=== instruction_fetch ===
Fig. 1: instruction_fetch, signal wires on met2
Scale: 2 px per um.
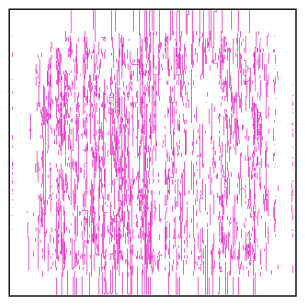

### config.mk
export PLATFORM = sky130hd
export DESIGN_NAME = instruction_fetch
export DESIGN_NICKNAME = d
export VERILOG_FILES = /design/src/rtl/instruction_fetch.sv
export SDC_FILE = /design/constraint.sdc
export NUM_CORES = 1
export LEC_CHECK = 0
export ABC_AREA = 1
export CORE_MARGIN = 8
export CORE_UTILIZATION = 54
export CTS_BUF_LIST = sky130_fd_sc_hd__clkbuf_8
export CTS_CLUSTER_SIZE = 8
export DETAILED_ROUTE_END_ITERATION = 10
export PLACE_DENSITY_LB_ADDON = 0.05
export REMOVE_ABC_BUFFERS = 1
export SLEW_MARGIN = 20
export SYNTH_ARGS = -nofsm -noshare
export SYNTH_HDL_FRONTEND = slang
export SYNTH_SLANG_ARGS = --single-unit
### constraint.sdc
create_clock -name clk -period 3.05 [get_ports clk]
set_clock_uncertainty 0.2 [all_clocks]
set_input_delay 0.61 -clock clk [delete_from_list [all_inputs] [get_ports clk]]
set_output_delay 0.61 -clock clk [all_outputs]
set_load 0.03 [all_outputs]
### src/rtl/instruction_fetch.sv
// rtl/instruction_fetch.sv - PC owner, BRAM read issue and 2-deep fetch buffer feeding the decoder
// Reads are issued only when the buffer is guaranteed room for every outstanding word.

module fetch_fifo #(
  parameter int W = 64
) (
  input  logic         clk,
  input  logic         rstn,
  input  logic         flush,
  input  logic         push,
  input  logic [W-1:0] push_data,
  input  logic         pop,
  output logic [W-1:0] head_data,
  output logic [1:0]   count
);

  logic [W-1:0] tail_data;
  logic         do_pop;

  assign do_pop = pop && (count != 2'd0);

  always_ff @(posedge clk) begin
    if (!rstn) begin
      head_data <= '0;
      tail_data <= '0;
      count     <= 2'd0;
    end else if (flush) begin
      count <= 2'd0;
    end else begin
      case ({push, do_pop})
        2'b10: begin
          if (count == 2'd0) head_data <= push_data;
          else               tail_data <= push_data;
          count <= count + 2'd1;
        end
        2'b01: begin
          head_data <= tail_data;
          count     <= count - 2'd1;
        end
        2'b11: begin
          // Count is unchanged; the new word lands behind whatever remains.
          if (count == 2'd1) begin
            head_data <= push_data;
          end else begin
            head_data <= tail_data;
            tail_data <= push_data;
          end
        end
        default: ;
      endcase
    end
  end

endmodule

module instruction_fetch #(
  parameter logic [31:0] RESET_PC    = 32'h0000_0000,
  parameter int          IMEM_ADDR_W = 14
) (
  input  logic                   clk,
  input  logic                   rstn,
  output logic                   imem_en,
  output logic [IMEM_ADDR_W-1:0] imem_addr,
  input  logic [31:0]            imem_rdata,
  input  logic                   imem_busy,
  input  logic                   redirect,
  input  logic [31:0]            redirect_pc,
  output logic                   inst_valid,
  input  logic                   inst_ready,
  output logic [31:0]            inst,
  output logic [31:0]            inst_pc,
  output logic [6:0]             opcode,
  output logic [2:0]             funct3,
  output logic [6:0]             funct7
);

  logic [31:0] pc;
  logic [31:0] tag;
  logic        inflight;
  logic [1:0]  count;
  logic [63:0] head;
  logic        pop;
  logic        push;
  logic [2:0]  occupancy;
  logic [1:0]  unused_rpc_lsb;

  assign unused_rpc_lsb = redirect_pc[1:0];

  assign pop       = inst_valid & inst_ready;
  // A word returning in the redirect cycle belongs to the old path.
  assign push      = inflight & ~redirect;
  assign occupancy = {1'b0, count} + {2'b00, inflight};

  // Issue only if buffered + outstanding words, less the one leaving now, leave a free slot.
  assign imem_en   = rstn & ~redirect & ~imem_busy &
                     (occupancy < (3'd2 + {2'b00, pop}));
  assign imem_addr = pc[IMEM_ADDR_W+1:2];

  always_ff @(posedge clk) begin
    if (!rstn) begin
      pc       <= {RESET_PC[31:2], 2'b00};
      tag      <= 32'h0;
      inflight <= 1'b0;
    end else if (redirect) begin
      pc       <= {redirect_pc[31:2], 2'b00};
      inflight <= 1'b0;
    end else begin
      inflight <= imem_en;
      if (imem_en) begin
        tag <= pc;
        pc  <= pc + 32'd4;
      end
    end
  end

  fetch_fifo #(.W(64)) u_fifo (
    .clk       (clk),
    .rstn      (rstn),
    .flush     (redirect),
    .push      (push),
    .push_data ({tag, imem_rdata}),
    .pop       (pop),
    .head_data (head),
    .count     (count)
  );

  assign inst_valid = (count != 2'd0);
  assign inst       = head[31:0];
  assign inst_pc    = head[63:32];
  assign opcode     = inst[6:0];
  assign funct3     = inst[14:12];
  assign funct7     = inst[31:25];

endmodule

=== clock_core_gen2 ===
**config.mk**
```make
export PLATFORM = sky130hd
export DESIGN_NAME = clock_core_gen2
export DESIGN_NICKNAME = d
export VERILOG_FILES = /design/src/rtl/clock_gen2_pkg.sv /design/src/rtl/clock_core_gen2_btn_sync_edge.sv /design/src/rtl/clock_core_gen2.sv
export SDC_FILE = /design/constraint.sdc
export NUM_CORES = 1
export LEC_CHECK = 0
export CORE_MARGIN = 4
export CORE_UTILIZATION = 45
export CTS_CLUSTER_SIZE = 25
export DETAILED_ROUTE_END_ITERATION = 6
export PLACE_DENSITY_LB_ADDON = 0.15
export SYNTH_ARGS = -nofsm -noshare
export SYNTH_HDL_FRONTEND = slang
export SYNTH_HIERARCHICAL = 1
export SYNTH_SLANG_ARGS = --single-unit
```
**constraint.sdc**
```tcl
create_clock -name clock -period 3.9 [get_ports clock]
set_input_delay 0.585 -clock clock [delete_from_list [all_inputs] [get_ports clock]]
set_output_delay 0.585 -clock clock [all_outputs]
set_load 0.01 [all_outputs]
```
**src/rtl/clock_gen2_pkg.sv**
```systemverilog
// Shared types and helpers for clock_core_gen2: FSM state encoding, 7-segment table,
// blank digit code and BCD helpers for counting and 12 h display mapping.
package clock_gen2_pkg;

    typedef enum logic [2:0] {
        ST_RUN      = 3'd0,
        ST_SET_HOUR = 3'd1,
        ST_SET_MIN  = 3'd2,
        ST_SET_AH   = 3'd3,
        ST_SET_AM   = 3'd4
    } state_t;

    localparam logic [3:0] BLANK = 4'hF;

    // Segment order is gfedcba, active high; index is the decimal digit.
    localparam logic [6:0] SEG_TABLE [10] = '{
        7'h3F, 7'h06, 7'h5B, 7'h4F, 7'h66,
        7'h6D, 7'h7D, 7'h07, 7'h7F, 7'h6F
    };

    function automatic logic [6:0] seg_decode(input logic [3:0] digit);
        if (digit <= 4'd9) begin
            return SEG_TABLE[digit];
        end
        return 7'h00;
    endfunction

    function automatic logic [7:0] bcd_inc(input logic [7:0] value, input logic [7:0] max_value);
        if (value == max_value) begin
            return 8'h00;
        end
        if (value[3:0] == 4'd9) begin
            return {value[7:4] + 4'd1, 4'd0};
        end
        return {value[7:4], value[3:0] + 4'd1};
    endfunction

    // 24 h BCD hour to 12 h BCD hour: 0 -> 12, 13..23 -> 1..11.
    function automatic logic [7:0] hour12_bcd(input logic [7:0] hour);
        logic [4:0] bin;
        bin = 5'(hour[7:4]) * 5'd10 + 5'(hour[3:0]);
        if (bin == 5'd0) begin
            bin = 5'd12;
        end else if (bin > 5'd12) begin
            bin = bin - 5'd12;
        end
        if (bin >= 5'd10) begin
            return {4'd1, 4'(bin - 5'd10)};
        end
        return {4'd0, 4'(bin)};
    endfunction

endpackage

```
**src/rtl/clock_core_gen2_btn_sync_edge.sv**
```systemverilog
// Button conditioner: two-flop synchroniser followed by a rising-edge detector that
// emits a single-cycle pulse per press, however long the button is held.
module btn_sync_edge (
    input  logic clock,
    input  logic reset,
    input  logic btn_in,
    output logic pulse
);

    logic sync0_q, sync0_d;
    logic sync1_q, sync1_d;
    logic prev_q, prev_d;

    always_comb begin
        sync0_d = btn_in;
        sync1_d = sync0_q;
        prev_d  = sync1_q;
    end

    always_ff @(posedge clock) begin
        if (reset) begin
            sync0_q <= 1'b0;
            sync1_q <= 1'b0;
            prev_q  <= 1'b0;
        end else begin
            sync0_q <= sync0_d;
            sync1_q <= sync1_d;
            prev_q  <= prev_d;
        end
    end

    assign pulse = sync1_q & ~prev_q;

endmodule

```
**src/rtl/clock_core_gen2.sv**
```systemverilog
// HH:MM:SS BCD clock with button set-mode FSM and 4-digit 7-segment HH:MM display.
// Optional alarm (SET_AH/SET_AM states, alarm output) is built when CLOCK_ALARM_EN is defined.
module clock_core_gen2
    import clock_gen2_pkg::*;
#(
    parameter int TICKS_PER_SEC  = 50000000,
    parameter int HOUR_12        = 0,
    parameter int SEG_ACTIVE_LOW = 1
) (
    input  logic        clock,
    input  logic        reset,
    input  logic        advance_btn,
    input  logic        increment_btn,
    output logic [7:0]  hour_bcd,
    output logic [7:0]  min_bcd,
    output logic [7:0]  sec_bcd,
    output logic [27:0] seg_out,
    output logic        dot,
    output logic        pm,
    output logic [2:0]  debug_state,
    output logic        alarm
);

    localparam int TW = $clog2(TICKS_PER_SEC);
    localparam logic [TW-1:0] TICK_MAX  = TW'(TICKS_PER_SEC - 1);
    localparam logic [TW-1:0] TICK_HALF = TW'(TICKS_PER_SEC / 2);

    state_t        state_q, state_d;
    logic [TW-1:0] tick_q, tick_d;
    logic [7:0]    hour_q, hour_d;
    logic [7:0]    min_q, min_d;
    logic [7:0]    sec_q, sec_d;
    logic          adv_pulse, inc_pulse, time_tick;

`ifdef CLOCK_ALARM_EN
    logic [7:0]    alarm_hour_q, alarm_hour_d;
    logic [7:0]    alarm_min_q, alarm_min_d;
    logic          alarm_q, alarm_d;
`endif

    logic [7:0]    disp_hour, disp_min, hour_12h;
    logic [3:0]    dig3, dig2, dig1, dig0;
    logic [27:0]   seg_raw;
    logic          half_phase, sel_hour, sel_min;

    btn_sync_edge u_adv_sync (
        .clock  (clock),
        .reset  (reset),
        .btn_in (advance_btn),
        .pulse  (adv_pulse)
    );

    btn_sync_edge u_inc_sync (
        .clock  (clock),
        .reset  (reset),
        .btn_in (increment_btn),
        .pulse  (inc_pulse)
    );

    always_ff @(posedge clock) begin
        if (reset) begin
            state_q <= ST_RUN;
            tick_q  <= '0;
            hour_q  <= 8'h00;
            min_q   <= 8'h00;
            sec_q   <= 8'h00;
`ifdef CLOCK_ALARM_EN
            alarm_hour_q <= 8'h00;
            alarm_min_q  <= 8'h00;
            alarm_q      <= 1'b0;
`endif
        end else begin
            state_q <= state_d;
            tick_q  <= tick_d;
            hour_q  <= hour_d;
            min_q   <= min_d;
            sec_q   <= sec_d;
`ifdef CLOCK_ALARM_EN
            alarm_hour_q <= alarm_hour_d;
            alarm_min_q  <= alarm_min_d;
            alarm_q      <= alarm_d;
`endif
        end
    end

    // Advance has priority: it restarts the prescaler and swallows any same-cycle increment.
    always_comb begin
        state_d   = state_q;
        tick_d    = tick_q;
        hour_d    = hour_q;
        min_d     = min_q;
        sec_d     = sec_q;
        time_tick = 1'b0;
`ifdef CLOCK_ALARM_EN
        alarm_hour_d = alarm_hour_q;
        alarm_min_d  = alarm_min_q;
        alarm_d      = alarm_q;
`endif
        if (adv_pulse) begin
            tick_d = '0;
            case (state_q)
                ST_RUN:      state_d = ST_SET_HOUR;
                ST_SET_HOUR: state_d = ST_SET_MIN;
                ST_SET_MIN: begin
                    sec_d = 8'h00;
`ifdef CLOCK_ALARM_EN
                    state_d = ST_SET_AH;
`else
                    state_d = ST_RUN;
`endif
                end
`ifdef CLOCK_ALARM_EN
                ST_SET_AH:   state_d = ST_SET_AM;
`endif
                default:     state_d = ST_RUN;
            endcase
        end else begin
            tick_d    = (tick_q == TICK_MAX) ? '0 : tick_q + TW'(1);
            time_tick = (state_q == ST_RUN) && (tick_q == TICK_MAX);
            if (time_tick) begin
                sec_d = bcd_inc(sec_q, 8'h59);
                if (sec_q == 8'h59) begin
                    min_d = bcd_inc(min_q, 8'h59);
                    if (min_q == 8'h59) begin
                        hour_d = bcd_inc(hour_q, 8'h23);
                    end
                end
            end else if (inc_pulse) begin
                case (state_q)
                    ST_SET_HOUR: hour_d = bcd_inc(hour_q, 8'h23);
                    ST_SET_MIN:  min_d  = bcd_inc(min_q, 8'h59);
`ifdef CLOCK_ALARM_EN
                    ST_SET_AH:   alarm_hour_d = bcd_inc(alarm_hour_q, 8'h23);
                    ST_SET_AM:   alarm_min_d  = bcd_inc(alarm_min_q, 8'h59);
`endif
                    default: ;
                endcase
            end
        end
`ifdef CLOCK_ALARM_EN
        // Rises only on the second tick that lands on HH:MM:00, so an acknowledge sticks.
        if (adv_pulse || inc_pulse) begin
            alarm_d = 1'b0;
        end else if (time_tick && hour_d == alarm_hour_q && min_d == alarm_min_q && sec_d == 8'h00) begin
            alarm_d = 1'b1;
        end else if (min_d != min_q) begin
            alarm_d = 1'b0;
        end
`endif
    end

    always_comb begin
        disp_hour  = hour_q;
        disp_min   = min_q;
        half_phase = (tick_q >= TICK_HALF);
        sel_hour   = (state_q == ST_SET_HOUR);
        sel_min    = (state_q == ST_SET_MIN);
`ifdef CLOCK_ALARM_EN
        if (state_q == ST_SET_AH || state_q == ST_SET_AM) begin
            disp_hour = alarm_hour_q;
            disp_min  = alarm_min_q;
        end
        sel_hour = sel_hour || (state_q == ST_SET_AH);
        sel_min  = sel_min || (state_q == ST_SET_AM);
`endif
        hour_12h = hour12_bcd(disp_hour);
        if (HOUR_12 != 0) begin
            dig3 = (hour_12h[7:4] == 4'd0) ? BLANK : hour_12h[7:4];
            dig2 = hour_12h[3:0];
        end else begin
            dig3 = disp_hour[7:4];
            dig2 = disp_hour[3:0];
        end
        dig1 = disp_min[7:4];
        dig0 = disp_min[3:0];
        if (half_phase && sel_hour) begin
            dig3 = BLANK;
            dig2 = BLANK;
        end
        if (half_phase && sel_min) begin
            dig1 = BLANK;
            dig0 = BLANK;
        end
        seg_raw = {seg_decode(dig3), seg_decode(dig2), seg_decode(dig1), seg_decode(dig0)};
        seg_out = (SEG_ACTIVE_LOW != 0) ? ~seg_raw : seg_raw;
        dot     = (state_q != ST_RUN) || !half_phase;
    end

    assign hour_bcd    = hour_q;
    assign min_bcd     = min_q;
    assign sec_bcd     = sec_q;
    assign pm          = (HOUR_12 != 0) && (hour_q >= 8'h12);
    assign debug_state = state_q;
`ifdef CLOCK_ALARM_EN
    assign alarm = alarm_q;
`else
    assign alarm = 1'b0;
`endif

endmodule

```
=== jesd204b_rx_char_replacer ===
[src/rtl/jesd204b_rx_char_replacer.sv]
// Purpose: JESD204B RX lane-0 octet tracker. Restores /F/ (K28.7) and /A/ (K28.3)
//          alignment characters to the data they replaced, marks frame/multiframe
//          starts, counts misplaced control characters and requests a relink.
// Latency: 1 cycle, i_data/i_charisk -> o_data/o_sof/o_somf/o_align_err.
// Backpressure: none; i_valid=0 cycles are skipped (no output, position holds).
//
// Ports:
//   i_dclk, i_rst_n          link clock, async active-low reset
//   i_link_ok                link core CGS/ILAS done (rises on a multiframe start)
//   i_valid/i_data/i_charisk 4 octets per word, octet 0 = [7:0] = earliest
//   o_valid/o_data           corrected word, zero when not valid
//   o_sof/o_somf             per-octet start-of-frame / start-of-multiframe
//   o_align_err              pulse: word held a misplaced or unknown K character
//   o_err_cnt                saturating errored-word count, cleared on link rise
//   o_relink_req             sticky until i_link_ok drops
module jesd204b_rx_char_replacer #(
    parameter int JESD_F          = 1,
    parameter int JESD_K          = 8,
    parameter int ERR_CNT_WIDTH   = 8,
    parameter int ALIGN_ERR_LIMIT = 3
) (
    input  logic                     i_dclk,
    input  logic                     i_rst_n,
    input  logic                     i_link_ok,
    input  logic                     i_valid,
    input  logic [31:0]              i_data,
    input  logic [3:0]               i_charisk,
    output logic                     o_valid,
    output logic [31:0]              o_data,
    output logic [3:0]               o_sof,
    output logic [3:0]               o_somf,
    output logic                     o_align_err,
    output logic [ERR_CNT_WIDTH-1:0] o_err_cnt,
    output logic                     o_relink_req
);

    localparam int         FK       = JESD_F * JESD_K;
    localparam logic [7:0] POS_WRAP = 8'(FK - 4);
    localparam logic [7:0] POS_LAST = 8'(FK - 1);
    localparam logic [7:0] F_MASK   = 8'(JESD_F - 1);
    localparam logic [3:0] LIMIT    = 4'(ALIGN_ERR_LIMIT);

    localparam logic [7:0] K28_3 = 8'h7C;  // /A/
    localparam logic [7:0] K28_7 = 8'hFC;  // /F/

    // State
    logic [7:0]               pos_q, pos_d;
    logic [31:0]              prev_q, prev_d;      // last corrected output word
    logic                     link_q, link_d;
    logic                     mf_err_q, mf_err_d;  // current multiframe saw an error
    logic [3:0]               consec_q, consec_d;  // consecutive errored multiframes
    logic                     valid_q, valid_d;
    logic [31:0]              data_q, data_d;
    logic [3:0]               sof_q, sof_d;
    logic [3:0]               somf_q, somf_d;
    logic                     aerr_q, aerr_d;
    logic [ERR_CNT_WIDTH-1:0] err_cnt_q, err_cnt_d;
    logic                     relink_q, relink_d;

    // Per-word decode
    logic        acc;
    logic        rise;
    logic        word_err;
    logic        at_wrap;
    logic [63:0] win;     // {current word, previous corrected word}
    logic [3:0]  rep;
    logic [3:0]  err;
    logic [3:0]  sof;
    logic [3:0]  somf;

    function automatic logic [7:0] octet_at(input logic [63:0] w, input int idx);
        return w[8*idx +: 8];
    endfunction

    assign acc  = i_link_ok & i_valid;
    assign rise = i_link_ok & ~link_q;

    // Octet j of the current word sits at window index j+4; its replacement
    // source p-F sits at j+4-F. Corrections are written back into the window
    // in octet order so that F=1 chains through already-corrected octets.
    always_comb begin
        win  = {i_data, prev_q};
        rep  = '0;
        err  = '0;
        sof  = '0;
        somf = '0;
        for (int j = 0; j < 4; j++) begin
            logic [7:0] p;
            logic       eof;
            logic       eomf;
            logic [7:0] oct;
            p    = pos_q + 8'(j);
            eof  = (p & F_MASK) == F_MASK;
            eomf = p == POS_LAST;
            oct  = octet_at(win, j + 4);
            sof[j]  = (p & F_MASK) == 8'd0;
            somf[j] = p == 8'd0;
            rep[j]  = i_charisk[j] & (((oct == K28_3) & eomf) |
                                      ((oct == K28_7) & eof & ~eomf));
            err[j]  = i_charisk[j] & ~rep[j];
            if (rep[j]) begin
                win[8*(j+4) +: 8] = octet_at(win, j + 4 - JESD_F);
            end
        end
    end

    assign word_err = acc & (|err);
    assign at_wrap  = acc & (pos_q == POS_WRAP);

    always_comb begin
        pos_d    = pos_q;
        prev_d   = prev_q;
        mf_err_d = mf_err_q;
        consec_d = consec_q;
        link_d   = i_link_ok;

        if (!i_link_ok) begin
            pos_d    = '0;
            prev_d   = '0;
            mf_err_d = 1'b0;
            consec_d = '0;
        end else if (acc) begin
            pos_d  = at_wrap ? 8'd0 : pos_q + 8'd4;
            prev_d = win[63:32];
            if (at_wrap) begin
                mf_err_d = 1'b0;
                if (mf_err_q | word_err) begin
                    consec_d = (consec_q == LIMIT) ? LIMIT : consec_q + 4'd1;
                end else begin
                    consec_d = '0;
                end
            end else begin
                mf_err_d = mf_err_q | word_err;
            end
        end

        // Cleared on the rise, but the rising word itself still counts.
        err_cnt_d = rise ? '0 : err_cnt_q;
        if (word_err && (err_cnt_d != '1)) begin
            err_cnt_d = err_cnt_d + 1'b1;
        end

        relink_d = i_link_ok & (relink_q | (consec_d == LIMIT));

        valid_d = acc;
        data_d  = acc ? win[63:32] : '0;
        sof_d   = acc ? sof : '0;
        somf_d  = acc ? somf : '0;
        aerr_d  = word_err;
    end

    always_ff @(posedge i_dclk or negedge i_rst_n) begin
        if (!i_rst_n) begin
            pos_q     <= '0;
            prev_q    <= '0;
            link_q    <= 1'b0;
            mf_err_q  <= 1'b0;
            consec_q  <= '0;
            valid_q   <= 1'b0;
            data_q    <= '0;
            sof_q     <= '0;
            somf_q    <= '0;
            aerr_q    <= 1'b0;
            err_cnt_q <= '0;
            relink_q  <= 1'b0;
        end else begin
            pos_q     <= pos_d;
            prev_q    <= prev_d;
            link_q    <= link_d;
            mf_err_q  <= mf_err_d;
            consec_q  <= consec_d;
            valid_q   <= valid_d;
            data_q    <= data_d;
            sof_q     <= sof_d;
            somf_q    <= somf_d;
            aerr_q    <= aerr_d;
            err_cnt_q <= err_cnt_d;
            relink_q  <= relink_d;
        end
    end

    assign o_valid      = valid_q;
    assign o_data       = data_q;
    assign o_sof        = sof_q;
    assign o_somf       = somf_q;
    assign o_align_err  = aerr_q;
    assign o_err_cnt    = err_cnt_q;
    assign o_relink_req = relink_q;

endmodule

[config.mk]
export PLATFORM = sky130hd
export DESIGN_NAME = jesd204b_rx_char_replacer
export DESIGN_NICKNAME = d
export VERILOG_FILES = /design/src/rtl/jesd204b_rx_char_replacer.sv
export SDC_FILE = /design/constraint.sdc
export NUM_CORES = 1
export LEC_CHECK = 0
export CAP_MARGIN = 25
export CORE_MARGIN = 1.5
export CORE_UTILIZATION = 42
export DETAILED_ROUTE_END_ITERATION = 6
export PLACE_DENSITY = 0.76
export SLEW_MARGIN = 20
export SYNTH_ARGS = -nofsm -noshare
export SYNTH_HDL_FRONTEND = slang
export SYNTH_SLANG_ARGS = --single-unit
[constraint.sdc]
create_clock -name i_dclk -period 1.95 [get_ports i_dclk]
set_clock_uncertainty 0.15 [all_clocks]
set_input_delay 0.2925 -clock i_dclk [delete_from_list [all_inputs] [get_ports i_dclk]]
set_output_delay 0.2925 -clock i_dclk [all_outputs]
set_load 0.02 [all_outputs]
=== ntt_stage_ctrl ===
$ cat config.mk
export PLATFORM = sky130hd
export DESIGN_NAME = ntt_stage_ctrl
export DESIGN_NICKNAME = d
export VERILOG_FILES = /design/src/rtl/ntt_stage_ctrl_pkg.sv /design/src/rtl/ntt_stage_ctrl_wb_delay_line.sv /design/src/rtl/ntt_stage_ctrl.sv
export SDC_FILE = /design/constraint.sdc
export NUM_CORES = 1
export LEC_CHECK = 0
export CAP_MARGIN = 20
export CORE_UTILIZATION = 54
export CTS_CLUSTER_SIZE = 14
export DETAILED_ROUTE_END_ITERATION = 6
export GPL_TIMING_DRIVEN = 0
export PLACE_DENSITY = 0.79
export SYNTH_ARGS = -nofsm -noshare
export SYNTH_HDL_FRONTEND = slang
export SYNTH_SLANG_ARGS = --single-unit
$ cat constraint.sdc
create_clock -name clk -period 4.2 [get_ports clk]
set_clock_uncertainty 0.15 [all_clocks]
set_input_delay 0.63 -clock clk [delete_from_list [all_inputs] [get_ports clk]]
set_output_delay 0.63 -clock clk [all_outputs]
set_load 0.01 [all_outputs]
$ cat src/rtl/ntt_stage_ctrl_pkg.sv
// rtl/ntt_stage_ctrl_pkg.sv - shared constants and state encoding for the NTT stage sequencer
package ntt_stage_ctrl_pkg;

  localparam int DEF_LOGN    = 8;
  localparam int DEF_BFU_LAT = 4;
  localparam int RING_SIZE   = 1 << DEF_LOGN;
  localparam int STAGE_BNUM  = RING_SIZE / 2;
  localparam int STAGE_W     = 5;

  typedef enum logic [2:0] {
    S_IDLE  = 3'd0,
    S_ISSUE = 3'd1,
    S_DRAIN = 3'd2,
    S_NEXT  = 3'd3,
    S_DONE  = 3'd4
  } state_t;

  // Butterflies issued per stage for a given ring size exponent.
  function automatic int stage_bnum_of(input int logn);
    return 1 << (logn - 1);
  endfunction

endpackage

$ cat src/rtl/ntt_stage_ctrl_wb_delay_line.sv
// rtl/ntt_stage_ctrl_wb_delay_line.sv - fixed-depth shift register that mirrors the BFU pipeline latency
module wb_delay_line #(
  parameter int DEPTH = 4,
  parameter int WIDTH = 8
) (
  input  logic             clk,
  input  logic             reset,
  input  logic [WIDTH-1:0] din,
  output logic [WIDTH-1:0] dout
);

  logic [WIDTH-1:0] sr [DEPTH];

  always_ff @(posedge clk) begin
    if (!reset) begin
      for (int i = 0; i < DEPTH; i++) sr[i] <= '0;
    end else begin
      sr[0] <= din;
      for (int i = 1; i < DEPTH; i++) sr[i] <= sr[i-1];
    end
  end

  assign dout = sr[DEPTH-1];

endmodule

$ cat src/rtl/ntt_stage_ctrl.sv
// rtl/ntt_stage_ctrl.sv - stage/butterfly sequencer for the in-place ping-pong NTT datapath
module ntt_stage_ctrl
  import ntt_stage_ctrl_pkg::*;
#(
  parameter int LOGN    = DEF_LOGN,
  parameter int BFU_LAT = DEF_BFU_LAT,
  parameter int AW      = LOGN - 1
) (
  input  logic               clk,
  input  logic               reset,
  input  logic               start,
  input  logic               hold,
  output logic               busy,
  output logic               done,
  output logic [STAGE_W-1:0] stage,
  output logic [AW-1:0]      bfly_idx,
  output logic               issue_valid,
  output logic [LOGN-1:0]    tw_addr,
  output logic               wb_valid,
  output logic [AW-1:0]      wb_idx,
  output logic               rd_bank,
  output logic               wr_bank,
  output logic               result_bank
);

  localparam int                 DW         = (BFU_LAT > 1) ? $clog2(BFU_LAT) : 1;
  localparam logic [AW-1:0]      BFLY_LAST  = AW'(stage_bnum_of(LOGN) - 1);
  localparam logic [DW-1:0]      DRAIN_LAST = DW'(BFU_LAT - 1);
  localparam logic [STAGE_W-1:0] STAGE_LAST = STAGE_W'(LOGN);
  localparam logic               RB_RST     = 1'(LOGN % 2);

  state_t          state, state_d;
  logic [DW-1:0]   drain_cnt;
  logic            run_init, bfly_step, drain_step, stage_adv;

  always_ff @(posedge clk) begin
    if (!reset) state <= S_IDLE;
    else        state <= state_d;
  end

  always_comb begin
    state_d     = state;
    busy        = 1'b1;
    done        = 1'b0;
    issue_valid = 1'b0;
    run_init    = 1'b0;
    bfly_step   = 1'b0;
    drain_step  = 1'b0;
    stage_adv   = 1'b0;
    case (state)
      S_IDLE: begin
        busy = 1'b0;
        if (start) begin
          run_init = 1'b1;
          state_d  = S_ISSUE;
        end
      end
      S_ISSUE: begin
        if (!hold) begin
          issue_valid = 1'b1;
          bfly_step   = 1'b1;
          if (bfly_idx == BFLY_LAST) state_d = S_DRAIN;
        end
      end
      S_DRAIN: begin
        drain_step = 1'b1;
        if (drain_cnt == DRAIN_LAST) begin
          if (stage == STAGE_LAST) begin
            state_d = S_DONE;
          end else begin
            // Stage and bank flip on entry to NEXT so NEXT already shows the new stage.
            stage_adv = 1'b1;
            state_d   = S_NEXT;
          end
        end
      end
      S_NEXT:  state_d = S_ISSUE;
      S_DONE: begin
        done    = 1'b1;
        state_d = S_IDLE;
      end
      default: state_d = S_IDLE;
    endcase
  end

  always_ff @(posedge clk) begin
    if (!reset) begin
      stage       <= STAGE_W'(1);
      bfly_idx    <= '0;
      rd_bank     <= 1'b0;
      drain_cnt   <= '0;
      result_bank <= RB_RST;
    end else begin
      if (run_init) begin
        stage    <= STAGE_W'(1);
        bfly_idx <= '0;
        rd_bank  <= 1'b0;
      end
      if (bfly_step)
        bfly_idx <= (bfly_idx == BFLY_LAST) ? '0 : bfly_idx + 1'b1;
      if (drain_step)
        drain_cnt <= (drain_cnt == DRAIN_LAST) ? '0 : drain_cnt + 1'b1;
      if (stage_adv) begin
        stage   <= stage + 1'b1;
        rd_bank <= ~rd_bank;
      end
      if (done) result_bank <= ~rd_bank;
    end
  end

  assign wr_bank = ~rd_bank;

  // Twiddle for stage s: 2^(s-1) + (j >> (LOGN-s)); peaks at 2^s-1 so LOGN bits suffice.
  logic [STAGE_W-1:0] tw_shift;
  logic [LOGN-1:0]    tw_base, tw_off;

  always_comb begin
    tw_shift = STAGE_W'(LOGN) - stage;
    tw_base  = LOGN'(1) << (stage - 1'b1);
    tw_off   = LOGN'(bfly_idx >> tw_shift);
    tw_addr  = (state == S_ISSUE) ? tw_base + tw_off : '0;
  end

  wb_delay_line #(
    .DEPTH (BFU_LAT),
    .WIDTH (AW + 1)
  ) u_wb_delay (
    .clk   (clk),
    .reset (reset),
    .din   ({issue_valid, bfly_idx}),
    .dout  ({wb_valid, wb_idx})
  );

endmodule

Fig. 2: clock_core_gen2, wiring by layer
Scale: 4 px per um.
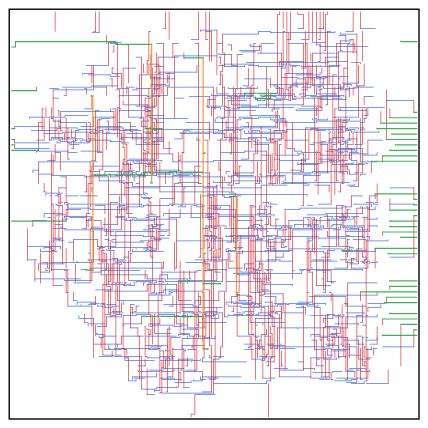
Key: red = M2 [wire length 4,360 um]; orange = M4 [wire length 175 um]; green = M3 [wire length 357 um]; blue = M1 [wire length 4,240 um]
total track usage: 17.9%
average routed wire per standard cell: 13.3 um
count of vias placed by the detailed router: 3,711
Detailed Route WL: 9140 um

Fig. 3: clock_core_gen2, M3 wires
Scale: 3 px per um.
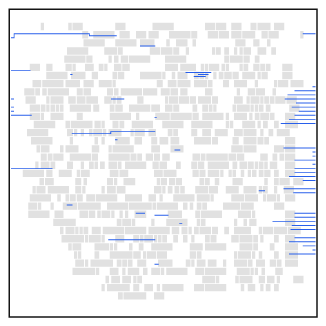
The longest straight run is 25.1 um. The layer holds 3.9% of the routed length. 47 nets have wire on it. The wires run mostly horizontal.
GRT met3 Usage: 3.21%

==> notes.md, clock_core_gen2 <==
Physical implementation.

- The max-capacitance violation count is 0.
- By instance count, the cell type seen most on the critical path is sky130_fd_sc_hd__nor2_1.
- The number of endpoints failing setup at the final stage is 0.
- The uppermost metal layer occupied by signal nets is met4.
- Per the final report, the share of cell area in clock cells is 3.30%.
- Per the CTS log, the buffer count on the longest clock path is 2.
- The remaining routing DRC violations is 0.
- In the post-synthesis netlist, the biggest area contributors are sky130_fd_sc_hd__dfxtp_1, sky130_fd_sc_hd__ha_1, sky130_fd_sc_hd__nor2_1.
- Buffers placed on the I/O ports in this run total 58.
- STA shows the worst min-delay path finishing at u_adv_sync/prev_d$_SDFF_PP0_.
- The layout report lists the non-clock buffer share of cell area as 13.9%.
- The synthesized design devotes to its leading area cell type 29.2% of total area.
- The simple logic cell fraction of the synthesized area is 32.0%.
- Combinational cells account for 9.6% of the total power.
- Net switching is 25.3% of the power.
- The run finished with clean final reports.
- The cell area after synthesis is 3980 sq um.
- The number of cells on the worst reg-to-reg path is 6.
- The type of element launching the critical path is a register.
- The largest share of the power goes to sequential cells.
- The first global-routing pass estimated 15,200 um of wire.
- The latest clock arrival within the worst-skew pair is 0.34 ns.
==> clock_core_gen2: state kept, by name, indices dropped and copies added, names as in the netlist <==
| name | flops |
|---|---|
| u_inc_sync/prev_q | 1 |
| min_bcd | 8 |
| hour_bcd | 8 |
| debug_state | 2 |
| tick_q | 26 |
| u_adv_sync/sync0_q | 1 |
| sec_bcd | 8 |
| u_inc_sync/prev_d | 1 |
| u_adv_sync/prev_q | 1 |
| u_adv_sync/prev_d | 1 |
| u_inc_sync/sync0_q | 1 |
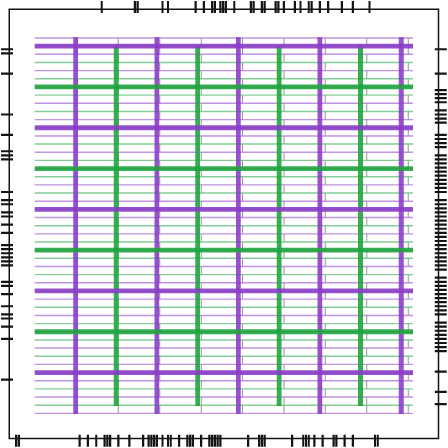
Fig. 4. PDN straps and rails (instruction_fetch).
Scale: 3 px per um. Pins as bars on the die edge. Tap cells in grey.
Key: purple = VSS; green = VDD
9 straps on met4. The core has 46 rows. 9 straps on met5. 216 tap cells.
Max rail drop VDD: 0.248 mV
core area: 15,800 sq um
die height: 143 um
floorplan die width: 143 um

Notes on Fig. 1 above:
The longest straight run is 54.4 um. 1,044 nets have wire on it.
GR Layer Usage met2: 33.7%
Detailed Route WL: 20,800 um
count of vias placed by the detailed router: 7,700

==> notes.md, instruction_fetch <==
Physical implementation.

- The total routing resource utilization after global routing is 20.5%.
- Looking at the reg2reg group, the worst path starts from u_fifo.count[0]$_SDFFE_PP0P_.
- The latest clock arrival within the worst-skew pair is 0.47 ns.
- The power report puts the net switching power at 0.00141 W.
- The largest net degree at the start of global routing is 125.
- The design received a total of 216 well taps at floorplan.
- The simple logic cell fraction of the synthesized area is 12.0%.
- The internal cell power is 0.00382 W.
- The cell type of the slowest stage on the worst timing path is sky130_fd_sc_hd__clkdlybuf4s50_1.
- The post-CTS hold buffer count recorded in the log is 0.
- The final cell count without fillers is 1,551.
- The fraction of layout instances using a drive strength above 1 is 4.34%.
- The cell area after synthesis is 8660 sq um.
- The run finished with clean final reports.
- The non-clock inverters instantiated in the layout total 256.
==> instruction_fetch: worst min-delay path by stage <==
stage	endpoint	cells after the start	slack (ns)
6_report	u_fifo.tail_data[43]$_SDFFE_PN0P_	2	0.26
3_5_place_dp	u_fifo.tail_data[38]$_SDFFE_PN0P_	2	0.24
4_1_cts	u_fifo.tail_data[43]$_SDFFE_PN0P_	2	0.26
5_1_grt	u_fifo.tail_data[43]$_SDFFE_PN0P_	2	0.27
3_3_place_gp	u_fifo.tail_data[50]$_SDFFE_PN0P_	2	0.24
2_1_floorplan	u_fifo.tail_data[0]$_SDFFE_PN0P_	2	0.23
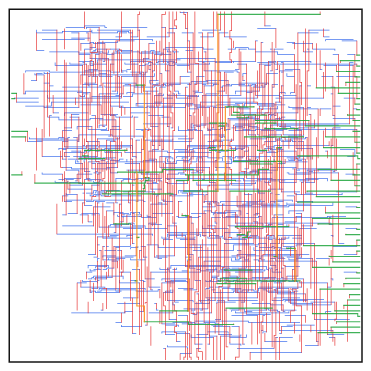
Fig. 5. Wiring by layer (jesd204b_rx_char_replacer).
Scale: 4 px per um.
Key: green = M3 [wire length 697 um]; orange = M4 [wire length 184 um]; red = M2 [wire length 5,220 um]; blue = M1 [wire length 3,910 um]

Fig. 6: jesd204b_rx_char_replacer, M3 wires
Scale: 3 px per um.
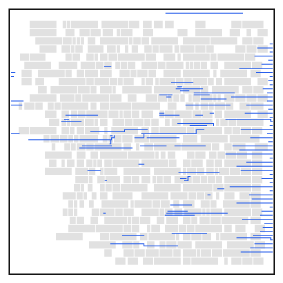
The layer carries 697 um of wire. The wires run mostly horizontal. 92 nets have wire on it. The layer holds 7.0% of the routed length.

==> notes.md, jesd204b_rx_char_replacer <==
Physical implementation.

- met2 track demand over resource after global routing is 45.7%.
- The global-route track usage on met3 is 6.22%.
- The placement-stage worst setup slack is -0.674 ns.
- Of the total power, combinational logic draws 22.0%.
- The number of hold violations in the final report is 0.
- The total wirelength of the detailed-routed design is 10,000 um.
- The flow ran to the end, but the final reports show violations.
- The most critical hold endpoint after final layout shows a slack of 0.223 ns.
- The synthesis run shows the most used standard cells to be sky130_fd_sc_hd__dfrtp_1, sky130_fd_sc_hd__nor2_1, sky130_fd_sc_hd__nand2_1, sky130_fd_sc_hd__a21oi_1, sky130_fd_sc_hd__o21ai_0.
- Summing over every cut layer, the via total after detailed routing is 3,038.
- The final critical-path setup slack is -0.203 ns.
- In this build the clock could be raised as far as 464 MHz.
- The wire length on met1 is 3910 um.
- The dominant power group is sequential cells.
- Walking the critical path from launch to capture passes 7 cell instances.
- The clock-pin slew of the registers on the worst-case setup and hold paths is 0.07 ns.
- After the first detailed-routing iteration, the DRC count stood at 161.
- Max fanout on the critical path was recorded as 3.
- In this run the number of H-tree levels came out at 3.
- The OpenROAD warning count is 32.
- The register with the most flip-flops in the layout has 32 of them.
- The clock buffer count from CTS is 9.
- The number of endpoints failing setup at the final stage is 29.
- The checks that failed: negative setup slack.
- VDD sags by at most 0.462 mV.
- The family with the most delay on the worst path is simple AND/OR/NAND/NOR gates.
- Global routing used 26.3% of the available tracks across all layers.
- After detailed routing, the number of vias per cell comes to 5.47.
- The chip occupies 7710 sq um.
- The net switching power in the latest report is 0.000934 W.
- After layout, the minimum clock period comes to 2.15 ns.
- Wire segments on met2 add up to 5220 um in the final route.
- Per the placement report, the placed cell count is 529.
- The remaining routing DRC violations is 0.
- The path class of the lowest-slack min-delay path is input pin to register.
## jesd204b_rx_char_replacer: logic make-up (layout without fill, tap and decap cells)
| family | Yosys count | count (layout) | synth area share [%] |
|---|---|---|---|
| other | 1 | 3 | 0.124 |
| xor gates and xnor gates | 2 | 2 | 0.580 |
| and+or+nand+nor | 107 | 107 | 20.2 |
| AOI/OAI and AO/OA | 81 | 81 | 18.8 |
| DFF | 65 | 65 | 53.9 |
| buffers and inverters | 20 | 193 | 3.23 |
| muxes | 2 | 2 | 0.746 |
| adders and majority gates | 6 | 6 | 2.49 |
Fig. 7: ntt_stage_ctrl, wiring by layer
Scale: 4 px per um.
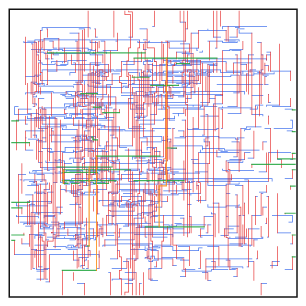
Key: blue = M1 [wire length 2,540 um]; green = M3 [wire length 225 um]; orange = M4 [wire length 95.7 um]; red = M2 [wire length 3,010 um]

==> notes.md, ntt_stage_ctrl <==
Physical implementation.

- The run finished with clean final reports.
- The launch point of the critical path was reported as stage[0]$_SDFFE_PN1P_.
- The pin slew with the least headroom to its limit is 0.591 ns.
- The power in combinational cells is 0.000131 W.
- The worst min-delay path startpoint is u_wb_delay.sr[1][7]$_SDFF_PN0_.
- The final layout net count is 370.
- The run reported a max-capacitance violation count of 0.
- Setup repair after global routing could not meet its margin everywhere.
- The global-route track usage on met3 is 4.36%.
- The cell class with the largest area share is multi-input combinational cells.
- In the final report, the number of hold violations comes to 0.
- The number of nets produced by synthesis is 320.
- The die height is 71.6 um.
- The detailed route wirelength on metal2 is 3010 um.
- The routed via count is 2,347.
- The area occupied by multi-input gates is 1520 sq um.
- The cell sitting at the root of the clock tree is a sky130_fd_sc_hd__clkbuf_8.
- The type of element launching the critical path is a register.
- The chip occupies 5120 sq um.
- TritonCTS built the clock tree.
- The placement report lists the number of port buffers as 37.
- The number of cells on the worst reg-to-reg path is 5.
- The fraction of power consumed by sequential logic is 51.4%.
- Per the detail_route report, routed wire per instance is 14.4 um.
- Entering global routing, the biggest net connects 18 pins.
- Setup slack closes at 0.0402 ns.
- The power per cell area is 299 nW/um^2.
- Before placement the cells fill 58.0% of the core.
- The number of cells on the critical path is 17.
## ntt_stage_ctrl: state kept, by name, summed over array words and instances, names as in the netlist
name and count:
result_bank 1, u_wb_delay.sr 32, drain_cnt 2, stage 5, state 3, rd_bank 1, bfly_idx 7
## ntt_stage_ctrl: cell families (layout without fill, tap and decap cells)
logic type               count (synthesis)  count (layout)  synth area share, %
AND/OR/NAND/NOR                        137             137                 28.5
XOR/XNOR                                 7               7                 2.35
adder cells (fa/ha/maj)                 13              13                 6.51
AND-OR/OR-AND                           58              58                 15.3
buffers and inverters                   28              79                 4.74
flip-flops                              51              51                 39.1
multiplexers                             9               9                 3.54

=== oldland_mem_arbiter ===
**config.mk**
```make
export PLATFORM = sky130hd
export DESIGN_NAME = oldland_mem_arbiter
export DESIGN_NICKNAME = d
export VERILOG_FILES = /design/src/rtl/oldland_mem_arbiter.sv
export SDC_FILE = /design/constraint.sdc
export NUM_CORES = 1
export LEC_CHECK = 0
export ABC_AREA = 1
export CORE_MARGIN = 4
export CORE_UTILIZATION = 36
export DETAILED_ROUTE_END_ITERATION = 8
export PLACE_DENSITY = 0.81
export SYNTH_ARGS = -nofsm -noshare
export SYNTH_HDL_FRONTEND = slang
export SYNTH_SLANG_ARGS = --single-unit
```
**constraint.sdc**
```tcl
create_clock -name clk -period 1.7 [get_ports clk]
set_input_delay 0.34 -clock clk [delete_from_list [all_inputs] [get_ports clk]]
set_output_delay 0.34 -clock clk [all_outputs]
set_load 0.02 [all_outputs]
```
**src/rtl/oldland_mem_arbiter.sv**
```systemverilog
// oldland_mem_arbiter
//   Merges the CPU instruction-refill bus and data bus onto one shared
//   memory/peripheral port. One master is granted per transaction. A bus
//   timeout turns a dead slave into an error response so the pipeline
//   never hangs.
//
//   state     | meaning
//   ----------+-----------------------------------------------------------
//   IDLE      | no transaction; arbitrate and latch the winner into m_*
//   GRANT_I   | instruction master owns the shared port
//   GRANT_D   | data master owns the shared port
//   RECOVER   | one dead cycle so the finished master can drop its request
//
// Parameters
//   TIMEOUT_CYCLES  grant cycles without m_ack/m_error before a timeout
//                   error (2..65535)
//
// Ports
//   clk, rst                     clock, synchronous active-high reset
//   i_access/i_addr              instruction read request
//   i_data/i_ack/i_error         instruction response (ack/error pulses)
//   d_access/d_addr/d_bytesel/
//   d_wr_en/d_wr_val             data request and attributes
//   d_data/d_ack/d_error         data response (ack/error pulses)
//   m_access/m_addr/m_bytesel/
//   m_wr_en/m_wr_val             registered shared-port request
//   m_data/m_ack/m_error         shared-port slave response
//
// Configuration
//   OLDLAND_MEM_ARBITER_ROUND_ROBIN_EN  when defined, simultaneous requests
//   are granted to the master not granted last (I wins the first tie).
//   When undefined, data has fixed priority over instruction.
module oldland_mem_arbiter #(
  parameter int unsigned TIMEOUT_CYCLES = 255
) (
  input  logic        clk,
  input  logic        rst,
  input  logic        i_access,
  input  logic [29:0] i_addr,
  output logic [31:0] i_data,
  output logic        i_ack,
  output logic        i_error,
  input  logic        d_access,
  input  logic [29:0] d_addr,
  input  logic [3:0]  d_bytesel,
  input  logic        d_wr_en,
  input  logic [31:0] d_wr_val,
  output logic [31:0] d_data,
  output logic        d_ack,
  output logic        d_error,
  output logic        m_access,
  output logic [29:0] m_addr,
  output logic [3:0]  m_bytesel,
  output logic        m_wr_en,
  output logic [31:0] m_wr_val,
  input  logic [31:0] m_data,
  input  logic        m_ack,
  input  logic        m_error
);

  localparam int unsigned CNT_W = $clog2(TIMEOUT_CYCLES);
  localparam logic [CNT_W-1:0] CNT_LAST = CNT_W'(TIMEOUT_CYCLES - 1);
  localparam logic [CNT_W-1:0] CNT_MAX  = '1;

  localparam logic [1:0] S_IDLE    = 2'd0;
  localparam logic [1:0] S_GRANT_I = 2'd1;
  localparam logic [1:0] S_GRANT_D = 2'd2;
  localparam logic [1:0] S_RECOVER = 2'd3;

  logic [1:0]       state;
  logic [CNT_W-1:0] cnt;
  logic             granted;
  logic             timeout_hit;
  logic             done;
  logic             resp_ok;
  logic             resp_err;
  logic             grant_d;
  logic             grant_i;

  assign granted     = (state == S_GRANT_I) || (state == S_GRANT_D);
  // A slave response in the final cycle takes precedence over the timeout.
  assign timeout_hit = granted && !m_ack && !m_error && (cnt == CNT_LAST);
  assign done        = granted && (m_ack || m_error || timeout_hit);
  // Responses are suppressed while rst is high so an aborted transfer
  // never produces a pulse.
  assign resp_ok     = granted && m_ack && !m_error && !rst;
  assign resp_err    = granted && (m_error || timeout_hit) && !rst;

`ifdef OLDLAND_MEM_ARBITER_ROUND_ROBIN_EN
  logic last_grant_d;
  assign grant_d = d_access && (!i_access || !last_grant_d);
`else
  assign grant_d = d_access;
`endif
  assign grant_i = i_access && !grant_d;

  assign i_ack   = resp_ok  && (state == S_GRANT_I);
  assign i_error = resp_err && (state == S_GRANT_I);
  assign d_ack   = resp_ok  && (state == S_GRANT_D);
  assign d_error = resp_err && (state == S_GRANT_D);
  assign i_data  = (state == S_GRANT_I) ? m_data : 32'h0;
  assign d_data  = (state == S_GRANT_D) ? m_data : 32'h0;

  always_ff @(posedge clk) begin
    if (rst) begin
      state     <= S_IDLE;
      cnt       <= '0;
      m_access  <= 1'b0;
      m_addr    <= 30'h0;
      m_bytesel <= 4'h0;
      m_wr_en   <= 1'b0;
      m_wr_val  <= 32'h0;
`ifdef OLDLAND_MEM_ARBITER_ROUND_ROBIN_EN
      last_grant_d <= 1'b1;
`endif
    end else begin
      case (state)
        S_IDLE: begin
          cnt <= '0;
          if (grant_d) begin
            state     <= S_GRANT_D;
            m_access  <= 1'b1;
            m_addr    <= d_addr;
            m_bytesel <= d_bytesel;
            m_wr_en   <= d_wr_en;
            m_wr_val  <= d_wr_val;
`ifdef OLDLAND_MEM_ARBITER_ROUND_ROBIN_EN
            last_grant_d <= 1'b1;
`endif
          end else if (grant_i) begin
            state     <= S_GRANT_I;
            m_access  <= 1'b1;
            m_addr    <= i_addr;
            m_bytesel <= 4'hf;
            m_wr_en   <= 1'b0;
            m_wr_val  <= 32'h0;
`ifdef OLDLAND_MEM_ARBITER_ROUND_ROBIN_EN
            last_grant_d <= 1'b0;
`endif
          end
        end
        S_GRANT_I, S_GRANT_D: begin
          if (done) begin
            state    <= S_RECOVER;
            m_access <= 1'b0;
            cnt      <= '0;
          end else if (cnt != CNT_MAX) begin
            cnt <= cnt + CNT_W'(1);
          end
        end
        S_RECOVER: begin
          state <= S_IDLE;
        end
        default: begin
          state <= S_IDLE;
        end
      endcase
    end
  end

endmodule

```
=== spatz_vrf_wsched ===
<file path="src/rtl/spatz_pkg.sv">
// Shared vector register file types and address helpers.
// Contents: sizing constants (NRVREG, NrVRFBanks), the element address
// (vreg_addr_t = {vreg, bank, elem}), the in-bank address
// (vregfile_addr_t = {vreg, elem}), data/byte-enable types, the queued write
// request struct, and the field extraction functions used by every block
// that decodes vector element addresses.
package spatz_pkg;

  localparam int unsigned NRVREG        = 32;
  localparam int unsigned NrVRFBanks    = 4;
  localparam int unsigned NrElemPerBank = 4;
  localparam int unsigned ELEN          = 32;

  localparam int unsigned VregIdxW = $clog2(NRVREG);
  localparam int unsigned BankIdxW = $clog2(NrVRFBanks);
  localparam int unsigned ElemIdxW = $clog2(NrElemPerBank);

  typedef logic [VregIdxW+BankIdxW+ElemIdxW-1:0] vreg_addr_t;
  typedef logic [VregIdxW+ElemIdxW-1:0]          vregfile_addr_t;
  typedef logic [ELEN-1:0]                       vreg_data_t;
  typedef logic [ELEN/8-1:0]                     vreg_be_t;

  typedef struct packed {
    vreg_addr_t addr;
    vreg_data_t data;
    vreg_be_t   be;
  } vrf_wreq_t;

  // Bank index sits between the element bits and the vreg index.
  function automatic logic [BankIdxW-1:0] vaddr_bank(input vreg_addr_t a);
    return a[ElemIdxW +: BankIdxW];
  endfunction

  // In-bank address drops the bank field: {vreg, elem}.
  function automatic vregfile_addr_t vaddr_inbank(input vreg_addr_t a);
    return {a[ElemIdxW+BankIdxW +: VregIdxW], a[ElemIdxW-1:0]};
  endfunction

endpackage

</file>
<file path="src/rtl/spatz_vrf_rr_arb.sv">
// Per-bank NR_REQ-way round-robin arbiter with its own pointer register.
// Ports:
//   clk_i, rst_ni : clock, async active-low reset (pointer -> 0)
//   cand_i        : requesters whose FIFO head targets this bank
//   gnt_o         : one-hot grant (zero when no candidate)
// The first candidate at or after the pointer wins; the pointer then moves
// one past the winner, and holds when nothing is granted.
module spatz_vrf_rr_arb #(
  parameter int unsigned NR_REQ = 3
) (
  input  logic              clk_i,
  input  logic              rst_ni,
  input  logic [NR_REQ-1:0] cand_i,
  output logic [NR_REQ-1:0] gnt_o
);

  localparam int unsigned PtrW = (NR_REQ > 1) ? $clog2(NR_REQ) : 1;

  logic [PtrW-1:0] r_ptr, w_ptr_nxt;

  function automatic logic [PtrW-1:0] wrap(input int v);
    return PtrW'(v % int'(NR_REQ));
  endfunction

  // Scan from the farthest offset down so the nearest candidate to the
  // pointer is the last one written and therefore wins.
  always_comb begin
    gnt_o     = '0;
    w_ptr_nxt = r_ptr;
    for (int i = int'(NR_REQ) - 1; i >= 0; i--) begin
      if (cand_i[wrap(int'(r_ptr) + i)]) begin
        gnt_o                          = '0;
        gnt_o[wrap(int'(r_ptr) + i)]   = 1'b1;
        w_ptr_nxt                      = wrap(int'(r_ptr) + i + 1);
      end
    end
  end

  always_ff @(posedge clk_i or negedge rst_ni) begin
    if (!rst_ni) r_ptr <= '0;
    else         r_ptr <= w_ptr_nxt;
  end

endmodule

</file>
<file path="src/rtl/spatz_vrf_wsched.sv">
// VRF write-port scheduler. Each write source (0 VFU, 1 LSU, 2 SLD) owns an
// in-order FIFO; every bank round-robins its single write port among the
// FIFO heads that target it.
// Ports:
//   clk_i, rst_ni      : clock, async active-low reset (drops queued writes)
//   req_valid_i/ready_o: per-source push handshake, ready = FIFO not full
//   req_addr/data/be_i : element address {vreg,bank,elem}, data, byte enables
//   bank_we/waddr/wdata/wbe_o : per-bank write port, zero when not enabled
//   wdone_o            : per-source pulse, head written this cycle
//   busy_o             : any FIFO non-empty
// NR_BANKS must match the bank field width of vreg_addr_t (NrVRFBanks).
module spatz_vrf_wsched
  import spatz_pkg::*;
#(
  parameter int unsigned NR_REQ     = 3,
  parameter int unsigned FIFO_DEPTH = 2,
  parameter int unsigned NR_BANKS   = NrVRFBanks
) (
  input  logic                                clk_i,
  input  logic                                rst_ni,
  input  logic           [NR_REQ-1:0]         req_valid_i,
  output logic           [NR_REQ-1:0]         req_ready_o,
  input  vreg_addr_t     [NR_REQ-1:0]         req_addr_i,
  input  vreg_data_t     [NR_REQ-1:0]         req_data_i,
  input  vreg_be_t       [NR_REQ-1:0]         req_be_i,
  output logic           [NR_BANKS-1:0]       bank_we_o,
  output vregfile_addr_t [NR_BANKS-1:0]       bank_waddr_o,
  output vreg_data_t     [NR_BANKS-1:0]       bank_wdata_o,
  output vreg_be_t       [NR_BANKS-1:0]       bank_wbe_o,
  output logic           [NR_REQ-1:0]         wdone_o,
  output logic                                busy_o
);

  // Pointers carry one extra wrap bit; depth 1 degenerates to a valid bit.
  localparam int unsigned AW  = (FIFO_DEPTH > 1) ? $clog2(FIFO_DEPTH) : 0;
  localparam int unsigned PW  = AW + 1;
  localparam int unsigned AWI = (AW > 0) ? AW : 1;

  function automatic logic [AWI-1:0] slot(input logic [PW-1:0] p);
    if (AW == 0) return '0;
    return p[AWI-1:0];
  endfunction

  vrf_wreq_t [NR_REQ-1:0]               w_head;
  logic      [NR_REQ-1:0]               w_empty, w_full, w_pop;
  logic      [NR_BANKS-1:0][NR_REQ-1:0] w_cand, w_gnt;

  for (genvar r = 0; r < NR_REQ; r++) begin : g_fifo
    vrf_wreq_t       r_mem [FIFO_DEPTH];
    logic [PW-1:0]   r_wptr, r_rptr;
    logic            w_push;

    assign w_empty[r] = (r_wptr == r_rptr);
    assign w_full[r]  = ((r_wptr - r_rptr) == PW'(FIFO_DEPTH));
    // Ready depends only on registered state, never on this cycle's pop.
    assign w_push     = req_valid_i[r] & ~w_full[r];
    assign w_head[r]  = r_mem[slot(r_rptr)];

    always_ff @(posedge clk_i or negedge rst_ni) begin
      if (!rst_ni) begin
        r_wptr <= '0;
        r_rptr <= '0;
      end else begin
        if (w_push)   r_wptr <= r_wptr + PW'(1);
        if (w_pop[r]) r_rptr <= r_rptr + PW'(1);
      end
    end

    always_ff @(posedge clk_i) begin
      if (w_push) r_mem[slot(r_wptr)] <= '{addr: req_addr_i[r], data: req_data_i[r], be: req_be_i[r]};
    end
  end

  always_comb begin
    w_cand = '0;
    for (int b = 0; b < int'(NR_BANKS); b++)
      for (int r = 0; r < int'(NR_REQ); r++)
        w_cand[b][r] = ~w_empty[r] & (vaddr_bank(w_head[r].addr) == BankIdxW'(b));
  end

  for (genvar b = 0; b < NR_BANKS; b++) begin : g_arb
    spatz_vrf_rr_arb #(.NR_REQ(NR_REQ)) i_arb (
      .clk_i  (clk_i),
      .rst_ni (rst_ni),
      .cand_i (w_cand[b]),
      .gnt_o  (w_gnt[b])
    );
  end

  // A head maps to one bank only, so each source sees at most one grant.
  always_comb begin
    bank_we_o    = '0;
    bank_waddr_o = '0;
    bank_wdata_o = '0;
    bank_wbe_o   = '0;
    wdone_o      = '0;
    for (int b = 0; b < int'(NR_BANKS); b++)
      for (int r = 0; r < int'(NR_REQ); r++)
        if (w_gnt[b][r]) begin
          bank_we_o[b]    = 1'b1;
          bank_waddr_o[b] = vaddr_inbank(w_head[r].addr);
          bank_wdata_o[b] = w_head[r].data;
          bank_wbe_o[b]   = w_head[r].be;
          wdone_o[r]      = 1'b1;
        end
  end

  assign w_pop       = wdone_o;
  assign req_ready_o = ~w_full;
  assign busy_o      = ~&w_empty;

endmodule

</file>
<file path="config.mk">
export PLATFORM = sky130hd
export DESIGN_NAME = spatz_vrf_wsched
export DESIGN_NICKNAME = d
export VERILOG_FILES = /design/src/rtl/spatz_pkg.sv /design/src/rtl/spatz_vrf_rr_arb.sv /design/src/rtl/spatz_vrf_wsched.sv
export SDC_FILE = /design/constraint.sdc
export NUM_CORES = 1
export LEC_CHECK = 0
export CAP_MARGIN = 0
export CORE_MARGIN = 1.5
export CORE_UTILIZATION = 55
export CTS_CLUSTER_DIAMETER = 40
export DETAILED_ROUTE_END_ITERATION = 12
export PLACE_DENSITY = 0.9
export SLEW_MARGIN = 20
export SYNTH_ARGS = -nofsm -noshare
export SYNTH_HDL_FRONTEND = slang
export SYNTH_SLANG_ARGS = --single-unit
</file>
<file path="constraint.sdc">
create_clock -name clk_i -period 12.5 [get_ports clk_i]
set_input_delay 1.25 -clock clk_i [delete_from_list [all_inputs] [get_ports clk_i]]
set_output_delay 1.25 -clock clk_i [all_outputs]
set_load 0.05 [all_outputs]
</file>
Fig. 8: oldland_mem_arbiter, signal wires on met2
Scale: 2 px per um.
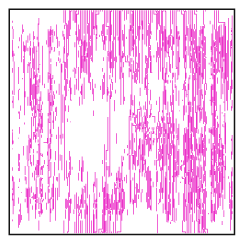
The layer carries 9,150 um of wire. The wires run mostly vertical. The layer holds 53% of the routed length. The longest straight run is 56.4 um.
count of vias placed by the detailed router: 5,044
GR Layer Usage met2: 45.2%

Fig. 9: oldland_mem_arbiter, wiring by layer
Scale: 3 px per um.
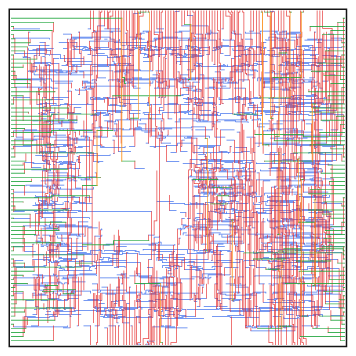
Key: green = M3 [wire length 1,450 um]; red = M2 [wire length 9,150 um]; blue = M1 [wire length 6,100 um]; orange = M4 [wire length 579 um]

==> notes.md, oldland_mem_arbiter <==
Physical implementation.

- The sequential portion of the cell area is 19.5%.
- For this run, the share of the core covered by cells in the final layout is 76.9%.
- Per Yosys stat, the portion of area used by sequential elements is 40.2%.
- The largest net degree at the start of global routing is 45.
- Per the placement report, the placed cell count is 994.
- The final critical-path setup slack is -0.308 ns.
- The clock buffer and inverter area fraction after layout is 2.28%.
- The synthesized instance count is 586.
- The critical path is of the register to output port type.
- For the worst reg-to-reg path, the endpoint reported by OpenROAD is cnt[5]$_SDFFE_PP0P_.
- The run finished, with violations left.
- The final timing summary puts the cycle share of the worst path at 118%.
- For the worst-skew pair, the clock arrives at the later sink with an insertion delay of 0.34 ns.
- The largest fanout on the critical path is 8.
- The routed wirelength on the met1 layer is recorded as 6100 um.
- Counting the warning lines in the Yosys log gives 0.
- The final timing report counts setup violations totalling 68.
- The checks that failed: negative setup slack.
-- oldland_mem_arbiter: cell usage after synthesis (all sizes together) --
cell type  instances
o21ai             32
a31oi             30
a21oi             42
o221a              4
o21bai             1
nand4              7
or2                4
inv               85
nand2            226
nand3b             2
ha                 5
nor2              19
dfxtp             78
nand3             15
clkbuf            23
buf               13
-- oldland_mem_arbiter: worst min-delay path: cells and delay by family (launching register included) --
family,cells,cell delay (ns)
simple gates,1,0.06
compound gates,1,0.05
flops,1,0.31
Fig. 10: spatz_vrf_wsched, signal wires on met2
Scale: 1.5 px per um.
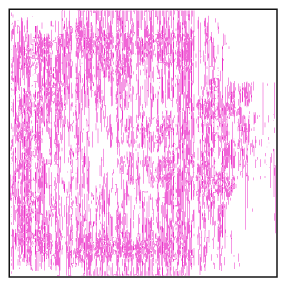
The wires run mostly vertical. 1,704 nets have wire on it. The layer holds 47% of the routed length. The layer carries 25.3 mm of wire. The longest straight run is 73.4 um.

==> notes.md, spatz_vrf_wsched <==
Physical implementation.

- The flow ran to the end, and the final reports show no timing, DRC or antenna violations.
- The worst path needs 7.03 ns of the cycle, external delays included.
- The cell area after placement is 20,300 sq um.
- The plain and repair buffers instantiated in the layout total 342.
- The clock sink count is 290.
- The main flop type after synthesis is sky130_fd_sc_hd__edfxtp_1.
- The number of cells on the critical path is 10.
- The total die size is 31,500 sq um.
- After synthesis, the cell types taking the most area are sky130_fd_sc_hd__edfxtp_1, sky130_fd_sc_hd__mux2i_1, sky130_fd_sc_hd__mux2_2.
- Per the OpenROAD floorplan log, the height of the die is 177 um.
- The buffer_ports step reported a buffer count of 322.
- Walking the worst path, the cells encountered are inv_1, a2111oi_4, o21ai_2, a22oi_4, a21boi_1, o21ai_4, buf_4, a221oi_1, a21oi_1, clkdlybuf4s50_1.
- The clock tree from TritonCTS is yes.
- By area, registers come first.
- The most common logic cells in the final layout are sky130_fd_sc_hd__clkdlybuf4s50_1, sky130_fd_sc_hd__edfxtp_1, sky130_fd_sc_hd__mux2i_1.
- The total buffers and inverters traversed by the critical path is 3.
- In the final layout, non-clock buffers account for 15.8% of the cell area.
- The maximum clock frequency is 142 MHz.
- After global routing, the most crowded layer is met2.
- Yosys mapped the design onto 86 distinct sky130hd cell types.
- The critical path is of the register to output port type.
- The area occupied by multi-input gates is 7580 sq um.
- The number of clock buffers in the layout is 45.
- The fraction of cell area in multi-input combinational cells is reported as 35.3%.
- The synthesized netlist was found by Yosys to have 1,378 cells.
- The synthesized flop and latch total is 290.
- The endpoint with the worst hold slack is g_fifo[0].r_wptr[1]$_DFFE_PN0P_.
- The latest clock arrival within the worst-skew pair is 0.53 ns.
- The setup slack on the worst flop-to-flop path is 6.20 ns.
- The post-synthesis xor/xnor area fraction is 1.91%.
- The remaining routing DRC violations is 0.
- On met1, the global router reports a usage of 39.4%.
- The clock H-tree reported by CTS has 2 levels.
- The tool warning count for the run is 50.
- In this run the remaining antenna-violating nets after routing total 0.
- The final tally of max-slew violations is 0.
-- spatz_vrf_wsched: metal layers --
| metal | up-vias | share of wire [%] |
|---|---|---|
| met4 | 4 | 6.5 |
| met2 | 1255 | 47 |
| met5 | - | 0.046 |
| li1 | 6082 | - |
| met1 | 6777 | 35 |
| met3 | 342 | 12 |

==> notes/layouts.md <==
Pictures saved along the way, in no particular order.

M3 wires.
picture 1
Scale: 2 px per um.
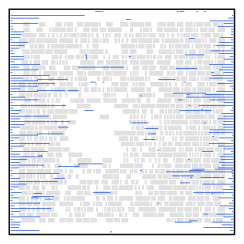
picture 2
Scale: 1.5 px per um.
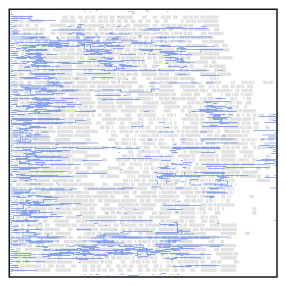
Of these, largest die: picture 2
| from | picture |
|---|---|
| oldland_mem_arbiter | picture 1 |
| spatz_vrf_wsched | picture 2 |

Key to picture 2:
The layer carries 6,330 um of wire. The longest straight run is 69.9 um. The wires run mostly horizontal. The layer holds 12% of the routed length.


=== midi_event_parser ===
Fig. 11: midi_event_parser, M3 wires
Scale: 2 px per um.
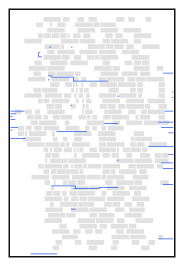

<file path="src/rtl/midi_event_parser.sv">
// MIDI byte-stream parser: running status, channel filter, Note On/Off FWFT event FIFO, mono gate.
// Define MIDI_OMNI_EN to accept Note On/Off on all 16 channels.
module midi_event_parser #(
    parameter int MIDI_CHANNEL = 0,
    parameter int FIFO_DEPTH   = 4
) (
    input  logic       clk,
    input  logic       nreset,
    input  logic       rx_valid,
    input  logic [7:0] rx_data,
    output logic       rx_ready,
    output logic       evt_valid,
    input  logic       evt_ready,
    output logic       evt_note_on,
    output logic [6:0] evt_note,
    output logic [6:0] evt_velocity,
    output logic       gate,
    output logic [6:0] active_note,
    output logic       overflow_err,
    input  logic       clear_err
);

    localparam int AW = (FIFO_DEPTH > 1) ? $clog2(FIFO_DEPTH) : 1;
    localparam logic [AW:0] FULL = (AW + 1)'(FIFO_DEPTH);

    typedef enum logic [1:0] {
        IDLE,
        WAIT_D1,
        WAIT_D2,
        SKIP
    } state_t;

    state_t      state;
    logic        rs_valid;
    logic        rs_on;
    logic [6:0]  note_q;

    logic [14:0]   mem [FIFO_DEPTH];
    logic [AW-1:0] wr_ptr;
    logic [AW-1:0] rd_ptr;
    logic [AW:0]   count;

    logic        take;
    logic        is_rt;
    logic        is_sys;
    logic        is_note;
    logic        chan_ok;
    logic        complete;
    logic        new_on;
    logic        full;
    logic        pop;
    logic        push;
    logic [14:0] new_evt;

    always_comb begin
        take     = rx_valid & rx_ready;
        is_rt    = (rx_data[7:3] == 5'b11111);
        is_sys   = (rx_data[7:3] == 5'b11110);
        is_note  = (rx_data[7:5] == 3'b100);
`ifdef MIDI_OMNI_EN
        chan_ok  = 1'b1;
`else
        chan_ok  = (rx_data[3:0] == 4'(MIDI_CHANNEL));
`endif
        complete = take & ~rx_data[7] & (state == WAIT_D2);
        // Note On with zero velocity is a Note Off
        new_on   = rs_on & (rx_data[6:0] != 7'd0);
        new_evt  = {new_on, note_q, rx_data[6:0]};
        full     = (count == FULL);
        evt_valid = (count != '0);
        pop      = evt_ready & evt_valid;
        push     = complete & (~full | pop);
    end

    assign evt_note_on  = mem[rd_ptr][14];
    assign evt_note     = mem[rd_ptr][13:7];
    assign evt_velocity = mem[rd_ptr][6:0];

    always_ff @(posedge clk or negedge nreset) begin
        if (!nreset) begin
            state       <= IDLE;
            rs_valid    <= 1'b0;
            rs_on       <= 1'b0;
            note_q      <= '0;
            rx_ready    <= 1'b0;
            gate        <= 1'b0;
            active_note <= '0;
        end else begin
            rx_ready <= 1'b1;
            if (take) begin
                if (is_rt) begin
                    state <= state;
                end else if (is_sys) begin
                    rs_valid <= 1'b0;
                    state    <= IDLE;
                end else if (rx_data[7]) begin
                    if (is_note && chan_ok) begin
                        rs_valid <= 1'b1;
                        rs_on    <= rx_data[4];
                        state    <= WAIT_D1;
                    end else begin
                        rs_valid <= 1'b0;
                        state    <= SKIP;
                    end
                end else begin
                    unique case (state)
                        IDLE: begin
                            if (rs_valid) begin
                                note_q <= rx_data[6:0];
                                state  <= WAIT_D2;
                            end
                        end
                        WAIT_D1: begin
                            note_q <= rx_data[6:0];
                            state  <= WAIT_D2;
                        end
                        WAIT_D2: begin
                            state <= IDLE;
                            if (new_on) begin
                                active_note <= note_q;
                                gate        <= 1'b1;
                            end else if (note_q == active_note) begin
                                gate <= 1'b0;
                            end
                        end
                        SKIP: begin
                            state <= SKIP;
                        end
                        default: begin
                            state <= IDLE;
                        end
                    endcase
                end
            end
        end
    end

    always_ff @(posedge clk or negedge nreset) begin
        if (!nreset) begin
            for (int i = 0; i < FIFO_DEPTH; i++) begin
                mem[i] <= '0;
            end
            wr_ptr       <= '0;
            rd_ptr       <= '0;
            count        <= '0;
            overflow_err <= 1'b0;
        end else begin
            if (push) begin
                mem[wr_ptr] <= new_evt;
                wr_ptr      <= wr_ptr + 1'b1;
            end
            if (pop) begin
                rd_ptr <= rd_ptr + 1'b1;
            end
            if (push && !pop) begin
                count <= count + 1'b1;
            end else if (pop && !push) begin
                count <= count - 1'b1;
            end
            if (clear_err) begin
                overflow_err <= 1'b0;
            end else if (complete && full && !pop) begin
                overflow_err <= 1'b1;
            end
        end
    end

endmodule
</file>
<file path="config.mk">
export PLATFORM = sky130hd
export DESIGN_NAME = midi_event_parser
export DESIGN_NICKNAME = d
export VERILOG_FILES = /design/src/rtl/midi_event_parser.sv
export SDC_FILE = /design/constraint.sdc
export NUM_CORES = 1
export LEC_CHECK = 0
export CAP_MARGIN = 10
export CORE_AREA = 2 2 80 121
export DETAILED_ROUTE_END_ITERATION = 8
export DIE_AREA = 0 0 82 123
export PLACE_DENSITY_LB_ADDON = 0.25
export SYNTH_ARGS = -nofsm -noshare
export SYNTH_HDL_FRONTEND = slang
export SYNTH_SLANG_ARGS = --single-unit
</file>
<file path="constraint.sdc">
create_clock -name clk -period 2.4 [get_ports clk]
set_input_delay 0.36 -clock clk [delete_from_list [all_inputs] [get_ports clk]]
set_output_delay 0.36 -clock clk [all_outputs]
set_load 0.02 [all_outputs]
</file>
=== ms_timer ===
`config.mk`:
```
export PLATFORM = sky130hd
export DESIGN_NAME = ms_timer
export DESIGN_NICKNAME = d
export VERILOG_FILES = /design/src/rtl/ms_timer.sv
export SDC_FILE = /design/constraint.sdc
export NUM_CORES = 1
export LEC_CHECK = 0
export ABC_CLOCK_PERIOD_IN_PS = 6100
export CAP_MARGIN = 20
export CORE_UTILIZATION = 35
export DETAILED_ROUTE_END_ITERATION = 10
export PLACE_DENSITY = 0.54
export SYNTH_ARGS = -nofsm -noshare
export SYNTH_HDL_FRONTEND = slang
export SYNTH_SLANG_ARGS = --single-unit
```
`constraint.sdc`:
```
create_clock -name clk -period 6.1 [get_ports clk]
set_clock_uncertainty 0.1 [all_clocks]
set_input_delay 1.22 -clock clk [delete_from_list [all_inputs] [get_ports clk]]
set_output_delay 1.22 -clock clk [all_outputs]
set_load 0.01 [all_outputs]
```
`src/rtl/ms_timer.sv`:
```
// Millisecond countdown timer: a prescaler divides clk down to 1 ms ticks that
// decrement remaining_ms. Define MS_TIMER_AUTO_RELOAD_EN to make it periodic.
module ms_timer #(
    parameter int CLK_PER_MS = 50000
) (
    input  logic        clk,
    input  logic        rst_n,
    input  logic        start,
    input  logic        stop,
    input  logic [15:0] load_ms,
    output logic        busy,
    output logic [15:0] remaining_ms,
    output logic        done
);

    typedef enum logic {IDLE, RUN} state_t;

    localparam logic [15:0] PRESC_MAX = 16'(CLK_PER_MS - 1);

    state_t      r_state;
    logic [15:0] r_presc;
    logic [15:0] r_remaining;
    logic        r_busy;
    logic        r_done;
    logic        w_tick;
`ifdef MS_TIMER_AUTO_RELOAD_EN
    logic [15:0] r_reload;
`endif

    assign w_tick       = (r_presc == PRESC_MAX);
    assign busy         = r_busy;
    assign remaining_ms = r_remaining;
    assign done         = r_done;

    // NOTE: every register below is assigned with <= so all of them see the
    // pre-edge values of each other; blocking here would create ordering bugs.
    always_ff @(posedge clk or negedge rst_n) begin
        if (!rst_n) begin
            r_state     <= IDLE;
            r_presc     <= '0;
            r_remaining <= '0;
            r_busy      <= 1'b0;
            r_done      <= 1'b0;
`ifdef MS_TIMER_AUTO_RELOAD_EN
            r_reload    <= '0;
`endif
        end else begin
            r_done <= 1'b0;
            case (r_state)
                IDLE: begin
                    if (start && !stop) begin
`ifdef MS_TIMER_AUTO_RELOAD_EN
                        r_reload <= load_ms;
`endif
                        r_remaining <= load_ms;
                        r_presc     <= '0;
                        if (load_ms == 16'd0) begin
                            r_done <= 1'b1;
                        end else begin
                            r_state <= RUN;
                            r_busy  <= 1'b1;
                        end
                    end
                end
                RUN: begin
                    // stop beats start, and both beat a coincident tick
                    if (stop) begin
                        r_state <= IDLE;
                        r_busy  <= 1'b0;
                        r_presc <= '0;
                    end else if (start) begin
`ifdef MS_TIMER_AUTO_RELOAD_EN
                        r_reload <= load_ms;
`endif
                        r_remaining <= load_ms;
                        r_presc     <= '0;
                    end else if (w_tick) begin
                        r_presc <= '0;
                        if (r_remaining > 16'd1) begin
                            r_remaining <= r_remaining - 16'd1;
                        end else if (r_remaining == 16'd1) begin
                            r_done <= 1'b1;
`ifdef MS_TIMER_AUTO_RELOAD_EN
                            r_remaining <= r_reload;
`else
                            r_remaining <= '0;
                            r_state     <= IDLE;
                            r_busy      <= 1'b0;
`endif
                        end
                    end else begin
                        r_presc <= r_presc + 16'd1;
                    end
                end
            endcase
        end
    end

endmodule

```
=== sub_abs_sub_arb ===
**src/rtl/sub_abs_sub_pkg.sv**
```systemverilog
// sub_abs_sub_pkg: shared FSM encoding and statistics width for the sub_abs_sub arbiter.
package sub_abs_sub_pkg;

    typedef enum logic [1:0] {IDLE, WAIT, RESP} state_t;

    localparam int OP_CNT_W = 16;

endpackage

```
**src/rtl/rr_arb.sv**
```systemverilog
// rr_arb: one-hot round-robin grant starting at (last_grant+1) mod NREQ.
module rr_arb #(
    parameter int NREQ = 4
) (
    input  logic [NREQ-1:0]         req,
    input  logic [$clog2(NREQ)-1:0] last_grant,
    output logic [NREQ-1:0]         grant
);
    localparam int IW = $clog2(NREQ);
    logic [IW-1:0] idx;
    // Scan farthest-first so the requester closest after last_grant overwrites the rest.
    always_comb begin
        grant = '0;
        idx = '0;
        for (int k = NREQ; k >= 1; k--) begin
            idx = IW'((int'(last_grant) + k) % NREQ);
            if (req[idx]) grant = NREQ'(1) << idx;
        end
    end
endmodule

```
**src/rtl/sub_abs_sub_arb.sv**
```systemverilog
// sub_abs_sub_arb: round-robin front end sharing one sub_abs_sub datapath among NREQ requesters.
// Optional SUB_ABS_SUB_ARB_STATS_EN adds a saturating op_cnt of completed responses.
module sub_abs_sub_arb
    import sub_abs_sub_pkg::*;
#(
    parameter int NREQ   = 4,
    parameter int W      = 8,
    parameter int DP_LAT = 1
) (
    input  logic                    clk,
    input  logic                    rst,
    input  logic [NREQ-1:0]         req_valid,
    input  logic [NREQ*W-1:0]       req_op1,
    input  logic [NREQ*W-1:0]       req_op2,
    output logic [NREQ-1:0]         req_ready,
    output logic [W-1:0]            dp_op1,
    output logic [W-1:0]            dp_op2,
    output logic                    dp_en,
    input  logic [W-1:0]            dp_res,
    output logic                    rsp_valid,
    output logic [$clog2(NREQ)-1:0] rsp_id,
    output logic [W-1:0]            rsp_res,
    input  logic                    rsp_ready
`ifdef SUB_ABS_SUB_ARB_STATS_EN
    ,
    output logic [OP_CNT_W-1:0]     op_cnt
`endif
);
    localparam int IW = $clog2(NREQ);

    state_t          state, state_nx;
    logic [IW-1:0]   last_grant, gid;
    logic [3:0]      cnt;
    logic [NREQ-1:0] grant;
    logic [W-1:0]    gop1, gop2;
    logic            go, last;

    rr_arb #(.NREQ(NREQ)) u_arb (
        .req        (req_valid),
        .last_grant (last_grant),
        .grant      (grant)
    );

    always_comb begin
        gid = '0;
        gop1 = '0;
        gop2 = '0;
        for (int i = 0; i < NREQ; i++)
            if (grant[i]) begin
                gid = IW'(i);
                gop1 = req_op1[i*W +: W];
                gop2 = req_op2[i*W +: W];
            end
    end

    assign go        = state == IDLE && |req_valid;
    assign last      = cnt == 4'(DP_LAT - 1);
    assign req_ready = go ? grant : '0;
    assign rsp_valid = state == RESP;

    always_comb begin
        state_nx = state;
        case (state)
            IDLE:    if (|req_valid) state_nx = WAIT;
            WAIT:    if (last) state_nx = RESP;
            RESP:    if (rsp_ready) state_nx = IDLE;
            default: state_nx = IDLE;
        endcase
    end

    // cnt restarts at 0 on the dp_en cycle, the first WAIT cycle.
    always_ff @(posedge clk or negedge rst) begin
        if (!rst) begin
            state      <= IDLE;
            last_grant <= IW'(NREQ - 1);
            cnt        <= '0;
            dp_en      <= 1'b0;
            dp_op1     <= '0;
            dp_op2     <= '0;
            rsp_id     <= '0;
            rsp_res    <= '0;
        end else begin
            state <= state_nx;
            dp_en <= go;
            cnt   <= state == WAIT ? cnt + 4'd1 : '0;
            if (go) begin
                last_grant <= gid;
                rsp_id     <= gid;
                dp_op1     <= gop1;
                dp_op2     <= gop2;
            end
            if (state == WAIT && last) rsp_res <= dp_res;
        end
    end

`ifdef SUB_ABS_SUB_ARB_STATS_EN
    always_ff @(posedge clk or negedge rst) begin
        if (!rst) op_cnt <= '0;
        else if (rsp_valid && rsp_ready && op_cnt != '1) op_cnt <= op_cnt + 1'b1;
    end
`endif

endmodule
```
**config.mk**
```make
export PLATFORM = sky130hd
export DESIGN_NAME = sub_abs_sub_arb
export DESIGN_NICKNAME = d
export VERILOG_FILES = /design/src/rtl/sub_abs_sub_pkg.sv /design/src/rtl/rr_arb.sv /design/src/rtl/sub_abs_sub_arb.sv
export SDC_FILE = /design/constraint.sdc
export NUM_CORES = 1
export LEC_CHECK = 0
export ABC_AREA = 1
export CAP_MARGIN = 40
export CELL_PAD_IN_SITES_DETAIL_PLACEMENT = 0
export CELL_PAD_IN_SITES_GLOBAL_PLACEMENT = 1
export CORE_MARGIN = 4
export CORE_UTILIZATION = 31
export DETAILED_ROUTE_END_ITERATION = 10
export PLACE_DENSITY = 0.95
export SYNTH_ARGS = -nofsm -noshare
export SYNTH_HDL_FRONTEND = slang
export SYNTH_SLANG_ARGS = --single-unit
```
**constraint.sdc**
```tcl
create_clock -name clk -period 4.8 [get_ports clk]
set_input_delay 0.96 -clock clk [delete_from_list [all_inputs] [get_ports clk]]
set_output_delay 0.96 -clock clk [all_outputs]
set_load 0.03 [all_outputs]
```
=== debounce_multi ===
<file path="config.mk">
export PLATFORM = sky130hd
export DESIGN_NAME = debounce_multi
export DESIGN_NICKNAME = d
export VERILOG_FILES = /design/src/rtl/debounce_multi.sv
export SDC_FILE = /design/constraint.sdc
export NUM_CORES = 1
export LEC_CHECK = 0
export CELL_PAD_IN_SITES_DETAIL_PLACEMENT = 1
export CELL_PAD_IN_SITES_GLOBAL_PLACEMENT = 2
export CORE_MARGIN = 2
export CORE_UTILIZATION = 37
export CTS_BUF_LIST = sky130_fd_sc_hd__clkbuf_8
export DETAILED_ROUTE_END_ITERATION = 8
export PLACE_DENSITY_LB_ADDON = 0.1
export SYNTH_ARGS = -nofsm -noshare
export SYNTH_HDL_FRONTEND = slang
export SYNTH_SLANG_ARGS = --single-unit
</file>
<file path="constraint.sdc">
create_clock -name clk -period 3.55 [get_ports clk]
set_clock_uncertainty 0.2 [all_clocks]
set_input_delay 0.8875 -clock clk [delete_from_list [all_inputs] [get_ports clk]]
set_output_delay 0.8875 -clock clk [all_outputs]
set_load 0.02 [all_outputs]
</file>
<file path="src/rtl/debounce_multi.sv">
// Multi-channel push-button debouncer: per-channel synchroniser, stability counter and result register.
// Define DEBOUNCE_EDGE_EN to build the registered one-cycle rise/fall pulses; otherwise they are tied to 0.
module debounce_multi #(
  parameter int CHANNELS      = 4,
  parameter int STABLE_CYCLES = 1000000,
  parameter int SYNC_STAGES   = 2
) (
  input  logic                clk,
  input  logic                rst,
  input  logic [CHANNELS-1:0] button,
  output logic [CHANNELS-1:0] result,
  output logic [CHANNELS-1:0] rise,
  output logic [CHANNELS-1:0] fall
);

  localparam int              CW       = $clog2(STABLE_CYCLES + 1);
  localparam logic [CW-1:0]   CNT_ZERO = {CW{1'b0}};
  localparam logic [CW-1:0]   CNT_ONE  = CW'(1);
  localparam logic [CW-1:0]   CNT_LAST = CW'(STABLE_CYCLES - 1);
  localparam bit              SINGLE   = (STABLE_CYCLES == 1);

  typedef enum logic {
    ST_STABLE  = 1'b0,
    ST_PENDING = 1'b1
  } state_t;

  for (genvar i = 0; i < CHANNELS; i++) begin : g_ch
    logic [SYNC_STAGES-1:0] sync_r;
    logic [CW-1:0]          cnt_r;
    state_t                 state_r;
    logic                   result_r;
    logic                   s_s;
    logic                   upd_s;

    assign s_s = sync_r[SYNC_STAGES-1];
    // A result update happens when the mismatch has lasted the full stability window.
    assign upd_s = (s_s != result_r) &&
                   ((state_r == ST_STABLE) ? SINGLE : (cnt_r == CNT_LAST));

    // Input synchroniser chain for the asynchronous button level.
    always_ff @(posedge clk or posedge rst) begin
      if (rst) begin
        sync_r <= {SYNC_STAGES{1'b0}};
      end else begin
        sync_r <= {sync_r[SYNC_STAGES-2:0], button[i]};
      end
    end

    // Stability FSM: any mismatch run shorter than the window is discarded.
    always_ff @(posedge clk or posedge rst) begin
      if (rst) begin
        state_r  <= ST_STABLE;
        cnt_r    <= CNT_ZERO;
        result_r <= 1'b0;
      end else begin
        case (state_r)
          ST_STABLE: begin
            if (upd_s) begin
              result_r <= s_s;
            end else if (s_s != result_r) begin
              cnt_r   <= CNT_ONE;
              state_r <= ST_PENDING;
            end else begin
              cnt_r   <= CNT_ZERO;
            end
          end
          ST_PENDING: begin
            if (upd_s) begin
              result_r <= s_s;
              cnt_r    <= CNT_ZERO;
              state_r  <= ST_STABLE;
            end else if (s_s == result_r) begin
              cnt_r    <= CNT_ZERO;
              state_r  <= ST_STABLE;
            end else begin
              cnt_r    <= cnt_r + CNT_ONE;
            end
          end
          default: begin
            cnt_r   <= CNT_ZERO;
            state_r <= ST_STABLE;
          end
        endcase
      end
    end

    assign result[i] = result_r;

`ifdef DEBOUNCE_EDGE_EN
    logic rise_r;
    logic fall_r;

    // Edge pulses coincide with the edge at which result changes.
    always_ff @(posedge clk or posedge rst) begin
      if (rst) begin
        rise_r <= 1'b0;
        fall_r <= 1'b0;
      end else begin
        rise_r <= upd_s & s_s;
        fall_r <= upd_s & ~s_s;
      end
    end

    assign rise[i] = rise_r;
    assign fall[i] = fall_r;
`else
    assign rise[i] = 1'b0;
    assign fall[i] = 1'b0;
`endif
  end

endmodule

</file>

## Gallery

Signal wires on met2.
panel A
Scale: 3 px per um.
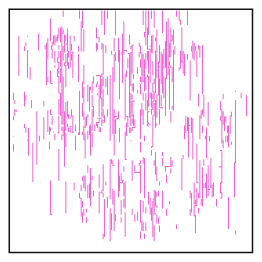
panel B
Scale: 2 px per um.
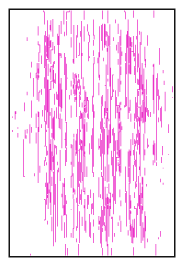
panel C
Scale: 2 px per um.
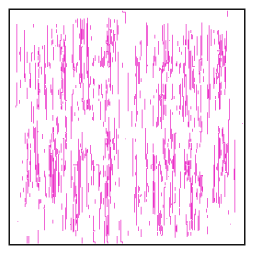
panel D
Scale: 3 px per um.
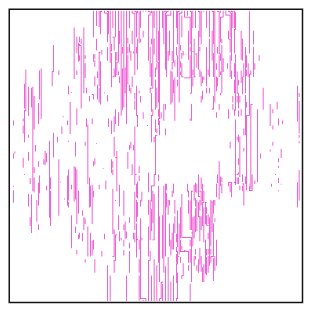
- largest die: panel C
- smallest die: panel A
Panel D comes from sub_abs_sub_arb.
Panel B comes from midi_event_parser.
Panel A comes from ms_timer.
Panel C comes from debounce_multi.

Key to panel B:
The layer holds 55% of the routed length. The wires run mostly vertical. The longest straight run is 49.6 um.

Fig. 12: debounce_multi, wiring by layer
Scale: 3 px per um.
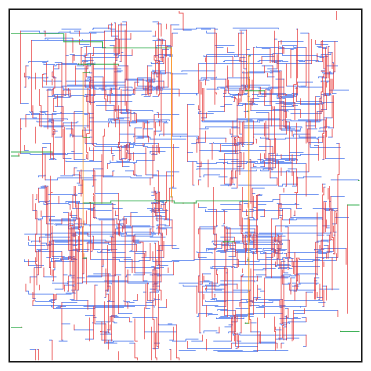
Key: red = M2 [wire length 4,840 um]; green = M3 [wire length 176 um]; orange = M4 [wire length 201 um]; blue = M1 [wire length 4,730 um]
total track usage: 16.5%
average routed wire per standard cell: 15.0 um
count of vias placed by the detailed router: 3,438

==> notes.md, debounce_multi <==
Physical implementation.

- The power of the sequential group is 0.00112 W.
- The count of plain and timing-repair buffers in the layout is 14.
- The required time at the worst-slack endpoint is 3.57 ns.
- The proportion of synthesized flip-flops having asynchronous set or reset is 100%.
- For the worst reg-to-reg path, the startpoint reported by OpenROAD is g_ch[1].cnt_r[7]$_DFFE_PP0P_.
- The number of placed instances, taps included, is 645.
- The max-slew headroom at the worst pin is 44.3%.
- The number of hold buffers added after CTS was 0.
- The uppermost metal layer occupied by signal nets is met4.
- The multi-input logic portion of the cell area is 41.5%.
- Measured on the final layout, the clock distribution area share stands at 3.57%.
- The I/O pin total is 18.
- Of the total synthesized cell area, the portion taken by XOR and XNOR cells is 10.9%.
- The count of flip-flops and latches is 96.
- The largest fanout on the critical path is 18.
- The fraction of layout instances using a drive strength above 1 is 9.20%.
- The met2 track demand over resource in global routing is 27.4%.
- The count of flip-flops with a built-in enable after synthesis is 0.
- The type of element launching the critical path is a register.
- The die boundary width is 117 um.
- The OpenROAD warning count is 26.
- The clock-pin slew of the registers on the worst-case setup and hold paths is 0.09 ns.
- Setup repair after global routing left no endpoint under its margin.
- The script extracted a net switching power of 0.000459 W.
- The number of endpoints failing setup at the final stage is 0.
- The fill cell instance count of the final layout is 1,449.
- The synthesis area per yosys is 4730 sq um.
- Synthesis produced a netlist whose cell count is 473.
- The fraction of area in non-clock buffers is 2.48%.
- The arrival time at the worst endpoint is 2.56 ns.
- The run finished with clean final reports.
- The endpoint kind of the worst setup timing path is a register.
- After layout, the inverter instance count without clock inverters stands at 21.
- For met1 alone, demand over resource in global routing was 21.5%.
- Of the total standard cell area in the layout, the sequential portion is 46.7%.
- The combinational power share is 4.0%.
- After synthesis, the mean cell area works out to 9.99 sq um.
- The number of hold violations in the final report is 0.
- The area taken by multi-input combinational cells is reported as 2130 sq um.
- The number of global-route vias before repair is 3,590.
- Buffers added to address setup during post-CTS repair amount to 0.
- Once layout is complete, the utilization of the core stands at 40.9%.
## debounce_multi: registers in the layout, indices dropped and copies added, names as in the netlist
name / count
g_ch.sync_r: 8
g_ch.state_r: 4
g_ch.result_r: 4
g_ch.cnt_r: 80
## debounce_multi: Yosys cell counts, drive strengths merged, types with 9 or more instances
master	number	share of area (%)
inv	21	1.7
nor3	12	1.3
nand3	35	3.7
nand2	17	1.4
dfrtp	96	51
nand4	18	2.4
o21ai	11	1.2
buf	15	2.4
xnor2	45	8.3
xor2	14	2.6
nor4	19	2.5
nor2	70	6.1
a21oi	22	2.3
or4	9	1.5
or3	13	1.8
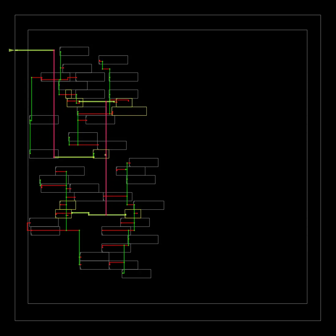
Fig. 13. Clock routing (sub_abs_sub_arb).
number of sinks handled by clock tree synthesis: 35
power drawn by the clock network: 0.000266 W

==> notes.md, sub_abs_sub_arb <==
Physical implementation.

- The design draws 0.00328 W.
- The flow ran to the end, and the final reports show no timing, DRC or antenna violations.
- The clock buffer count from CTS is 5.
- In this design, the critical path's most frequently occurring cell is sky130_fd_sc_hd__nand2_1.
- Summing all multi-input logic gate instances after layout gives 1310 sq um.
- In the floorplan report the effective utilization is 31.9%.
- The clock tree skew after final layout is 0.00332 ns.
- The launch point of the worst path is req_valid[1].
- The remaining routing DRC violations is 0.
- The family with the most delay on the worst path is buffers and inverters.
- The required time at the worst-slack endpoint is 3.84 ns.
- The congestion estimate from routability-driven global placement came to 0.893.
- The synthesized flop and latch total is 35.
- The number of cells on the worst reg-to-reg path is 15.
- The total routing resource utilization after global routing is 15.4%.
- In the final report, the number of pins over their slew limit comes to 0.
- The dominant power group is combinational logic.
- For reference, the top cells by count after synthesis are sky130_fd_sc_hd__nand2_1, sky130_fd_sc_hd__a21oi_1, sky130_fd_sc_hd__inv_1, sky130_fd_sc_hd__dfrtp_1, sky130_fd_sc_hd__nand3_1.
- The count of flip-flops with a built-in enable after synthesis is 0.
- The multi-input logic portion of the cell area is 34.9%.
- The biggest slice of the area belongs to multi-input combinational cells.
- The hold buffer count at CTS is 0.
- The number of optimization iterations in the first detailed-route pass is 4.
- The chip occupies 9450 sq um.
- The fraction of layout instances using a drive strength above 1 is 9.23%.
==> sub_abs_sub_arb: cells by family (layout without fill, tap and decap cells) <==
logic type | Yosys count | after routing | share of synthesized area (%)
compound gates | 55 | 55 | 11.8
xor+xnor | 2 | 2 | 0.710
fa+ha+maj | 9 | 9 | 4.56
buf+inv | 65 | 173 | 11.4
flops | 35 | 35 | 35.6
mux | 8 | 8 | 3.65
simple gates | 184 | 184 | 32.3
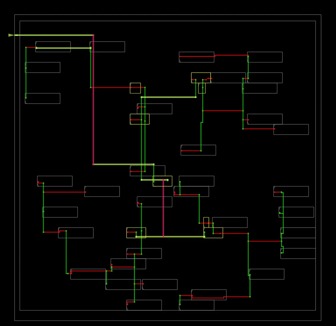
Fig. 14. Clock routing (ms_timer).
count of sequential standard cells: 35
TritonCTS Buffers: 5
number of sinks handled by clock tree synthesis: 35
clock latency (worst-skew pair): 0.29 ns
number of clock buffers in the layout: 6

Fig. 15: ms_timer, wiring by layer
Scale: 4 px per um.
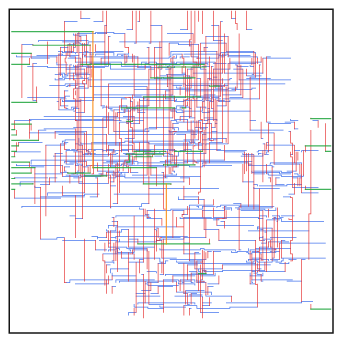
Key: orange = M4 [wire length 49.0 um]; blue = M1 [wire length 2,980 um]; red = M2 [wire length 2,320 um]; green = M3 [wire length 290 um]
average routed wire per standard cell: 16.0 um
total track usage: 18.7%

==> notes.md, ms_timer <==
Physical implementation.

- The number of cells on the critical path is 6.
- The sequential cell area is 876 sq um.
- In the layout the commonest cells are sky130_fd_sc_hd__clkdlybuf4s50_1, sky130_fd_sc_hd__dfrtp_1, sky130_fd_sc_hd__nand2_1.
- TritonCTS built the clock tree.
- The final design instance area without fill is 2630 sq um.
- The path with the worst hold slack has its endpoint at remaining_ms[14]$_DFFE_PN0P_.
- The synthesis run shows the most used standard cells to be sky130_fd_sc_hd__dfrtp_1, sky130_fd_sc_hd__nand2_1, sky130_fd_sc_hd__nor2_1, sky130_fd_sc_hd__o21ai_0, sky130_fd_sc_hd__nor4_1.
- Looking at the clock tree report, the maximum root-to-sink buffer count equals 2.
- The detailed router used layers up to and including met4.
- The setup slack on the worst flop-to-flop path is 3.28 ns.
- The final weighted congestion of routability-driven global placement is 0.784.
- The finished layout holds 352 standard cells, fillers aside.
- The kind of critical path is input pin to register.
- The number of cells on the worst reg-to-reg path is 6.
- The synthesis area per yosys is 2160 sq um.
- The cell type of the slowest stage on the worst timing path is sky130_fd_sc_hd__nand2b_1.
- The number of global-route vias before repair was 1,785.
- The max-slew headroom at the worst pin is 38.0%.
- The multi-input combinational cells in the finished layout cover a total of 1180 sq um.
- The final tally of max-slew violations is 0.
- The fraction of cell area in multi-input combinational cells is reported as 44.8%.
- In this run the post-CTS setup repair buffer count came out at 0.
- The number of diodes is 0.
- The final layout reports a setup TNS of 0 ns.
- The number of antenna violations at the first check in global routing came to 0.
- The floorplan has 28 rows.
- The flow ran to the end, and the final reports show no timing, DRC or antenna violations.
- Per the post-run analysis, buffers plus inverters along the critical path come to 1.
- The count of plain and timing-repair buffers in the layout is 37.
- Once synthesis finished, the tally of register bits stood at 35.
- The synthesis stats list as the most numerous cell sky130_fd_sc_hd__dfrtp_1.
- The script extracted a net switching power of 0.000217 W.
- Summed over all cells, the static leakage comes to 1.03 nW.
- The AND-OR/OR-AND share of the synthesized area is 20.2%.
- The capture point of the worst register-to-register path is recorded as remaining_ms[1]$_DFFE_PN0P_.
- The most numerous logic cell after layout is sky130_fd_sc_hd__clkdlybuf4s50_1.
- The maximum clock frequency is 273 MHz.
- The placement-stage worst setup slack is 2.15 ns.
==> ms_timer: state kept, by name (all words and copies together), names as in the netlist <==
| name | cells |
|---|---|
| r_state | 1 |
| done | 1 |
| busy | 1 |
| remaining_ms | 16 |
| r_presc | 16 |
==> ms_timer: power by group through the flow <==
stage	combinational, W	clock, W	sequential [W]
2_1_floorplan	0.0000900	0	0.000301
3_3_place_gp	0.000181	0	0.000304
3_5_place_dp	0.000179	0	0.000302
4_1_cts	0.000180	0.000174	0.000299
5_1_grt	0.000197	0.000183	0.000305
6_report	0.000180	0.000167	0.000300
Fig. 16: midi_event_parser, wiring by layer
Scale: 3 px per um.
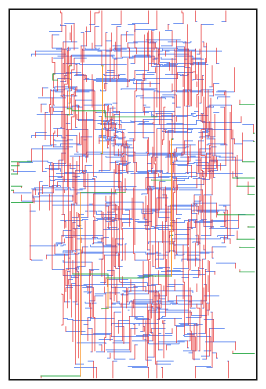
Key: red = M2 [wire length 4,420 um]; blue = M1 [wire length 3,330 um]; green = M3 [wire length 195 um]; orange = M4 [wire length 163 um]
average routed wire per standard cell: 18.5 um
total track usage: 17.9%
count of vias placed by the detailed router: 2,355
Detailed Route WL: 8110 um

About Fig. 11:
The layer carries 195 um of wire. 25 nets have wire on it.
GRT met3 Usage: 3.28%

==> notes.md, midi_event_parser <==
Physical implementation.

- The worst VDD IR drop from the latest analysis is 0.584 mV.
- The most numerous logic cell after layout is sky130_fd_sc_hd__dfrtp_1.
- Across all checked pins, the minimum headroom to the slew limit is 64.5%.
- The portion of synthesized cell area occupied by the leading cell type is 55.4%.
- The number of antenna violations at the first check in global routing came to 0.
- The final global-route overflow total is 0.
- The final tally of max-slew violations is 0.
- The cell count after placement is 422.
- For reference, full adder, half adder and majority cells occupy 2.08% of the area reported after synthesis.
- For the combinational group, total power comes out at 0.00177 W.
- The final critical-path setup slack is 0.0839 ns.
- The number of global-route vias before repair is 2,509.
- Measured along the x axis, the die boundary spans 82 um.
- The final worst hold slack is -0.00254 ns.
- The combinational power share is 32.1%.
- The simple logic cell fraction of the synthesized area is 4.63%.
- The first-pass GRT wire length is 13,100 um.
- As logged by OpenROAD, the buffers inserted on ports number 38.
- The required time at the worst-slack endpoint is 2.04 ns.
- Timing analysis after detailed placement gives a worst setup slack of -0.125 ns.
- The number of nets handed over by synthesis was 277.
- The register with the most flip-flops in the layout has 60 of them.
- The net switching power in the latest report is 0.00164 W.
- The uppermost metal layer occupied by signal nets is met4.
- Per STA, the worst path accumulates the most delay in the family buffers and inverters.
- The run finished, with violations left.
- The final reports fail on negative hold slack.
- Summing internal, switching and leakage power gives 0.00553 W.
- The root buffer cell chosen for the clock tree is sky130_fd_sc_hd__clkbuf_16.
- The number of hold violations in the final report is 4.
- The cell area after synthesis is 3980 sq um.
- The worst setup path is launched from a register.
- Wire segments on met3 add up to 195 um in the final route.
- For reference, XOR and XNOR gates occupy 2.86% of the area reported after synthesis.
- The final weighted congestion of routability-driven global placement is 0.803.
- The number of maximum-capacitance violations recorded for the run is 0.
- Checking hold timing, the worst path is listed with class input pin to async pin.
midi_event_parser: layer usage:
layer	track usage, %	up-vias
met2	30.3	36
met1	22.4	1241
met3	3.28	12
met5	0	-
met4	7.40	0
li1	-	1066
midi_event_parser: area by class of cell:
class | instances | area (sq um) | share of cell area (%)
Clock buffer | 14 | 284 | 5.65
Tap cell | 112 | 140 | 2.79
Multi-Input combinational cell | 153 | 1690 | 33.5
Sequential cell | 88 | 2200 | 43.8
Inverter | 3 | 11.3 | 0.224
Clock inverter | 2 | 35.0 | 0.696
Timing Repair Buffer | 66 | 671 | 13.3

=== mem_arbiter ===
File: src/rtl/mem_arbiter_pkg.sv
// Shared types and constants for the memory-port arbiter: FSM state encoding,
// default parameter values and the grant-index width helper.
package mem_arbiter_pkg;

  typedef enum logic [1:0] {
    ST_IDLE   = 2'd0,
    ST_ACCESS = 2'd1,
    ST_RWAIT  = 2'd2
  } arb_state_e;

  localparam int DEF_NUM_PORTS = 2;
  localparam int DEF_ADDR_LEN  = 14;
  localparam int DEF_DATA_W    = 32;
  localparam int DEF_READ_LAT  = 1;
  // Wide enough for the largest supported read latency (4).
  localparam int CNT_W         = 3;

  function automatic int idx_w(input int n);
    if (n <= 1) begin
      return 1;
    end else begin
      return $clog2(n);
    end
  endfunction

endpackage

File: src/rtl/mem_arbiter_rr_arbiter.sv
// Combinational rotate-priority encoder: the first requester found scanning
// upward from ptr (wrapping) wins, reported both one-hot and as an index.
module rr_arbiter #(
  parameter int N  = 2,
  parameter int IW = 1
) (
  input  logic [N-1:0]  req,
  input  logic [IW-1:0] ptr,
  output logic [N-1:0]  gnt,
  output logic [IW-1:0] idx,
  output logic          valid
);

  logic [IW:0] w_pos;

  // Scan ports in priority order starting at ptr; keep the first hit.
  always_comb begin
    gnt   = '0;
    idx   = '0;
    valid = 1'b0;
    w_pos = '0;
    for (int i = 0; i < N; i++) begin
      w_pos = {1'b0, ptr} + (IW + 1)'(i);
      if (w_pos >= (IW + 1)'(N)) begin
        w_pos = w_pos - (IW + 1)'(N);
      end else begin
        w_pos = w_pos;
      end
      for (int k = 0; k < N; k++) begin
        if (!valid && (w_pos == (IW + 1)'(k)) && req[k]) begin
          gnt[k] = 1'b1;
          idx    = IW'(k);
          valid  = 1'b1;
        end else begin
          gnt[k] = gnt[k];
        end
      end
    end
  end

endmodule

File: src/rtl/mem_arbiter.sv
// Round-robin arbiter sharing one single-port block RAM among NUM_PORTS
// requesters, one transaction in flight at a time.
module mem_arbiter
  import mem_arbiter_pkg::*;
#(
  parameter int NUM_PORTS = DEF_NUM_PORTS,
  parameter int ADDR_LEN  = DEF_ADDR_LEN,
  parameter int DATA_W    = DEF_DATA_W,
  parameter int READ_LAT  = DEF_READ_LAT
) (
  input  logic                          clk,
  input  logic                          rst,
  input  logic [NUM_PORTS-1:0]          req,
  input  logic [NUM_PORTS-1:0]          we,
  input  logic [NUM_PORTS*ADDR_LEN-1:0] addr,
  input  logic [NUM_PORTS*DATA_W-1:0]   wdata,
  output logic [NUM_PORTS-1:0]          gnt,
  output logic [NUM_PORTS-1:0]          rvalid,
  output logic [DATA_W-1:0]             rdata,
  output logic                          mem_we,
  output logic [ADDR_LEN-1:0]           mem_addr,
  output logic [DATA_W-1:0]             mem_wdata,
  input  logic [DATA_W-1:0]             mem_rdata,
  output logic                          busy
);

  localparam int IW = idx_w(NUM_PORTS);

  arb_state_e            r_state;
  logic [IW-1:0]         r_ptr;
  logic [CNT_W-1:0]      r_cnt;
  logic [NUM_PORTS-1:0]  r_sel;
  logic [NUM_PORTS-1:0]  r_gnt;
  logic [NUM_PORTS-1:0]  r_rvalid;
  logic [DATA_W-1:0]     r_rdata;
  logic                  r_mem_we;
  logic [ADDR_LEN-1:0]   r_mem_addr;
  logic [DATA_W-1:0]     r_mem_wdata;

  logic [NUM_PORTS-1:0]  w_gnt;
  logic [IW-1:0]         w_idx;
  logic                  w_valid;
  logic                  w_we_sel;
  logic [ADDR_LEN-1:0]   w_addr_sel;
  logic [DATA_W-1:0]     w_wdata_sel;
  logic [IW-1:0]         w_ptr_next;

  rr_arbiter #(
    .N  (NUM_PORTS),
    .IW (IW)
  ) u_rr (
    .req   (req),
    .ptr   (r_ptr),
    .gnt   (w_gnt),
    .idx   (w_idx),
    .valid (w_valid)
  );

  // AND-OR mux of the winning port's command fields.
  always_comb begin
    w_we_sel    = 1'b0;
    w_addr_sel  = '0;
    w_wdata_sel = '0;
    for (int k = 0; k < NUM_PORTS; k++) begin
      w_we_sel    = w_we_sel | (w_gnt[k] & we[k]);
      w_addr_sel  = w_addr_sel | ({ADDR_LEN{w_gnt[k]}} & addr[k*ADDR_LEN +: ADDR_LEN]);
      w_wdata_sel = w_wdata_sel | ({DATA_W{w_gnt[k]}} & wdata[k*DATA_W +: DATA_W]);
    end
  end

  // The port just granted drops to lowest priority next time.
  assign w_ptr_next = (w_idx == IW'(NUM_PORTS - 1)) ? '0 : (w_idx + IW'(1));

  // Transaction FSM with registered grant, memory command and read return.
  always_ff @(posedge clk or negedge rst) begin
    if (!rst) begin
      r_state     <= ST_IDLE;
      r_ptr       <= '0;
      r_cnt       <= '0;
      r_sel       <= '0;
      r_gnt       <= '0;
      r_rvalid    <= '0;
      r_rdata     <= '0;
      r_mem_we    <= 1'b0;
      r_mem_addr  <= '0;
      r_mem_wdata <= '0;
    end else begin
      r_gnt    <= '0;
      r_rvalid <= '0;
      case (r_state)
        ST_IDLE: begin
          if (w_valid) begin
            r_state     <= ST_ACCESS;
            r_sel       <= w_gnt;
            r_gnt       <= w_gnt;
            r_ptr       <= w_ptr_next;
            r_mem_we    <= w_we_sel;
            r_mem_addr  <= w_addr_sel;
            r_mem_wdata <= w_wdata_sel;
          end else begin
            r_state <= ST_IDLE;
          end
        end
        ST_ACCESS: begin
          r_mem_we <= 1'b0;
          if (r_mem_we) begin
            r_state <= ST_IDLE;
          end else begin
            r_state <= ST_RWAIT;
            r_cnt   <= CNT_W'(READ_LAT);
          end
        end
        ST_RWAIT: begin
          if (r_cnt <= CNT_W'(1)) begin
            r_state  <= ST_IDLE;
            r_rvalid <= r_sel;
            r_rdata  <= mem_rdata;
          end else begin
            r_cnt <= r_cnt - CNT_W'(1);
          end
        end
        default: begin
          r_state  <= ST_IDLE;
          r_mem_we <= 1'b0;
        end
      endcase
    end
  end

  assign gnt       = r_gnt;
  assign rvalid    = r_rvalid;
  assign rdata     = r_rdata;
  assign mem_we    = r_mem_we;
  assign mem_addr  = r_mem_addr;
  assign mem_wdata = r_mem_wdata;
  assign busy      = (r_state != ST_IDLE);

endmodule

File: config.mk
export PLATFORM = sky130hd
export DESIGN_NAME = mem_arbiter
export DESIGN_NICKNAME = d
export VERILOG_FILES = /design/src/rtl/mem_arbiter_pkg.sv /design/src/rtl/mem_arbiter_rr_arbiter.sv /design/src/rtl/mem_arbiter.sv
export SDC_FILE = /design/constraint.sdc
export NUM_CORES = 1
export LEC_CHECK = 0
export CAP_MARGIN = 20
export CORE_ASPECT_RATIO = 0.5
export CORE_MARGIN = 4
export CORE_UTILIZATION = 40
export DETAILED_ROUTE_END_ITERATION = 12
export PLACE_DENSITY = 0.82
export REMOVE_ABC_BUFFERS = 1
export SYNTH_ARGS = -nofsm -noshare
export SYNTH_HDL_FRONTEND = slang
export SYNTH_HIERARCHICAL = 1
export SYNTH_SLANG_ARGS = --single-unit
File: constraint.sdc
create_clock -name clk -period 3.1 [get_ports clk]
set_input_delay 0.465 -clock clk [delete_from_list [all_inputs] [get_ports clk]]
set_output_delay 0.465 -clock clk [all_outputs]
set_load 0.05 [all_outputs]
=== regfile_write_scheduler_flat ===
**src/rtl/regfile_pkg.sv**
```systemverilog
// Shared definitions for the register-file write scheduler.
//   state_t   : scheduler phase (INIT = zero sweep, RUN = arbitration)
//   SRC_A/B   : source IDs, also the bit positions of the one-hot grant
//   ZERO_REG  : address of the hard-wired zero register
package regfile_pkg;

  typedef enum logic {
    INIT = 1'b0,
    RUN  = 1'b1
  } state_t;

  localparam logic SRC_A = 1'b0;
  localparam logic SRC_B = 1'b1;

  localparam int unsigned ZERO_REG = 0;

endpackage

```
**src/rtl/regfile_write_scheduler_if.sv**
```systemverilog
// Bundle between the writeback requesters, the scheduler and the register file.
//   reqValid/Addr/Data/Ready A,B : valid/ready write requests from A and B
//   writeEnable/Address/Value    : register file write port
//   initDone                     : zero sweep finished
//   grantB                       : source of the write on the port (0 = A, 1 = B)
// Modports: master = requester/register-file side, slave = scheduler.
interface regfile_write_scheduler_if #(
  parameter int WIDTH   = 32,
  parameter int REGSIZE = 5
);

  logic               reqValidA;
  logic [REGSIZE-1:0] reqAddrA;
  logic [WIDTH-1:0]   reqDataA;
  logic               reqReadyA;

  logic               reqValidB;
  logic [REGSIZE-1:0] reqAddrB;
  logic [WIDTH-1:0]   reqDataB;
  logic               reqReadyB;

  logic               writeEnable;
  logic [REGSIZE-1:0] writeAddress;
  logic [WIDTH-1:0]   writeValue;
  logic               initDone;
  logic               grantB;

  modport master (
    output reqValidA, reqAddrA, reqDataA,
    output reqValidB, reqAddrB, reqDataB,
    input  reqReadyA, reqReadyB,
    input  writeEnable, writeAddress, writeValue, initDone, grantB
  );

  modport slave (
    input  reqValidA, reqAddrA, reqDataA,
    input  reqValidB, reqAddrB, reqDataB,
    output reqReadyA, reqReadyB,
    output writeEnable, writeAddress, writeValue, initDone, grantB
  );

endinterface

```
**src/rtl/regfile_write_scheduler_arbiter.sv**
```systemverilog
// wb_arbiter2: two-input combinational arbiter for the writeback port.
//   valid_a, valid_b : pending requests
//   last_grant       : source granted most recently (SRC_A / SRC_B)
//   grant            : one-hot grant, bit SRC_A for A, bit SRC_B for B
// Macro WB_RR_EN selects round-robin; undefined gives fixed priority to A.
module wb_arbiter2
  import regfile_pkg::*;
(
  input  logic       valid_a,
  input  logic       valid_b,
  input  logic       last_grant,
  output logic [1:0] grant
);

`ifdef WB_RR_EN
  always_comb begin
    // NOTE: default every output first so no path leaves grant unassigned (no latch).
    grant = '0;
    // On contention the side that did not win last time goes first.
    if (valid_a && (!valid_b || last_grant == SRC_B)) begin
      grant[SRC_A] = 1'b1;
    end else if (valid_b) begin
      grant[SRC_B] = 1'b1;
    end
  end
`else
  // Fixed priority: B only when A is idle; the pointer is irrelevant here.
  logic unused_last_grant;
  assign unused_last_grant = last_grant;

  always_comb begin
    grant        = '0;
    grant[SRC_A] = valid_a;
    grant[SRC_B] = valid_b & ~valid_a;
  end
`endif

endmodule

```
**src/rtl/regfile_write_scheduler.sv**
```systemverilog
// regfile_write_scheduler: owns the register file's single write port.
// After reset it sweeps every register to zero (INIT), then arbitrates the
// port between writeback requesters A and B (RUN).
//   clk, rstN : clock, asynchronous active-low reset
//   bus       : slave side of regfile_write_scheduler_if (requests + write port)
// Macro WB_RR_EN (in wb_arbiter2) selects round-robin instead of A-priority.
module regfile_write_scheduler
  import regfile_pkg::*;
#(
  parameter int WIDTH   = 32,
  parameter int REGSIZE = 5
) (
  input logic                       clk,
  input logic                       rstN,
  regfile_write_scheduler_if.slave  bus
);

  localparam logic [REGSIZE-1:0] LAST_ADDR = '1;

  state_t             state;
  logic [REGSIZE-1:0] sweep_cnt;
  logic               last_b;

  logic [1:0]         grant;
  logic               run;
  logic               xfer;
  logic               src;
  logic [REGSIZE-1:0] sel_addr;
  logic [WIDTH-1:0]   sel_data;

  wb_arbiter2 u_arb (
    .valid_a    (bus.reqValidA),
    .valid_b    (bus.reqValidB),
    .last_grant (last_b),
    .grant      (grant)
  );

  // Readys are combinational so a request can move in the cycle it appears.
  assign run           = (state == RUN);
  assign bus.reqReadyA = run & grant[SRC_A];
  assign bus.reqReadyB = run & grant[SRC_B];

  // The arbiter only grants valid requesters, so any grant in RUN is a transfer.
  assign xfer     = run & (|grant);
  assign src      = grant[SRC_B] ? SRC_B : SRC_A;
  assign sel_addr = grant[SRC_B] ? bus.reqAddrB : bus.reqAddrA;
  assign sel_data = grant[SRC_B] ? bus.reqDataB : bus.reqDataA;

  // NOTE: sequential state uses non-blocking assignments so every flop samples pre-edge values.
  always_ff @(posedge clk or negedge rstN) begin
    if (!rstN) begin
      state            <= INIT;
      sweep_cnt        <= '0;
      last_b           <= SRC_B;
      bus.writeEnable  <= 1'b0;
      bus.writeAddress <= '0;
      bus.writeValue   <= '0;
      bus.grantB       <= 1'b0;
      bus.initDone     <= 1'b0;
    end else begin
      // initDone lags the INIT->RUN change by one edge, so it rises together
      // with the first edge on which a request can be accepted.
      bus.initDone <= run;
      case (state)
        INIT: begin
          bus.writeEnable  <= 1'b1;
          bus.writeAddress <= sweep_cnt;
          bus.writeValue   <= '0;
          sweep_cnt        <= sweep_cnt + REGSIZE'(1);
          if (sweep_cnt == LAST_ADDR) begin
            state <= RUN;
          end
        end
        RUN: begin
          // A write to the zero register completes the handshake and counts
          // as a grant, but never strobes the register file.
          bus.writeEnable <= xfer && (sel_addr != REGSIZE'(ZERO_REG));
          if (xfer) begin
            bus.writeAddress <= sel_addr;
            bus.writeValue   <= sel_data;
            bus.grantB       <= src;
            last_b           <= src;
          end
        end
        default: state <= INIT;
      endcase
    end
  end

endmodule

```
**src/flat_wrapper.sv**
```systemverilog
// flat-port wrapper written by rule: the top's interface ports become plain ports
module regfile_write_scheduler_flat import regfile_pkg::*;
#(
  parameter int WIDTH   = 32,
  parameter int REGSIZE = 5
)
  (clk, rstN, bus_reqValidA, bus_reqAddrA, bus_reqDataA, bus_reqValidB, bus_reqAddrB, bus_reqDataB, bus_reqReadyA, bus_reqReadyB, bus_writeEnable, bus_writeAddress, bus_writeValue, bus_initDone, bus_grantB);
  regfile_write_scheduler_if #(.WIDTH(WIDTH), .REGSIZE(REGSIZE)) bus_i ();
  input logic clk;
  input logic rstN;
  input wire logic [$bits(bus_i.reqValidA)-1:0] bus_reqValidA;
  input wire logic [$bits(bus_i.reqAddrA)-1:0] bus_reqAddrA;
  input wire logic [$bits(bus_i.reqDataA)-1:0] bus_reqDataA;
  input wire logic [$bits(bus_i.reqValidB)-1:0] bus_reqValidB;
  input wire logic [$bits(bus_i.reqAddrB)-1:0] bus_reqAddrB;
  input wire logic [$bits(bus_i.reqDataB)-1:0] bus_reqDataB;
  output wire logic [$bits(bus_i.reqReadyA)-1:0] bus_reqReadyA;
  output wire logic [$bits(bus_i.reqReadyB)-1:0] bus_reqReadyB;
  output wire logic [$bits(bus_i.writeEnable)-1:0] bus_writeEnable;
  output wire logic [$bits(bus_i.writeAddress)-1:0] bus_writeAddress;
  output wire logic [$bits(bus_i.writeValue)-1:0] bus_writeValue;
  output wire logic [$bits(bus_i.initDone)-1:0] bus_initDone;
  output wire logic [$bits(bus_i.grantB)-1:0] bus_grantB;
  assign bus_i.reqValidA = bus_reqValidA;
  assign bus_i.reqAddrA = bus_reqAddrA;
  assign bus_i.reqDataA = bus_reqDataA;
  assign bus_i.reqValidB = bus_reqValidB;
  assign bus_i.reqAddrB = bus_reqAddrB;
  assign bus_i.reqDataB = bus_reqDataB;
  assign bus_reqReadyA = bus_i.reqReadyA;
  assign bus_reqReadyB = bus_i.reqReadyB;
  assign bus_writeEnable = bus_i.writeEnable;
  assign bus_writeAddress = bus_i.writeAddress;
  assign bus_writeValue = bus_i.writeValue;
  assign bus_initDone = bus_i.initDone;
  assign bus_grantB = bus_i.grantB;
  regfile_write_scheduler #(.WIDTH(WIDTH), .REGSIZE(REGSIZE)) u_core (.clk(clk), .rstN(rstN), .bus(bus_i));
endmodule
```
**config.mk**
```make
export PLATFORM = sky130hd
export DESIGN_NAME = regfile_write_scheduler_flat
export DESIGN_NICKNAME = d
export VERILOG_FILES = /design/src/rtl/regfile_pkg.sv /design/src/rtl/regfile_write_scheduler_if.sv /design/src/rtl/regfile_write_scheduler_arbiter.sv /design/src/rtl/regfile_write_scheduler.sv /design/src/flat_wrapper.sv
export SDC_FILE = /design/constraint.sdc
export NUM_CORES = 1
export LEC_CHECK = 0
export ABC_AREA = 0
export CORE_ASPECT_RATIO = 0.5
export CORE_MARGIN = 2
export CORE_UTILIZATION = 43
export DETAILED_ROUTE_END_ITERATION = 10
export PLACE_DENSITY_LB_ADDON = 0.25
export SYNTH_ARGS = -nofsm -noshare
export SYNTH_HDL_FRONTEND = slang
export SYNTH_SLANG_ARGS = --single-unit
```
**constraint.sdc**
```tcl
create_clock -name clk -period 2 [get_ports clk]
set_input_delay 0.2 -clock clk [delete_from_list [all_inputs] [get_ports clk]]
set_output_delay 0.2 -clock clk [all_outputs]
set_load 0.005 [all_outputs]
```
=== branch_target_buffer ===
## src/rtl/mips_core_pkg.sv

```systemverilog
// mips_core_pkg: shared core types, BTB entry layout and 2-bit saturating counter helpers
package mips_core_pkg;

    typedef enum logic {
        NOT_TAKEN = 1'b0,
        TAKEN     = 1'b1
    } BranchOutcome;

    localparam int BTB_INDEX_BITS = 6;
    localparam int BTB_TAG_BITS   = 8;

    typedef struct packed {
        logic                    valid;
        logic [BTB_TAG_BITS-1:0] tag;
        logic                    is_jump;
        logic [1:0]              cnt;
        logic [29:0]             target;
    } btb_entry_t;

    function automatic logic [1:0] sat2_inc(input logic [1:0] c);
        return (c == 2'b11) ? c : c + 2'b01;
    endfunction

    function automatic logic [1:0] sat2_dec(input logic [1:0] c);
        return (c == 2'b00) ? c : c - 2'b01;
    endfunction

endpackage

```

## src/rtl/branch_target_buffer_stats.sv

```systemverilog
// btb_stats: free-running 20-bit lookup and hit counters for the BTB
module btb_stats (
    input  logic        clk,
    input  logic        rst_n,
    input  logic        i_req_valid,
    input  logic        i_hit,
    output logic [19:0] o_lookups,
    output logic [19:0] o_hits
);

    logic [19:0] lookups_q, lookups_d, hits_q, hits_d;

    // next counts; both wrap modulo 2^20
    always_comb begin
        lookups_d = lookups_q + 20'(i_req_valid);
        hits_d    = hits_q + 20'(i_req_valid & i_hit);
    end

    // counter registers
    always_ff @(posedge clk or negedge rst_n) begin
        if (!rst_n) begin
            lookups_q <= '0;
            hits_q    <= '0;
        end else begin
            lookups_q <= lookups_d;
            hits_q    <= hits_d;
        end
    end

    assign o_lookups = lookups_q;
    assign o_hits    = hits_q;

endmodule

```

## src/rtl/branch_target_buffer.sv

```systemverilog
// branch_target_buffer: direct-mapped tagged BTB giving fetch a target and taken hint
module branch_target_buffer
    import mips_core_pkg::*;
#(
    parameter int         INDEX_BITS = BTB_INDEX_BITS,
    parameter int         TAG_BITS   = BTB_TAG_BITS,
    parameter logic [1:0] CNT_INIT   = 2'd1
) (
    input  logic        clk,
    input  logic        rst_n,
    input  logic        i_req_valid,
    input  logic [31:0] i_req_pc,
    output logic        o_hit,
    output logic        o_taken,
    output logic [31:0] o_target,
    input  logic        i_fb_valid,
    input  logic [31:0] i_fb_pc,
    input  logic        i_fb_is_jump,
    input  logic        i_fb_outcome,
    input  logic [31:0] i_fb_target,
    input  logic        i_flush,
    output logic [19:0] o_lookups,
    output logic [19:0] o_hits
);

    localparam int ENTRIES = 1 << INDEX_BITS;
    localparam int TAG_LO  = INDEX_BITS + 2;
    localparam int TAG_HI  = INDEX_BITS + TAG_BITS + 1;

    logic [ENTRIES-1:0]    valid_q, valid_d;
    logic [TAG_BITS-1:0]   tag_q [ENTRIES];
    logic [TAG_BITS-1:0]   tag_d [ENTRIES];
    logic                  jmp_q [ENTRIES];
    logic                  jmp_d [ENTRIES];
    logic [1:0]            cnt_q [ENTRIES];
    logic [1:0]            cnt_d [ENTRIES];
    logic [29:0]           tgt_q [ENTRIES];
    logic [29:0]           tgt_d [ENTRIES];

    logic [INDEX_BITS-1:0] rq_idx, fb_idx;
    logic [TAG_BITS-1:0]   rq_tag, fb_tag;
    logic                  fb_hit, fb_taken;
    btb_entry_t            rd_e;
    logic                  unused_ok;

    assign rq_idx   = i_req_pc[INDEX_BITS+1:2];
    assign rq_tag   = i_req_pc[TAG_HI:TAG_LO];
    assign fb_idx   = i_fb_pc[INDEX_BITS+1:2];
    assign fb_tag   = i_fb_pc[TAG_HI:TAG_LO];
    assign fb_hit   = valid_q[fb_idx] && (tag_q[fb_idx] == fb_tag);
    assign fb_taken = BranchOutcome'(i_fb_outcome) == TAKEN;

    // zero-latency read of the indexed entry; sees pre-update contents
    always_comb begin
        rd_e = '{valid: valid_q[rq_idx], tag: tag_q[rq_idx], is_jump: jmp_q[rq_idx],
                 cnt: cnt_q[rq_idx], target: tgt_q[rq_idx]};
    end

    assign o_hit    = i_req_valid & rd_e.valid & (rd_e.tag == rq_tag);
    assign o_taken  = o_hit & (rd_e.cnt[1] | rd_e.is_jump);
    assign o_target = o_hit ? {rd_e.target, 2'b00} : '0;

    // training: flush beats feedback, hits adjust the counter, taken misses allocate
    always_comb begin
        valid_d = valid_q;
        tag_d   = tag_q;
        jmp_d   = jmp_q;
        cnt_d   = cnt_q;
        tgt_d   = tgt_q;
        if (i_flush) begin
            valid_d = '0;
        end else if (i_fb_valid && fb_hit) begin
            cnt_d[fb_idx] = i_fb_is_jump ? 2'b11
                          : fb_taken     ? sat2_inc(cnt_q[fb_idx]) : sat2_dec(cnt_q[fb_idx]);
            if (fb_taken)
                tgt_d[fb_idx] = i_fb_target[31:2];
        end else if (i_fb_valid && fb_taken) begin
            valid_d[fb_idx] = 1'b1;
            tag_d[fb_idx]   = fb_tag;
            jmp_d[fb_idx]   = i_fb_is_jump;
            cnt_d[fb_idx]   = i_fb_is_jump ? 2'b11 : CNT_INIT + 2'b01;
            tgt_d[fb_idx]   = i_fb_target[31:2];
        end
    end

    // table state; reset empties the table and returns counters to their initial value
    always_ff @(posedge clk or negedge rst_n) begin
        if (!rst_n) begin
            valid_q <= '0;
            for (int i = 0; i < ENTRIES; i++) begin
                tag_q[i] <= '0;
                jmp_q[i] <= 1'b0;
                cnt_q[i] <= CNT_INIT;
                tgt_q[i] <= '0;
            end
        end else begin
            valid_q <= valid_d;
            tag_q   <= tag_d;
            jmp_q   <= jmp_d;
            cnt_q   <= cnt_d;
            tgt_q   <= tgt_d;
        end
    end

    btb_stats u_stats (
        .clk        (clk),
        .rst_n      (rst_n),
        .i_req_valid(i_req_valid),
        .i_hit      (o_hit),
        .o_lookups  (o_lookups),
        .o_hits     (o_hits)
    );

    assign unused_ok = ^{i_req_pc[1:0], i_req_pc[31:TAG_HI+1], i_fb_pc[1:0],
                         i_fb_pc[31:TAG_HI+1], i_fb_target[1:0]};

endmodule

```

## config.mk

```make
export PLATFORM = sky130hd
export DESIGN_NAME = branch_target_buffer
export DESIGN_NICKNAME = d
export VERILOG_FILES = /design/src/rtl/mips_core_pkg.sv /design/src/rtl/branch_target_buffer_stats.sv /design/src/rtl/branch_target_buffer.sv
export SDC_FILE = /design/constraint.sdc
export NUM_CORES = 2
export LEC_CHECK = 0
export ABC_CLOCK_PERIOD_IN_PS = 5560
export CAP_MARGIN = 25
export CELL_PAD_IN_SITES_DETAIL_PLACEMENT = 1
export CELL_PAD_IN_SITES_GLOBAL_PLACEMENT = 1
export CORE_UTILIZATION = 30
export CTS_BUF_LIST = sky130_fd_sc_hd__clkbuf_8
export DETAILED_ROUTE_END_ITERATION = 10
export PLACE_DENSITY_LB_ADDON = 0.1
export SETUP_SLACK_MARGIN = 0.2
export SYNTH_ARGS = -nofsm -noshare
export SYNTH_HDL_FRONTEND = slang
export SYNTH_SLANG_ARGS = --single-unit
```

## constraint.sdc

```tcl
create_clock -name clk -period 5.56 [get_ports clk]
set_clock_uncertainty 0.15 [all_clocks]
set_input_delay 0.556 -clock clk [delete_from_list [all_inputs] [get_ports clk]]
set_output_delay 0.556 -clock clk [all_outputs]
set_load 0.01 [all_outputs]
```

=== tt_um_rps_match ===
===== config.mk =====
export PLATFORM = sky130hd
export DESIGN_NAME = tt_um_rps_match
export DESIGN_NICKNAME = d
export VERILOG_FILES = /design/src/rtl/tt_um_rps_match.sv
export SDC_FILE = /design/constraint.sdc
export NUM_CORES = 1
export LEC_CHECK = 0
export ABC_AREA = 1
export CORE_AREA = 2 2 85 87
export DETAILED_ROUTE_END_ITERATION = 7
export DIE_AREA = 0 0 87 89
export PLACE_DENSITY = 0.53
export RECOVER_POWER = 100
export SYNTH_ARGS = -nofsm -noshare
export SYNTH_HDL_FRONTEND = slang
export SYNTH_SLANG_ARGS = --single-unit

===== constraint.sdc =====
create_clock -name clk -period 2.2 [get_ports clk]
set_clock_uncertainty 0.05 [all_clocks]
set_input_delay 0.55 -clock clk [delete_from_list [all_inputs] [get_ports clk]]
set_output_delay 0.55 -clock clk [all_outputs]
set_load 0.05 [all_outputs]

===== src/rtl/tt_um_rps_match.sv =====
// Stone-paper-scissors match controller: lock strobes, judging, scores, match end.
// Define RPS_INVALID_FORFEIT_EN to make a single invalid move forfeit the round.
module tt_um_rps_match #(
  parameter int ROUNDS_TO_WIN = 3,
  parameter int MAX_ROUNDS    = 9
) (
  input  logic       clk,
  input  logic       rst_n,
  input  logic       ena,
  input  logic [7:0] ui_in,
  output logic [7:0] uo_out,
  input  logic [7:0] uio_in,
  output logic [7:0] uio_out,
  output logic [7:0] uio_oe
);

  localparam logic [1:0] COLLECT = 2'b00;
  localparam logic [1:0] JUDGE   = 2'b01;
  localparam logic [1:0] SHOW    = 2'b10;
  localparam logic [1:0] OVER    = 2'b11;

  localparam logic [1:0] STONE = 2'b00;
  localparam logic [1:0] PAPER = 2'b01;
  localparam logic [1:0] SCIS  = 2'b10;
  localparam logic [1:0] INV   = 2'b11;

  localparam logic [1:0] R_TIE  = 2'b00;
  localparam logic [1:0] R_P1   = 2'b01;
  localparam logic [1:0] R_P2   = 2'b10;
  localparam logic [1:0] R_VOID = 2'b11;

  localparam logic [3:0] WIN_T = ROUNDS_TO_WIN[3:0];
  localparam logic [3:0] MAX_T = MAX_ROUNDS[3:0];

`ifdef RPS_INVALID_FORFEIT_EN
  localparam logic [1:0] P1_BAD = R_P2;
  localparam logic [1:0] P2_BAD = R_P1;
`else
  localparam logic [1:0] P1_BAD = R_VOID;
  localparam logic [1:0] P2_BAD = R_VOID;
`endif

  logic [1:0] state;
  logic [1:0] m1;
  logic [1:0] m2;
  logic       lk1;
  logic       lk2;
  logic [1:0] result;
  logic [1:0] match;
  logic [3:0] s1;
  logic [3:0] s2;
  logic [3:0] rounds;
  logic       l1_q;
  logic       l2_q;
  logic       nx_q;

  logic       l1_rise;
  logic       l2_rise;
  logic       nx_rise;
  logic       clr;
  logic       wipe;
  logic       beats1;
  logic [1:0] verdict;
  logic [3:0] s1_n;
  logic [3:0] s2_n;
  logic [3:0] rounds_n;
  logic       unused_ok;

  assign l1_rise = ui_in[2] & ~l1_q;
  assign l2_rise = ui_in[5] & ~l2_q;
  assign nx_rise = ui_in[6] & ~nx_q;
  assign clr     = ui_in[7];

  // OVER exit and clear share the same full wipe
  assign wipe = clr | ((state == OVER) & nx_rise);

  assign beats1 = ((m1 == PAPER) & (m2 == STONE)) |
                  ((m1 == SCIS)  & (m2 == PAPER)) |
                  ((m1 == STONE) & (m2 == SCIS));

  always_comb begin
    verdict = R_P2;
    unique case (1'b1)
      (m1 == INV) & (m2 == INV): verdict = R_VOID;
      (m1 == INV) & (m2 != INV): verdict = P1_BAD;
      (m2 == INV) & (m1 != INV): verdict = P2_BAD;
      (m1 == m2) & (m1 != INV):  verdict = R_TIE;
      beats1:                    verdict = R_P1;
      default:                   verdict = R_P2;
    endcase
  end

  assign s1_n     = s1 + {3'b000, verdict == R_P1};
  assign s2_n     = s2 + {3'b000, verdict == R_P2};
  assign rounds_n = rounds + {3'b000, verdict != R_VOID};

  always_ff @(posedge clk) begin
    if (!rst_n) begin
      state  <= COLLECT;
      m1     <= STONE;
      m2     <= STONE;
      lk1    <= 1'b0;
      lk2    <= 1'b0;
      result <= R_TIE;
      match  <= 2'b00;
      s1     <= 4'd0;
      s2     <= 4'd0;
      rounds <= 4'd0;
      l1_q   <= 1'b0;
      l2_q   <= 1'b0;
      nx_q   <= 1'b0;
    end else if (ena) begin
      l1_q <= ui_in[2];
      l2_q <= ui_in[5];
      nx_q <= ui_in[6];
      if (wipe) begin
        state  <= COLLECT;
        lk1    <= 1'b0;
        lk2    <= 1'b0;
        result <= R_TIE;
        match  <= 2'b00;
        s1     <= 4'd0;
        s2     <= 4'd0;
        rounds <= 4'd0;
      end else begin
        unique case (state)
          COLLECT: begin
            if (l1_rise && !lk1) begin
              m1  <= ui_in[1:0];
              lk1 <= 1'b1;
            end
            if (l2_rise && !lk2) begin
              m2  <= ui_in[4:3];
              lk2 <= 1'b1;
            end
            if ((lk1 | l1_rise) & (lk2 | l2_rise))
              state <= JUDGE;
          end
          JUDGE: begin
            result <= verdict;
            s1     <= s1_n;
            s2     <= s2_n;
            rounds <= rounds_n;
            // a win reached this round outranks the round-limit draw
            if (s1_n == WIN_T) begin
              match <= R_P1;
              state <= OVER;
            end else if (s2_n == WIN_T) begin
              match <= R_P2;
              state <= OVER;
            end else if (rounds_n == MAX_T) begin
              match <= 2'b11;
              state <= OVER;
            end else begin
              state <= SHOW;
            end
          end
          SHOW: begin
            if (nx_rise) begin
              lk1   <= 1'b0;
              lk2   <= 1'b0;
              state <= COLLECT;
            end
          end
          OVER: begin
            state <= OVER;
          end
          default: state <= COLLECT;
        endcase
      end
    end
  end

  assign uo_out    = {state, match, lk2, lk1, result};
  assign uio_out   = {s2, s1};
  assign uio_oe    = 8'hFF;
  assign unused_ok = ^uio_in;

endmodule


Fig. 17: mem_arbiter, M3 wires
Scale: 2 px per um.
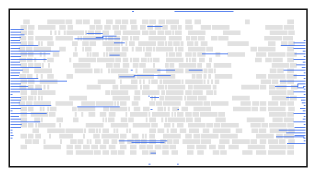
The longest straight run is 29.2 um. The wires run mostly horizontal. The layer holds 6.6% of the routed length. 92 nets have wire on it.
GRT met3 Usage: 5.94%
count of vias placed by the detailed router: 3,320

Fig. 18: mem_arbiter, clock routing
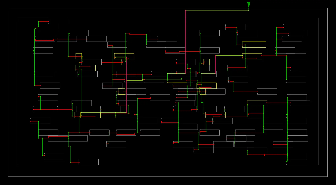
power drawn by the clock network: 0.00109 W
count of sequential standard cells: 91
Fin Clk Skew: 0.00340 ns

==> notes.md, mem_arbiter <==
Physical implementation.

- The summed negative setup slack over all endpoints is 0 ns.
- Buffers outside the clock tree occupy 34.2% of the routed design's cell area.
- The floorplan step set the die width to 148 um.
- In the final layout, the fill cell count is 713.
- The clock tree from TritonCTS is yes.
- In this run, CTS created clock tree buffers numbering 9.
- The multi-input logic portion of the cell area is 22.9%.
- The fraction of layout instances using a drive strength above 1 is 11.3%.
- Entering global routing, the biggest net connects 52 pins.
- The cell-mix breakdown from Yosys lists the XOR/XNOR area share as 0%.
- The clock tree root buffer cell is sky130_fd_sc_hd__clkbuf_16.
- Once routing completed, OpenROAD measured the worst setup slack at 0.721 ns.
- The number of cells on the worst reg-to-reg path is 5.
- In the global route stage, met2 resource usage came out at 35.3%.
- The floorplan step set the die height to 78.0 um.
- The setup check on the worst reg-to-reg path leaves a slack of 0.72 ns.
- The family with the most delay on the worst path is simple AND/OR/NAND/NOR gates.
- By area, the combinational part of the netlist is dominated by AND-OR/OR-AND gates.
- The leading cell type by number of instances after synthesis is sky130_fd_sc_hd__nor2_1.
- The number of buffers and inverters on the critical path is 1.
- The report shows a maximum critical-path fanout of 34.
- The number of cells on the critical path is 5.
- The number of endpoints failing setup at the final stage is 0.
- The final global-route overflow total is 0.
- The post-detailed-route wirelength per cell is 16.5 um.
- For this run, the chip area from Yosys synthesis comes to 3920 sq um.
- In the final layout, flip-flops and latches occupy 2280 sq um.
- The cell type of the slowest stage on the worst timing path is sky130_fd_sc_hd__or3_2.
- The final weighted congestion of routability-driven global placement is 0.777.
- Setup repair after global routing left no endpoint under its margin.
- For this run, the leading register cell type out of synthesis is sky130_fd_sc_hd__dfrtp_1.
- The flow ran to the end, and the final reports show no timing, DRC or antenna violations.
- The post-synthesis average cell area is 11.9 sq um.
- The maximum clock frequency is 420 MHz.
- The violation tally from detailed-route iteration zero is 149.
mem_arbiter: where the power goes:
| group | switching, W | internal [W] | total, W | leakage [nW] |
|---|---|---|---|---|
| clock | 0.000465 | 0.000629 | 0.00109 | 0.134 |
| sequential | 0.000327 | 0.00178 | 0.00210 | 1.07 |
| combinational | 0.00303 | 0.00182 | 0.00484 | 1.55 |
Fig. 19: tt_um_rps_match, wiring by layer
Scale: 4 px per um.
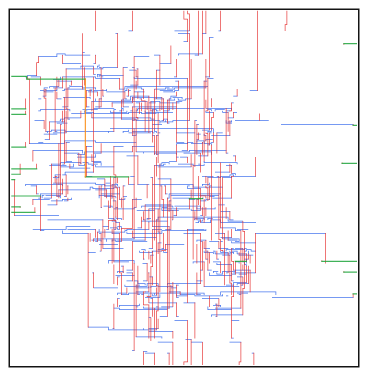
Key: red = M2 [wire length 1,820 um]; green = M3 [wire length 90.2 um]; blue = M1 [wire length 1,760 um]; orange = M4 [wire length 24.5 um]
total track usage: 9.61%
Detailed Route WL: 3690 um
count of vias placed by the detailed router: 1,548

==> notes.md, tt_um_rps_match <==
Physical implementation.

- The flow ran to the end, and the final reports show no timing, DRC or antenna violations.
- STA puts the critical path data required time at 1.60 ns.
- For reference, compound AND-OR and OR-AND cells occupy 14.5% of the area reported after synthesis.
- The critical path's slowest stage uses the library cell sky130_fd_sc_hd__dlygate4sd3_1.
- The family with the most delay on the worst path is buffers and inverters.
- The path class of the lowest-slack min-delay path is register to register.
- The layout has 31 inverters outside the clock class.
- After the last flow step, the layout net total stands at 301.
- The end-of-flow core utilization is 30.8%.
- Per the run report, area growth between synthesis and finish was 24.7%.
- In the detailed route, the total length drawn on met3 is 90 um.
- The layer with the highest usage after global routing is met2.
- The post-synthesis xor/xnor area fraction is 0%.
- The fraction of the core area occupied by cells at floorplan is 24.7%.
- The number of optimization iterations in the first detailed-route pass is 4.
- The total buffers and inverters traversed by the critical path is 1.
- TritonCTS created 3 clock buffers.
- The uppermost metal layer occupied by signal nets is met4.
- The max-slew headroom at the worst pin is 56.6%.
- In this run the standard cell core region covers 6720 sq um.
- The main flop type after synthesis is sky130_fd_sc_hd__dfxtp_1.
- Port buffering added 26 buffers.
- Summed over all layers, the global routing overflow is 0.
==> tt_um_rps_match: flip-flops by register name (all words and copies together) (netlist names) <==
register	count
s2	4
m1	2
lk2	1
m2	2
match	2
state	2
l1_q	1
l2_q	1
nx_q	1
s1	4
rounds	4
result	2
lk1	1
==> tt_um_rps_match: report_power, final <==
part,switching (W),leakage [nW],internal [W],total (W)
sequential,0.0000161,0.222,0.000506,0.000522
combinational,0.000156,0.588,0.0000764,0.000232
clock,0.000156,0.0228,0.000130,0.000286
total,0.000329,0.832,0.000712,0.00104
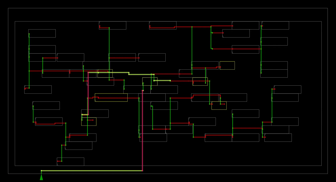
Fig. 20. Clock routing (regfile_write_scheduler_flat).
count of sequential standard cells: 46
power drawn by the clock network: 0.000706 W
clock latency (worst-skew pair): 0.29 ns

==> notes.md, regfile_write_scheduler_flat <==
Physical implementation.

- In this run the clock root is driven by a sky130_fd_sc_hd__clkbuf_8.
- After clock tree synthesis, the clock-pin slew on the worst setup and hold paths is 0.08 ns.
- The post-detailed-route wirelength per cell is 15.3 um.
- The area occupied by multi-input gates is 1070 sq um.
- The sequential-to-total area share from yosys stat is 49.2%.
- The critical path's slowest stage uses the library cell sky130_fd_sc_hd__dfrtp_1.
- Per the layout report, the design carries 6 clock buffers.
- In this run, the synthesized area fraction spent on AND-OR/OR-AND gates is recorded as 17.6%.
- The layout-stage area growth over the synthesis result is 58.8%.
- The cell area after placement is 3600 sq um.
- The area of the core is 5090 sq um.
- The highest metal layer carrying signal wires in the routed design is met4.
- The filler cells instantiated in the layout total 391.
- The die height is 56.2 um.
- The cell area after synthesis is 2340 sq um.
- The kind of critical path is register to output port.
- After clock tree synthesis, the repair step resized 0 gates.
- The flow ran to the end, and the final reports show no timing, DRC or antenna violations.
- The internal cell power is 0.00177 W.
[regfile_write_scheduler_flat: registers in the layout, indices dropped and copies added (netlist names)]
| signal | cells |
|---|---|
| u_core.bus.writeEnable | 1 |
| u_core.bus.writeValue | 32 |
| u_core.run | 1 |
| u_core.bus.grantB | 1 |
| u_core.bus.writeAddress | 5 |
| u_core.sweep_cnt | 5 |
| u_core.bus.initDone | 1 |
[regfile_write_scheduler_flat: repair_timing]
item,CTS,global route
endpoints found under the setup margin,0,0
hold buffers,1,0
endpoints found under the hold margin,46,0
Fig. 21: branch_target_buffer, M3 wires
Scale: 1 px per um.
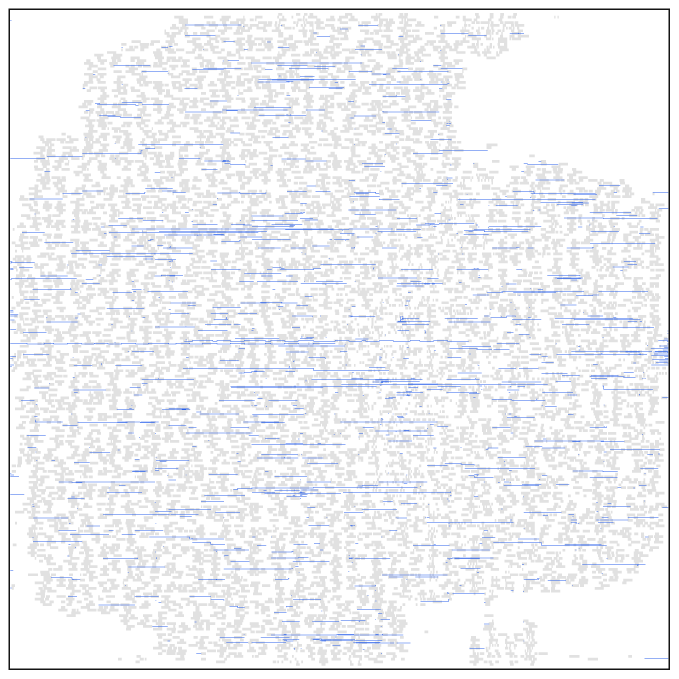
The layer carries 16,700 um of wire. The layer holds 3.5% of the routed length.
count of vias placed by the detailed router: 78,400
GRT met3 Usage: 2.78%

==> notes.md, branch_target_buffer <==
Physical implementation.

- By count the netlist is led by sky130_fd_sc_hd__dfrtp_1, sky130_fd_sc_hd__mux2_2, sky130_fd_sc_hd__mux4_2, sky130_fd_sc_hd__clkbuf_1, sky130_fd_sc_hd__mux2i_1.
- The number of core rows is 240.
- The cell type of the slowest stage on the worst timing path is sky130_fd_sc_hd__mux4_2.
- Total power for the finished layout comes to 0.0456 W.
- The chip occupies 434,000 sq um.
- The run finished, with violations left.
- Measured along the x axis, the die boundary spans 659 um.
- Once layout is complete, the cells apart from fillers number 14,800.
- The switching power of the nets is 0.0120 W.
- The latest clock arrival within the worst-skew pair is 1.17 ns.
- The final critical-path setup slack is -0.122 ns.
- For this floorplan the total number of well-tap instances is 5,687.
- The required time at the worst-slack endpoint is 4.85 ns.
- The fraction of power consumed by sequential logic is 47.0%.
- The power in combinational cells is 0.00411 W.
- TritonCTS built the clock tree.
- The power per cell area is 298 nW/um^2.
- Yosys printed 0 warnings.
- The repair_antennas step left the layout with diodes totalling 13.
- The path class of the tightest hold or removal check is input pin to register.
- The number of endpoints failing setup at the final stage is 30.
- The terminus of the critical flop-to-flop path is u_stats.o_hits[14]$_DFF_PN0_.
- The final reports fail on negative setup slack.
- The register ranked first by flip-flop count is tgt_q.
- The script extracted a total leakage power of 71.4 nW.
- The endpoint of the most critical setup path is o_target[30].
- Of all cell types, the one taking the most synthesized area is sky130_fd_sc_hd__dfrtp_1.
- After floorplanning, the core was sized to cover 428,000 sq um.
- In the layout the tool counted multi-input logic cells amounting to 4,678.
- Counting the buffers created by CTS gives 535.
- The critical path runs through a total of 14 cells.
- After Yosys synthesis, XOR and XNOR cells account for 0.386% of the synthesized area.
- The port buffer count is 136.
- Looking at hold timing, the worst path starts from i_fb_target[30].
- The family with the most delay on the worst path is multiplexers.
- The first global-routing pass estimated 695,000 um of wire.
- The final tally of max-slew violations is 0.
- The number of gates given a new drive strength after cts is 179.
- The startpoint identified for the worst register-to-register timing path is tag_q[237]$_DFFE_PN0P_.
- From bottom edge to top edge, the die measures 659 um.
- The largest net degree at the start of global routing is 165.
- The tightest hold path in the finished design has a slack of 0.0984 ns.
==> branch_target_buffer: through the flow <==
step / util (%) / setup TNS, ns / setup WS, ns
after global routing: 35.7 / -6.56 / -0.266
after floorplan: - / 0 / 0.779
after detailed placement: 33.0 / -8.21 / -0.358
after CTS: 35.5 / -6.33 / -0.286
final: 35.7 / -2.48 / -0.122
after global placement: 32.9 / -11.28 / -0.436
==> branch_target_buffer: per-layer routing <==
| layer | vias up | wire, um |
|---|---|---|
| met5 | - | 125 |
| met4 | 18 | 17300 |
| met3 | 747 | 16700 |
| met2 | 1571 | 238000 |
| met1 | 44000 | 212000 |
| li1 | 32100 | - |

=== onehot_scan_decoder ===
Fig. 22: onehot_scan_decoder, wiring by layer
Scale: 6 px per um.
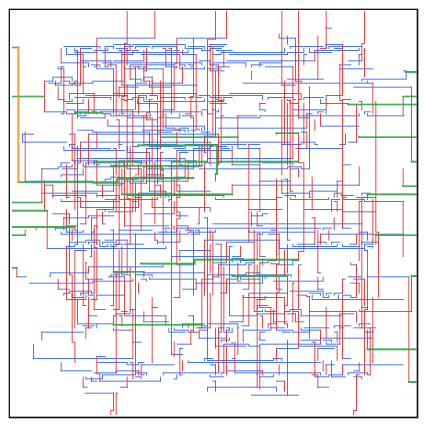

**config.mk**
```make
export PLATFORM = sky130hd
export DESIGN_NAME = onehot_scan_decoder
export DESIGN_NICKNAME = d
export VERILOG_FILES = /design/src/rtl/onehot_dec_pkg.sv /design/src/rtl/onehot_dec.sv /design/src/rtl/onehot_scan_decoder.sv
export SDC_FILE = /design/constraint.sdc
export NUM_CORES = 1
export LEC_CHECK = 0
export ABC_AREA = 1
export CAP_MARGIN = 5
export CORE_MARGIN = 2
export CORE_UTILIZATION = 50
export CTS_CLUSTER_DIAMETER = 100
export DETAILED_ROUTE_END_ITERATION = 16
export DONT_BUFFER_PORTS = 1
export SYNTH_ARGS = -nofsm -noshare
export SYNTH_HDL_FRONTEND = slang
export SYNTH_HIERARCHICAL = 1
export SYNTH_SLANG_ARGS = --single-unit
```
**constraint.sdc**
```tcl
create_clock -name clk -period 2.37 [get_ports clk]
set_input_delay 0.474 -clock clk [delete_from_list [all_inputs] [get_ports clk]]
set_output_delay 0.474 -clock clk [all_outputs]
set_load 0.05 [all_outputs]
```
**src/rtl/onehot_dec_pkg.sv**
```systemverilog
// rtl/onehot_dec_pkg.sv - shared types, mode constants and one-hot helper for the scan decoder
package onehot_dec_pkg;

    typedef enum logic {
        IDLE = 1'b0,
        SCAN = 1'b1
    } state_e;

    localparam logic MODE_DIRECT = 1'b0;
    localparam logic MODE_SCAN   = 1'b1;

    // Widest decode the helper supports; callers cast the result down to their OUT_W.
    localparam int MAX_SEL_W = 8;
    localparam int MAX_OUT_W = 1 << MAX_SEL_W;

    function automatic logic [MAX_OUT_W-1:0] onehot(input logic [MAX_SEL_W-1:0] sel);
        logic [MAX_OUT_W-1:0] r;
        r      = '0;
        r[sel] = 1'b1;
        return r;
    endfunction

endpackage

```
**src/rtl/onehot_dec.sv**
```systemverilog
// rtl/onehot_dec.sv - combinational binary-to-one-hot decode of SEL_W bits into 1<<SEL_W lines
module onehot_dec
    import onehot_dec_pkg::*;
#(
    parameter int   SEL_W = 3,
    localparam int  OUT_W = 1 << SEL_W
) (
    input  logic [SEL_W-1:0] sel,
    output logic [OUT_W-1:0] out
);

    assign out = OUT_W'(onehot(MAX_SEL_W'(sel)));

endmodule

```
**src/rtl/onehot_scan_decoder.sv**
```systemverilog
// rtl/onehot_scan_decoder.sv - registered one-hot decoder with direct and wrapping scan modes
module onehot_scan_decoder
    import onehot_dec_pkg::*;
#(
    parameter int   SEL_W  = 3,
    parameter int   HOLD_W = 8,
    localparam int  OUT_W  = 1 << SEL_W
) (
    input  logic              clk,
    input  logic              rst_n,
    input  logic              en,
    input  logic              abort,
    input  logic              in_valid,
    output logic              in_ready,
    input  logic              mode,
    input  logic [SEL_W-1:0]  sel,
    input  logic [HOLD_W-1:0] hold,
    output logic [OUT_W-1:0]  out,
    output logic              out_valid,
    output logic              busy,
    output logic              done
);

    localparam logic [SEL_W:0] LAST_STEP = (SEL_W+1)'(OUT_W - 1);

    state_e              state_q, state_d;
    logic [OUT_W-1:0]    out_q, out_d;
    logic                out_valid_q, out_valid_d;
    logic                done_q, done_d;
    logic [SEL_W-1:0]    idx_q, idx_d;
    logic [HOLD_W-1:0]   hold_cfg_q, hold_cfg_d;
    logic [HOLD_W-1:0]   hold_cnt_q, hold_cnt_d;
    logic [SEL_W:0]      step_cnt_q, step_cnt_d;

    logic                accept;
    logic [SEL_W-1:0]    idx_next;
    logic [OUT_W-1:0]    accept_dec;
    logic [OUT_W-1:0]    step_dec;

    assign in_ready = en & (state_q == IDLE) & ~abort;
    assign accept   = in_valid & in_ready;
    assign idx_next = idx_q + SEL_W'(1);

    onehot_dec #(.SEL_W(SEL_W)) u_accept_dec (
        .sel (sel),
        .out (accept_dec)
    );

    onehot_dec #(.SEL_W(SEL_W)) u_step_dec (
        .sel (idx_next),
        .out (step_dec)
    );

    always_comb begin
        state_d     = state_q;
        out_d       = out_q;
        out_valid_d = 1'b0;
        done_d      = 1'b0;
        idx_d       = idx_q;
        hold_cfg_d  = hold_cfg_q;
        hold_cnt_d  = hold_cnt_q;
        step_cnt_d  = step_cnt_q;

        if (abort) begin
            state_d    = IDLE;
            out_d      = '0;
            idx_d      = '0;
            hold_cfg_d = '0;
            hold_cnt_d = '0;
            step_cnt_d = '0;
        end else if (en) begin
            case (state_q)
                IDLE: begin
                    if (accept) begin
                        out_d       = accept_dec;
                        out_valid_d = 1'b1;
                        if (mode == MODE_SCAN) begin
                            state_d    = SCAN;
                            idx_d      = sel;
                            hold_cfg_d = hold;
                            hold_cnt_d = '0;
                            step_cnt_d = '0;
                        end
                    end
                end
                SCAN: begin
                    if (hold_cnt_q == hold_cfg_q) begin
                        hold_cnt_d = '0;
                        // The final position has now been held its full length: finish on this edge.
                        if (step_cnt_q == LAST_STEP) begin
                            state_d    = IDLE;
                            out_d      = '0;
                            done_d     = 1'b1;
                            idx_d      = '0;
                            step_cnt_d = '0;
                        end else begin
                            idx_d       = idx_next;
                            out_d       = step_dec;
                            out_valid_d = 1'b1;
                            step_cnt_d  = step_cnt_q + (SEL_W+1)'(1);
                        end
                    end else begin
                        hold_cnt_d = hold_cnt_q + HOLD_W'(1);
                    end
                end
                default: begin
                    state_d = IDLE;
                    out_d   = '0;
                end
            endcase
        end
    end

    always_ff @(posedge clk or negedge rst_n) begin
        if (!rst_n) begin
            state_q     <= IDLE;
            out_q       <= '0;
            out_valid_q <= 1'b0;
            done_q      <= 1'b0;
            idx_q       <= '0;
            hold_cfg_q  <= '0;
            hold_cnt_q  <= '0;
            step_cnt_q  <= '0;
        end else begin
            state_q     <= state_d;
            out_q       <= out_d;
            out_valid_q <= out_valid_d;
            done_q      <= done_d;
            idx_q       <= idx_d;
            hold_cfg_q  <= hold_cfg_d;
            hold_cnt_q  <= hold_cnt_d;
            step_cnt_q  <= step_cnt_d;
        end
    end

    assign out       = out_q;
    assign out_valid = out_valid_q;
    assign done      = done_q;
    assign busy      = (state_q == SCAN);

endmodule
```
=== mult_iter_flat ===
<file path="config.mk">
export PLATFORM = sky130hd
export DESIGN_NAME = mult_iter_flat
export DESIGN_NICKNAME = d
export VERILOG_FILES = /design/src/rtl/mult_pkg.sv /design/src/rtl/mult_iter_if.sv /design/src/rtl/mult_iter_fsm.sv /design/src/rtl/mult_iter.sv /design/src/flat_wrapper.sv
export SDC_FILE = /design/constraint.sdc
export NUM_CORES = 1
export LEC_CHECK = 0
export ABC_CLOCK_PERIOD_IN_PS = 16600
export CAP_MARGIN = 20
export CORE_MARGIN = 3
export CORE_UTILIZATION = 67
export CTS_CLUSTER_SIZE = 24
export DETAILED_ROUTE_END_ITERATION = 6
export GPL_ROUTABILITY_DRIVEN = 0
export PLACE_DENSITY = 0.95
export SETUP_SLACK_MARGIN = 0.15
export SYNTH_ARGS = -nofsm -noshare
export SYNTH_HDL_FRONTEND = slang
export SYNTH_SLANG_ARGS = --single-unit
</file>
<file path="constraint.sdc">
create_clock -name clk -period 16.6 [get_ports clk]
set_input_delay 3.32 -clock clk [delete_from_list [all_inputs] [get_ports clk]]
set_output_delay 3.32 -clock clk [all_outputs]
set_load 0.02 [all_outputs]
</file>
<file path="src/rtl/mult_pkg.sv">
// Shared types and elaboration helpers for the iterative multiplier.
package mult_pkg;

  typedef enum logic [1:0] {
    IDLE = 2'd0,
    MUL  = 2'd1,
    FIX  = 2'd2
  } state_t;

  function automatic bit cfg_ok(int unsigned width, int unsigned chunk);
    return (chunk != 0) && (chunk <= width) && ((width % chunk) == 0);
  endfunction

  // Counter width for n steps; at least one bit even when n == 1.
  function automatic int unsigned cnt_w(int unsigned n);
    return (n <= 1) ? 1 : $clog2(n);
  endfunction

endpackage

</file>
<file path="src/rtl/mult_iter_if.sv">
// Request/response bundle between a requester and the iterative multiplier.
interface mult_iter_if #(
  parameter int unsigned WIDTH = 32
) ();

  logic               start;
  logic               is_signed;
  logic [WIDTH-1:0]   a;
  logic [WIDTH-1:0]   b;
  logic               busy;
  logic               done;
  logic [2*WIDTH-1:0] product;

  modport master (
    output start, is_signed, a, b,
    input  busy, done, product
  );

  modport slave (
    input  start, is_signed, a, b,
    output busy, done, product
  );

endinterface

</file>
<file path="src/rtl/mult_iter_fsm.sv">
// Sequencer: walks k over all chunk pairs, then one sign-fix cycle.
module mult_iter_fsm
  import mult_pkg::*;
#(
  parameter int unsigned NCH = 2,
  parameter int unsigned IW  = 1
) (
  input  logic          clk,
  input  logic          reset,
  input  logic          start_i,
  output logic          busy_o,
  output logic          done_o,
  output logic          clr_prod_o,
  output logic          upd_prod_o,
  output logic          neg_prod_o,
  output logic [IW-1:0] i_o,
  output logic [IW-1:0] j_o
);

  localparam int unsigned N  = NCH * NCH;
  localparam int unsigned KW = cnt_w(N);
  localparam logic [KW-1:0] K_LAST = KW'(N - 1);
  localparam logic [KW-1:0] K_NCH  = KW'(NCH);

  state_t          state_q, state_d;
  logic [KW-1:0]   k_q, k_d;
  logic            busy_q, busy_d;
  logic            done_q, done_d;

  always_comb begin
    state_d    = state_q;
    k_d        = k_q;
    busy_d     = busy_q;
    done_d     = 1'b0;
    clr_prod_o = 1'b0;
    upd_prod_o = 1'b0;
    neg_prod_o = 1'b0;
    case (state_q)
      IDLE: begin
        if (start_i) begin
          state_d    = MUL;
          k_d        = '0;
          busy_d     = 1'b1;
          clr_prod_o = 1'b1;
        end
      end
      MUL: begin
        upd_prod_o = 1'b1;
        if (k_q == K_LAST) begin
          state_d = FIX;
        end else begin
          k_d = k_q + 1'b1;
        end
      end
      FIX: begin
        neg_prod_o = 1'b1;
        done_d     = 1'b1;
        busy_d     = 1'b0;
        state_d    = IDLE;
      end
      default: begin
        state_d = IDLE;
        busy_d  = 1'b0;
      end
    endcase
  end

  always_ff @(posedge clk or negedge reset) begin
    if (!reset) begin
      state_q <= IDLE;
      k_q     <= '0;
      busy_q  <= 1'b0;
      done_q  <= 1'b0;
    end else begin
      state_q <= state_d;
      k_q     <= k_d;
      busy_q  <= busy_d;
      done_q  <= done_d;
    end
  end

  // k enumerates chunk pairs row-major: i selects the a chunk, j the b chunk.
  assign i_o    = IW'(k_q / K_NCH);
  assign j_o    = IW'(k_q % K_NCH);
  assign busy_o = busy_q;
  assign done_o = done_q;

endmodule

</file>
<file path="src/rtl/mult_iter.sv">
// Iterative WIDTH x WIDTH multiplier, one CHUNK x CHUNK partial product per cycle.
module mult_iter
  import mult_pkg::*;
#(
  parameter int unsigned WIDTH = 32,
  parameter int unsigned CHUNK = 16
) (
  input  logic       clk,
  input  logic       reset,
  mult_iter_if.slave bus
);

  localparam int unsigned NCH = WIDTH / CHUNK;
  localparam int unsigned IW  = cnt_w(NCH);
  localparam int unsigned PW  = 2 * WIDTH;

  if (!cfg_ok(WIDTH, CHUNK)) begin : g_cfg_err
    $error("mult_iter: WIDTH must be a non-zero multiple of CHUNK");
  end

  logic             clr_prod, upd_prod, neg_prod;
  logic [IW-1:0]    sel_i, sel_j;

  logic [WIDTH-1:0] amag_q, bmag_q;
  logic             neg_q;
  logic [PW-1:0]    prod_q, prod_d;

  logic [CHUNK-1:0]   a_chunk, b_chunk;
  logic [2*CHUNK-1:0] pp;
  logic [PW-1:0]      pp_shift;

  mult_iter_fsm #(
    .NCH (NCH),
    .IW  (IW)
  ) u_fsm (
    .clk        (clk),
    .reset      (reset),
    .start_i    (bus.start),
    .busy_o     (bus.busy),
    .done_o     (bus.done),
    .clr_prod_o (clr_prod),
    .upd_prod_o (upd_prod),
    .neg_prod_o (neg_prod),
    .i_o        (sel_i),
    .j_o        (sel_j)
  );

  // Two's-complement magnitude; the most negative value maps onto itself, read unsigned.
  function automatic logic [WIDTH-1:0] mag(logic [WIDTH-1:0] x, logic sgn);
    return (sgn && x[WIDTH-1]) ? -x : x;
  endfunction

  always_comb begin
    a_chunk  = amag_q[sel_i*CHUNK +: CHUNK];
    b_chunk  = bmag_q[sel_j*CHUNK +: CHUNK];
    pp       = (2*CHUNK)'(a_chunk) * (2*CHUNK)'(b_chunk);
    pp_shift = PW'(pp) << ((32'(sel_i) + 32'(sel_j)) * CHUNK);
  end

  always_comb begin
    prod_d = prod_q;
    if (clr_prod) begin
      prod_d = '0;
    end else if (upd_prod) begin
      prod_d = prod_q + pp_shift;
    end else if (neg_prod && neg_q) begin
      prod_d = -prod_q;
    end
  end

  always_ff @(posedge clk or negedge reset) begin
    if (!reset) begin
      amag_q <= '0;
      bmag_q <= '0;
      neg_q  <= 1'b0;
      prod_q <= '0;
    end else begin
      if (clr_prod) begin
        amag_q <= mag(bus.a, bus.is_signed);
        bmag_q <= mag(bus.b, bus.is_signed);
        neg_q  <= bus.is_signed & (bus.a[WIDTH-1] ^ bus.b[WIDTH-1]);
      end
      prod_q <= prod_d;
    end
  end

  assign bus.product = prod_q;

  a_done_not_busy: assert property (
    @(posedge clk) disable iff (!reset) bus.done |-> !bus.busy
  );

endmodule

</file>
<file path="src/flat_wrapper.sv">
// flat-port wrapper written by rule: the top's interface ports become plain ports
module mult_iter_flat import mult_pkg::*;
#(
  parameter int unsigned WIDTH = 32,
  parameter int unsigned CHUNK = 16
)
  (clk, reset, bus_start, bus_is_signed, bus_a, bus_b, bus_busy, bus_done, bus_product);
  mult_iter_if #(.WIDTH(WIDTH)) bus_i ();
  input  logic clk;
  input  logic reset;
  input wire logic [$bits(bus_i.start)-1:0] bus_start;
  input wire logic [$bits(bus_i.is_signed)-1:0] bus_is_signed;
  input wire logic [$bits(bus_i.a)-1:0] bus_a;
  input wire logic [$bits(bus_i.b)-1:0] bus_b;
  output wire logic [$bits(bus_i.busy)-1:0] bus_busy;
  output wire logic [$bits(bus_i.done)-1:0] bus_done;
  output wire logic [$bits(bus_i.product)-1:0] bus_product;
  assign bus_i.start = bus_start;
  assign bus_i.is_signed = bus_is_signed;
  assign bus_i.a = bus_a;
  assign bus_i.b = bus_b;
  assign bus_busy = bus_i.busy;
  assign bus_done = bus_i.done;
  assign bus_product = bus_i.product;
  mult_iter #(.WIDTH(WIDTH), .CHUNK(CHUNK)) u_core (.clk(clk), .reset(reset), .bus(bus_i));
endmodule
</file>
=== dco_freq_tracker ===
File: src/rtl/dco_freq_tracker.sv
// dco_freq_tracker: closed-loop frequency controller for the ring-oscillator DCO.
// Counts synchronised osc_i rising edges over a fixed clk_i window and steps
// freq_sel_o toward target_cnt_i until the count stays inside a deadband.
// Optional feature macro: DCO_TRACK_BINSEARCH_EN (binary-search first acquisition).
module dco_freq_tracker #(
    parameter int unsigned CTRL_WIDTH    = 4,
    parameter int unsigned CNT_WIDTH     = 12,
    parameter int unsigned GATE_CYCLES   = 1024,
    parameter int unsigned SETTLE_CYCLES = 16,
    parameter int unsigned DEADBAND      = 2,
    parameter int unsigned LOCK_COUNT    = 4,
    parameter int unsigned INIT_SEL      = 0
) (
    input  logic                  clk_i,
    input  logic                  rst_i,
    input  logic                  enable_i,
    input  logic                  osc_i,
    input  logic [CNT_WIDTH-1:0]  target_cnt_i,
    output logic                  osc_en_o,
    output logic [CTRL_WIDTH-1:0] freq_sel_o,
    output logic [CNT_WIDTH-1:0]  meas_cnt_o,
    output logic                  meas_valid_o,
    output logic                  locked_o
);

    localparam int unsigned TMR_MAX = (GATE_CYCLES > SETTLE_CYCLES) ? GATE_CYCLES : SETTLE_CYCLES;
    localparam int unsigned TMR_W   = $clog2(TMR_MAX);
    localparam int unsigned LOCK_W  = $clog2(LOCK_COUNT + 1);
    localparam int unsigned CMP_W   = CNT_WIDTH + 2;

    localparam logic [CTRL_WIDTH-1:0] SEL_MAX  = {CTRL_WIDTH{1'b1}};
    localparam logic [CNT_WIDTH-1:0]  CNT_MAX  = {CNT_WIDTH{1'b1}};
    localparam logic [TMR_W-1:0]      SETTLE_LAST = TMR_W'(SETTLE_CYCLES - 1);
    localparam logic [TMR_W-1:0]      GATE_LAST   = TMR_W'(GATE_CYCLES - 1);
    localparam logic [LOCK_W-1:0]     LOCK_TGT    = LOCK_W'(LOCK_COUNT);

    typedef enum logic [1:0] {
        IDLE    = 2'd0,
        SETTLE  = 2'd1,
        MEASURE = 2'd2,
        UPDATE  = 2'd3
    } state_t;

    state_t                state_q;
    state_t                state_d;

    logic                  osc_sync1;
    logic                  osc_sync2;
    logic                  osc_sync3;
    logic                  osc_rise_c;

    logic [TMR_W-1:0]      timer_q;
    logic [CNT_WIDTH-1:0]  edge_cnt_q;
    logic [LOCK_W-1:0]     lock_cnt_q;
    logic [LOCK_W-1:0]     lock_cnt_d;

    logic                  osc_en_d;
    logic [CTRL_WIDTH-1:0] freq_sel_d;
    logic [CNT_WIDTH-1:0]  meas_cnt_d;
    logic                  meas_valid_d;
    logic                  locked_d;

    logic [CTRL_WIDTH-1:0] step_c;
    logic [CTRL_WIDTH:0]   sum_up_c;
    logic [CTRL_WIDTH-1:0] sel_up_c;
    logic [CTRL_WIDTH-1:0] sel_dn_c;

    logic signed [CMP_W-1:0] meas_s;
    logic signed [CMP_W-1:0] lo_s;
    logic signed [CMP_W-1:0] hi_s;
    logic                    below_c;
    logic                    above_c;
    logic                    in_band_c;
    logic                    code_chg_c;

`ifdef DCO_TRACK_BINSEARCH_EN
    localparam logic [CTRL_WIDTH-1:0] STEP_MAX = CTRL_WIDTH'(2 ** (CTRL_WIDTH - 1));
    logic [CTRL_WIDTH-1:0] step_q;
    logic [CTRL_WIDTH-1:0] step_d;
    assign step_c = step_q;
`else
    assign step_c = CTRL_WIDTH'(1);
`endif

    // Two-flop synchroniser plus history flop for rising-edge detection of osc_i
    always_ff @(posedge clk_i or posedge rst_i) begin
        if (rst_i) begin
            osc_sync1 <= 1'b0;
            osc_sync2 <= 1'b0;
            osc_sync3 <= 1'b0;
        end else begin
            osc_sync1 <= osc_i;
            osc_sync2 <= osc_sync1;
            osc_sync3 <= osc_sync2;
        end
    end

    assign osc_rise_c = osc_sync2 & ~osc_sync3;

    // Window count vs target, widened and signed so target +/- deadband cannot wrap
    assign meas_s    = $signed({2'b00, edge_cnt_q});
    assign lo_s      = $signed({2'b00, target_cnt_i}) - $signed(CMP_W'(DEADBAND));
    assign hi_s      = $signed({2'b00, target_cnt_i}) + $signed(CMP_W'(DEADBAND));
    assign below_c   = (meas_s < lo_s);
    assign above_c   = (meas_s > hi_s);
    assign in_band_c = ~below_c & ~above_c;

    // Saturating candidate codes; a change only happens when not already pinned
    assign sum_up_c   = {1'b0, freq_sel_o} + {1'b0, step_c};
    assign sel_up_c   = sum_up_c[CTRL_WIDTH] ? SEL_MAX : sum_up_c[CTRL_WIDTH-1:0];
    assign sel_dn_c   = (freq_sel_o < step_c) ? '0 : (freq_sel_o - step_c);
    assign code_chg_c = (below_c && (freq_sel_o != SEL_MAX)) ||
                        (above_c && (freq_sel_o != '0));

    // FSM state register
    always_ff @(posedge clk_i or posedge rst_i) begin
        if (rst_i) begin
            state_q <= IDLE;
        end else begin
            state_q <= state_d;
        end
    end

    // FSM next-state logic; enable_i low forces IDLE from any state
    always_comb begin
        state_d = state_q;
        unique case (state_q)
            IDLE: begin
                if (enable_i) state_d = SETTLE;
            end
            SETTLE: begin
                if (!enable_i)                  state_d = IDLE;
                else if (timer_q == SETTLE_LAST) state_d = MEASURE;
            end
            MEASURE: begin
                if (!enable_i)                state_d = IDLE;
                else if (timer_q == GATE_LAST) state_d = UPDATE;
            end
            UPDATE: begin
                if (!enable_i)       state_d = IDLE;
                else if (code_chg_c) state_d = SETTLE;
                else                 state_d = MEASURE;
            end
            default: state_d = IDLE;
        endcase
    end

    // Phase timer and saturating window edge counter, both restarted on state entry
    always_ff @(posedge clk_i or posedge rst_i) begin
        if (rst_i) begin
            timer_q    <= '0;
            edge_cnt_q <= '0;
        end else begin
            if ((state_d == IDLE) || (state_d != state_q)) begin
                timer_q <= '0;
            end else begin
                timer_q <= timer_q + TMR_W'(1);
            end

            if (state_d == IDLE) begin
                edge_cnt_q <= '0;
            end else if ((state_d == MEASURE) && (state_q != MEASURE)) begin
                edge_cnt_q <= '0;
            end else if ((state_q == MEASURE) && osc_rise_c && (edge_cnt_q != CNT_MAX)) begin
                edge_cnt_q <= edge_cnt_q + CNT_WIDTH'(1);
            end
        end
    end

    // FSM output logic: next values of the registered outputs and lock tracking
    always_comb begin
        osc_en_d     = (state_d != IDLE);
        freq_sel_d   = freq_sel_o;
        meas_cnt_d   = meas_cnt_o;
        meas_valid_d = 1'b0;
        locked_d     = locked_o;
        lock_cnt_d   = lock_cnt_q;
`ifdef DCO_TRACK_BINSEARCH_EN
        step_d       = step_q;
`endif
        if (state_d == IDLE) begin
            locked_d   = 1'b0;
            lock_cnt_d = '0;
        end else if (state_q == UPDATE) begin
            meas_cnt_d   = edge_cnt_q;
            meas_valid_d = 1'b1;
            if (in_band_c) begin
                lock_cnt_d = (lock_cnt_q == LOCK_TGT) ? lock_cnt_q : (lock_cnt_q + LOCK_W'(1));
                locked_d   = (lock_cnt_d == LOCK_TGT);
            end else begin
                lock_cnt_d = '0;
                locked_d   = 1'b0;
                if (below_c) freq_sel_d = sel_up_c;
                if (above_c) freq_sel_d = sel_dn_c;
`ifdef DCO_TRACK_BINSEARCH_EN
                if (step_q > CTRL_WIDTH'(1)) step_d = step_q >> 1;
`endif
            end
        end
`ifdef DCO_TRACK_BINSEARCH_EN
        if ((state_q == IDLE) && (state_d == SETTLE)) begin
            step_d = STEP_MAX;
        end
`endif
    end

    // Output and loop-status registers
    always_ff @(posedge clk_i or posedge rst_i) begin
        if (rst_i) begin
            osc_en_o     <= 1'b0;
            freq_sel_o   <= CTRL_WIDTH'(INIT_SEL);
            meas_cnt_o   <= '0;
            meas_valid_o <= 1'b0;
            locked_o     <= 1'b0;
            lock_cnt_q   <= '0;
        end else begin
            osc_en_o     <= osc_en_d;
            freq_sel_o   <= freq_sel_d;
            meas_cnt_o   <= meas_cnt_d;
            meas_valid_o <= meas_valid_d;
            locked_o     <= locked_d;
            lock_cnt_q   <= lock_cnt_d;
        end
    end

`ifdef DCO_TRACK_BINSEARCH_EN
    // Acquisition step size, reloaded to half-scale on every IDLE exit
    always_ff @(posedge clk_i or posedge rst_i) begin
        if (rst_i) begin
            step_q <= STEP_MAX;
        end else begin
            step_q <= step_d;
        end
    end
`endif

endmodule

File: config.mk
export PLATFORM = sky130hd
export DESIGN_NAME = dco_freq_tracker
export DESIGN_NICKNAME = d
export VERILOG_FILES = /design/src/rtl/dco_freq_tracker.sv
export SDC_FILE = /design/constraint.sdc
export NUM_CORES = 1
export LEC_CHECK = 0
export CORE_UTILIZATION = 30
export CTS_CLUSTER_DIAMETER = 120
export CTS_CLUSTER_SIZE = 12
export DETAILED_ROUTE_END_ITERATION = 10
export HOLD_SLACK_MARGIN = 0.03
export PLACE_DENSITY = 0.6
export SETUP_SLACK_MARGIN = 0.5
export SYNTH_ARGS = -nofsm -noshare
export SYNTH_HDL_FRONTEND = slang
export SYNTH_SLANG_ARGS = --single-unit
File: constraint.sdc
create_clock -name clk_i -period 2.05 [get_ports clk_i]
set_input_delay 0.41 -clock clk_i [delete_from_list [all_inputs] [get_ports clk_i]]
set_output_delay 0.41 -clock clk_i [all_outputs]
set_load 0.05 [all_outputs]
Fig. 23: mult_iter_flat, clock routing
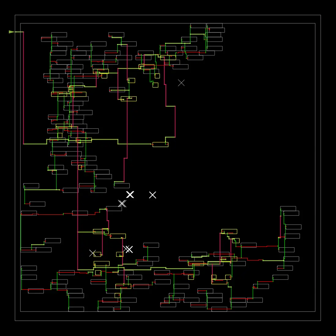
TritonCTS Buffers: 17
Fin Clk Skew: 0.0171 ns
number of clock buffers in the layout: 17
count of sequential standard cells: 135

Fig. 24: mult_iter_flat, PDN straps and rails
Scale: 2 px per um. Pins as bars on the die edge. Tap cells in grey.
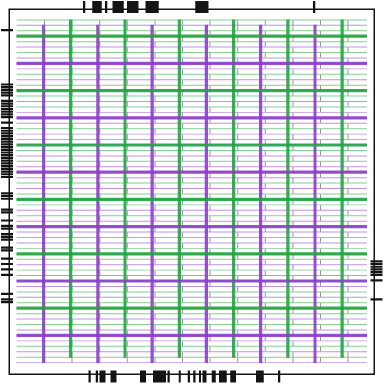
Key: green = VDD; purple = VSS
12 straps on met4. 390 tap cells.
core area: 30,000 sq um
floorplan die width: 182 um
die height: 182 um

==> notes.md, mult_iter_flat <==
Physical implementation.

- The first-pass GRT wire length is 109,000 um.
- In the setup report, the worst path falls into the class register to register.
- Setup repair after global routing left no endpoint under its margin.
- Summed over its instances, the top area cell type makes up 18.9% of the synthesized netlist area.
- Per the skew report, the later register of the worst-skew pair sees a clock latency of 0.47 ns.
- The count of plain and timing-repair buffers in the layout is 155.
- The number of diodes is 0.
- The violation tally from detailed-route iteration zero is 3,498.
- In this run the clock root is driven by a sky130_fd_sc_hd__clkbuf_16.
- During synthesis, Yosys emitted a total of 0 warnings.
- The final reports fail on design-rule violations.
- The post-synthesis average cell area is 7.99 sq um.
- The fraction of the core area occupied by cells at floorplan is 68.9%.
- The run finished, with violations left.
- The remaining routing DRC violations is 62.
- The number of unique standard cell types used by synthesis is 72.
- The number of antenna violations at the first check in global routing was 1.
- The number of endpoints failing setup at the final stage is 0.
- For this design, the CTS-stage hold fixing added 0 buffers.
- The detailed route wirelength on metal2 is 30,300 um.
- The worst setup path is launched from a register.
-- mult_iter_flat: critical path, delay by kind of cell (launching register included) --
family | cells | cell delay [ns]
XOR/XNOR | 1 | 0.14
adder cells (fa/ha/maj) | 8 | 3.92
buffers and inverters | 5 | 0.69
multiplexers | 3 | 1.21
AND-OR/OR-AND | 11 | 3.48
flip-flops | 1 | 0.39
AND/OR/NAND/NOR | 5 | 1.32
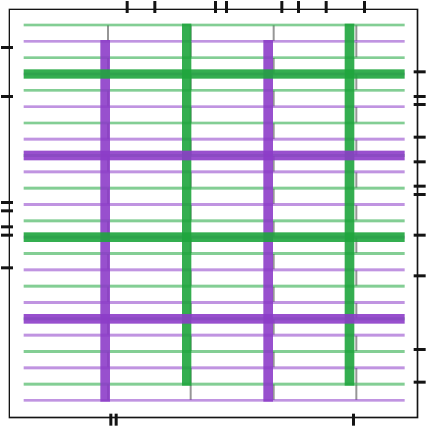
Fig. 25. PDN straps and rails (onehot_scan_decoder).
Scale: 6 px per um. Pins as bars on the die edge. Tap cells in grey.
Key: green = VDD; purple = VSS
50 tap cells. 29 signal pins sit on the boundary. 4 straps on met4.
die height: 67.8 um
core area: 3970 sq um

About Fig. 22:
Key: red = M2 [wire length 1,920 um]; green = M3 [wire length 269 um]; blue = M1 [wire length 2,250 um]; orange = M4 [wire length 22.4 um]
Detailed Route WL: 4460 um
average routed wire per standard cell: 13.1 um
count of vias placed by the detailed router: 1,730
total track usage: 21.4%

==> notes.md, onehot_scan_decoder <==
Physical implementation.

- The flow ran to the end, and the final reports show no timing, DRC or antenna violations.
- The tool flagged a number of max-cap violations equal to 0.
- From left edge to right edge, the die measures 67.8 um.
- CTS saw 34 sinks.
- The path class of the lowest-slack min-delay path is input pin to async pin.
- Counting instances in the post-synthesis netlist gives the leading cell types as sky130_fd_sc_hd__nand2_1, sky130_fd_sc_hd__dfrtp_1, sky130_fd_sc_hd__nor2_1, sky130_fd_sc_hd__inv_1, sky130_fd_sc_hd__nand3_1.
- The report puts the cell count of the worst reg-to-reg path at 8.
- The multi-input gate count is 213.
- The number of non-clock inverters in the layout is 31.
- Post-CTS repair changed the size of 0 cells.
- The number of setup buffers added after CTS is 0.
- Entering global routing, the biggest net connects 35 pins.
- The class occupying the most area after layout is reported as multi-input combinational cells.
- The largest total area in the synthesized netlist belongs to sky130_fd_sc_hd__dfrtp_1.
- The clock buffer count from CTS is 5.
==> onehot_scan_decoder: critical path: cells and delay by family, from the launching register on <==
kind | cells | cell delay (ns)
xor gates and xnor gates | 1 | 0.31
DFF | 1 | 0.42
adders and majority gates | 1 | 0.22
and+or+nand+nor | 5 | 0.52
AOI/OAI and AO/OA | 1 | 0.16
==> onehot_scan_decoder: registers in the layout, indices dropped and copies added, names as in the netlist <==
register and flops:
hold_cfg_q 8, hold_cnt_q 8, out 8, step_cnt_q 4, idx_q 3, busy 1, done 1, out_valid 1
Fig. 26: dco_freq_tracker, PDN straps and rails
Scale: 3 px per um. Pins as bars on the die edge. Tap cells in grey.
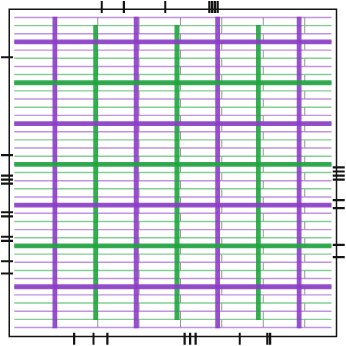
Key: purple = VSS; green = VDD
The core has 38 rows. 7 straps on met5. 140 tap cells.

Fig. 27: dco_freq_tracker, clock routing
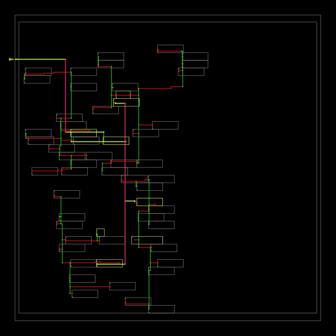
number of clock buffers in the layout: 6
Fin Clk Skew: 0.00604 ns
count of sequential standard cells: 49

==> notes.md, dco_freq_tracker <==
Physical implementation.

- The routed via count is 3,024.
- OpenROAD reports that the post-layout worst path occupies 142% of the period.
- The remaining routing DRC violations is 0.
- After layout, the minimum clock period comes to 2.92 ns.
- Entering global routing, the biggest net connects 50 pins.
- The worst setup path is captured at a register.
- In the final report, the number of endpoints failing setup comes to 22.
- After floorplanning, the core was sized to cover 10,900 sq um.
- Among the non-sequential cells, simple AND/OR/NAND/NOR gates take the most area.
- In the final layout, flip-flops and latches occupy 1230 sq um.
- In this run, synthesis inferred 0 flip-flops with an integrated enable.
- In the final timing run, aggregate negative setup slack is -17.66 ns.
- The yosys cell count is 367.
- The endpoint of the most critical setup path is lock_cnt_q[2]$_DFFE_PP0P_.
- The clock buffer count from CTS is 5.
- The half-perimeter wire length after placement is 6100 um.
- The cell type of the slowest stage on the worst timing path is sky130_fd_sc_hd__ha_1.
- RePlAce ended its routability-driven mode at a weighted congestion of 0.909.
- The sequential-to-total area share from yosys stat is 36.0%.
- The multi-input logic portion of the cell area is 47.1%.
- At the end of the flow, the number of nets in the layout was 527.
- The clock tree root buffer cell is sky130_fd_sc_hd__clkbuf_16.
- The wire length on met1 is 4130 um.
- The number of antenna violations at the first check in global routing is 0.
- The final critical-path setup slack is -0.871 ns.
- The clock tree from TritonCTS is yes.
- Measured on the finished design, the core utilization comes to 45.8%.
- The run finished, with violations left.
- The checks that failed: negative setup slack.
-- dco_freq_tracker: critical path: cells and delay by family --
| kind | cells | cell delay [ns] |
|---|---|---|
| and+or+nand+nor | 6 | 1.00 |
| AOI/OAI and AO/OA | 3 | 0.53 |
| buffers and inverters | 5 | 0.74 |
| adders and majority gates | 1 | 0.31 |
| xor gates and xnor gates | 1 | 0.15 |
-- dco_freq_tracker: repair_timing --
item | in CTS | in global routing
pin swaps | 45 | 12
setup buffers | 12 | 11
hold endpoints to repair | 0 | 0
resized | 97 | 38
gates cloned | 1 | 1
endpoints found under the setup margin | 47 | 47

## Gallery

M3 wires.
Plate I
Scale: 1.5 px per um.
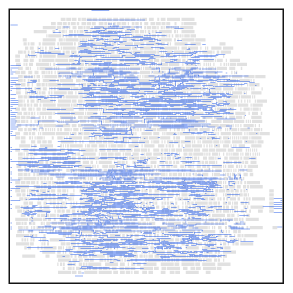
Plate II
Scale: 2 px per um.
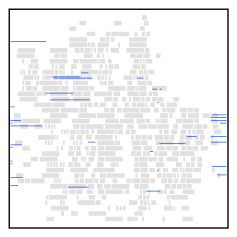
Plate III
Scale: 4 px per um.
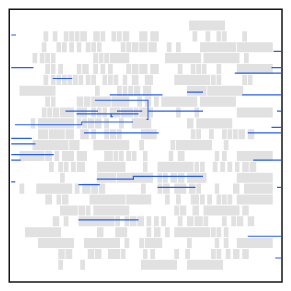
For mult_iter_flat, see Plate I.
For dco_freq_tracker, see Plate II.
For onehot_scan_decoder, see Plate III.
- smallest die: Plate III
- largest die: Plate I


=== score_bcd ===
Fig. 28: score_bcd, M3 wires
Scale: 3 px per um.
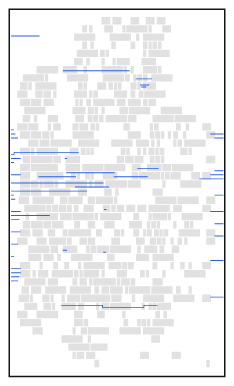

$ cat src/rtl/score_bcd.sv
`default_nettype none
// ============================================================================
// Module   : score_bcd
// Purpose  : Sequential 16-bit binary to 5-digit BCD converter (double-dabble)
//            for on-screen score rendering, with leading-zero blank mask.
// Revision : 1.0 - initial release
// ============================================================================
module score_bcd (
  input  logic        clk,
  input  logic        reset,
  input  logic        start,
  input  logic [15:0] bin,
  output logic        busy,
  output logic        done,
  output logic [3:0]  d0,
  output logic [3:0]  d1,
  output logic [3:0]  d2,
  output logic [3:0]  d3,
  output logic [3:0]  d4,
  output logic [4:0]  blank
);

  typedef enum logic [1:0] {
    S_IDLE  = 2'd0,
    S_SHIFT = 2'd1,
    S_DONE  = 2'd2
  } state_t;

  localparam logic [4:0] C_NUM_SHIFTS = 5'd16;
  localparam logic [4:0] C_BLANK_RST  = 5'b11110;

  state_t      state_q, state_d;
  // Scratch layout: [35:16] five BCD nibbles, [15:0] binary shift register.
  logic [35:0] scr_q,   scr_d;
  logic [4:0]  cnt_q,   cnt_d;
  logic [19:0] dig_q,   dig_d;
  logic [4:0]  blank_q, blank_d;

  logic [35:0] w_adj;
  logic [19:0] w_new;
  logic [4:0]  w_blank;

  // Binary half passes through untouched; only the BCD nibbles are adjusted.
  assign w_adj[15:0] = scr_q[15:0];

  generate
    for (genvar i = 0; i < 5; i++) begin : g_adj
      logic [3:0] w_nib;
      assign w_nib = scr_q[16 + 4*i +: 4];
      assign w_adj[16 + 4*i +: 4] = (w_nib >= 4'd5) ? (w_nib + 4'd3) : w_nib;
    end
  endgenerate

  // Leading-zero mask of the finished digits; the units digit is always shown.
  assign w_new      = scr_q[35:16];
  assign w_blank[4] = (w_new[19:16] == 4'd0);
  assign w_blank[3] = w_blank[4] & (w_new[15:12] == 4'd0);
  assign w_blank[2] = w_blank[3] & (w_new[11:8]  == 4'd0);
  assign w_blank[1] = w_blank[2] & (w_new[7:4]   == 4'd0);
  assign w_blank[0] = 1'b0;

  // State and datapath registers; reset wins over everything else.
  always_ff @(posedge clk) begin
    if (reset) begin
      state_q <= S_IDLE;
      scr_q   <= '0;
      cnt_q   <= '0;
      dig_q   <= '0;
      blank_q <= C_BLANK_RST;
    end else begin
      state_q <= state_d;
      scr_q   <= scr_d;
      cnt_q   <= cnt_d;
      dig_q   <= dig_d;
      blank_q <= blank_d;
    end
  end

  // Next-state logic: accept in IDLE, 16 adjust-and-shift steps, then publish.
  always_comb begin
    state_d = state_q;
    scr_d   = scr_q;
    cnt_d   = cnt_q;
    dig_d   = dig_q;
    blank_d = blank_q;
    case (state_q)
      S_IDLE: begin
        if (start) begin
          scr_d   = {20'd0, bin};
          cnt_d   = '0;
          state_d = S_SHIFT;
        end
      end
      S_SHIFT: begin
        if (cnt_q == C_NUM_SHIFTS) begin
          // Digits and mask are published together so no partial value shows.
          dig_d   = w_new;
          blank_d = w_blank;
          state_d = S_DONE;
        end else begin
          scr_d = {w_adj[34:0], 1'b0};
          cnt_d = cnt_q + 5'd1;
        end
      end
      S_DONE: begin
        state_d = S_IDLE;
      end
      default: begin
        state_d = S_IDLE;
      end
    endcase
  end

  assign busy  = (state_q == S_SHIFT);
  assign done  = (state_q == S_DONE);
  assign d0    = dig_q[3:0];
  assign d1    = dig_q[7:4];
  assign d2    = dig_q[11:8];
  assign d3    = dig_q[15:12];
  assign d4    = dig_q[19:16];
  assign blank = blank_q;

endmodule
`default_nettype wire
$ cat config.mk
export PLATFORM = sky130hd
export DESIGN_NAME = score_bcd
export DESIGN_NICKNAME = d
export VERILOG_FILES = /design/src/rtl/score_bcd.sv
export SDC_FILE = /design/constraint.sdc
export NUM_CORES = 1
export LEC_CHECK = 0
export CORE_ASPECT_RATIO = 1.75
export CORE_MARGIN = 2
export CORE_UTILIZATION = 39
export CTS_BUF_LIST = sky130_fd_sc_hd__clkbuf_8
export DETAILED_ROUTE_END_ITERATION = 8
export HOLD_SLACK_MARGIN = 0.06
export PLACE_DENSITY = 0.65
export SYNTH_ARGS = -nofsm -noshare
export SYNTH_HDL_FRONTEND = slang
export SYNTH_SLANG_ARGS = --single-unit
$ cat constraint.sdc
create_clock -name clk -period 1.9 [get_ports clk]
set_clock_uncertainty 0.2 [all_clocks]
set_input_delay 0.38 -clock clk [delete_from_list [all_inputs] [get_ports clk]]
set_output_delay 0.38 -clock clk [all_outputs]
set_load 0.03 [all_outputs]
=== ks_ref_adder ===
`config.mk`:
```
export PLATFORM = sky130hd
export DESIGN_NAME = ks_ref_adder
export DESIGN_NICKNAME = d
export VERILOG_FILES = /design/src/rtl/ks_pkg.sv /design/src/rtl/ks_ref_adder.sv
export SDC_FILE = /design/constraint.sdc
export NUM_CORES = 1
export LEC_CHECK = 0
export ABC_AREA = 1
export CAP_MARGIN = 15
export CORE_AREA = 2 2 39 41
export DETAILED_ROUTE_END_ITERATION = 8
export DIE_AREA = 0 0 41 43
export GPL_TIMING_DRIVEN = 0
export PLACE_DENSITY = 0.38
export SYNTH_ARGS = -nofsm -noshare
export SYNTH_HDL_FRONTEND = slang
export SYNTH_SLANG_ARGS = --single-unit
```
`constraint.sdc`:
```
create_clock -name vclk -period 1.75
set_input_delay 0.2625 -clock vclk [all_inputs]
set_output_delay 0.2625 -clock vclk [all_outputs]
set_load 0.01 [all_outputs]
```
`src/rtl/ks_pkg.sv`:
```
// Shared definitions for the Kogge-Stone response checker.
//   KS_WIDTH   : default operand width of the adder under test
//   KS_CNT_W   : default width of the vector and error counters
//   KS_CNT_SAT : saturation value of a default-width counter
//   ks_state_e : checker run state
package ks_pkg;

    localparam int KS_WIDTH = 4;
    localparam int KS_CNT_W = 16;
    localparam logic [KS_CNT_W-1:0] KS_CNT_SAT = '1;

    typedef enum logic [1:0] {
        ST_IDLE  = 2'd0,
        ST_RUN   = 2'd1,
        ST_DRAIN = 2'd2,
        ST_DONE  = 2'd3
    } ks_state_e;

endpackage

```
`src/rtl/ks_ref_adder.sv`:
```
// Golden reference adder: plain behavioural add, kept deliberately separate
// from any prefix-tree structure so it cannot share a bug with the adder
// under test.
//   a, b : WIDTH-bit operands
//   cin  : carry-in
//   sum  : WIDTH+1-bit result {cout, sum}
module ks_ref_adder
    import ks_pkg::*;
#(
    parameter int WIDTH = KS_WIDTH
) (
    input  logic [WIDTH-1:0] a,
    input  logic [WIDTH-1:0] b,
    input  logic             cin,
    output logic [WIDTH:0]   sum
);

    assign sum = {1'b0, a} + {1'b0, b} + {{WIDTH{1'b0}}, cin};

endmodule

```
Fig. 29: ks_ref_adder, M3 wires
Scale: 6 px per um.
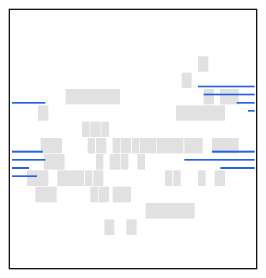
12 nets have wire on it. The layer carries 66.2 um of wire.

==> notes.md, ks_ref_adder <==
Physical implementation.

- The run finished with clean final reports.
- The number of endpoints failing setup at the final stage is 0.
- The biggest slice of the area belongs to multi-input combinational cells.
- The area fraction in full adders, half adders and majority gates is 47.0%.
- The portion of synthesized cell area occupied by the leading cell type is 24.2%.
- The number of gates given a new drive strength after cts is 34.
- The clock buffers instantiated in the layout total 0.
- Detailed routing inserted a total of 207 vias.
- The largest fanout on the critical path is 2.
- Recorded from the global router log, the overflow total was 0.
- Yosys mapped the design onto 9 distinct sky130hd cell types.
- The end-of-flow core utilization is 22.8%.
- For reference, the critical path is captured by sum[1].
- The internal cell power is 0.0000539 W.
- The hold buffer count at CTS is 0.
- According to the tapcell log, the count of inserted taps is 16.
-- ks_ref_adder: placed cells by master, fill, tap and decap left out, types with 2 or more instances in the layout --
cell                              instances
sky130_fd_sc_hd__buf_2                    6
sky130_fd_sc_hd__inv_1                    5
sky130_fd_sc_hd__nand2_1                  5
sky130_fd_sc_hd__clkdlybuf4s50_1          4
sky130_fd_sc_hd__nand3_1                  3
sky130_fd_sc_hd__inv_2                    2
sky130_fd_sc_hd__a21oi_1                  2
sky130_fd_sc_hd__fa_2                     2
sky130_fd_sc_hd__ha_1                     2
sky130_fd_sc_hd__dlygate4sd2_1            2
Fig. 30: score_bcd, wiring by layer
Scale: 4 px per um.
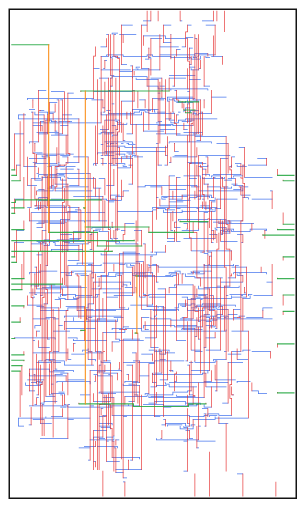
Key: blue = M1 [wire length 2,730 um]; green = M3 [wire length 299 um]; red = M2 [wire length 3,730 um]; orange = M4 [wire length 139 um]

Fig. 31: score_bcd, clock routing
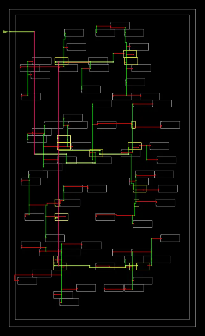
number of sinks handled by clock tree synthesis: 67
number of clock buffers in the layout: 11
clock latency (worst-skew pair): 0.34 ns
TritonCTS Buffers: 9
power drawn by the clock network: 0.00103 W

## Picture notes: Fig. 28
39 nets have wire on it. The layer carries 299 um of wire.

==> notes.md, score_bcd <==
Physical implementation.

- The synthesis area per yosys is 3100 sq um.
- Overall routing resource usage recorded by global route was 16.7%.
- Entering global routing, the biggest net connects 41 pins.
- The critical path contains buffers and inverters numbering 2 combined.
- The main area contributors are sky130_fd_sc_hd__dfxtp_1, sky130_fd_sc_hd__nand2_1, sky130_fd_sc_hd__ha_1.
- The commonest cells after synthesis are sky130_fd_sc_hd__dfxtp_1, sky130_fd_sc_hd__nand2_1, sky130_fd_sc_hd__a21oi_1, sky130_fd_sc_hd__nor2_1, sky130_fd_sc_hd__o21ai_0.
- Routability-driven placement finished with a final weighted congestion of 0.806.
- The design draws 0.00286 W.
- Summing the areas of all xor and xnor instances in the mapped netlist gives 2.26% of the synthesized area.
- In this run the count of I/O pins placed on the die edge is 46.
- For met3 alone, demand over resource in global routing was 5.21%.
- The simple logic cell fraction of the synthesized area is 18.7%.
- The flow ran to the end, and the final reports show no timing, DRC or antenna violations.
- Per the timing report, the most critical flop-to-flop path originates at cnt_q[0]$_SDFFE_PP0P_.
- The number of H-tree branching levels is 3.
- On the worst setup and hold paths after CTS, the clock-pin slew comes to 0.07 ns.
[score_bcd: flip-flops by register name, indices dropped and copies added (netlist names)]
signal / cells
cnt_q: 5
blank: 4
state_q: 2
scr_q: 36
dig_q: 20
[score_bcd: power breakdown]
| part | internal [W] | total [W] | switching, W |
|---|---|---|---|
| clock network | 0.000526 | 0.00103 | 0.000508 |
| logic | 0.000180 | 0.000351 | 0.000170 |
| registers | 0.00145 | 0.00148 | 0.0000272 |
| total | 0.00215 | 0.00286 | 0.000706 |

==> layout pictures side by side <==
PDN straps and rails.
(a)
Scale: 4 px per um. Pins as bars on the die edge. Tap cells in grey.
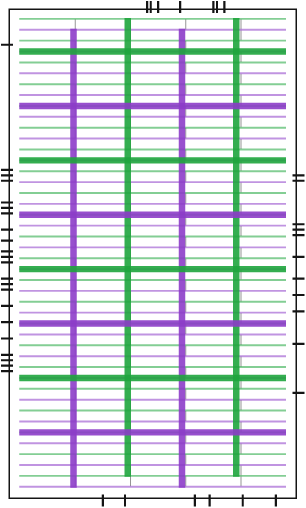
(b)
Scale: 8 px per um. Pins as bars on the die edge. Tap cells in grey.
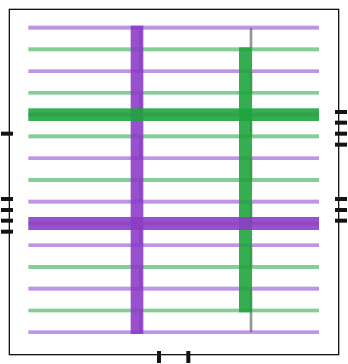
(b): ks_ref_adder
(a): score_bcd
Of these, most pins: (a)

Key to (b):
Key: purple = VSS; green = VDD
2 straps on met4. 16 tap cells. 2 straps on met5. The core has 14 rows. 14 signal pins sit on the boundary.


=== pipeline_dest_tracker_flat ===
### src/rtl/pipeline_dest_tracker_if.sv
// Bundle between the ID/EX/MEM/WB control path and the destination tracker.
// The tracker drives the stage fields, the pipeline controls and the counters.
interface pipeline_dest_tracker_if #(
    parameter int REG_ADDR_W = 5,
    parameter int CNT_W      = 16
);
    logic [REG_ADDR_W-1:0] id_rs1_addr;
    logic [REG_ADDR_W-1:0] id_rs2_addr;
    logic                  id_uses_rs1;
    logic                  id_uses_rs2;
    logic [REG_ADDR_W-1:0] id_rd_addr;
    logic                  id_reg_write;
    logic                  id_mem_read;
    logic                  ex_branch_taken;
    logic                  mem_stall;

    logic [REG_ADDR_W-1:0] id_ex_rs1_addr;
    logic [REG_ADDR_W-1:0] id_ex_rs2_addr;
    logic [REG_ADDR_W-1:0] id_ex_rd_addr;
    logic                  id_ex_reg_write;
    logic                  id_ex_mem_read;
    logic [REG_ADDR_W-1:0] ex_mem_rd_addr;
    logic                  ex_mem_reg_write;
    logic [REG_ADDR_W-1:0] mem_wb_rd_addr;
    logic                  mem_wb_reg_write;
    logic                  pc_write;
    logic                  if_id_write;
    logic                  if_id_flush;
    logic                  load_use_hazard;
    logic [CNT_W-1:0]      stall_count;
    logic [CNT_W-1:0]      flush_count;

    modport master (
        output id_rs1_addr, id_rs2_addr, id_uses_rs1, id_uses_rs2,
               id_rd_addr, id_reg_write, id_mem_read, ex_branch_taken, mem_stall,
        input  id_ex_rs1_addr, id_ex_rs2_addr, id_ex_rd_addr, id_ex_reg_write,
               id_ex_mem_read, ex_mem_rd_addr, ex_mem_reg_write, mem_wb_rd_addr,
               mem_wb_reg_write, pc_write, if_id_write, if_id_flush,
               load_use_hazard, stall_count, flush_count
    );

    modport slave (
        input  id_rs1_addr, id_rs2_addr, id_uses_rs1, id_uses_rs2,
               id_rd_addr, id_reg_write, id_mem_read, ex_branch_taken, mem_stall,
        output id_ex_rs1_addr, id_ex_rs2_addr, id_ex_rd_addr, id_ex_reg_write,
               id_ex_mem_read, ex_mem_rd_addr, ex_mem_reg_write, mem_wb_rd_addr,
               mem_wb_reg_write, pc_write, if_id_write, if_id_flush,
               load_use_hazard, stall_count, flush_count
    );
endinterface

### src/rtl/pipeline_dest_tracker.sv
// Destination/control field pipeline for the forwarding unit, plus load-use
// hazard detection and the stall/bubble/flush controls with event counters.
module pipeline_dest_tracker #(
    parameter int REG_ADDR_W = 5,
    parameter int CNT_W      = 16
) (
    input  logic                     clk,
    input  logic                     rst,
    pipeline_dest_tracker_if.slave   trk_if
);
    typedef enum logic [1:0] {
        ACT_NORMAL,
        ACT_STALL,
        ACT_FLUSH,
        ACT_HOLD
    } act_e;

    localparam logic [CNT_W-1:0] CNT_MAX = {CNT_W{1'b1}};
    localparam logic [CNT_W-1:0] CNT_ONE = {{(CNT_W-1){1'b0}}, 1'b1};

    logic [REG_ADDR_W-1:0] id_ex_rs1_q, id_ex_rs1_d;
    logic [REG_ADDR_W-1:0] id_ex_rs2_q, id_ex_rs2_d;
    logic [REG_ADDR_W-1:0] id_ex_rd_q, id_ex_rd_d;
    logic                  id_ex_wr_q, id_ex_wr_d;
    logic                  id_ex_ld_q, id_ex_ld_d;
    logic [REG_ADDR_W-1:0] ex_mem_rd_q, ex_mem_rd_d;
    logic                  ex_mem_wr_q, ex_mem_wr_d;
    logic [REG_ADDR_W-1:0] mem_wb_rd_q, mem_wb_rd_d;
    logic                  mem_wb_wr_q, mem_wb_wr_d;
    logic [CNT_W-1:0]      stall_cnt_q, stall_cnt_d;
    logic [CNT_W-1:0]      flush_cnt_q, flush_cnt_d;

    logic hazard;
    act_e act;

    assign hazard = id_ex_ld_q && (id_ex_rd_q != '0) &&
                    ((trk_if.id_uses_rs1 && (trk_if.id_rs1_addr == id_ex_rd_q)) ||
                     (trk_if.id_uses_rs2 && (trk_if.id_rs2_addr == id_ex_rd_q)));

    // A taken branch squashes the ID instruction, so it outranks the hazard.
    always_comb begin
        act = ACT_NORMAL;
        if (trk_if.mem_stall)            act = ACT_HOLD;
        else if (trk_if.ex_branch_taken) act = ACT_FLUSH;
        else if (hazard)                 act = ACT_STALL;
    end

    always_comb begin
        id_ex_rs1_d = id_ex_rs1_q;
        id_ex_rs2_d = id_ex_rs2_q;
        id_ex_rd_d  = id_ex_rd_q;
        id_ex_wr_d  = id_ex_wr_q;
        id_ex_ld_d  = id_ex_ld_q;
        ex_mem_rd_d = ex_mem_rd_q;
        ex_mem_wr_d = ex_mem_wr_q;
        mem_wb_rd_d = mem_wb_rd_q;
        mem_wb_wr_d = mem_wb_wr_q;
        stall_cnt_d = stall_cnt_q;
        flush_cnt_d = flush_cnt_q;
        trk_if.pc_write    = 1'b1;
        trk_if.if_id_write = 1'b1;
        trk_if.if_id_flush = 1'b0;

        if (act != ACT_HOLD) begin
            ex_mem_rd_d = id_ex_rd_q;
            ex_mem_wr_d = id_ex_wr_q;
            mem_wb_rd_d = ex_mem_rd_q;
            mem_wb_wr_d = ex_mem_wr_q;
            id_ex_rs1_d = '0;
            id_ex_rs2_d = '0;
            id_ex_rd_d  = '0;
            id_ex_wr_d  = 1'b0;
            id_ex_ld_d  = 1'b0;
        end

        case (act)
            ACT_HOLD: begin
                trk_if.pc_write    = 1'b0;
                trk_if.if_id_write = 1'b0;
            end
            ACT_FLUSH: begin
                trk_if.if_id_flush = 1'b1;
                if (flush_cnt_q != CNT_MAX) flush_cnt_d = flush_cnt_q + CNT_ONE;
            end
            ACT_STALL: begin
                trk_if.pc_write    = 1'b0;
                trk_if.if_id_write = 1'b0;
                if (stall_cnt_q != CNT_MAX) stall_cnt_d = stall_cnt_q + CNT_ONE;
            end
            default: begin
                id_ex_rs1_d = trk_if.id_rs1_addr;
                id_ex_rs2_d = trk_if.id_rs2_addr;
                id_ex_rd_d  = trk_if.id_rd_addr;
                // x0 is never a writing destination downstream.
                id_ex_wr_d  = trk_if.id_reg_write && (trk_if.id_rd_addr != '0);
                id_ex_ld_d  = trk_if.id_mem_read;
            end
        endcase
    end

    always_ff @(posedge clk or posedge rst) begin
        if (rst) begin
            id_ex_rs1_q <= '0;
            id_ex_rs2_q <= '0;
            id_ex_rd_q  <= '0;
            id_ex_wr_q  <= 1'b0;
            id_ex_ld_q  <= 1'b0;
            ex_mem_rd_q <= '0;
            ex_mem_wr_q <= 1'b0;
            mem_wb_rd_q <= '0;
            mem_wb_wr_q <= 1'b0;
            stall_cnt_q <= '0;
            flush_cnt_q <= '0;
        end else begin
            id_ex_rs1_q <= id_ex_rs1_d;
            id_ex_rs2_q <= id_ex_rs2_d;
            id_ex_rd_q  <= id_ex_rd_d;
            id_ex_wr_q  <= id_ex_wr_d;
            id_ex_ld_q  <= id_ex_ld_d;
            ex_mem_rd_q <= ex_mem_rd_d;
            ex_mem_wr_q <= ex_mem_wr_d;
            mem_wb_rd_q <= mem_wb_rd_d;
            mem_wb_wr_q <= mem_wb_wr_d;
            stall_cnt_q <= stall_cnt_d;
            flush_cnt_q <= flush_cnt_d;
        end
    end

    assign trk_if.id_ex_rs1_addr   = id_ex_rs1_q;
    assign trk_if.id_ex_rs2_addr   = id_ex_rs2_q;
    assign trk_if.id_ex_rd_addr    = id_ex_rd_q;
    assign trk_if.id_ex_reg_write  = id_ex_wr_q;
    assign trk_if.id_ex_mem_read   = id_ex_ld_q;
    assign trk_if.ex_mem_rd_addr   = ex_mem_rd_q;
    assign trk_if.ex_mem_reg_write = ex_mem_wr_q;
    assign trk_if.mem_wb_rd_addr   = mem_wb_rd_q;
    assign trk_if.mem_wb_reg_write = mem_wb_wr_q;
    assign trk_if.load_use_hazard  = hazard;
    assign trk_if.stall_count      = stall_cnt_q;
    assign trk_if.flush_count      = flush_cnt_q;
endmodule

### src/flat_wrapper.sv
// flat-port wrapper written by rule: the top's interface ports become plain ports
module pipeline_dest_tracker_flat 
#(
    parameter int REG_ADDR_W = 5,
    parameter int CNT_W      = 16
)
  (clk, rst, trk_if_id_rs1_addr, trk_if_id_rs2_addr, trk_if_id_uses_rs1, trk_if_id_uses_rs2, trk_if_id_rd_addr, trk_if_id_reg_write, trk_if_id_mem_read, trk_if_ex_branch_taken, trk_if_mem_stall, trk_if_id_ex_rs1_addr, trk_if_id_ex_rs2_addr, trk_if_id_ex_rd_addr, trk_if_id_ex_reg_write, trk_if_id_ex_mem_read, trk_if_ex_mem_rd_addr, trk_if_ex_mem_reg_write, trk_if_mem_wb_rd_addr, trk_if_mem_wb_reg_write, trk_if_pc_write, trk_if_if_id_write, trk_if_if_id_flush, trk_if_load_use_hazard, trk_if_stall_count, trk_if_flush_count);
  pipeline_dest_tracker_if #(.REG_ADDR_W(REG_ADDR_W), .CNT_W(CNT_W)) trk_if_i ();
  input  logic clk;
  input  logic rst;
  input wire logic [$bits(trk_if_i.id_rs1_addr)-1:0] trk_if_id_rs1_addr;
  input wire logic [$bits(trk_if_i.id_rs2_addr)-1:0] trk_if_id_rs2_addr;
  input wire logic [$bits(trk_if_i.id_uses_rs1)-1:0] trk_if_id_uses_rs1;
  input wire logic [$bits(trk_if_i.id_uses_rs2)-1:0] trk_if_id_uses_rs2;
  input wire logic [$bits(trk_if_i.id_rd_addr)-1:0] trk_if_id_rd_addr;
  input wire logic [$bits(trk_if_i.id_reg_write)-1:0] trk_if_id_reg_write;
  input wire logic [$bits(trk_if_i.id_mem_read)-1:0] trk_if_id_mem_read;
  input wire logic [$bits(trk_if_i.ex_branch_taken)-1:0] trk_if_ex_branch_taken;
  input wire logic [$bits(trk_if_i.mem_stall)-1:0] trk_if_mem_stall;
  output wire logic [$bits(trk_if_i.id_ex_rs1_addr)-1:0] trk_if_id_ex_rs1_addr;
  output wire logic [$bits(trk_if_i.id_ex_rs2_addr)-1:0] trk_if_id_ex_rs2_addr;
  output wire logic [$bits(trk_if_i.id_ex_rd_addr)-1:0] trk_if_id_ex_rd_addr;
  output wire logic [$bits(trk_if_i.id_ex_reg_write)-1:0] trk_if_id_ex_reg_write;
  output wire logic [$bits(trk_if_i.id_ex_mem_read)-1:0] trk_if_id_ex_mem_read;
  output wire logic [$bits(trk_if_i.ex_mem_rd_addr)-1:0] trk_if_ex_mem_rd_addr;
  output wire logic [$bits(trk_if_i.ex_mem_reg_write)-1:0] trk_if_ex_mem_reg_write;
  output wire logic [$bits(trk_if_i.mem_wb_rd_addr)-1:0] trk_if_mem_wb_rd_addr;
  output wire logic [$bits(trk_if_i.mem_wb_reg_write)-1:0] trk_if_mem_wb_reg_write;
  output wire logic [$bits(trk_if_i.pc_write)-1:0] trk_if_pc_write;
  output wire logic [$bits(trk_if_i.if_id_write)-1:0] trk_if_if_id_write;
  output wire logic [$bits(trk_if_i.if_id_flush)-1:0] trk_if_if_id_flush;
  output wire logic [$bits(trk_if_i.load_use_hazard)-1:0] trk_if_load_use_hazard;
  output wire logic [$bits(trk_if_i.stall_count)-1:0] trk_if_stall_count;
  output wire logic [$bits(trk_if_i.flush_count)-1:0] trk_if_flush_count;
  assign trk_if_i.id_rs1_addr = trk_if_id_rs1_addr;
  assign trk_if_i.id_rs2_addr = trk_if_id_rs2_addr;
  assign trk_if_i.id_uses_rs1 = trk_if_id_uses_rs1;
  assign trk_if_i.id_uses_rs2 = trk_if_id_uses_rs2;
  assign trk_if_i.id_rd_addr = trk_if_id_rd_addr;
  assign trk_if_i.id_reg_write = trk_if_id_reg_write;
  assign trk_if_i.id_mem_read = trk_if_id_mem_read;
  assign trk_if_i.ex_branch_taken = trk_if_ex_branch_taken;
  assign trk_if_i.mem_stall = trk_if_mem_stall;
  assign trk_if_id_ex_rs1_addr = trk_if_i.id_ex_rs1_addr;
  assign trk_if_id_ex_rs2_addr = trk_if_i.id_ex_rs2_addr;
  assign trk_if_id_ex_rd_addr = trk_if_i.id_ex_rd_addr;
  assign trk_if_id_ex_reg_write = trk_if_i.id_ex_reg_write;
  assign trk_if_id_ex_mem_read = trk_if_i.id_ex_mem_read;
  assign trk_if_ex_mem_rd_addr = trk_if_i.ex_mem_rd_addr;
  assign trk_if_ex_mem_reg_write = trk_if_i.ex_mem_reg_write;
  assign trk_if_mem_wb_rd_addr = trk_if_i.mem_wb_rd_addr;
  assign trk_if_mem_wb_reg_write = trk_if_i.mem_wb_reg_write;
  assign trk_if_pc_write = trk_if_i.pc_write;
  assign trk_if_if_id_write = trk_if_i.if_id_write;
  assign trk_if_if_id_flush = trk_if_i.if_id_flush;
  assign trk_if_load_use_hazard = trk_if_i.load_use_hazard;
  assign trk_if_stall_count = trk_if_i.stall_count;
  assign trk_if_flush_count = trk_if_i.flush_count;
  pipeline_dest_tracker #(.REG_ADDR_W(REG_ADDR_W), .CNT_W(CNT_W)) u_core (.clk(clk), .rst(rst), .trk_if(trk_if_i));
endmodule
### config.mk
export PLATFORM = sky130hd
export DESIGN_NAME = pipeline_dest_tracker_flat
export DESIGN_NICKNAME = d
export VERILOG_FILES = /design/src/rtl/pipeline_dest_tracker_if.sv /design/src/rtl/pipeline_dest_tracker.sv /design/src/flat_wrapper.sv
export SDC_FILE = /design/constraint.sdc
export NUM_CORES = 1
export LEC_CHECK = 0
export CAP_MARGIN = 20
export CELL_PAD_IN_SITES_DETAIL_PLACEMENT = 0
export CELL_PAD_IN_SITES_GLOBAL_PLACEMENT = 1
export CORE_MARGIN = 3
export CORE_UTILIZATION = 32
export DETAILED_ROUTE_END_ITERATION = 7
export PLACE_DENSITY = 0.81
export SLEW_MARGIN = 15
export SYNTH_ARGS = -nofsm -noshare
export SYNTH_HDL_FRONTEND = slang
export SYNTH_SLANG_ARGS = --single-unit
### constraint.sdc
create_clock -name clk -period 2 [get_ports clk]
set_clock_uncertainty 0.1 [all_clocks]
set_input_delay 0.2 -clock clk [delete_from_list [all_inputs] [get_ports clk]]
set_output_delay 0.2 -clock clk [all_outputs]
set_load 0.005 [all_outputs]
=== vjtag_dr_bank ===
### src/rtl/vjtag_dr_bank.sv
// Virtual-JTAG data-register bank: N_REGS R/W chains, an ID register and BYPASS,
// all clocked on tck. Also returns an update counter through ir_out at Capture-IR.

module vjtag_dr_slot #(
    parameter int                    DR_WIDTH  = 32,
    parameter logic [DR_WIDTH-1:0]   RESET_VAL = '0
) (
    input  logic                tck,
    input  logic                reset_n,
    input  logic                commit,
    input  logic [DR_WIDTH-1:0] din,
    output logic [DR_WIDTH-1:0] q,
    output logic                stb
);
    always_ff @(posedge tck or negedge reset_n) begin
        if (!reset_n) begin
            q   <= RESET_VAL;
            stb <= 1'b0;
        end else begin
            stb <= commit;
            if (commit) q <= din;
        end
    end
endmodule

module vjtag_dr_bank #(
    parameter int                    IR_WIDTH  = 4,
    parameter int                    DR_WIDTH  = 32,
    parameter int                    N_REGS    = 4,
    parameter logic [DR_WIDTH-1:0]   ID_VALUE  = 32'h5654_4D31,
    parameter logic [DR_WIDTH-1:0]   RESET_VAL = '0
) (
    input  logic                         tck,
    input  logic                         reset_n,
    input  logic                         tdi,
    output logic                         tdo,
    input  logic [IR_WIDTH-1:0]          ir_in,
    output logic [IR_WIDTH-1:0]          ir_out,
    input  logic                         virtual_state_cdr,
    input  logic                         virtual_state_sdr,
    input  logic                         virtual_state_e1dr,
    input  logic                         virtual_state_pdr,
    input  logic                         virtual_state_e2dr,
    input  logic                         virtual_state_udr,
    input  logic                         virtual_state_cir,
    input  logic                         virtual_state_uir,
    input  logic [N_REGS*DR_WIDTH-1:0]   cap_data,
    output logic [N_REGS*DR_WIDTH-1:0]   upd_data,
    output logic [N_REGS-1:0]            upd_stb,
    output logic [IR_WIDTH-1:0]          sel_ir
);
    localparam logic [IR_WIDTH-1:0] IR_ID = '1;

    logic [N_REGS-1:0]   reg_sel;
    logic                hit_rw, hit_id, hit_byp;
    logic [DR_WIDTH-1:0] cap_word;
    logic [DR_WIDTH-1:0] shift_reg;
    logic                bypass_reg;
    logic [IR_WIDTH-1:0] upd_cnt;
    logic                dr_pause;
    logic                do_cdr, do_sdr, do_udr;
    logic [N_REGS-1:0]   commit;

    // One-hot register select; codes above N_REGS other than all-ones fall to BYPASS.
    always_comb begin
        reg_sel  = '0;
        cap_word = '0;
        for (int k = 0; k < N_REGS; k++) begin
            reg_sel[k] = (ir_in == IR_WIDTH'(k + 1));
            if (reg_sel[k]) cap_word = cap_data[k*DR_WIDTH +: DR_WIDTH];
        end
        hit_id  = (ir_in == IR_ID);
        hit_rw  = |reg_sel;
        hit_byp = !hit_rw && !hit_id;
    end

    // Strobe priority cdr > sdr > udr; a hold state alongside udr is a glitched
    // TAP, so holding is the safe choice there.
    assign dr_pause = virtual_state_e1dr | virtual_state_pdr | virtual_state_e2dr;
    assign do_cdr   = virtual_state_cdr;
    assign do_sdr   = virtual_state_sdr & ~virtual_state_cdr;
    assign do_udr   = virtual_state_udr & ~virtual_state_cdr & ~virtual_state_sdr & ~dr_pause;

    always_ff @(posedge tck or negedge reset_n) begin
        if (!reset_n) begin
            shift_reg  <= '0;
            bypass_reg <= 1'b0;
        end else if (do_cdr) begin
            if (hit_rw)      shift_reg  <= cap_word;
            else if (hit_id) shift_reg  <= ID_VALUE;
            else             bypass_reg <= 1'b0;
        end else if (do_sdr) begin
            if (hit_byp) bypass_reg <= tdi;
            else         shift_reg  <= {tdi, shift_reg[DR_WIDTH-1:1]};
        end
    end

    assign tdo = hit_byp ? bypass_reg : shift_reg[0];

    always_ff @(posedge tck or negedge reset_n) begin
        if (!reset_n) begin
            upd_cnt <= '0;
            ir_out  <= '0;
            sel_ir  <= '0;
        end else begin
            if (do_udr && hit_rw) upd_cnt <= upd_cnt + 1'b1;
            // Same-cycle udr+cir returns the pre-increment count.
            if (virtual_state_cir) ir_out <= upd_cnt;
            if (virtual_state_uir) sel_ir <= ir_in;
        end
    end

    assign commit = reg_sel & {N_REGS{do_udr}};

    genvar g;
    generate
        for (g = 0; g < N_REGS; g++) begin : g_slot
            vjtag_dr_slot #(
                .DR_WIDTH  (DR_WIDTH),
                .RESET_VAL (RESET_VAL)
            ) u_slot (
                .tck     (tck),
                .reset_n (reset_n),
                .commit  (commit[g]),
                .din     (shift_reg),
                .q       (upd_data[g*DR_WIDTH +: DR_WIDTH]),
                .stb     (upd_stb[g])
            );
        end
    endgenerate
endmodule

### config.mk
export PLATFORM = sky130hd
export DESIGN_NAME = vjtag_dr_bank
export DESIGN_NICKNAME = d
export VERILOG_FILES = /design/src/rtl/vjtag_dr_bank.sv
export SDC_FILE = /design/constraint.sdc
export NUM_CORES = 1
export LEC_CHECK = 0
export CAP_MARGIN = 20
export CORE_MARGIN = 10
export CORE_UTILIZATION = 30
export DETAILED_ROUTE_END_ITERATION = 6
export PLACE_DENSITY = 0.64
export SYNTH_ARGS = -nofsm -noshare
export SYNTH_HDL_FRONTEND = slang
export SYNTH_HIERARCHICAL = 1
export SYNTH_SLANG_ARGS = --single-unit
### constraint.sdc
create_clock -name tck -period 1.7 [get_ports tck]
set_input_delay 0.34 -clock tck [delete_from_list [all_inputs] [get_ports tck]]
set_output_delay 0.34 -clock tck [all_outputs]
set_load 0.03 [all_outputs]
Fig. 32: vjtag_dr_bank, M3 wires
Scale: 1.5 px per um.
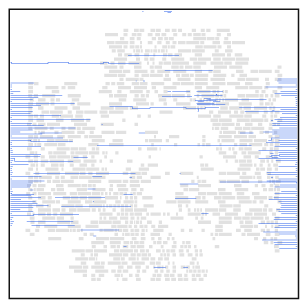
193 nets have wire on it. The wires run mostly horizontal. The layer carries 2,780 um of wire. The layer holds 7.9% of the routed length.
GRT met3 Usage: 4.46%
Detailed Route WL: 35,200 um
count of vias placed by the detailed router: 7,099

==> notes.md, vjtag_dr_bank <==
Physical implementation.

- The flow ran to the end, but the final reports show violations.
- The checks that failed: negative setup slack.
- In the final report, the number of hold violations comes to 0.
- The clock buffer and inverter area fraction after layout is 4.56%.
- The end-of-flow core utilization is 47.7%.
- The total die size is 36,800 sq um.
- The number of antenna violations at the first check in global routing came to 0.
- The main flop type after synthesis is sky130_fd_sc_hd__dfrtp_1.
- The clock sink count is 177.
- The final design instance area without fill is 13,800 sq um.
- TritonCTS built the clock tree.
- The latest clock arrival within the worst-skew pair is 0.43 ns.
- Yosys printed 6 warnings.
- The multi-input gate count is 424.
- The synthesized netlist devotes 8.24% of its cell area to simple gates.
- Per the STA report, the cell with the highest stage delay on the worst path is sky130_fd_sc_hd__or4_4.
- The largest fanout on the critical path is 6.
- The path class of the lowest-slack min-delay path is input pin to register.
- The final timing report counts setup violations totalling 130.
- On the critical path the largest part of the delay comes from simple AND/OR/NAND/NOR gates.
- In the post-route analysis, the smallest setup slack over all paths is -0.343 ns.
- The OpenROAD warning count is 29.
- The commonest cells after synthesis are sky130_fd_sc_hd__dfrtp_1, sky130_fd_sc_hd__mux2_4, sky130_fd_sc_hd__a21oi_1, sky130_fd_sc_hd__nand3b_1, sky130_fd_sc_hd__clkbuf_1.
- Per the layout report, the design carries 0 non-clock inverters.
- The worst setup path is captured at a register.
- The first global-routing pass estimated 50,500 um of wire.
- The max-slew headroom at the worst pin is 73.3%.
- In the final layout, the fill cell count is 2,628.
- The half-perimeter wire length after placement is 24,500 um.
## vjtag_dr_bank: report_power, final
part	internal, W	total (W)	switching [W]
clock	0.00204	0.00415	0.00210
combinational	0.000996	0.00194	0.000941
sequential	0.00452	0.00505	0.000528
## vjtag_dr_bank: routing by layer
metal,GRT usage (%),wire length (um),share of wire [%]
met5,0,0,0
met4,3.88,404,1.1
met3,4.46,2780,7.9
met2,30.3,16900,48
met1,24.1,15000,43
Fig. 33: pipeline_dest_tracker_flat, clock routing
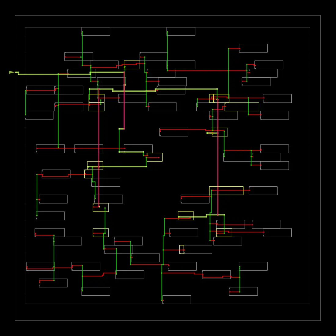
number of sinks handled by clock tree synthesis: 61
TritonCTS Buffers: 9

==> notes.md, pipeline_dest_tracker_flat <==
Physical implementation.

- The sequential cell area is 1530 sq um.
- The max-capacitance violation count is 0.
- For this run, global-route usage on met1 was measured as 19.0%.
- The AND-OR/OR-AND share of the synthesized area is 7.63%.
- The number of antenna violations at the first check in global routing is 0.
- The final reports fail on negative setup slack.
- The die height is 99.1 um.
- The proportion of synthesized area in mux cells is 5.69%.
- The arrival time at the worst endpoint is 1.99 ns.
- According to the hold report, the worst path is of the input pin to async pin type.
- Synthesis produced a netlist with a net count of 252.
- The number of endpoints failing setup at the final stage is 34.
- Setup repair after global routing could not meet its margin everywhere.
- Per the synth stats, the flop cell with the highest instance count is sky130_fd_sc_hd__dfrtp_1.
- Looking at the clock tree report, the H-tree level count equals 3.
- The chip occupies 9810 sq um.
- According to the I/O placement log, the pin count is 88.
- The number of optimization iterations in the first detailed-route pass is 4.
- TritonCTS built the clock tree.
- By area the synthesized netlist is led by sky130_fd_sc_hd__dfrtp_1, sky130_fd_sc_hd__xnor2_1, sky130_fd_sc_hd__mux2_2.
- The area of the core is 8300 sq um.
- Together, buffers and inverters on the worst path number 4.
- The final critical-path setup slack is -0.288 ns.
- The run finished, with violations left.
- The post-synthesis xor/xnor area fraction is 12.6%.
- The yosys cell count is 227.
- Per the synthesis report, the simple-gate share of the synthesized area is 15.4%.
- STA shows the worst reg2reg path with a cell count of 8.
- The final global-route overflow total is 0.
- Among logic cells in the layout, the one with the most instances is sky130_fd_sc_hd__clkdlybuf4s50_1.
- The synthesized instance count is 227.
- In this run the static leakage power is 1.95 nW.
pipeline_dest_tracker_flat: area by class of cell:
class,instances,area share [%]
Sequential cell,61,35.0
Clock buffer,13,3.64
Timing Repair Buffer,131,28.5
Clock inverter,3,1.55
Tap cell,105,3.01
Multi-Input combinational cell,152,27.8
Inverter,6,0.516
pipeline_dest_tracker_flat: power by group:
group / internal (W) / switching, W / leakage (nW)
logic: 0.000428 / 0.000226 / 1.02
registers: 0.00135 / 0.000108 / 0.814
clock network: 0.000772 / 0.000496 / 0.110

=== hazard_scoreboard_flat ===
$ cat src/rtl/hazard_scoreboard_if.sv
`default_nettype none
// ============================================================================
// Module   : hazard_scoreboard_if
// Desc     : D-stage request and hazard-response bundle shared by the
//            controller (master) and the hazard scoreboard (slave).
// Revision : 1.0 - initial release
// ============================================================================
interface hazard_scoreboard_if #(
    parameter int NREG   = 16,
    parameter int NWP    = 2,
    parameter int LD_LAT = 1,
    parameter int CNT_W  = 16
);
    localparam int c_RW = $clog2(NREG);
    localparam int c_PW = (NWP > 1) ? $clog2(NWP) : 1;
    localparam int c_SW = $clog2(LD_LAT + 2);

    logic                   ValidD;
    logic [c_RW-1:0]        RA1D;
    logic [c_RW-1:0]        RA2D;
    logic                   Use1D;
    logic                   Use2D;
    logic [NWP*c_RW-1:0]    WAD;
    logic [NWP-1:0]         WED;
    logic                   LoadD;
    logic                   PCSrcE;

    logic                   StallF;
    logic                   StallD;
    logic                   FlushD;
    logic                   FlushE;
    logic [c_PW+c_SW-1:0]   ForwardAE;
    logic [c_PW+c_SW-1:0]   ForwardBE;
    logic [CNT_W-1:0]       StallCount;
    logic [CNT_W-1:0]       FlushCount;

    modport master (
        output ValidD, RA1D, RA2D, Use1D, Use2D, WAD, WED, LoadD, PCSrcE,
        input  StallF, StallD, FlushD, FlushE, ForwardAE, ForwardBE,
               StallCount, FlushCount
    );

    modport slave (
        input  ValidD, RA1D, RA2D, Use1D, Use2D, WAD, WED, LoadD, PCSrcE,
        output StallF, StallD, FlushD, FlushE, ForwardAE, ForwardBE,
               StallCount, FlushCount
    );
endinterface
`default_nettype wire

$ cat src/rtl/hazard_scoreboard.sv
`default_nettype none
// ============================================================================
// Module   : hazard_scoreboard
// Desc     : In-flight write tracker producing load-use stalls, branch
//            flushes, E-stage forwarding selects and saturating counters.
// Revision : 1.0 - initial release
// ============================================================================
module hazard_scoreboard #(
    parameter int NREG   = 16,
    parameter int NWP    = 2,
    parameter int LD_LAT = 1,
    parameter int CNT_W  = 16
) (
    input  wire logic          clk,
    input  wire logic          reset,
    hazard_scoreboard_if.slave sb
);
    localparam int c_RW    = $clog2(NREG);
    localparam int c_PW    = (NWP > 1) ? $clog2(NWP) : 1;
    localparam int c_SW    = $clog2(LD_LAT + 2);
    localparam int c_FW    = c_PW + c_SW;
    localparam int c_NSLOT = LD_LAT + 2;
    localparam int c_WIDX  = LD_LAT + 1;
    localparam logic [CNT_W-1:0] c_CNT_MAX = '1;

    // Slot 0 = E, 1..LD_LAT = memory stages, c_WIDX = W
    logic [c_NSLOT-1:0]     r_slotValid;
    logic [c_NSLOT-1:0]     r_slotLoad;
    logic [NWP-1:0]         r_slotEn   [c_NSLOT];
    logic [NWP*c_RW-1:0]    r_slotAddr [c_NSLOT];

    logic [c_RW-1:0]        r_srcE [2];
    logic [1:0]             r_useE;
    logic [CNT_W-1:0]       r_stallCount;
    logic [CNT_W-1:0]       r_flushCount;

    logic                   w_hazard;
    logic                   w_stall;
    logic                   w_issue;
    logic [c_FW-1:0]        w_fwd [2];

    // A load in slot s is still unavailable to the instruction in D when it
    // would not yet have reached W by the time D advances into E.
    always_comb begin
        w_hazard = 1'b0;
        for (int s = 0; s < LD_LAT; s++) begin
            for (int p = 0; p < NWP; p++) begin
                if (r_slotValid[s] && r_slotLoad[s] && r_slotEn[s][p] &&
                    ((sb.Use1D && (r_slotAddr[s][p*c_RW +: c_RW] == sb.RA1D)) ||
                     (sb.Use2D && (r_slotAddr[s][p*c_RW +: c_RW] == sb.RA2D)))) begin
                    w_hazard = 1'b1;
                end
            end
        end
        w_hazard = w_hazard & sb.ValidD;
    end

    assign w_stall = w_hazard & ~sb.PCSrcE;
    assign w_issue = sb.ValidD & ~w_stall & ~sb.PCSrcE;

    // Oldest slot scanned first so younger matches overwrite; ascending ports
    // let the highest matching port win inside a slot.
    always_comb begin
        w_fwd[0] = '0;
        w_fwd[1] = '0;
        for (int o = 0; o < 2; o++) begin
            for (int k = c_NSLOT - 1; k >= 1; k--) begin
                for (int p = 0; p < NWP; p++) begin
                    if (r_useE[o] && r_slotValid[k] && r_slotEn[k][p] &&
                        (r_slotAddr[k][p*c_RW +: c_RW] == r_srcE[o])) begin
                        w_fwd[o] = (!r_slotLoad[k] || (k == c_WIDX)) ?
                                   {c_PW'(p), c_SW'(k)} : '0;
                    end
                end
            end
        end
    end

    always_ff @(posedge clk) begin
        if (!reset) begin
            r_slotValid  <= '0;
            r_slotLoad   <= '0;
            r_useE       <= '0;
            r_srcE[0]    <= '0;
            r_srcE[1]    <= '0;
            r_stallCount <= '0;
            r_flushCount <= '0;
        end else begin
            r_slotValid <= {r_slotValid[c_NSLOT-2:0], w_issue};
            r_slotLoad  <= {r_slotLoad[c_NSLOT-2:0], w_issue & sb.LoadD};
            r_useE      <= w_issue ? {sb.Use2D, sb.Use1D} : 2'b00;
            r_srcE[0]   <= w_issue ? sb.RA1D : '0;
            r_srcE[1]   <= w_issue ? sb.RA2D : '0;
            if (w_stall && (r_stallCount != c_CNT_MAX)) begin
                r_stallCount <= r_stallCount + CNT_W'(1);
            end
            if (sb.PCSrcE && (r_flushCount != c_CNT_MAX)) begin
                r_flushCount <= r_flushCount + CNT_W'(1);
            end
        end
    end

    // Address/enable payload is qualified by the slot valid, so it needs no reset
    always_ff @(posedge clk) begin
        r_slotEn[0]   <= w_issue ? sb.WED : '0;
        r_slotAddr[0] <= sb.WAD;
        for (int k = 1; k < c_NSLOT; k++) begin
            r_slotEn[k]   <= r_slotEn[k-1];
            r_slotAddr[k] <= r_slotAddr[k-1];
        end
    end

    assign sb.StallF     = reset & w_stall;
    assign sb.StallD     = reset & w_stall;
    assign sb.FlushD     = reset & sb.PCSrcE;
    assign sb.FlushE     = reset & (sb.PCSrcE | w_stall);
    assign sb.ForwardAE  = reset ? w_fwd[0] : '0;
    assign sb.ForwardBE  = reset ? w_fwd[1] : '0;
    assign sb.StallCount = reset ? r_stallCount : '0;
    assign sb.FlushCount = reset ? r_flushCount : '0;
endmodule
`default_nettype wire

$ cat src/flat_wrapper.sv
// flat-port wrapper written by rule: the top's interface ports become plain ports
module hazard_scoreboard_flat 
#(
    parameter int NREG   = 16,
    parameter int NWP    = 2,
    parameter int LD_LAT = 1,
    parameter int CNT_W  = 16
)
  (clk, reset, sb_ValidD, sb_RA1D, sb_RA2D, sb_Use1D, sb_Use2D, sb_WAD, sb_WED, sb_LoadD, sb_PCSrcE, sb_StallF, sb_StallD, sb_FlushD, sb_FlushE, sb_ForwardAE, sb_ForwardBE, sb_StallCount, sb_FlushCount);
  hazard_scoreboard_if #(.NREG(NREG), .NWP(NWP), .LD_LAT(LD_LAT), .CNT_W(CNT_W)) sb_i ();
  input  wire logic clk;
  input  wire logic reset;
  input wire logic [$bits(sb_i.ValidD)-1:0] sb_ValidD;
  input wire logic [$bits(sb_i.RA1D)-1:0] sb_RA1D;
  input wire logic [$bits(sb_i.RA2D)-1:0] sb_RA2D;
  input wire logic [$bits(sb_i.Use1D)-1:0] sb_Use1D;
  input wire logic [$bits(sb_i.Use2D)-1:0] sb_Use2D;
  input wire logic [$bits(sb_i.WAD)-1:0] sb_WAD;
  input wire logic [$bits(sb_i.WED)-1:0] sb_WED;
  input wire logic [$bits(sb_i.LoadD)-1:0] sb_LoadD;
  input wire logic [$bits(sb_i.PCSrcE)-1:0] sb_PCSrcE;
  output wire logic [$bits(sb_i.StallF)-1:0] sb_StallF;
  output wire logic [$bits(sb_i.StallD)-1:0] sb_StallD;
  output wire logic [$bits(sb_i.FlushD)-1:0] sb_FlushD;
  output wire logic [$bits(sb_i.FlushE)-1:0] sb_FlushE;
  output wire logic [$bits(sb_i.ForwardAE)-1:0] sb_ForwardAE;
  output wire logic [$bits(sb_i.ForwardBE)-1:0] sb_ForwardBE;
  output wire logic [$bits(sb_i.StallCount)-1:0] sb_StallCount;
  output wire logic [$bits(sb_i.FlushCount)-1:0] sb_FlushCount;
  assign sb_i.ValidD = sb_ValidD;
  assign sb_i.RA1D = sb_RA1D;
  assign sb_i.RA2D = sb_RA2D;
  assign sb_i.Use1D = sb_Use1D;
  assign sb_i.Use2D = sb_Use2D;
  assign sb_i.WAD = sb_WAD;
  assign sb_i.WED = sb_WED;
  assign sb_i.LoadD = sb_LoadD;
  assign sb_i.PCSrcE = sb_PCSrcE;
  assign sb_StallF = sb_i.StallF;
  assign sb_StallD = sb_i.StallD;
  assign sb_FlushD = sb_i.FlushD;
  assign sb_FlushE = sb_i.FlushE;
  assign sb_ForwardAE = sb_i.ForwardAE;
  assign sb_ForwardBE = sb_i.ForwardBE;
  assign sb_StallCount = sb_i.StallCount;
  assign sb_FlushCount = sb_i.FlushCount;
  hazard_scoreboard #(.NREG(NREG), .NWP(NWP), .LD_LAT(LD_LAT), .CNT_W(CNT_W)) u_core (.clk(clk), .reset(reset), .sb(sb_i));
endmodule
$ cat config.mk
export PLATFORM = sky130hd
export DESIGN_NAME = hazard_scoreboard_flat
export DESIGN_NICKNAME = d
export VERILOG_FILES = /design/src/rtl/hazard_scoreboard_if.sv /design/src/rtl/hazard_scoreboard.sv /design/src/flat_wrapper.sv
export SDC_FILE = /design/constraint.sdc
export NUM_CORES = 1
export LEC_CHECK = 0
export ABC_AREA = 1
export CAP_MARGIN = 15
export CORE_MARGIN = 8
export CORE_UTILIZATION = 57
export CTS_CLUSTER_DIAMETER = 50
export DETAILED_ROUTE_END_ITERATION = 10
export HOLD_SLACK_MARGIN = 0.15
export PLACE_DENSITY = 0.89
export SETUP_SLACK_MARGIN = 0.5
export SKIP_LAST_GASP = 1
export SYNTH_ARGS = -nofsm -noshare
export SYNTH_HDL_FRONTEND = slang
export SYNTH_SLANG_ARGS = --single-unit
export TNS_END_PERCENT = 50
$ cat constraint.sdc
create_clock -name clk -period 4.1 [get_ports clk]
set_input_delay 0.82 -clock clk [delete_from_list [all_inputs] [get_ports clk]]
set_output_delay 0.82 -clock clk [all_outputs]
set_load 0.05 [all_outputs]
=== fir_decim_out ===
===== config.mk =====
export PLATFORM = sky130hd
export DESIGN_NAME = fir_decim_out
export DESIGN_NICKNAME = d
export VERILOG_FILES = /design/src/rtl/fir_decim_out.sv
export SDC_FILE = /design/constraint.sdc
export NUM_CORES = 1
export LEC_CHECK = 0
export CAP_MARGIN = 20
export CELL_PAD_IN_SITES_DETAIL_PLACEMENT = 0
export CELL_PAD_IN_SITES_GLOBAL_PLACEMENT = 1
export CORE_MARGIN = 4
export CORE_UTILIZATION = 45
export DETAILED_ROUTE_END_ITERATION = 16
export PLACE_DENSITY = 0.77
export SETUP_SLACK_MARGIN = 0.05
export SYNTH_ARGS = -nofsm -noshare
export SYNTH_HDL_FRONTEND = slang
export SYNTH_SLANG_ARGS = --single-unit

===== constraint.sdc =====
create_clock -name clk -period 3.45 [get_ports clk]
set_clock_uncertainty 0.1 [all_clocks]
set_input_delay 0.69 -clock clk [delete_from_list [all_inputs] [get_ports clk]]
set_output_delay 0.69 -clock clk [all_outputs]
set_load 0.1 [all_outputs]

===== src/rtl/fir_decim_out.sv =====
`timescale 1ns / 1ps
`default_nettype none
// ============================================================================
// Module      : fir_decim_out
// Description : Integrate-and-dump decimator placed after fir_filter. It
//               averages DECIM consecutive samples (boxcar), buffers each
//               result in a small circular FIFO and delivers it over a
//               valid/ready handshake. When a result is dropped, a sticky
//               overflow flag is set.
// Revision    : 1.0 - initial release
// ============================================================================
module fir_decim_out #(
  parameter int DECIM = 4,
  parameter int DEPTH = 4
) (
  input  logic                      clk,
  input  logic                      rst,
  input  logic signed [17:0]        in_sig,
  input  logic                      in_strobe,
  output logic signed [17:0]        out_sig,
  output logic                      out_valid,
  input  logic                      out_ready,
  output logic [$clog2(DEPTH):0]    fifo_level,
  output logic                      overflow
);

  localparam int c_SHIFT = $clog2(DECIM);
  localparam int c_AW    = 18 + c_SHIFT;
  localparam int c_PW    = $clog2(DEPTH);
  localparam int c_LW    = c_PW + 1;

  localparam logic [c_SHIFT-1:0] c_PH_LAST = c_SHIFT'(DECIM - 1);
  localparam logic [c_LW-1:0]    c_FULL    = c_LW'(DEPTH);

  // Accumulation state
  logic [c_SHIFT-1:0]      r_ph;
  logic signed [c_AW-1:0]  r_acc;

  // FIFO state
  logic [17:0]             r_mem [DEPTH];
  logic [c_PW-1:0]         r_wr;
  logic [c_PW-1:0]         r_rd;
  logic [c_LW-1:0]         r_level;
  logic                    r_overflow;

  // Datapath / control wires
  logic signed [c_AW-1:0]  w_in_ext;
  logic signed [c_AW-1:0]  w_sum;
  logic [17:0]             w_result;
  logic                    w_dump;
  logic                    w_full;
  logic                    w_pop;
  logic                    w_push;
  logic                    w_drop;

  // Running sum including the current sample. The upper 18 bits of the sum
  // are exactly the arithmetic right shift by log2(DECIM), kept to 18 bits:
  // the floor-rounded average.
  always_comb begin
    w_in_ext = {{c_SHIFT{in_sig[17]}}, in_sig};
    w_sum    = r_acc + w_in_ext;
    w_result = w_sum[c_AW-1:c_SHIFT];
  end

  // Push/pop decisions; a pop in the dump cycle frees a slot for the push.
  always_comb begin
    w_dump = in_strobe && (r_ph == c_PH_LAST);
    w_full = (r_level == c_FULL);
    w_pop  = out_valid && out_ready;
    w_push = w_dump && (!w_full || w_pop);
    w_drop = w_dump && w_full && !w_pop;
  end

  // Phase counter and accumulator; a group restarts on every ph==0 strobe.
  always_ff @(posedge clk) begin
    if (rst) begin
      r_ph  <= '0;
      r_acc <= '0;
    end else if (in_strobe) begin
      r_ph <= r_ph + 1'b1;
      if (r_ph == '0) begin
        r_acc <= w_in_ext;
      end else begin
        r_acc <= w_sum;
      end
    end
  end

  // FIFO storage; contents need no reset because the level gates visibility.
  always_ff @(posedge clk) begin
    if (w_push) begin
      r_mem[r_wr] <= w_result;
    end
  end

  // FIFO pointers, occupancy and sticky overflow flag.
  always_ff @(posedge clk) begin
    if (rst) begin
      r_wr       <= '0;
      r_rd       <= '0;
      r_level    <= '0;
      r_overflow <= 1'b0;
    end else begin
      if (w_push) begin
        r_wr <= r_wr + 1'b1;
      end
      if (w_pop) begin
        r_rd <= r_rd + 1'b1;
      end
      case ({w_push, w_pop})
        2'b10:   r_level <= r_level + 1'b1;
        2'b01:   r_level <= r_level - 1'b1;
        default: r_level <= r_level;
      endcase
      if (w_drop) begin
        r_overflow <= 1'b1;
      end
    end
  end

  // Output head; forced to zero while empty so the reset value is defined.
  always_comb begin
    out_valid  = (r_level != '0);
    out_sig    = out_valid ? r_mem[r_rd] : '0;
    fifo_level = r_level;
    overflow   = r_overflow;
  end

endmodule
`default_nettype wire


=== if_else_parser_2 ===
--- src/rtl/if_else_parser_2.sv ---
// Streaming parser/evaluator for one statement of the form
// "if (a op b) begin v <= n; end else begin v <= n; end", one ASCII char per valid cycle.
module if_else_parser_2 (
   input  logic               clk,
   input  logic               rst,
   input  logic signed [31:0] x,
   input  logic [6:0]         ascii_char,
   input  logic               char_valid,
   output logic signed [31:0] p,
   output logic [6:0]         assignment_var,
   output logic               parsing_done,
   output logic               error_flag,
   output logic [3:0]         error_code
);
   localparam logic [3:0] NO_ERROR          = 4'd0;
   localparam logic [3:0] INVALID_KEYWORD   = 4'd1;
   localparam logic [3:0] VAR_MISMATCH      = 4'd2;
   localparam logic [3:0] INVALID_CHAR      = 4'd3;
   localparam logic [3:0] MISSING_SEMICOLON = 4'd4;
   localparam logic [3:0] MISSING_OPERATOR  = 4'd5;
   localparam logic [3:0] SYNTAX_ERROR      = 4'd6;

   // Keywords are left-aligned so character i is always the top byte after a shift.
   localparam logic [39:0] KW_IF    = {"if", 24'd0};
   localparam logic [39:0] KW_BEGIN = "begin";
   localparam logic [39:0] KW_END   = {"end", 16'd0};
   localparam logic [39:0] KW_ELSE  = {"else", 8'd0};

   typedef enum logic [3:0] {
      IF_KW, COND_OPEN, OPND_A, RELOP, OPND_B, COND_CLOSE, BEGIN_KW, VAR,
      ASSIGN_OP, NUM, SEMI, END_KW, ELSE_KW, DONE, ERROR
   } state_t;

   typedef enum logic [2:0] {OP_LT, OP_LE, OP_GT, OP_GE, OP_EQ, OP_NE} relop_t;

   state_t             state_q, state_d, eff_state;
   relop_t             relop_q, relop_d;
   logic [2:0]         idx_q, idx_d, eff_idx, kw_last;
   logic [1:0]         pdepth_q, pdepth_d;
   logic               branch_q, branch_d, neg_q, neg_d, dig_q, dig_d;
   logic               a_is_x_q, a_is_x_d, b_is_x_q, b_is_x_d, cond_q, cond_d;
   logic [31:0]        acc_q, acc_d;
   logic signed [31:0] a_val_q, a_val_d, b_val_q, b_val_d;
   logic signed [31:0] val_if_q, val_if_d, val_else_q, val_else_d, p_q, p_d;
   logic signed [31:0] lit_val, cmp_a, cmp_b;
   logic [6:0]         var_cur_q, var_cur_d, var_if_q, var_if_d, avar_q, avar_d;
   logic               done_q, done_d, err_q, err_d;
   logic [3:0]         code_q, code_d, err_val;
   logic [7:0]         ch8, kw_byte;
   logic [39:0]        kw_sel;
   logic               is_ws, is_digit, is_alpha, is_lower, is_bad, is_relop;
   logic               consume, err_en, finish_assign, cond_now;

   assign ch8      = {1'b0, ascii_char};
   assign is_ws    = (ch8 == " ") || (ch8 == 8'h09) || (ch8 == 8'h0D) || (ch8 == 8'h0A);
   assign is_digit = (ch8 >= "0") && (ch8 <= "9");
   assign is_lower = (ch8 >= "a") && (ch8 <= "z");
   assign is_alpha = is_lower || ((ch8 >= "A") && (ch8 <= "Z"));
   assign is_bad   = !is_ws && ((ch8 < 8'h20) || (ch8 == 8'h7F));
   assign is_relop = (ch8 == "<") || (ch8 == ">") || (ch8 == "=") || (ch8 == "!");
   assign consume  = char_valid && (state_q != DONE) && (state_q != ERROR);
   assign lit_val  = neg_q ? (32'd0 - acc_q) : acc_q;

   always_ff @(posedge clk or posedge rst) begin
      if (rst) begin
         state_q <= IF_KW;      relop_q <= OP_LT;     idx_q <= '0;      pdepth_q <= '0;
         branch_q <= 1'b0;      neg_q <= 1'b0;        dig_q <= 1'b0;    cond_q <= 1'b0;
         a_is_x_q <= 1'b0;      b_is_x_q <= 1'b0;     acc_q <= '0;      a_val_q <= '0;
         b_val_q <= '0;         val_if_q <= '0;       val_else_q <= '0; p_q <= '0;
         var_cur_q <= '0;       var_if_q <= '0;       avar_q <= '0;
         done_q <= 1'b0;        err_q <= 1'b0;        code_q <= NO_ERROR;
      end else begin
         state_q <= state_d;    relop_q <= relop_d;   idx_q <= idx_d;   pdepth_q <= pdepth_d;
         branch_q <= branch_d;  neg_q <= neg_d;       dig_q <= dig_d;   cond_q <= cond_d;
         a_is_x_q <= a_is_x_d;  b_is_x_q <= b_is_x_d; acc_q <= acc_d;   a_val_q <= a_val_d;
         b_val_q <= b_val_d;    val_if_q <= val_if_d; val_else_q <= val_else_d; p_q <= p_d;
         var_cur_q <= var_cur_d; var_if_q <= var_if_d; avar_q <= avar_d;
         done_q <= done_d;      err_q <= err_d;       code_q <= code_d;
      end
   end

   always_comb begin
      state_d = state_q;     relop_d = relop_q;     idx_d = idx_q;       pdepth_d = pdepth_q;
      branch_d = branch_q;   neg_d = neg_q;         dig_d = dig_q;       cond_d = cond_q;
      a_is_x_d = a_is_x_q;   b_is_x_d = b_is_x_q;   acc_d = acc_q;       a_val_d = a_val_q;
      b_val_d = b_val_q;     val_if_d = val_if_q;   val_else_d = val_else_q; p_d = p_q;
      var_cur_d = var_cur_q; var_if_d = var_if_q;   avar_d = avar_q;
      done_d = done_q;       err_d = err_q;         code_d = code_q;
      err_en = 1'b0;         err_val = NO_ERROR;    finish_assign = 1'b0;
      eff_state = state_q;   eff_idx = idx_q;       kw_sel = KW_IF;      kw_last = 3'd1;

      // A token that ends without a delimiter hands its terminating char to the next state.
      if (consume) begin
         if ((state_q == RELOP) && (ch8 != "=") && ((relop_q == OP_LT) || (relop_q == OP_GT))) begin
            eff_state = OPND_B;
            eff_idx   = 3'd0;
         end else if (((state_q == OPND_A) || (state_q == OPND_B)) && (idx_q == 3'd1) && !is_digit) begin
            eff_idx = 3'd2;
            acc_d   = '0;
            neg_d   = 1'b0;
            if (state_q == OPND_A) begin
               a_val_d = lit_val;
            end else begin
               b_val_d = lit_val;
               if (pdepth_q == 2'd0) begin
                  eff_state = COND_CLOSE;
                  eff_idx   = 3'd0;
               end
            end
         end
         state_d = eff_state;
         idx_d   = eff_idx;
      end

      cmp_a    = a_is_x_q ? x : a_val_q;
      cmp_b    = b_is_x_d ? x : b_val_d;
      cond_now = 1'b0;
      case (relop_q)
         OP_LT:   cond_now = cmp_a <  cmp_b;
         OP_LE:   cond_now = cmp_a <= cmp_b;
         OP_GT:   cond_now = cmp_a >  cmp_b;
         OP_GE:   cond_now = cmp_a >= cmp_b;
         OP_EQ:   cond_now = cmp_a == cmp_b;
         default: cond_now = cmp_a != cmp_b;
      endcase

      case (state_q)
         BEGIN_KW: begin kw_sel = KW_BEGIN; kw_last = 3'd4; end
         END_KW:   begin kw_sel = KW_END;   kw_last = 3'd2; end
         ELSE_KW:  begin kw_sel = KW_ELSE;  kw_last = 3'd3; end
         default:  begin kw_sel = KW_IF;    kw_last = 3'd1; end
      endcase
      kw_byte = kw_sel[39 - {idx_q, 3'b000} -: 8];

      if (consume && is_bad) begin
         err_en  = 1'b1;
         err_val = INVALID_CHAR;
      end else if (consume) begin
         case (eff_state)
            IF_KW, BEGIN_KW, END_KW, ELSE_KW: begin
               if (is_ws && (idx_q == 3'd0)) begin
                  idx_d = 3'd0;
               end else if (ch8 == kw_byte) begin
                  idx_d = idx_q + 3'd1;
                  if (idx_q == kw_last) begin
                     idx_d = 3'd0;
                     case (state_q)
                        IF_KW:    state_d = COND_OPEN;
                        BEGIN_KW: state_d = VAR;
                        ELSE_KW:  begin state_d = BEGIN_KW; branch_d = 1'b1; end
                        default: begin
                           if (!branch_q) begin
                              state_d = ELSE_KW;
                           end else begin
                              state_d = DONE;
                              done_d  = 1'b1;
                              p_d     = cond_q ? val_if_q : val_else_q;
                              avar_d  = cond_q ? var_if_q : var_cur_q;
                           end
                        end
                     endcase
                  end
               end else begin
                  err_en  = 1'b1;
                  err_val = is_alpha ? INVALID_KEYWORD : SYNTAX_ERROR;
               end
            end
            COND_OPEN: begin
               if (ch8 == "(") begin
                  state_d = OPND_A; idx_d = 3'd0; pdepth_d = 2'd0;
                  acc_d = '0; neg_d = 1'b0;
               end else if (!is_ws) begin
                  err_en  = 1'b1;
                  err_val = is_alpha ? INVALID_KEYWORD : SYNTAX_ERROR;
               end
            end
            OPND_A, OPND_B: begin
               if (eff_idx == 3'd0) begin
                  if (is_ws && !neg_q) begin
                     idx_d = 3'd0;
                  end else if ((ch8 == "(") && !neg_q && (pdepth_q != 2'd3)) begin
                     pdepth_d = pdepth_q + 2'd1;
                  end else if ((ch8 == "-") && !neg_q) begin
                     neg_d = 1'b1;
                  end else if (is_digit) begin
                     acc_d = {28'd0, ascii_char[3:0]};
                     idx_d = 3'd1;
                     if (eff_state == OPND_A) a_is_x_d = 1'b0; else b_is_x_d = 1'b0;
                  end else if ((ch8 == "x") && !neg_q) begin
                     idx_d = 3'd2;
                     if (eff_state == OPND_A) begin
                        a_is_x_d = 1'b1;
                     end else begin
                        b_is_x_d = 1'b1;
                        if (pdepth_q == 2'd0) begin state_d = COND_CLOSE; idx_d = 3'd0; end
                     end
                  end else begin
                     err_en = 1'b1; err_val = SYNTAX_ERROR;
                  end
               end else if (eff_idx == 3'd1) begin
                  acc_d = acc_q * 32'd10 + {28'd0, ascii_char[3:0]};
               end else if (is_ws) begin
                  idx_d = 3'd2;
               end else if (ch8 == ")") begin
                  if (pdepth_q != 2'd0) begin
                     pdepth_d = pdepth_q - 2'd1;
                     if ((eff_state == OPND_B) && (pdepth_q == 2'd1)) begin
                        state_d = COND_CLOSE; idx_d = 3'd0;
                     end
                  end else begin
                     err_en = 1'b1; err_val = MISSING_OPERATOR;
                  end
               end else if ((eff_state == OPND_A) && is_relop && (pdepth_q == 2'd0)) begin
                  state_d = RELOP;
                  relop_d = (ch8 == "<") ? OP_LT : (ch8 == ">") ? OP_GT : (ch8 == "=") ? OP_EQ : OP_NE;
               end else begin
                  err_en  = 1'b1;
                  err_val = ((eff_state == OPND_A) && !is_relop) ? MISSING_OPERATOR : SYNTAX_ERROR;
               end
            end
            RELOP: begin
               if (ch8 == "=") begin
                  state_d  = OPND_B; idx_d = 3'd0; pdepth_d = 2'd0;
                  relop_d  = (relop_q == OP_LT) ? OP_LE : (relop_q == OP_GT) ? OP_GE : relop_q;
               end else begin
                  err_en = 1'b1; err_val = MISSING_OPERATOR;
               end
            end
            COND_CLOSE: begin
               if (ch8 == ")") begin
                  cond_d = cond_now; state_d = BEGIN_KW; idx_d = 3'd0; branch_d = 1'b0;
               end else if (!is_ws) begin
                  err_en = 1'b1; err_val = SYNTAX_ERROR;
               end
            end
            VAR: begin
               if (is_lower) begin
                  var_cur_d = ascii_char; state_d = ASSIGN_OP; idx_d = 3'd0;
               end else if (!is_ws) begin
                  err_en = 1'b1; err_val = SYNTAX_ERROR;
               end
            end
            ASSIGN_OP: begin
               if ((idx_q == 3'd0) && is_ws) begin
                  idx_d = 3'd0;
               end else if ((idx_q == 3'd0) && (ch8 == "<")) begin
                  idx_d = 3'd1;
               end else if ((idx_q == 3'd1) && (ch8 == "=")) begin
                  state_d = NUM; idx_d = 3'd0; acc_d = '0; neg_d = 1'b0; dig_d = 1'b0;
               end else begin
                  err_en  = 1'b1;
                  err_val = ((idx_q == 3'd0) && is_alpha) ? SYNTAX_ERROR : MISSING_OPERATOR;
               end
            end
            NUM: begin
               if (is_digit) begin
                  acc_d = acc_q * 32'd10 + {28'd0, ascii_char[3:0]};
                  dig_d = 1'b1;
               end else if (dig_q && (ch8 == ";")) begin
                  finish_assign = 1'b1;
               end else if (dig_q && is_ws) begin
                  state_d = SEMI;
               end else if (is_ws && !neg_q) begin
                  idx_d = 3'd0;
               end else if ((ch8 == "-") && !neg_q && !dig_q) begin
                  neg_d = 1'b1;
               end else begin
                  err_en  = 1'b1;
                  err_val = dig_q ? MISSING_SEMICOLON : SYNTAX_ERROR;
               end
            end
            SEMI: begin
               if (ch8 == ";") begin
                  finish_assign = 1'b1;
               end else if (!is_ws) begin
                  err_en = 1'b1; err_val = MISSING_SEMICOLON;
               end
            end
            default: begin
               state_d = state_q;
            end
         endcase
      end

      if (finish_assign) begin
         if (!branch_q) begin
            val_if_d = lit_val;
            var_if_d = var_cur_q;
         end else begin
            val_else_d = lit_val;
            if (var_cur_q != var_if_q) begin
               err_en = 1'b1; err_val = VAR_MISMATCH;
            end
         end
         state_d = END_KW; idx_d = 3'd0; acc_d = '0; neg_d = 1'b0; dig_d = 1'b0;
      end

      if (err_en) begin
         state_d = ERROR;
         err_d   = 1'b1;
         code_d  = err_val;
      end
   end

   assign p              = p_q;
   assign assignment_var = avar_q;
   assign parsing_done   = done_q;
   assign error_flag     = err_q;
   assign error_code     = code_q;
endmodule

--- config.mk ---
export PLATFORM = sky130hd
export DESIGN_NAME = if_else_parser_2
export DESIGN_NICKNAME = d
export VERILOG_FILES = /design/src/rtl/if_else_parser_2.sv
export SDC_FILE = /design/constraint.sdc
export NUM_CORES = 1
export LEC_CHECK = 0
export ABC_AREA = 1
export CAP_MARGIN = 25
export CELL_PAD_IN_SITES_DETAIL_PLACEMENT = 1
export CELL_PAD_IN_SITES_GLOBAL_PLACEMENT = 1
export CORE_MARGIN = 1
export CORE_UTILIZATION = 48
export DETAILED_ROUTE_END_ITERATION = 8
export PLACE_DENSITY_LB_ADDON = 0.1
export SYNTH_ARGS = -nofsm -noshare
export SYNTH_HDL_FRONTEND = slang
export SYNTH_SLANG_ARGS = --single-unit
--- constraint.sdc ---
create_clock -name clk -period 13.7 [get_ports clk]
set_input_delay 3.425 -clock clk [delete_from_list [all_inputs] [get_ports clk]]
set_output_delay 3.425 -clock clk [all_outputs]
set_load 0.02 [all_outputs]
Fig. 34: if_else_parser_2, signal wires on met2
Scale: 1.5 px per um.
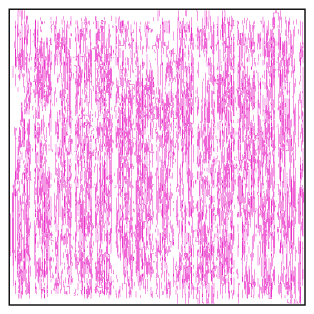
The layer holds 48% of the routed length. 2,548 nets have wire on it.

==> notes.md, if_else_parser_2 <==
Physical implementation.

- The synthesized instance count is 2,684.
- Per the synth stats, the flop cell with the highest instance count is sky130_fd_sc_hd__dfrtp_1.
- For this run, the register share of the synthesized area comes to 32.6%.
- The final critical-path setup slack is 5.47 ns.
- The switching power of the nets is 0.00218 W.
- STA classifies the critical path startpoint as an input pin.
- The flow ran to the end, and the final reports show no timing, DRC or antenna violations.
- Of the total power, registers draw 23.0%.
- The worst path in the final design needs a cycle of 8.23 ns, including I/O delays and setup.
- The clock tree root buffer cell is sky130_fd_sc_hd__clkbuf_16.
- Of the post-synthesis cell area, the part taken by muxes is 3.64%.
- The peak supply drop is 0.123 mV.
- The script computed a power per unit cell area of 205 nW/um^2.
- The number of antenna violations at the first check in global routing is 0.
- By instance count, the leading cell after synthesis is sky130_fd_sc_hd__nand2_1.
- The worst path uses 60.1% of the clock period.
## if_else_parser_2: layout make-up
| cell class | count | area [sq um] |
|---|---|---|
| fillers | 4888 | 16500 |
| multi-input cells | 2008 | 10500 |
| flip-flops and latches | 236 | 5910 |
| inverters | 367 | 1400 |
| repair buffers | 98 | 1000 |
| clock buffers | 43 | 837 |
| well taps | 504 | 631 |
| clock inverters | 9 | 128 |
| diodes | 1 | 2.50 |
## if_else_parser_2: layer usage
metal	vias up	track usage (%)	routed length, um
li1	8787	-	-
met1	9387	47.8	30500
met2	574	60.7	33100
met3	136	4.31	4050
met4	0	9.58	1980
met5	-	0	0
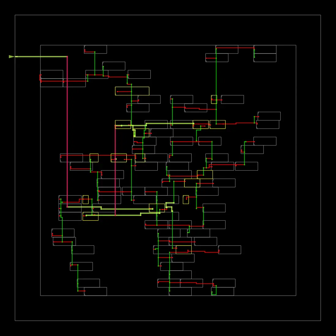
Fig. 35. Clock routing (hazard_scoreboard_flat).
number of sinks handled by clock tree synthesis: 77
Fin Clk Skew: 0.00889 ns
power drawn by the clock network: 0.000562 W

Fig. 36: hazard_scoreboard_flat, M3 wires
Scale: 3 px per um.
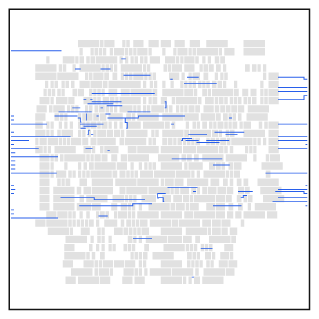
The layer holds 6.1% of the routed length. The longest straight run is 20.7 um. The wires run mostly horizontal.

==> notes.md, hazard_scoreboard_flat <==
Physical implementation.

- In the final report, the number of endpoints failing setup comes to 0.
- The number of antenna violations at the first check in global routing is 0.
- Yosys reports a chip area of 3980 sq um.
- The data arrival time reported for the critical path is 2.56 ns.
- Setup slack on the worst reg-to-reg path comes out at 2.23 ns.
- The first global-routing pass estimated 16,300 um of wire.
- STA classifies the critical path startpoint as an input pin.
- The final weighted congestion of routability-driven global placement is 0.896.
- The routed design has 9390 um of wire.
- The overall power after layout is 0.00147 W.
- The clock buffer and inverter area fraction after layout is 4.02%.
- The area of the core is 6790 sq um.
- The fraction of power consumed by sequential logic is 53.6%.
- Tap insertion was completed with 96 tapcells.
- The finished cells cover 4950 sq um.
- Dividing the final minimum period by the clock period gives 82.3%.
- The run finished with clean final reports.
- Per the post-route antenna check, the number of violating nets is 0.
- The largest fanout on the critical path is 11.
- The hold buffer count at CTS is 0.
- After detailed routing, the average wire length per cell comes to 12.6 um.
[hazard_scoreboard_flat: layer usage]
metal  part of all wire [%]  track usage [%]
met1                     43             22.7
met2                     48             33.7
met3                    6.1             5.66
met4                    2.3             8.38
met5                      0                0
[hazard_scoreboard_flat: state kept, by name (all words and copies together) (netlist names)]
register	cells
u_core.r_flushCount	16
u_core.r_stallCount	16
u_core.r_srcE	8
u_core.r_slotLoad	2
u_core.r_slotValid	3
u_core.r_useE	2
u_core.r_slotEn	6
u_core.r_slotAddr	24
Fig. 37: fir_decim_out, PDN straps and rails
Scale: 3 px per um. Pins as bars on the die edge. Tap cells in grey.
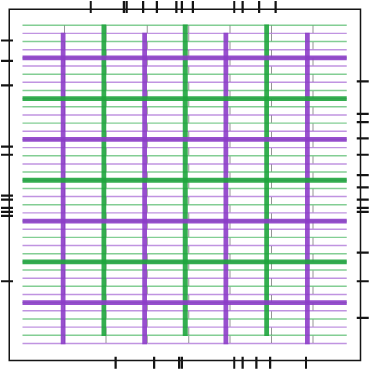
Key: green = VDD; purple = VSS
45 signal pins sit on the boundary. The core has 39 rows. 40 met1 rails follow the rows.

==> notes.md, fir_decim_out <==
Physical implementation.

- The largest fanout on the critical path is 5.
- The fraction of layout instances using a drive strength above 1 is 21.6%.
- The clock tree from TritonCTS is yes.
- The die height is 117 um.
- The number of clock buffers added by TritonCTS is 9.
- The number of instances on the worst hold path is 2.
- The flow ran to the end, and the final reports show no timing, DRC or antenna violations.
- The transition time recorded at the tightest slew-check pin is 0.937 ns.
- Of the synthesized area, sequential elements account for 52.8%.
- The number of flip-flops under the largest register name is 72.
- The AND-OR/OR-AND share of the synthesized area is 12.2%.
- The type of element launching the critical path is an input pin.
- Detailed placement ended at an HPWL of 7560 um.
- The power in combinational cells is 0.00245 W.
- The count of flip-flops with a built-in enable after synthesis is 72.
- The final tally of max-slew violations is 0.
- Detailed routing placed a total of 4950 um of wire on met2.
- The latest clock arrival within the worst-skew pair is 0.34 ns.
[fir_decim_out: through the flow]
stage               cell area (sq um)  total power [W]
global placement                 6180          0.00397
global route                     6470          0.00518
floorplan                        5320          0.00322
detailed placement               6180          0.00400
finish                           6470          0.00495
CTS                              6470          0.00499
[fir_decim_out: cell type report]
cell class	count	area (sq um)
flip-flops and latches	104	2810
repair buffers	65	766
clock inverters	6	57.6
inverters	14	52.6
well taps	143	179
fillers	937	4990
clock buffers	10	239
multi-input cells	292	2370

==> layout pictures side by side <==
Wiring by layer.
shot_01.png
Scale: 4 px per um.
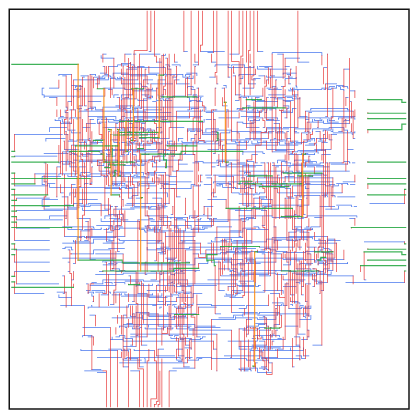
shot_02.png
Scale: 3 px per um.
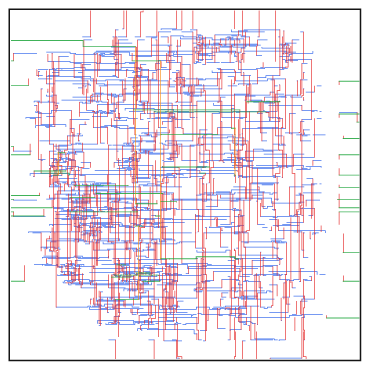
shot_03.png
Scale: 2 px per um.
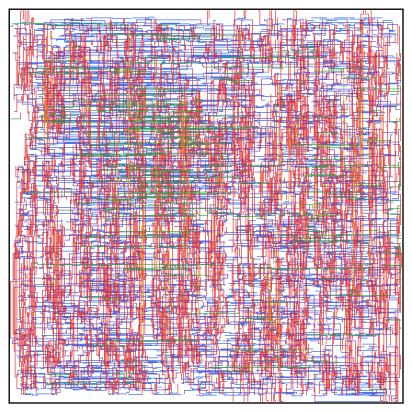
fir_decim_out -> shot_02.png
hazard_scoreboard_flat -> shot_01.png
if_else_parser_2 -> shot_03.png
Of these, smallest die: shot_01.png
Of these, most wire: shot_03.png

Key to shot_03.png:
Key: green = M3 [wire length 4,050 um]; blue = M1 [wire length 30.5 mm]; red = M2 [wire length 33.1 mm]; orange = M4 [wire length 1,980 um]



==> notes/layouts.md <==
Pictures saved along the way, in no particular order.

Clock routing.
image #1
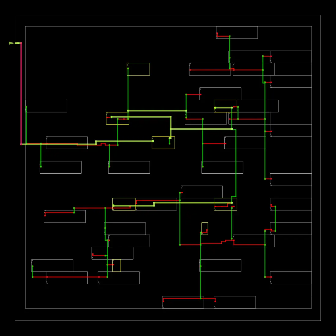
image #2
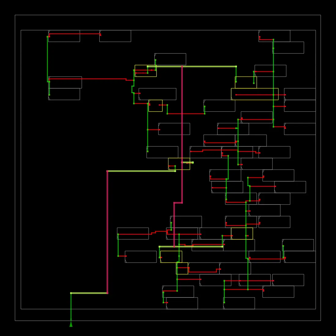
image #3
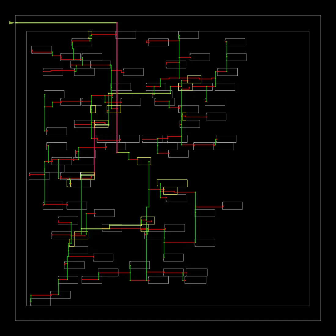
image #4
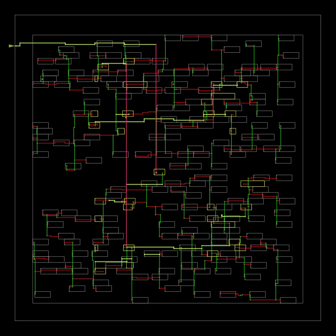
image #5
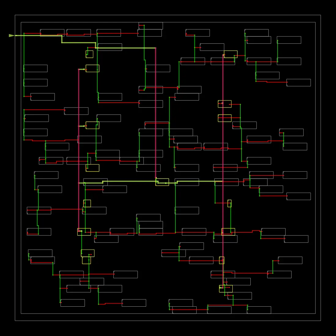
image #6
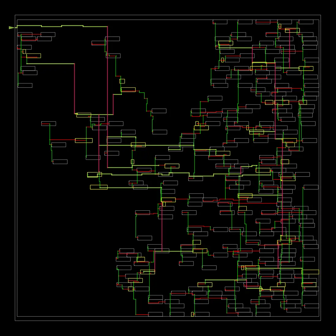
debounce_multi: image #5
oldland_mem_arbiter: image #3
instruction_fetch: image #4
if_else_parser_2: image #6
ntt_stage_ctrl: image #2
onehot_scan_decoder: image #1
The one with the fewest sequential cells is image #1.
The one with the most clock buffers is image #6.


## Gallery

Clock routing.
(a)
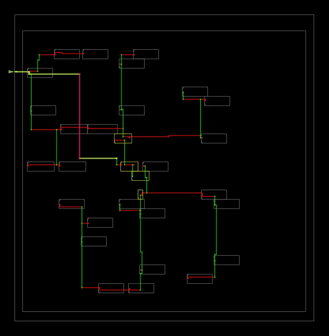
(b)
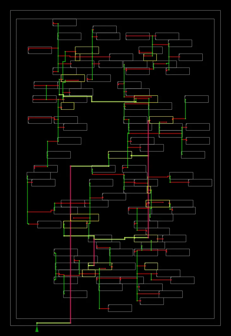
(c)
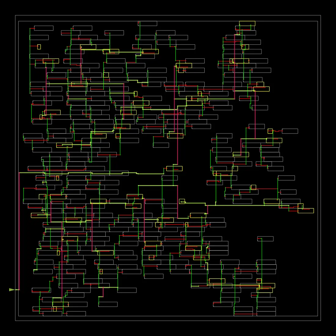
(d)
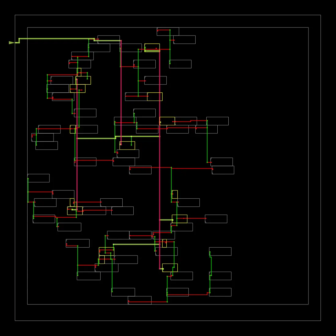
(e)
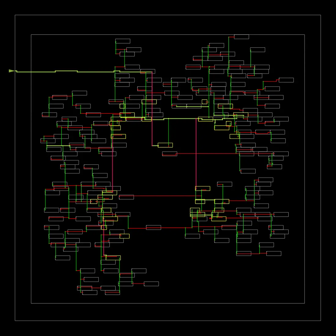
(f)
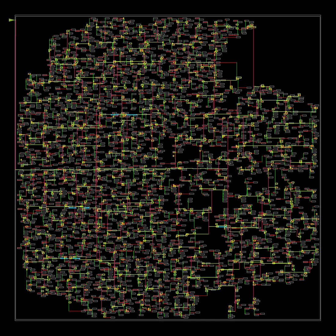
(a) comes from tt_um_rps_match.
(b) comes from midi_event_parser.
(f) comes from branch_target_buffer.
(e) comes from vjtag_dr_bank.
(d) comes from clock_core_gen2.
(c) comes from spatz_vrf_wsched.
Of these, fewest clock buffers: (a)
Of these, fewest sequential cells: (a)

Power and IR drop assume default switching activity.
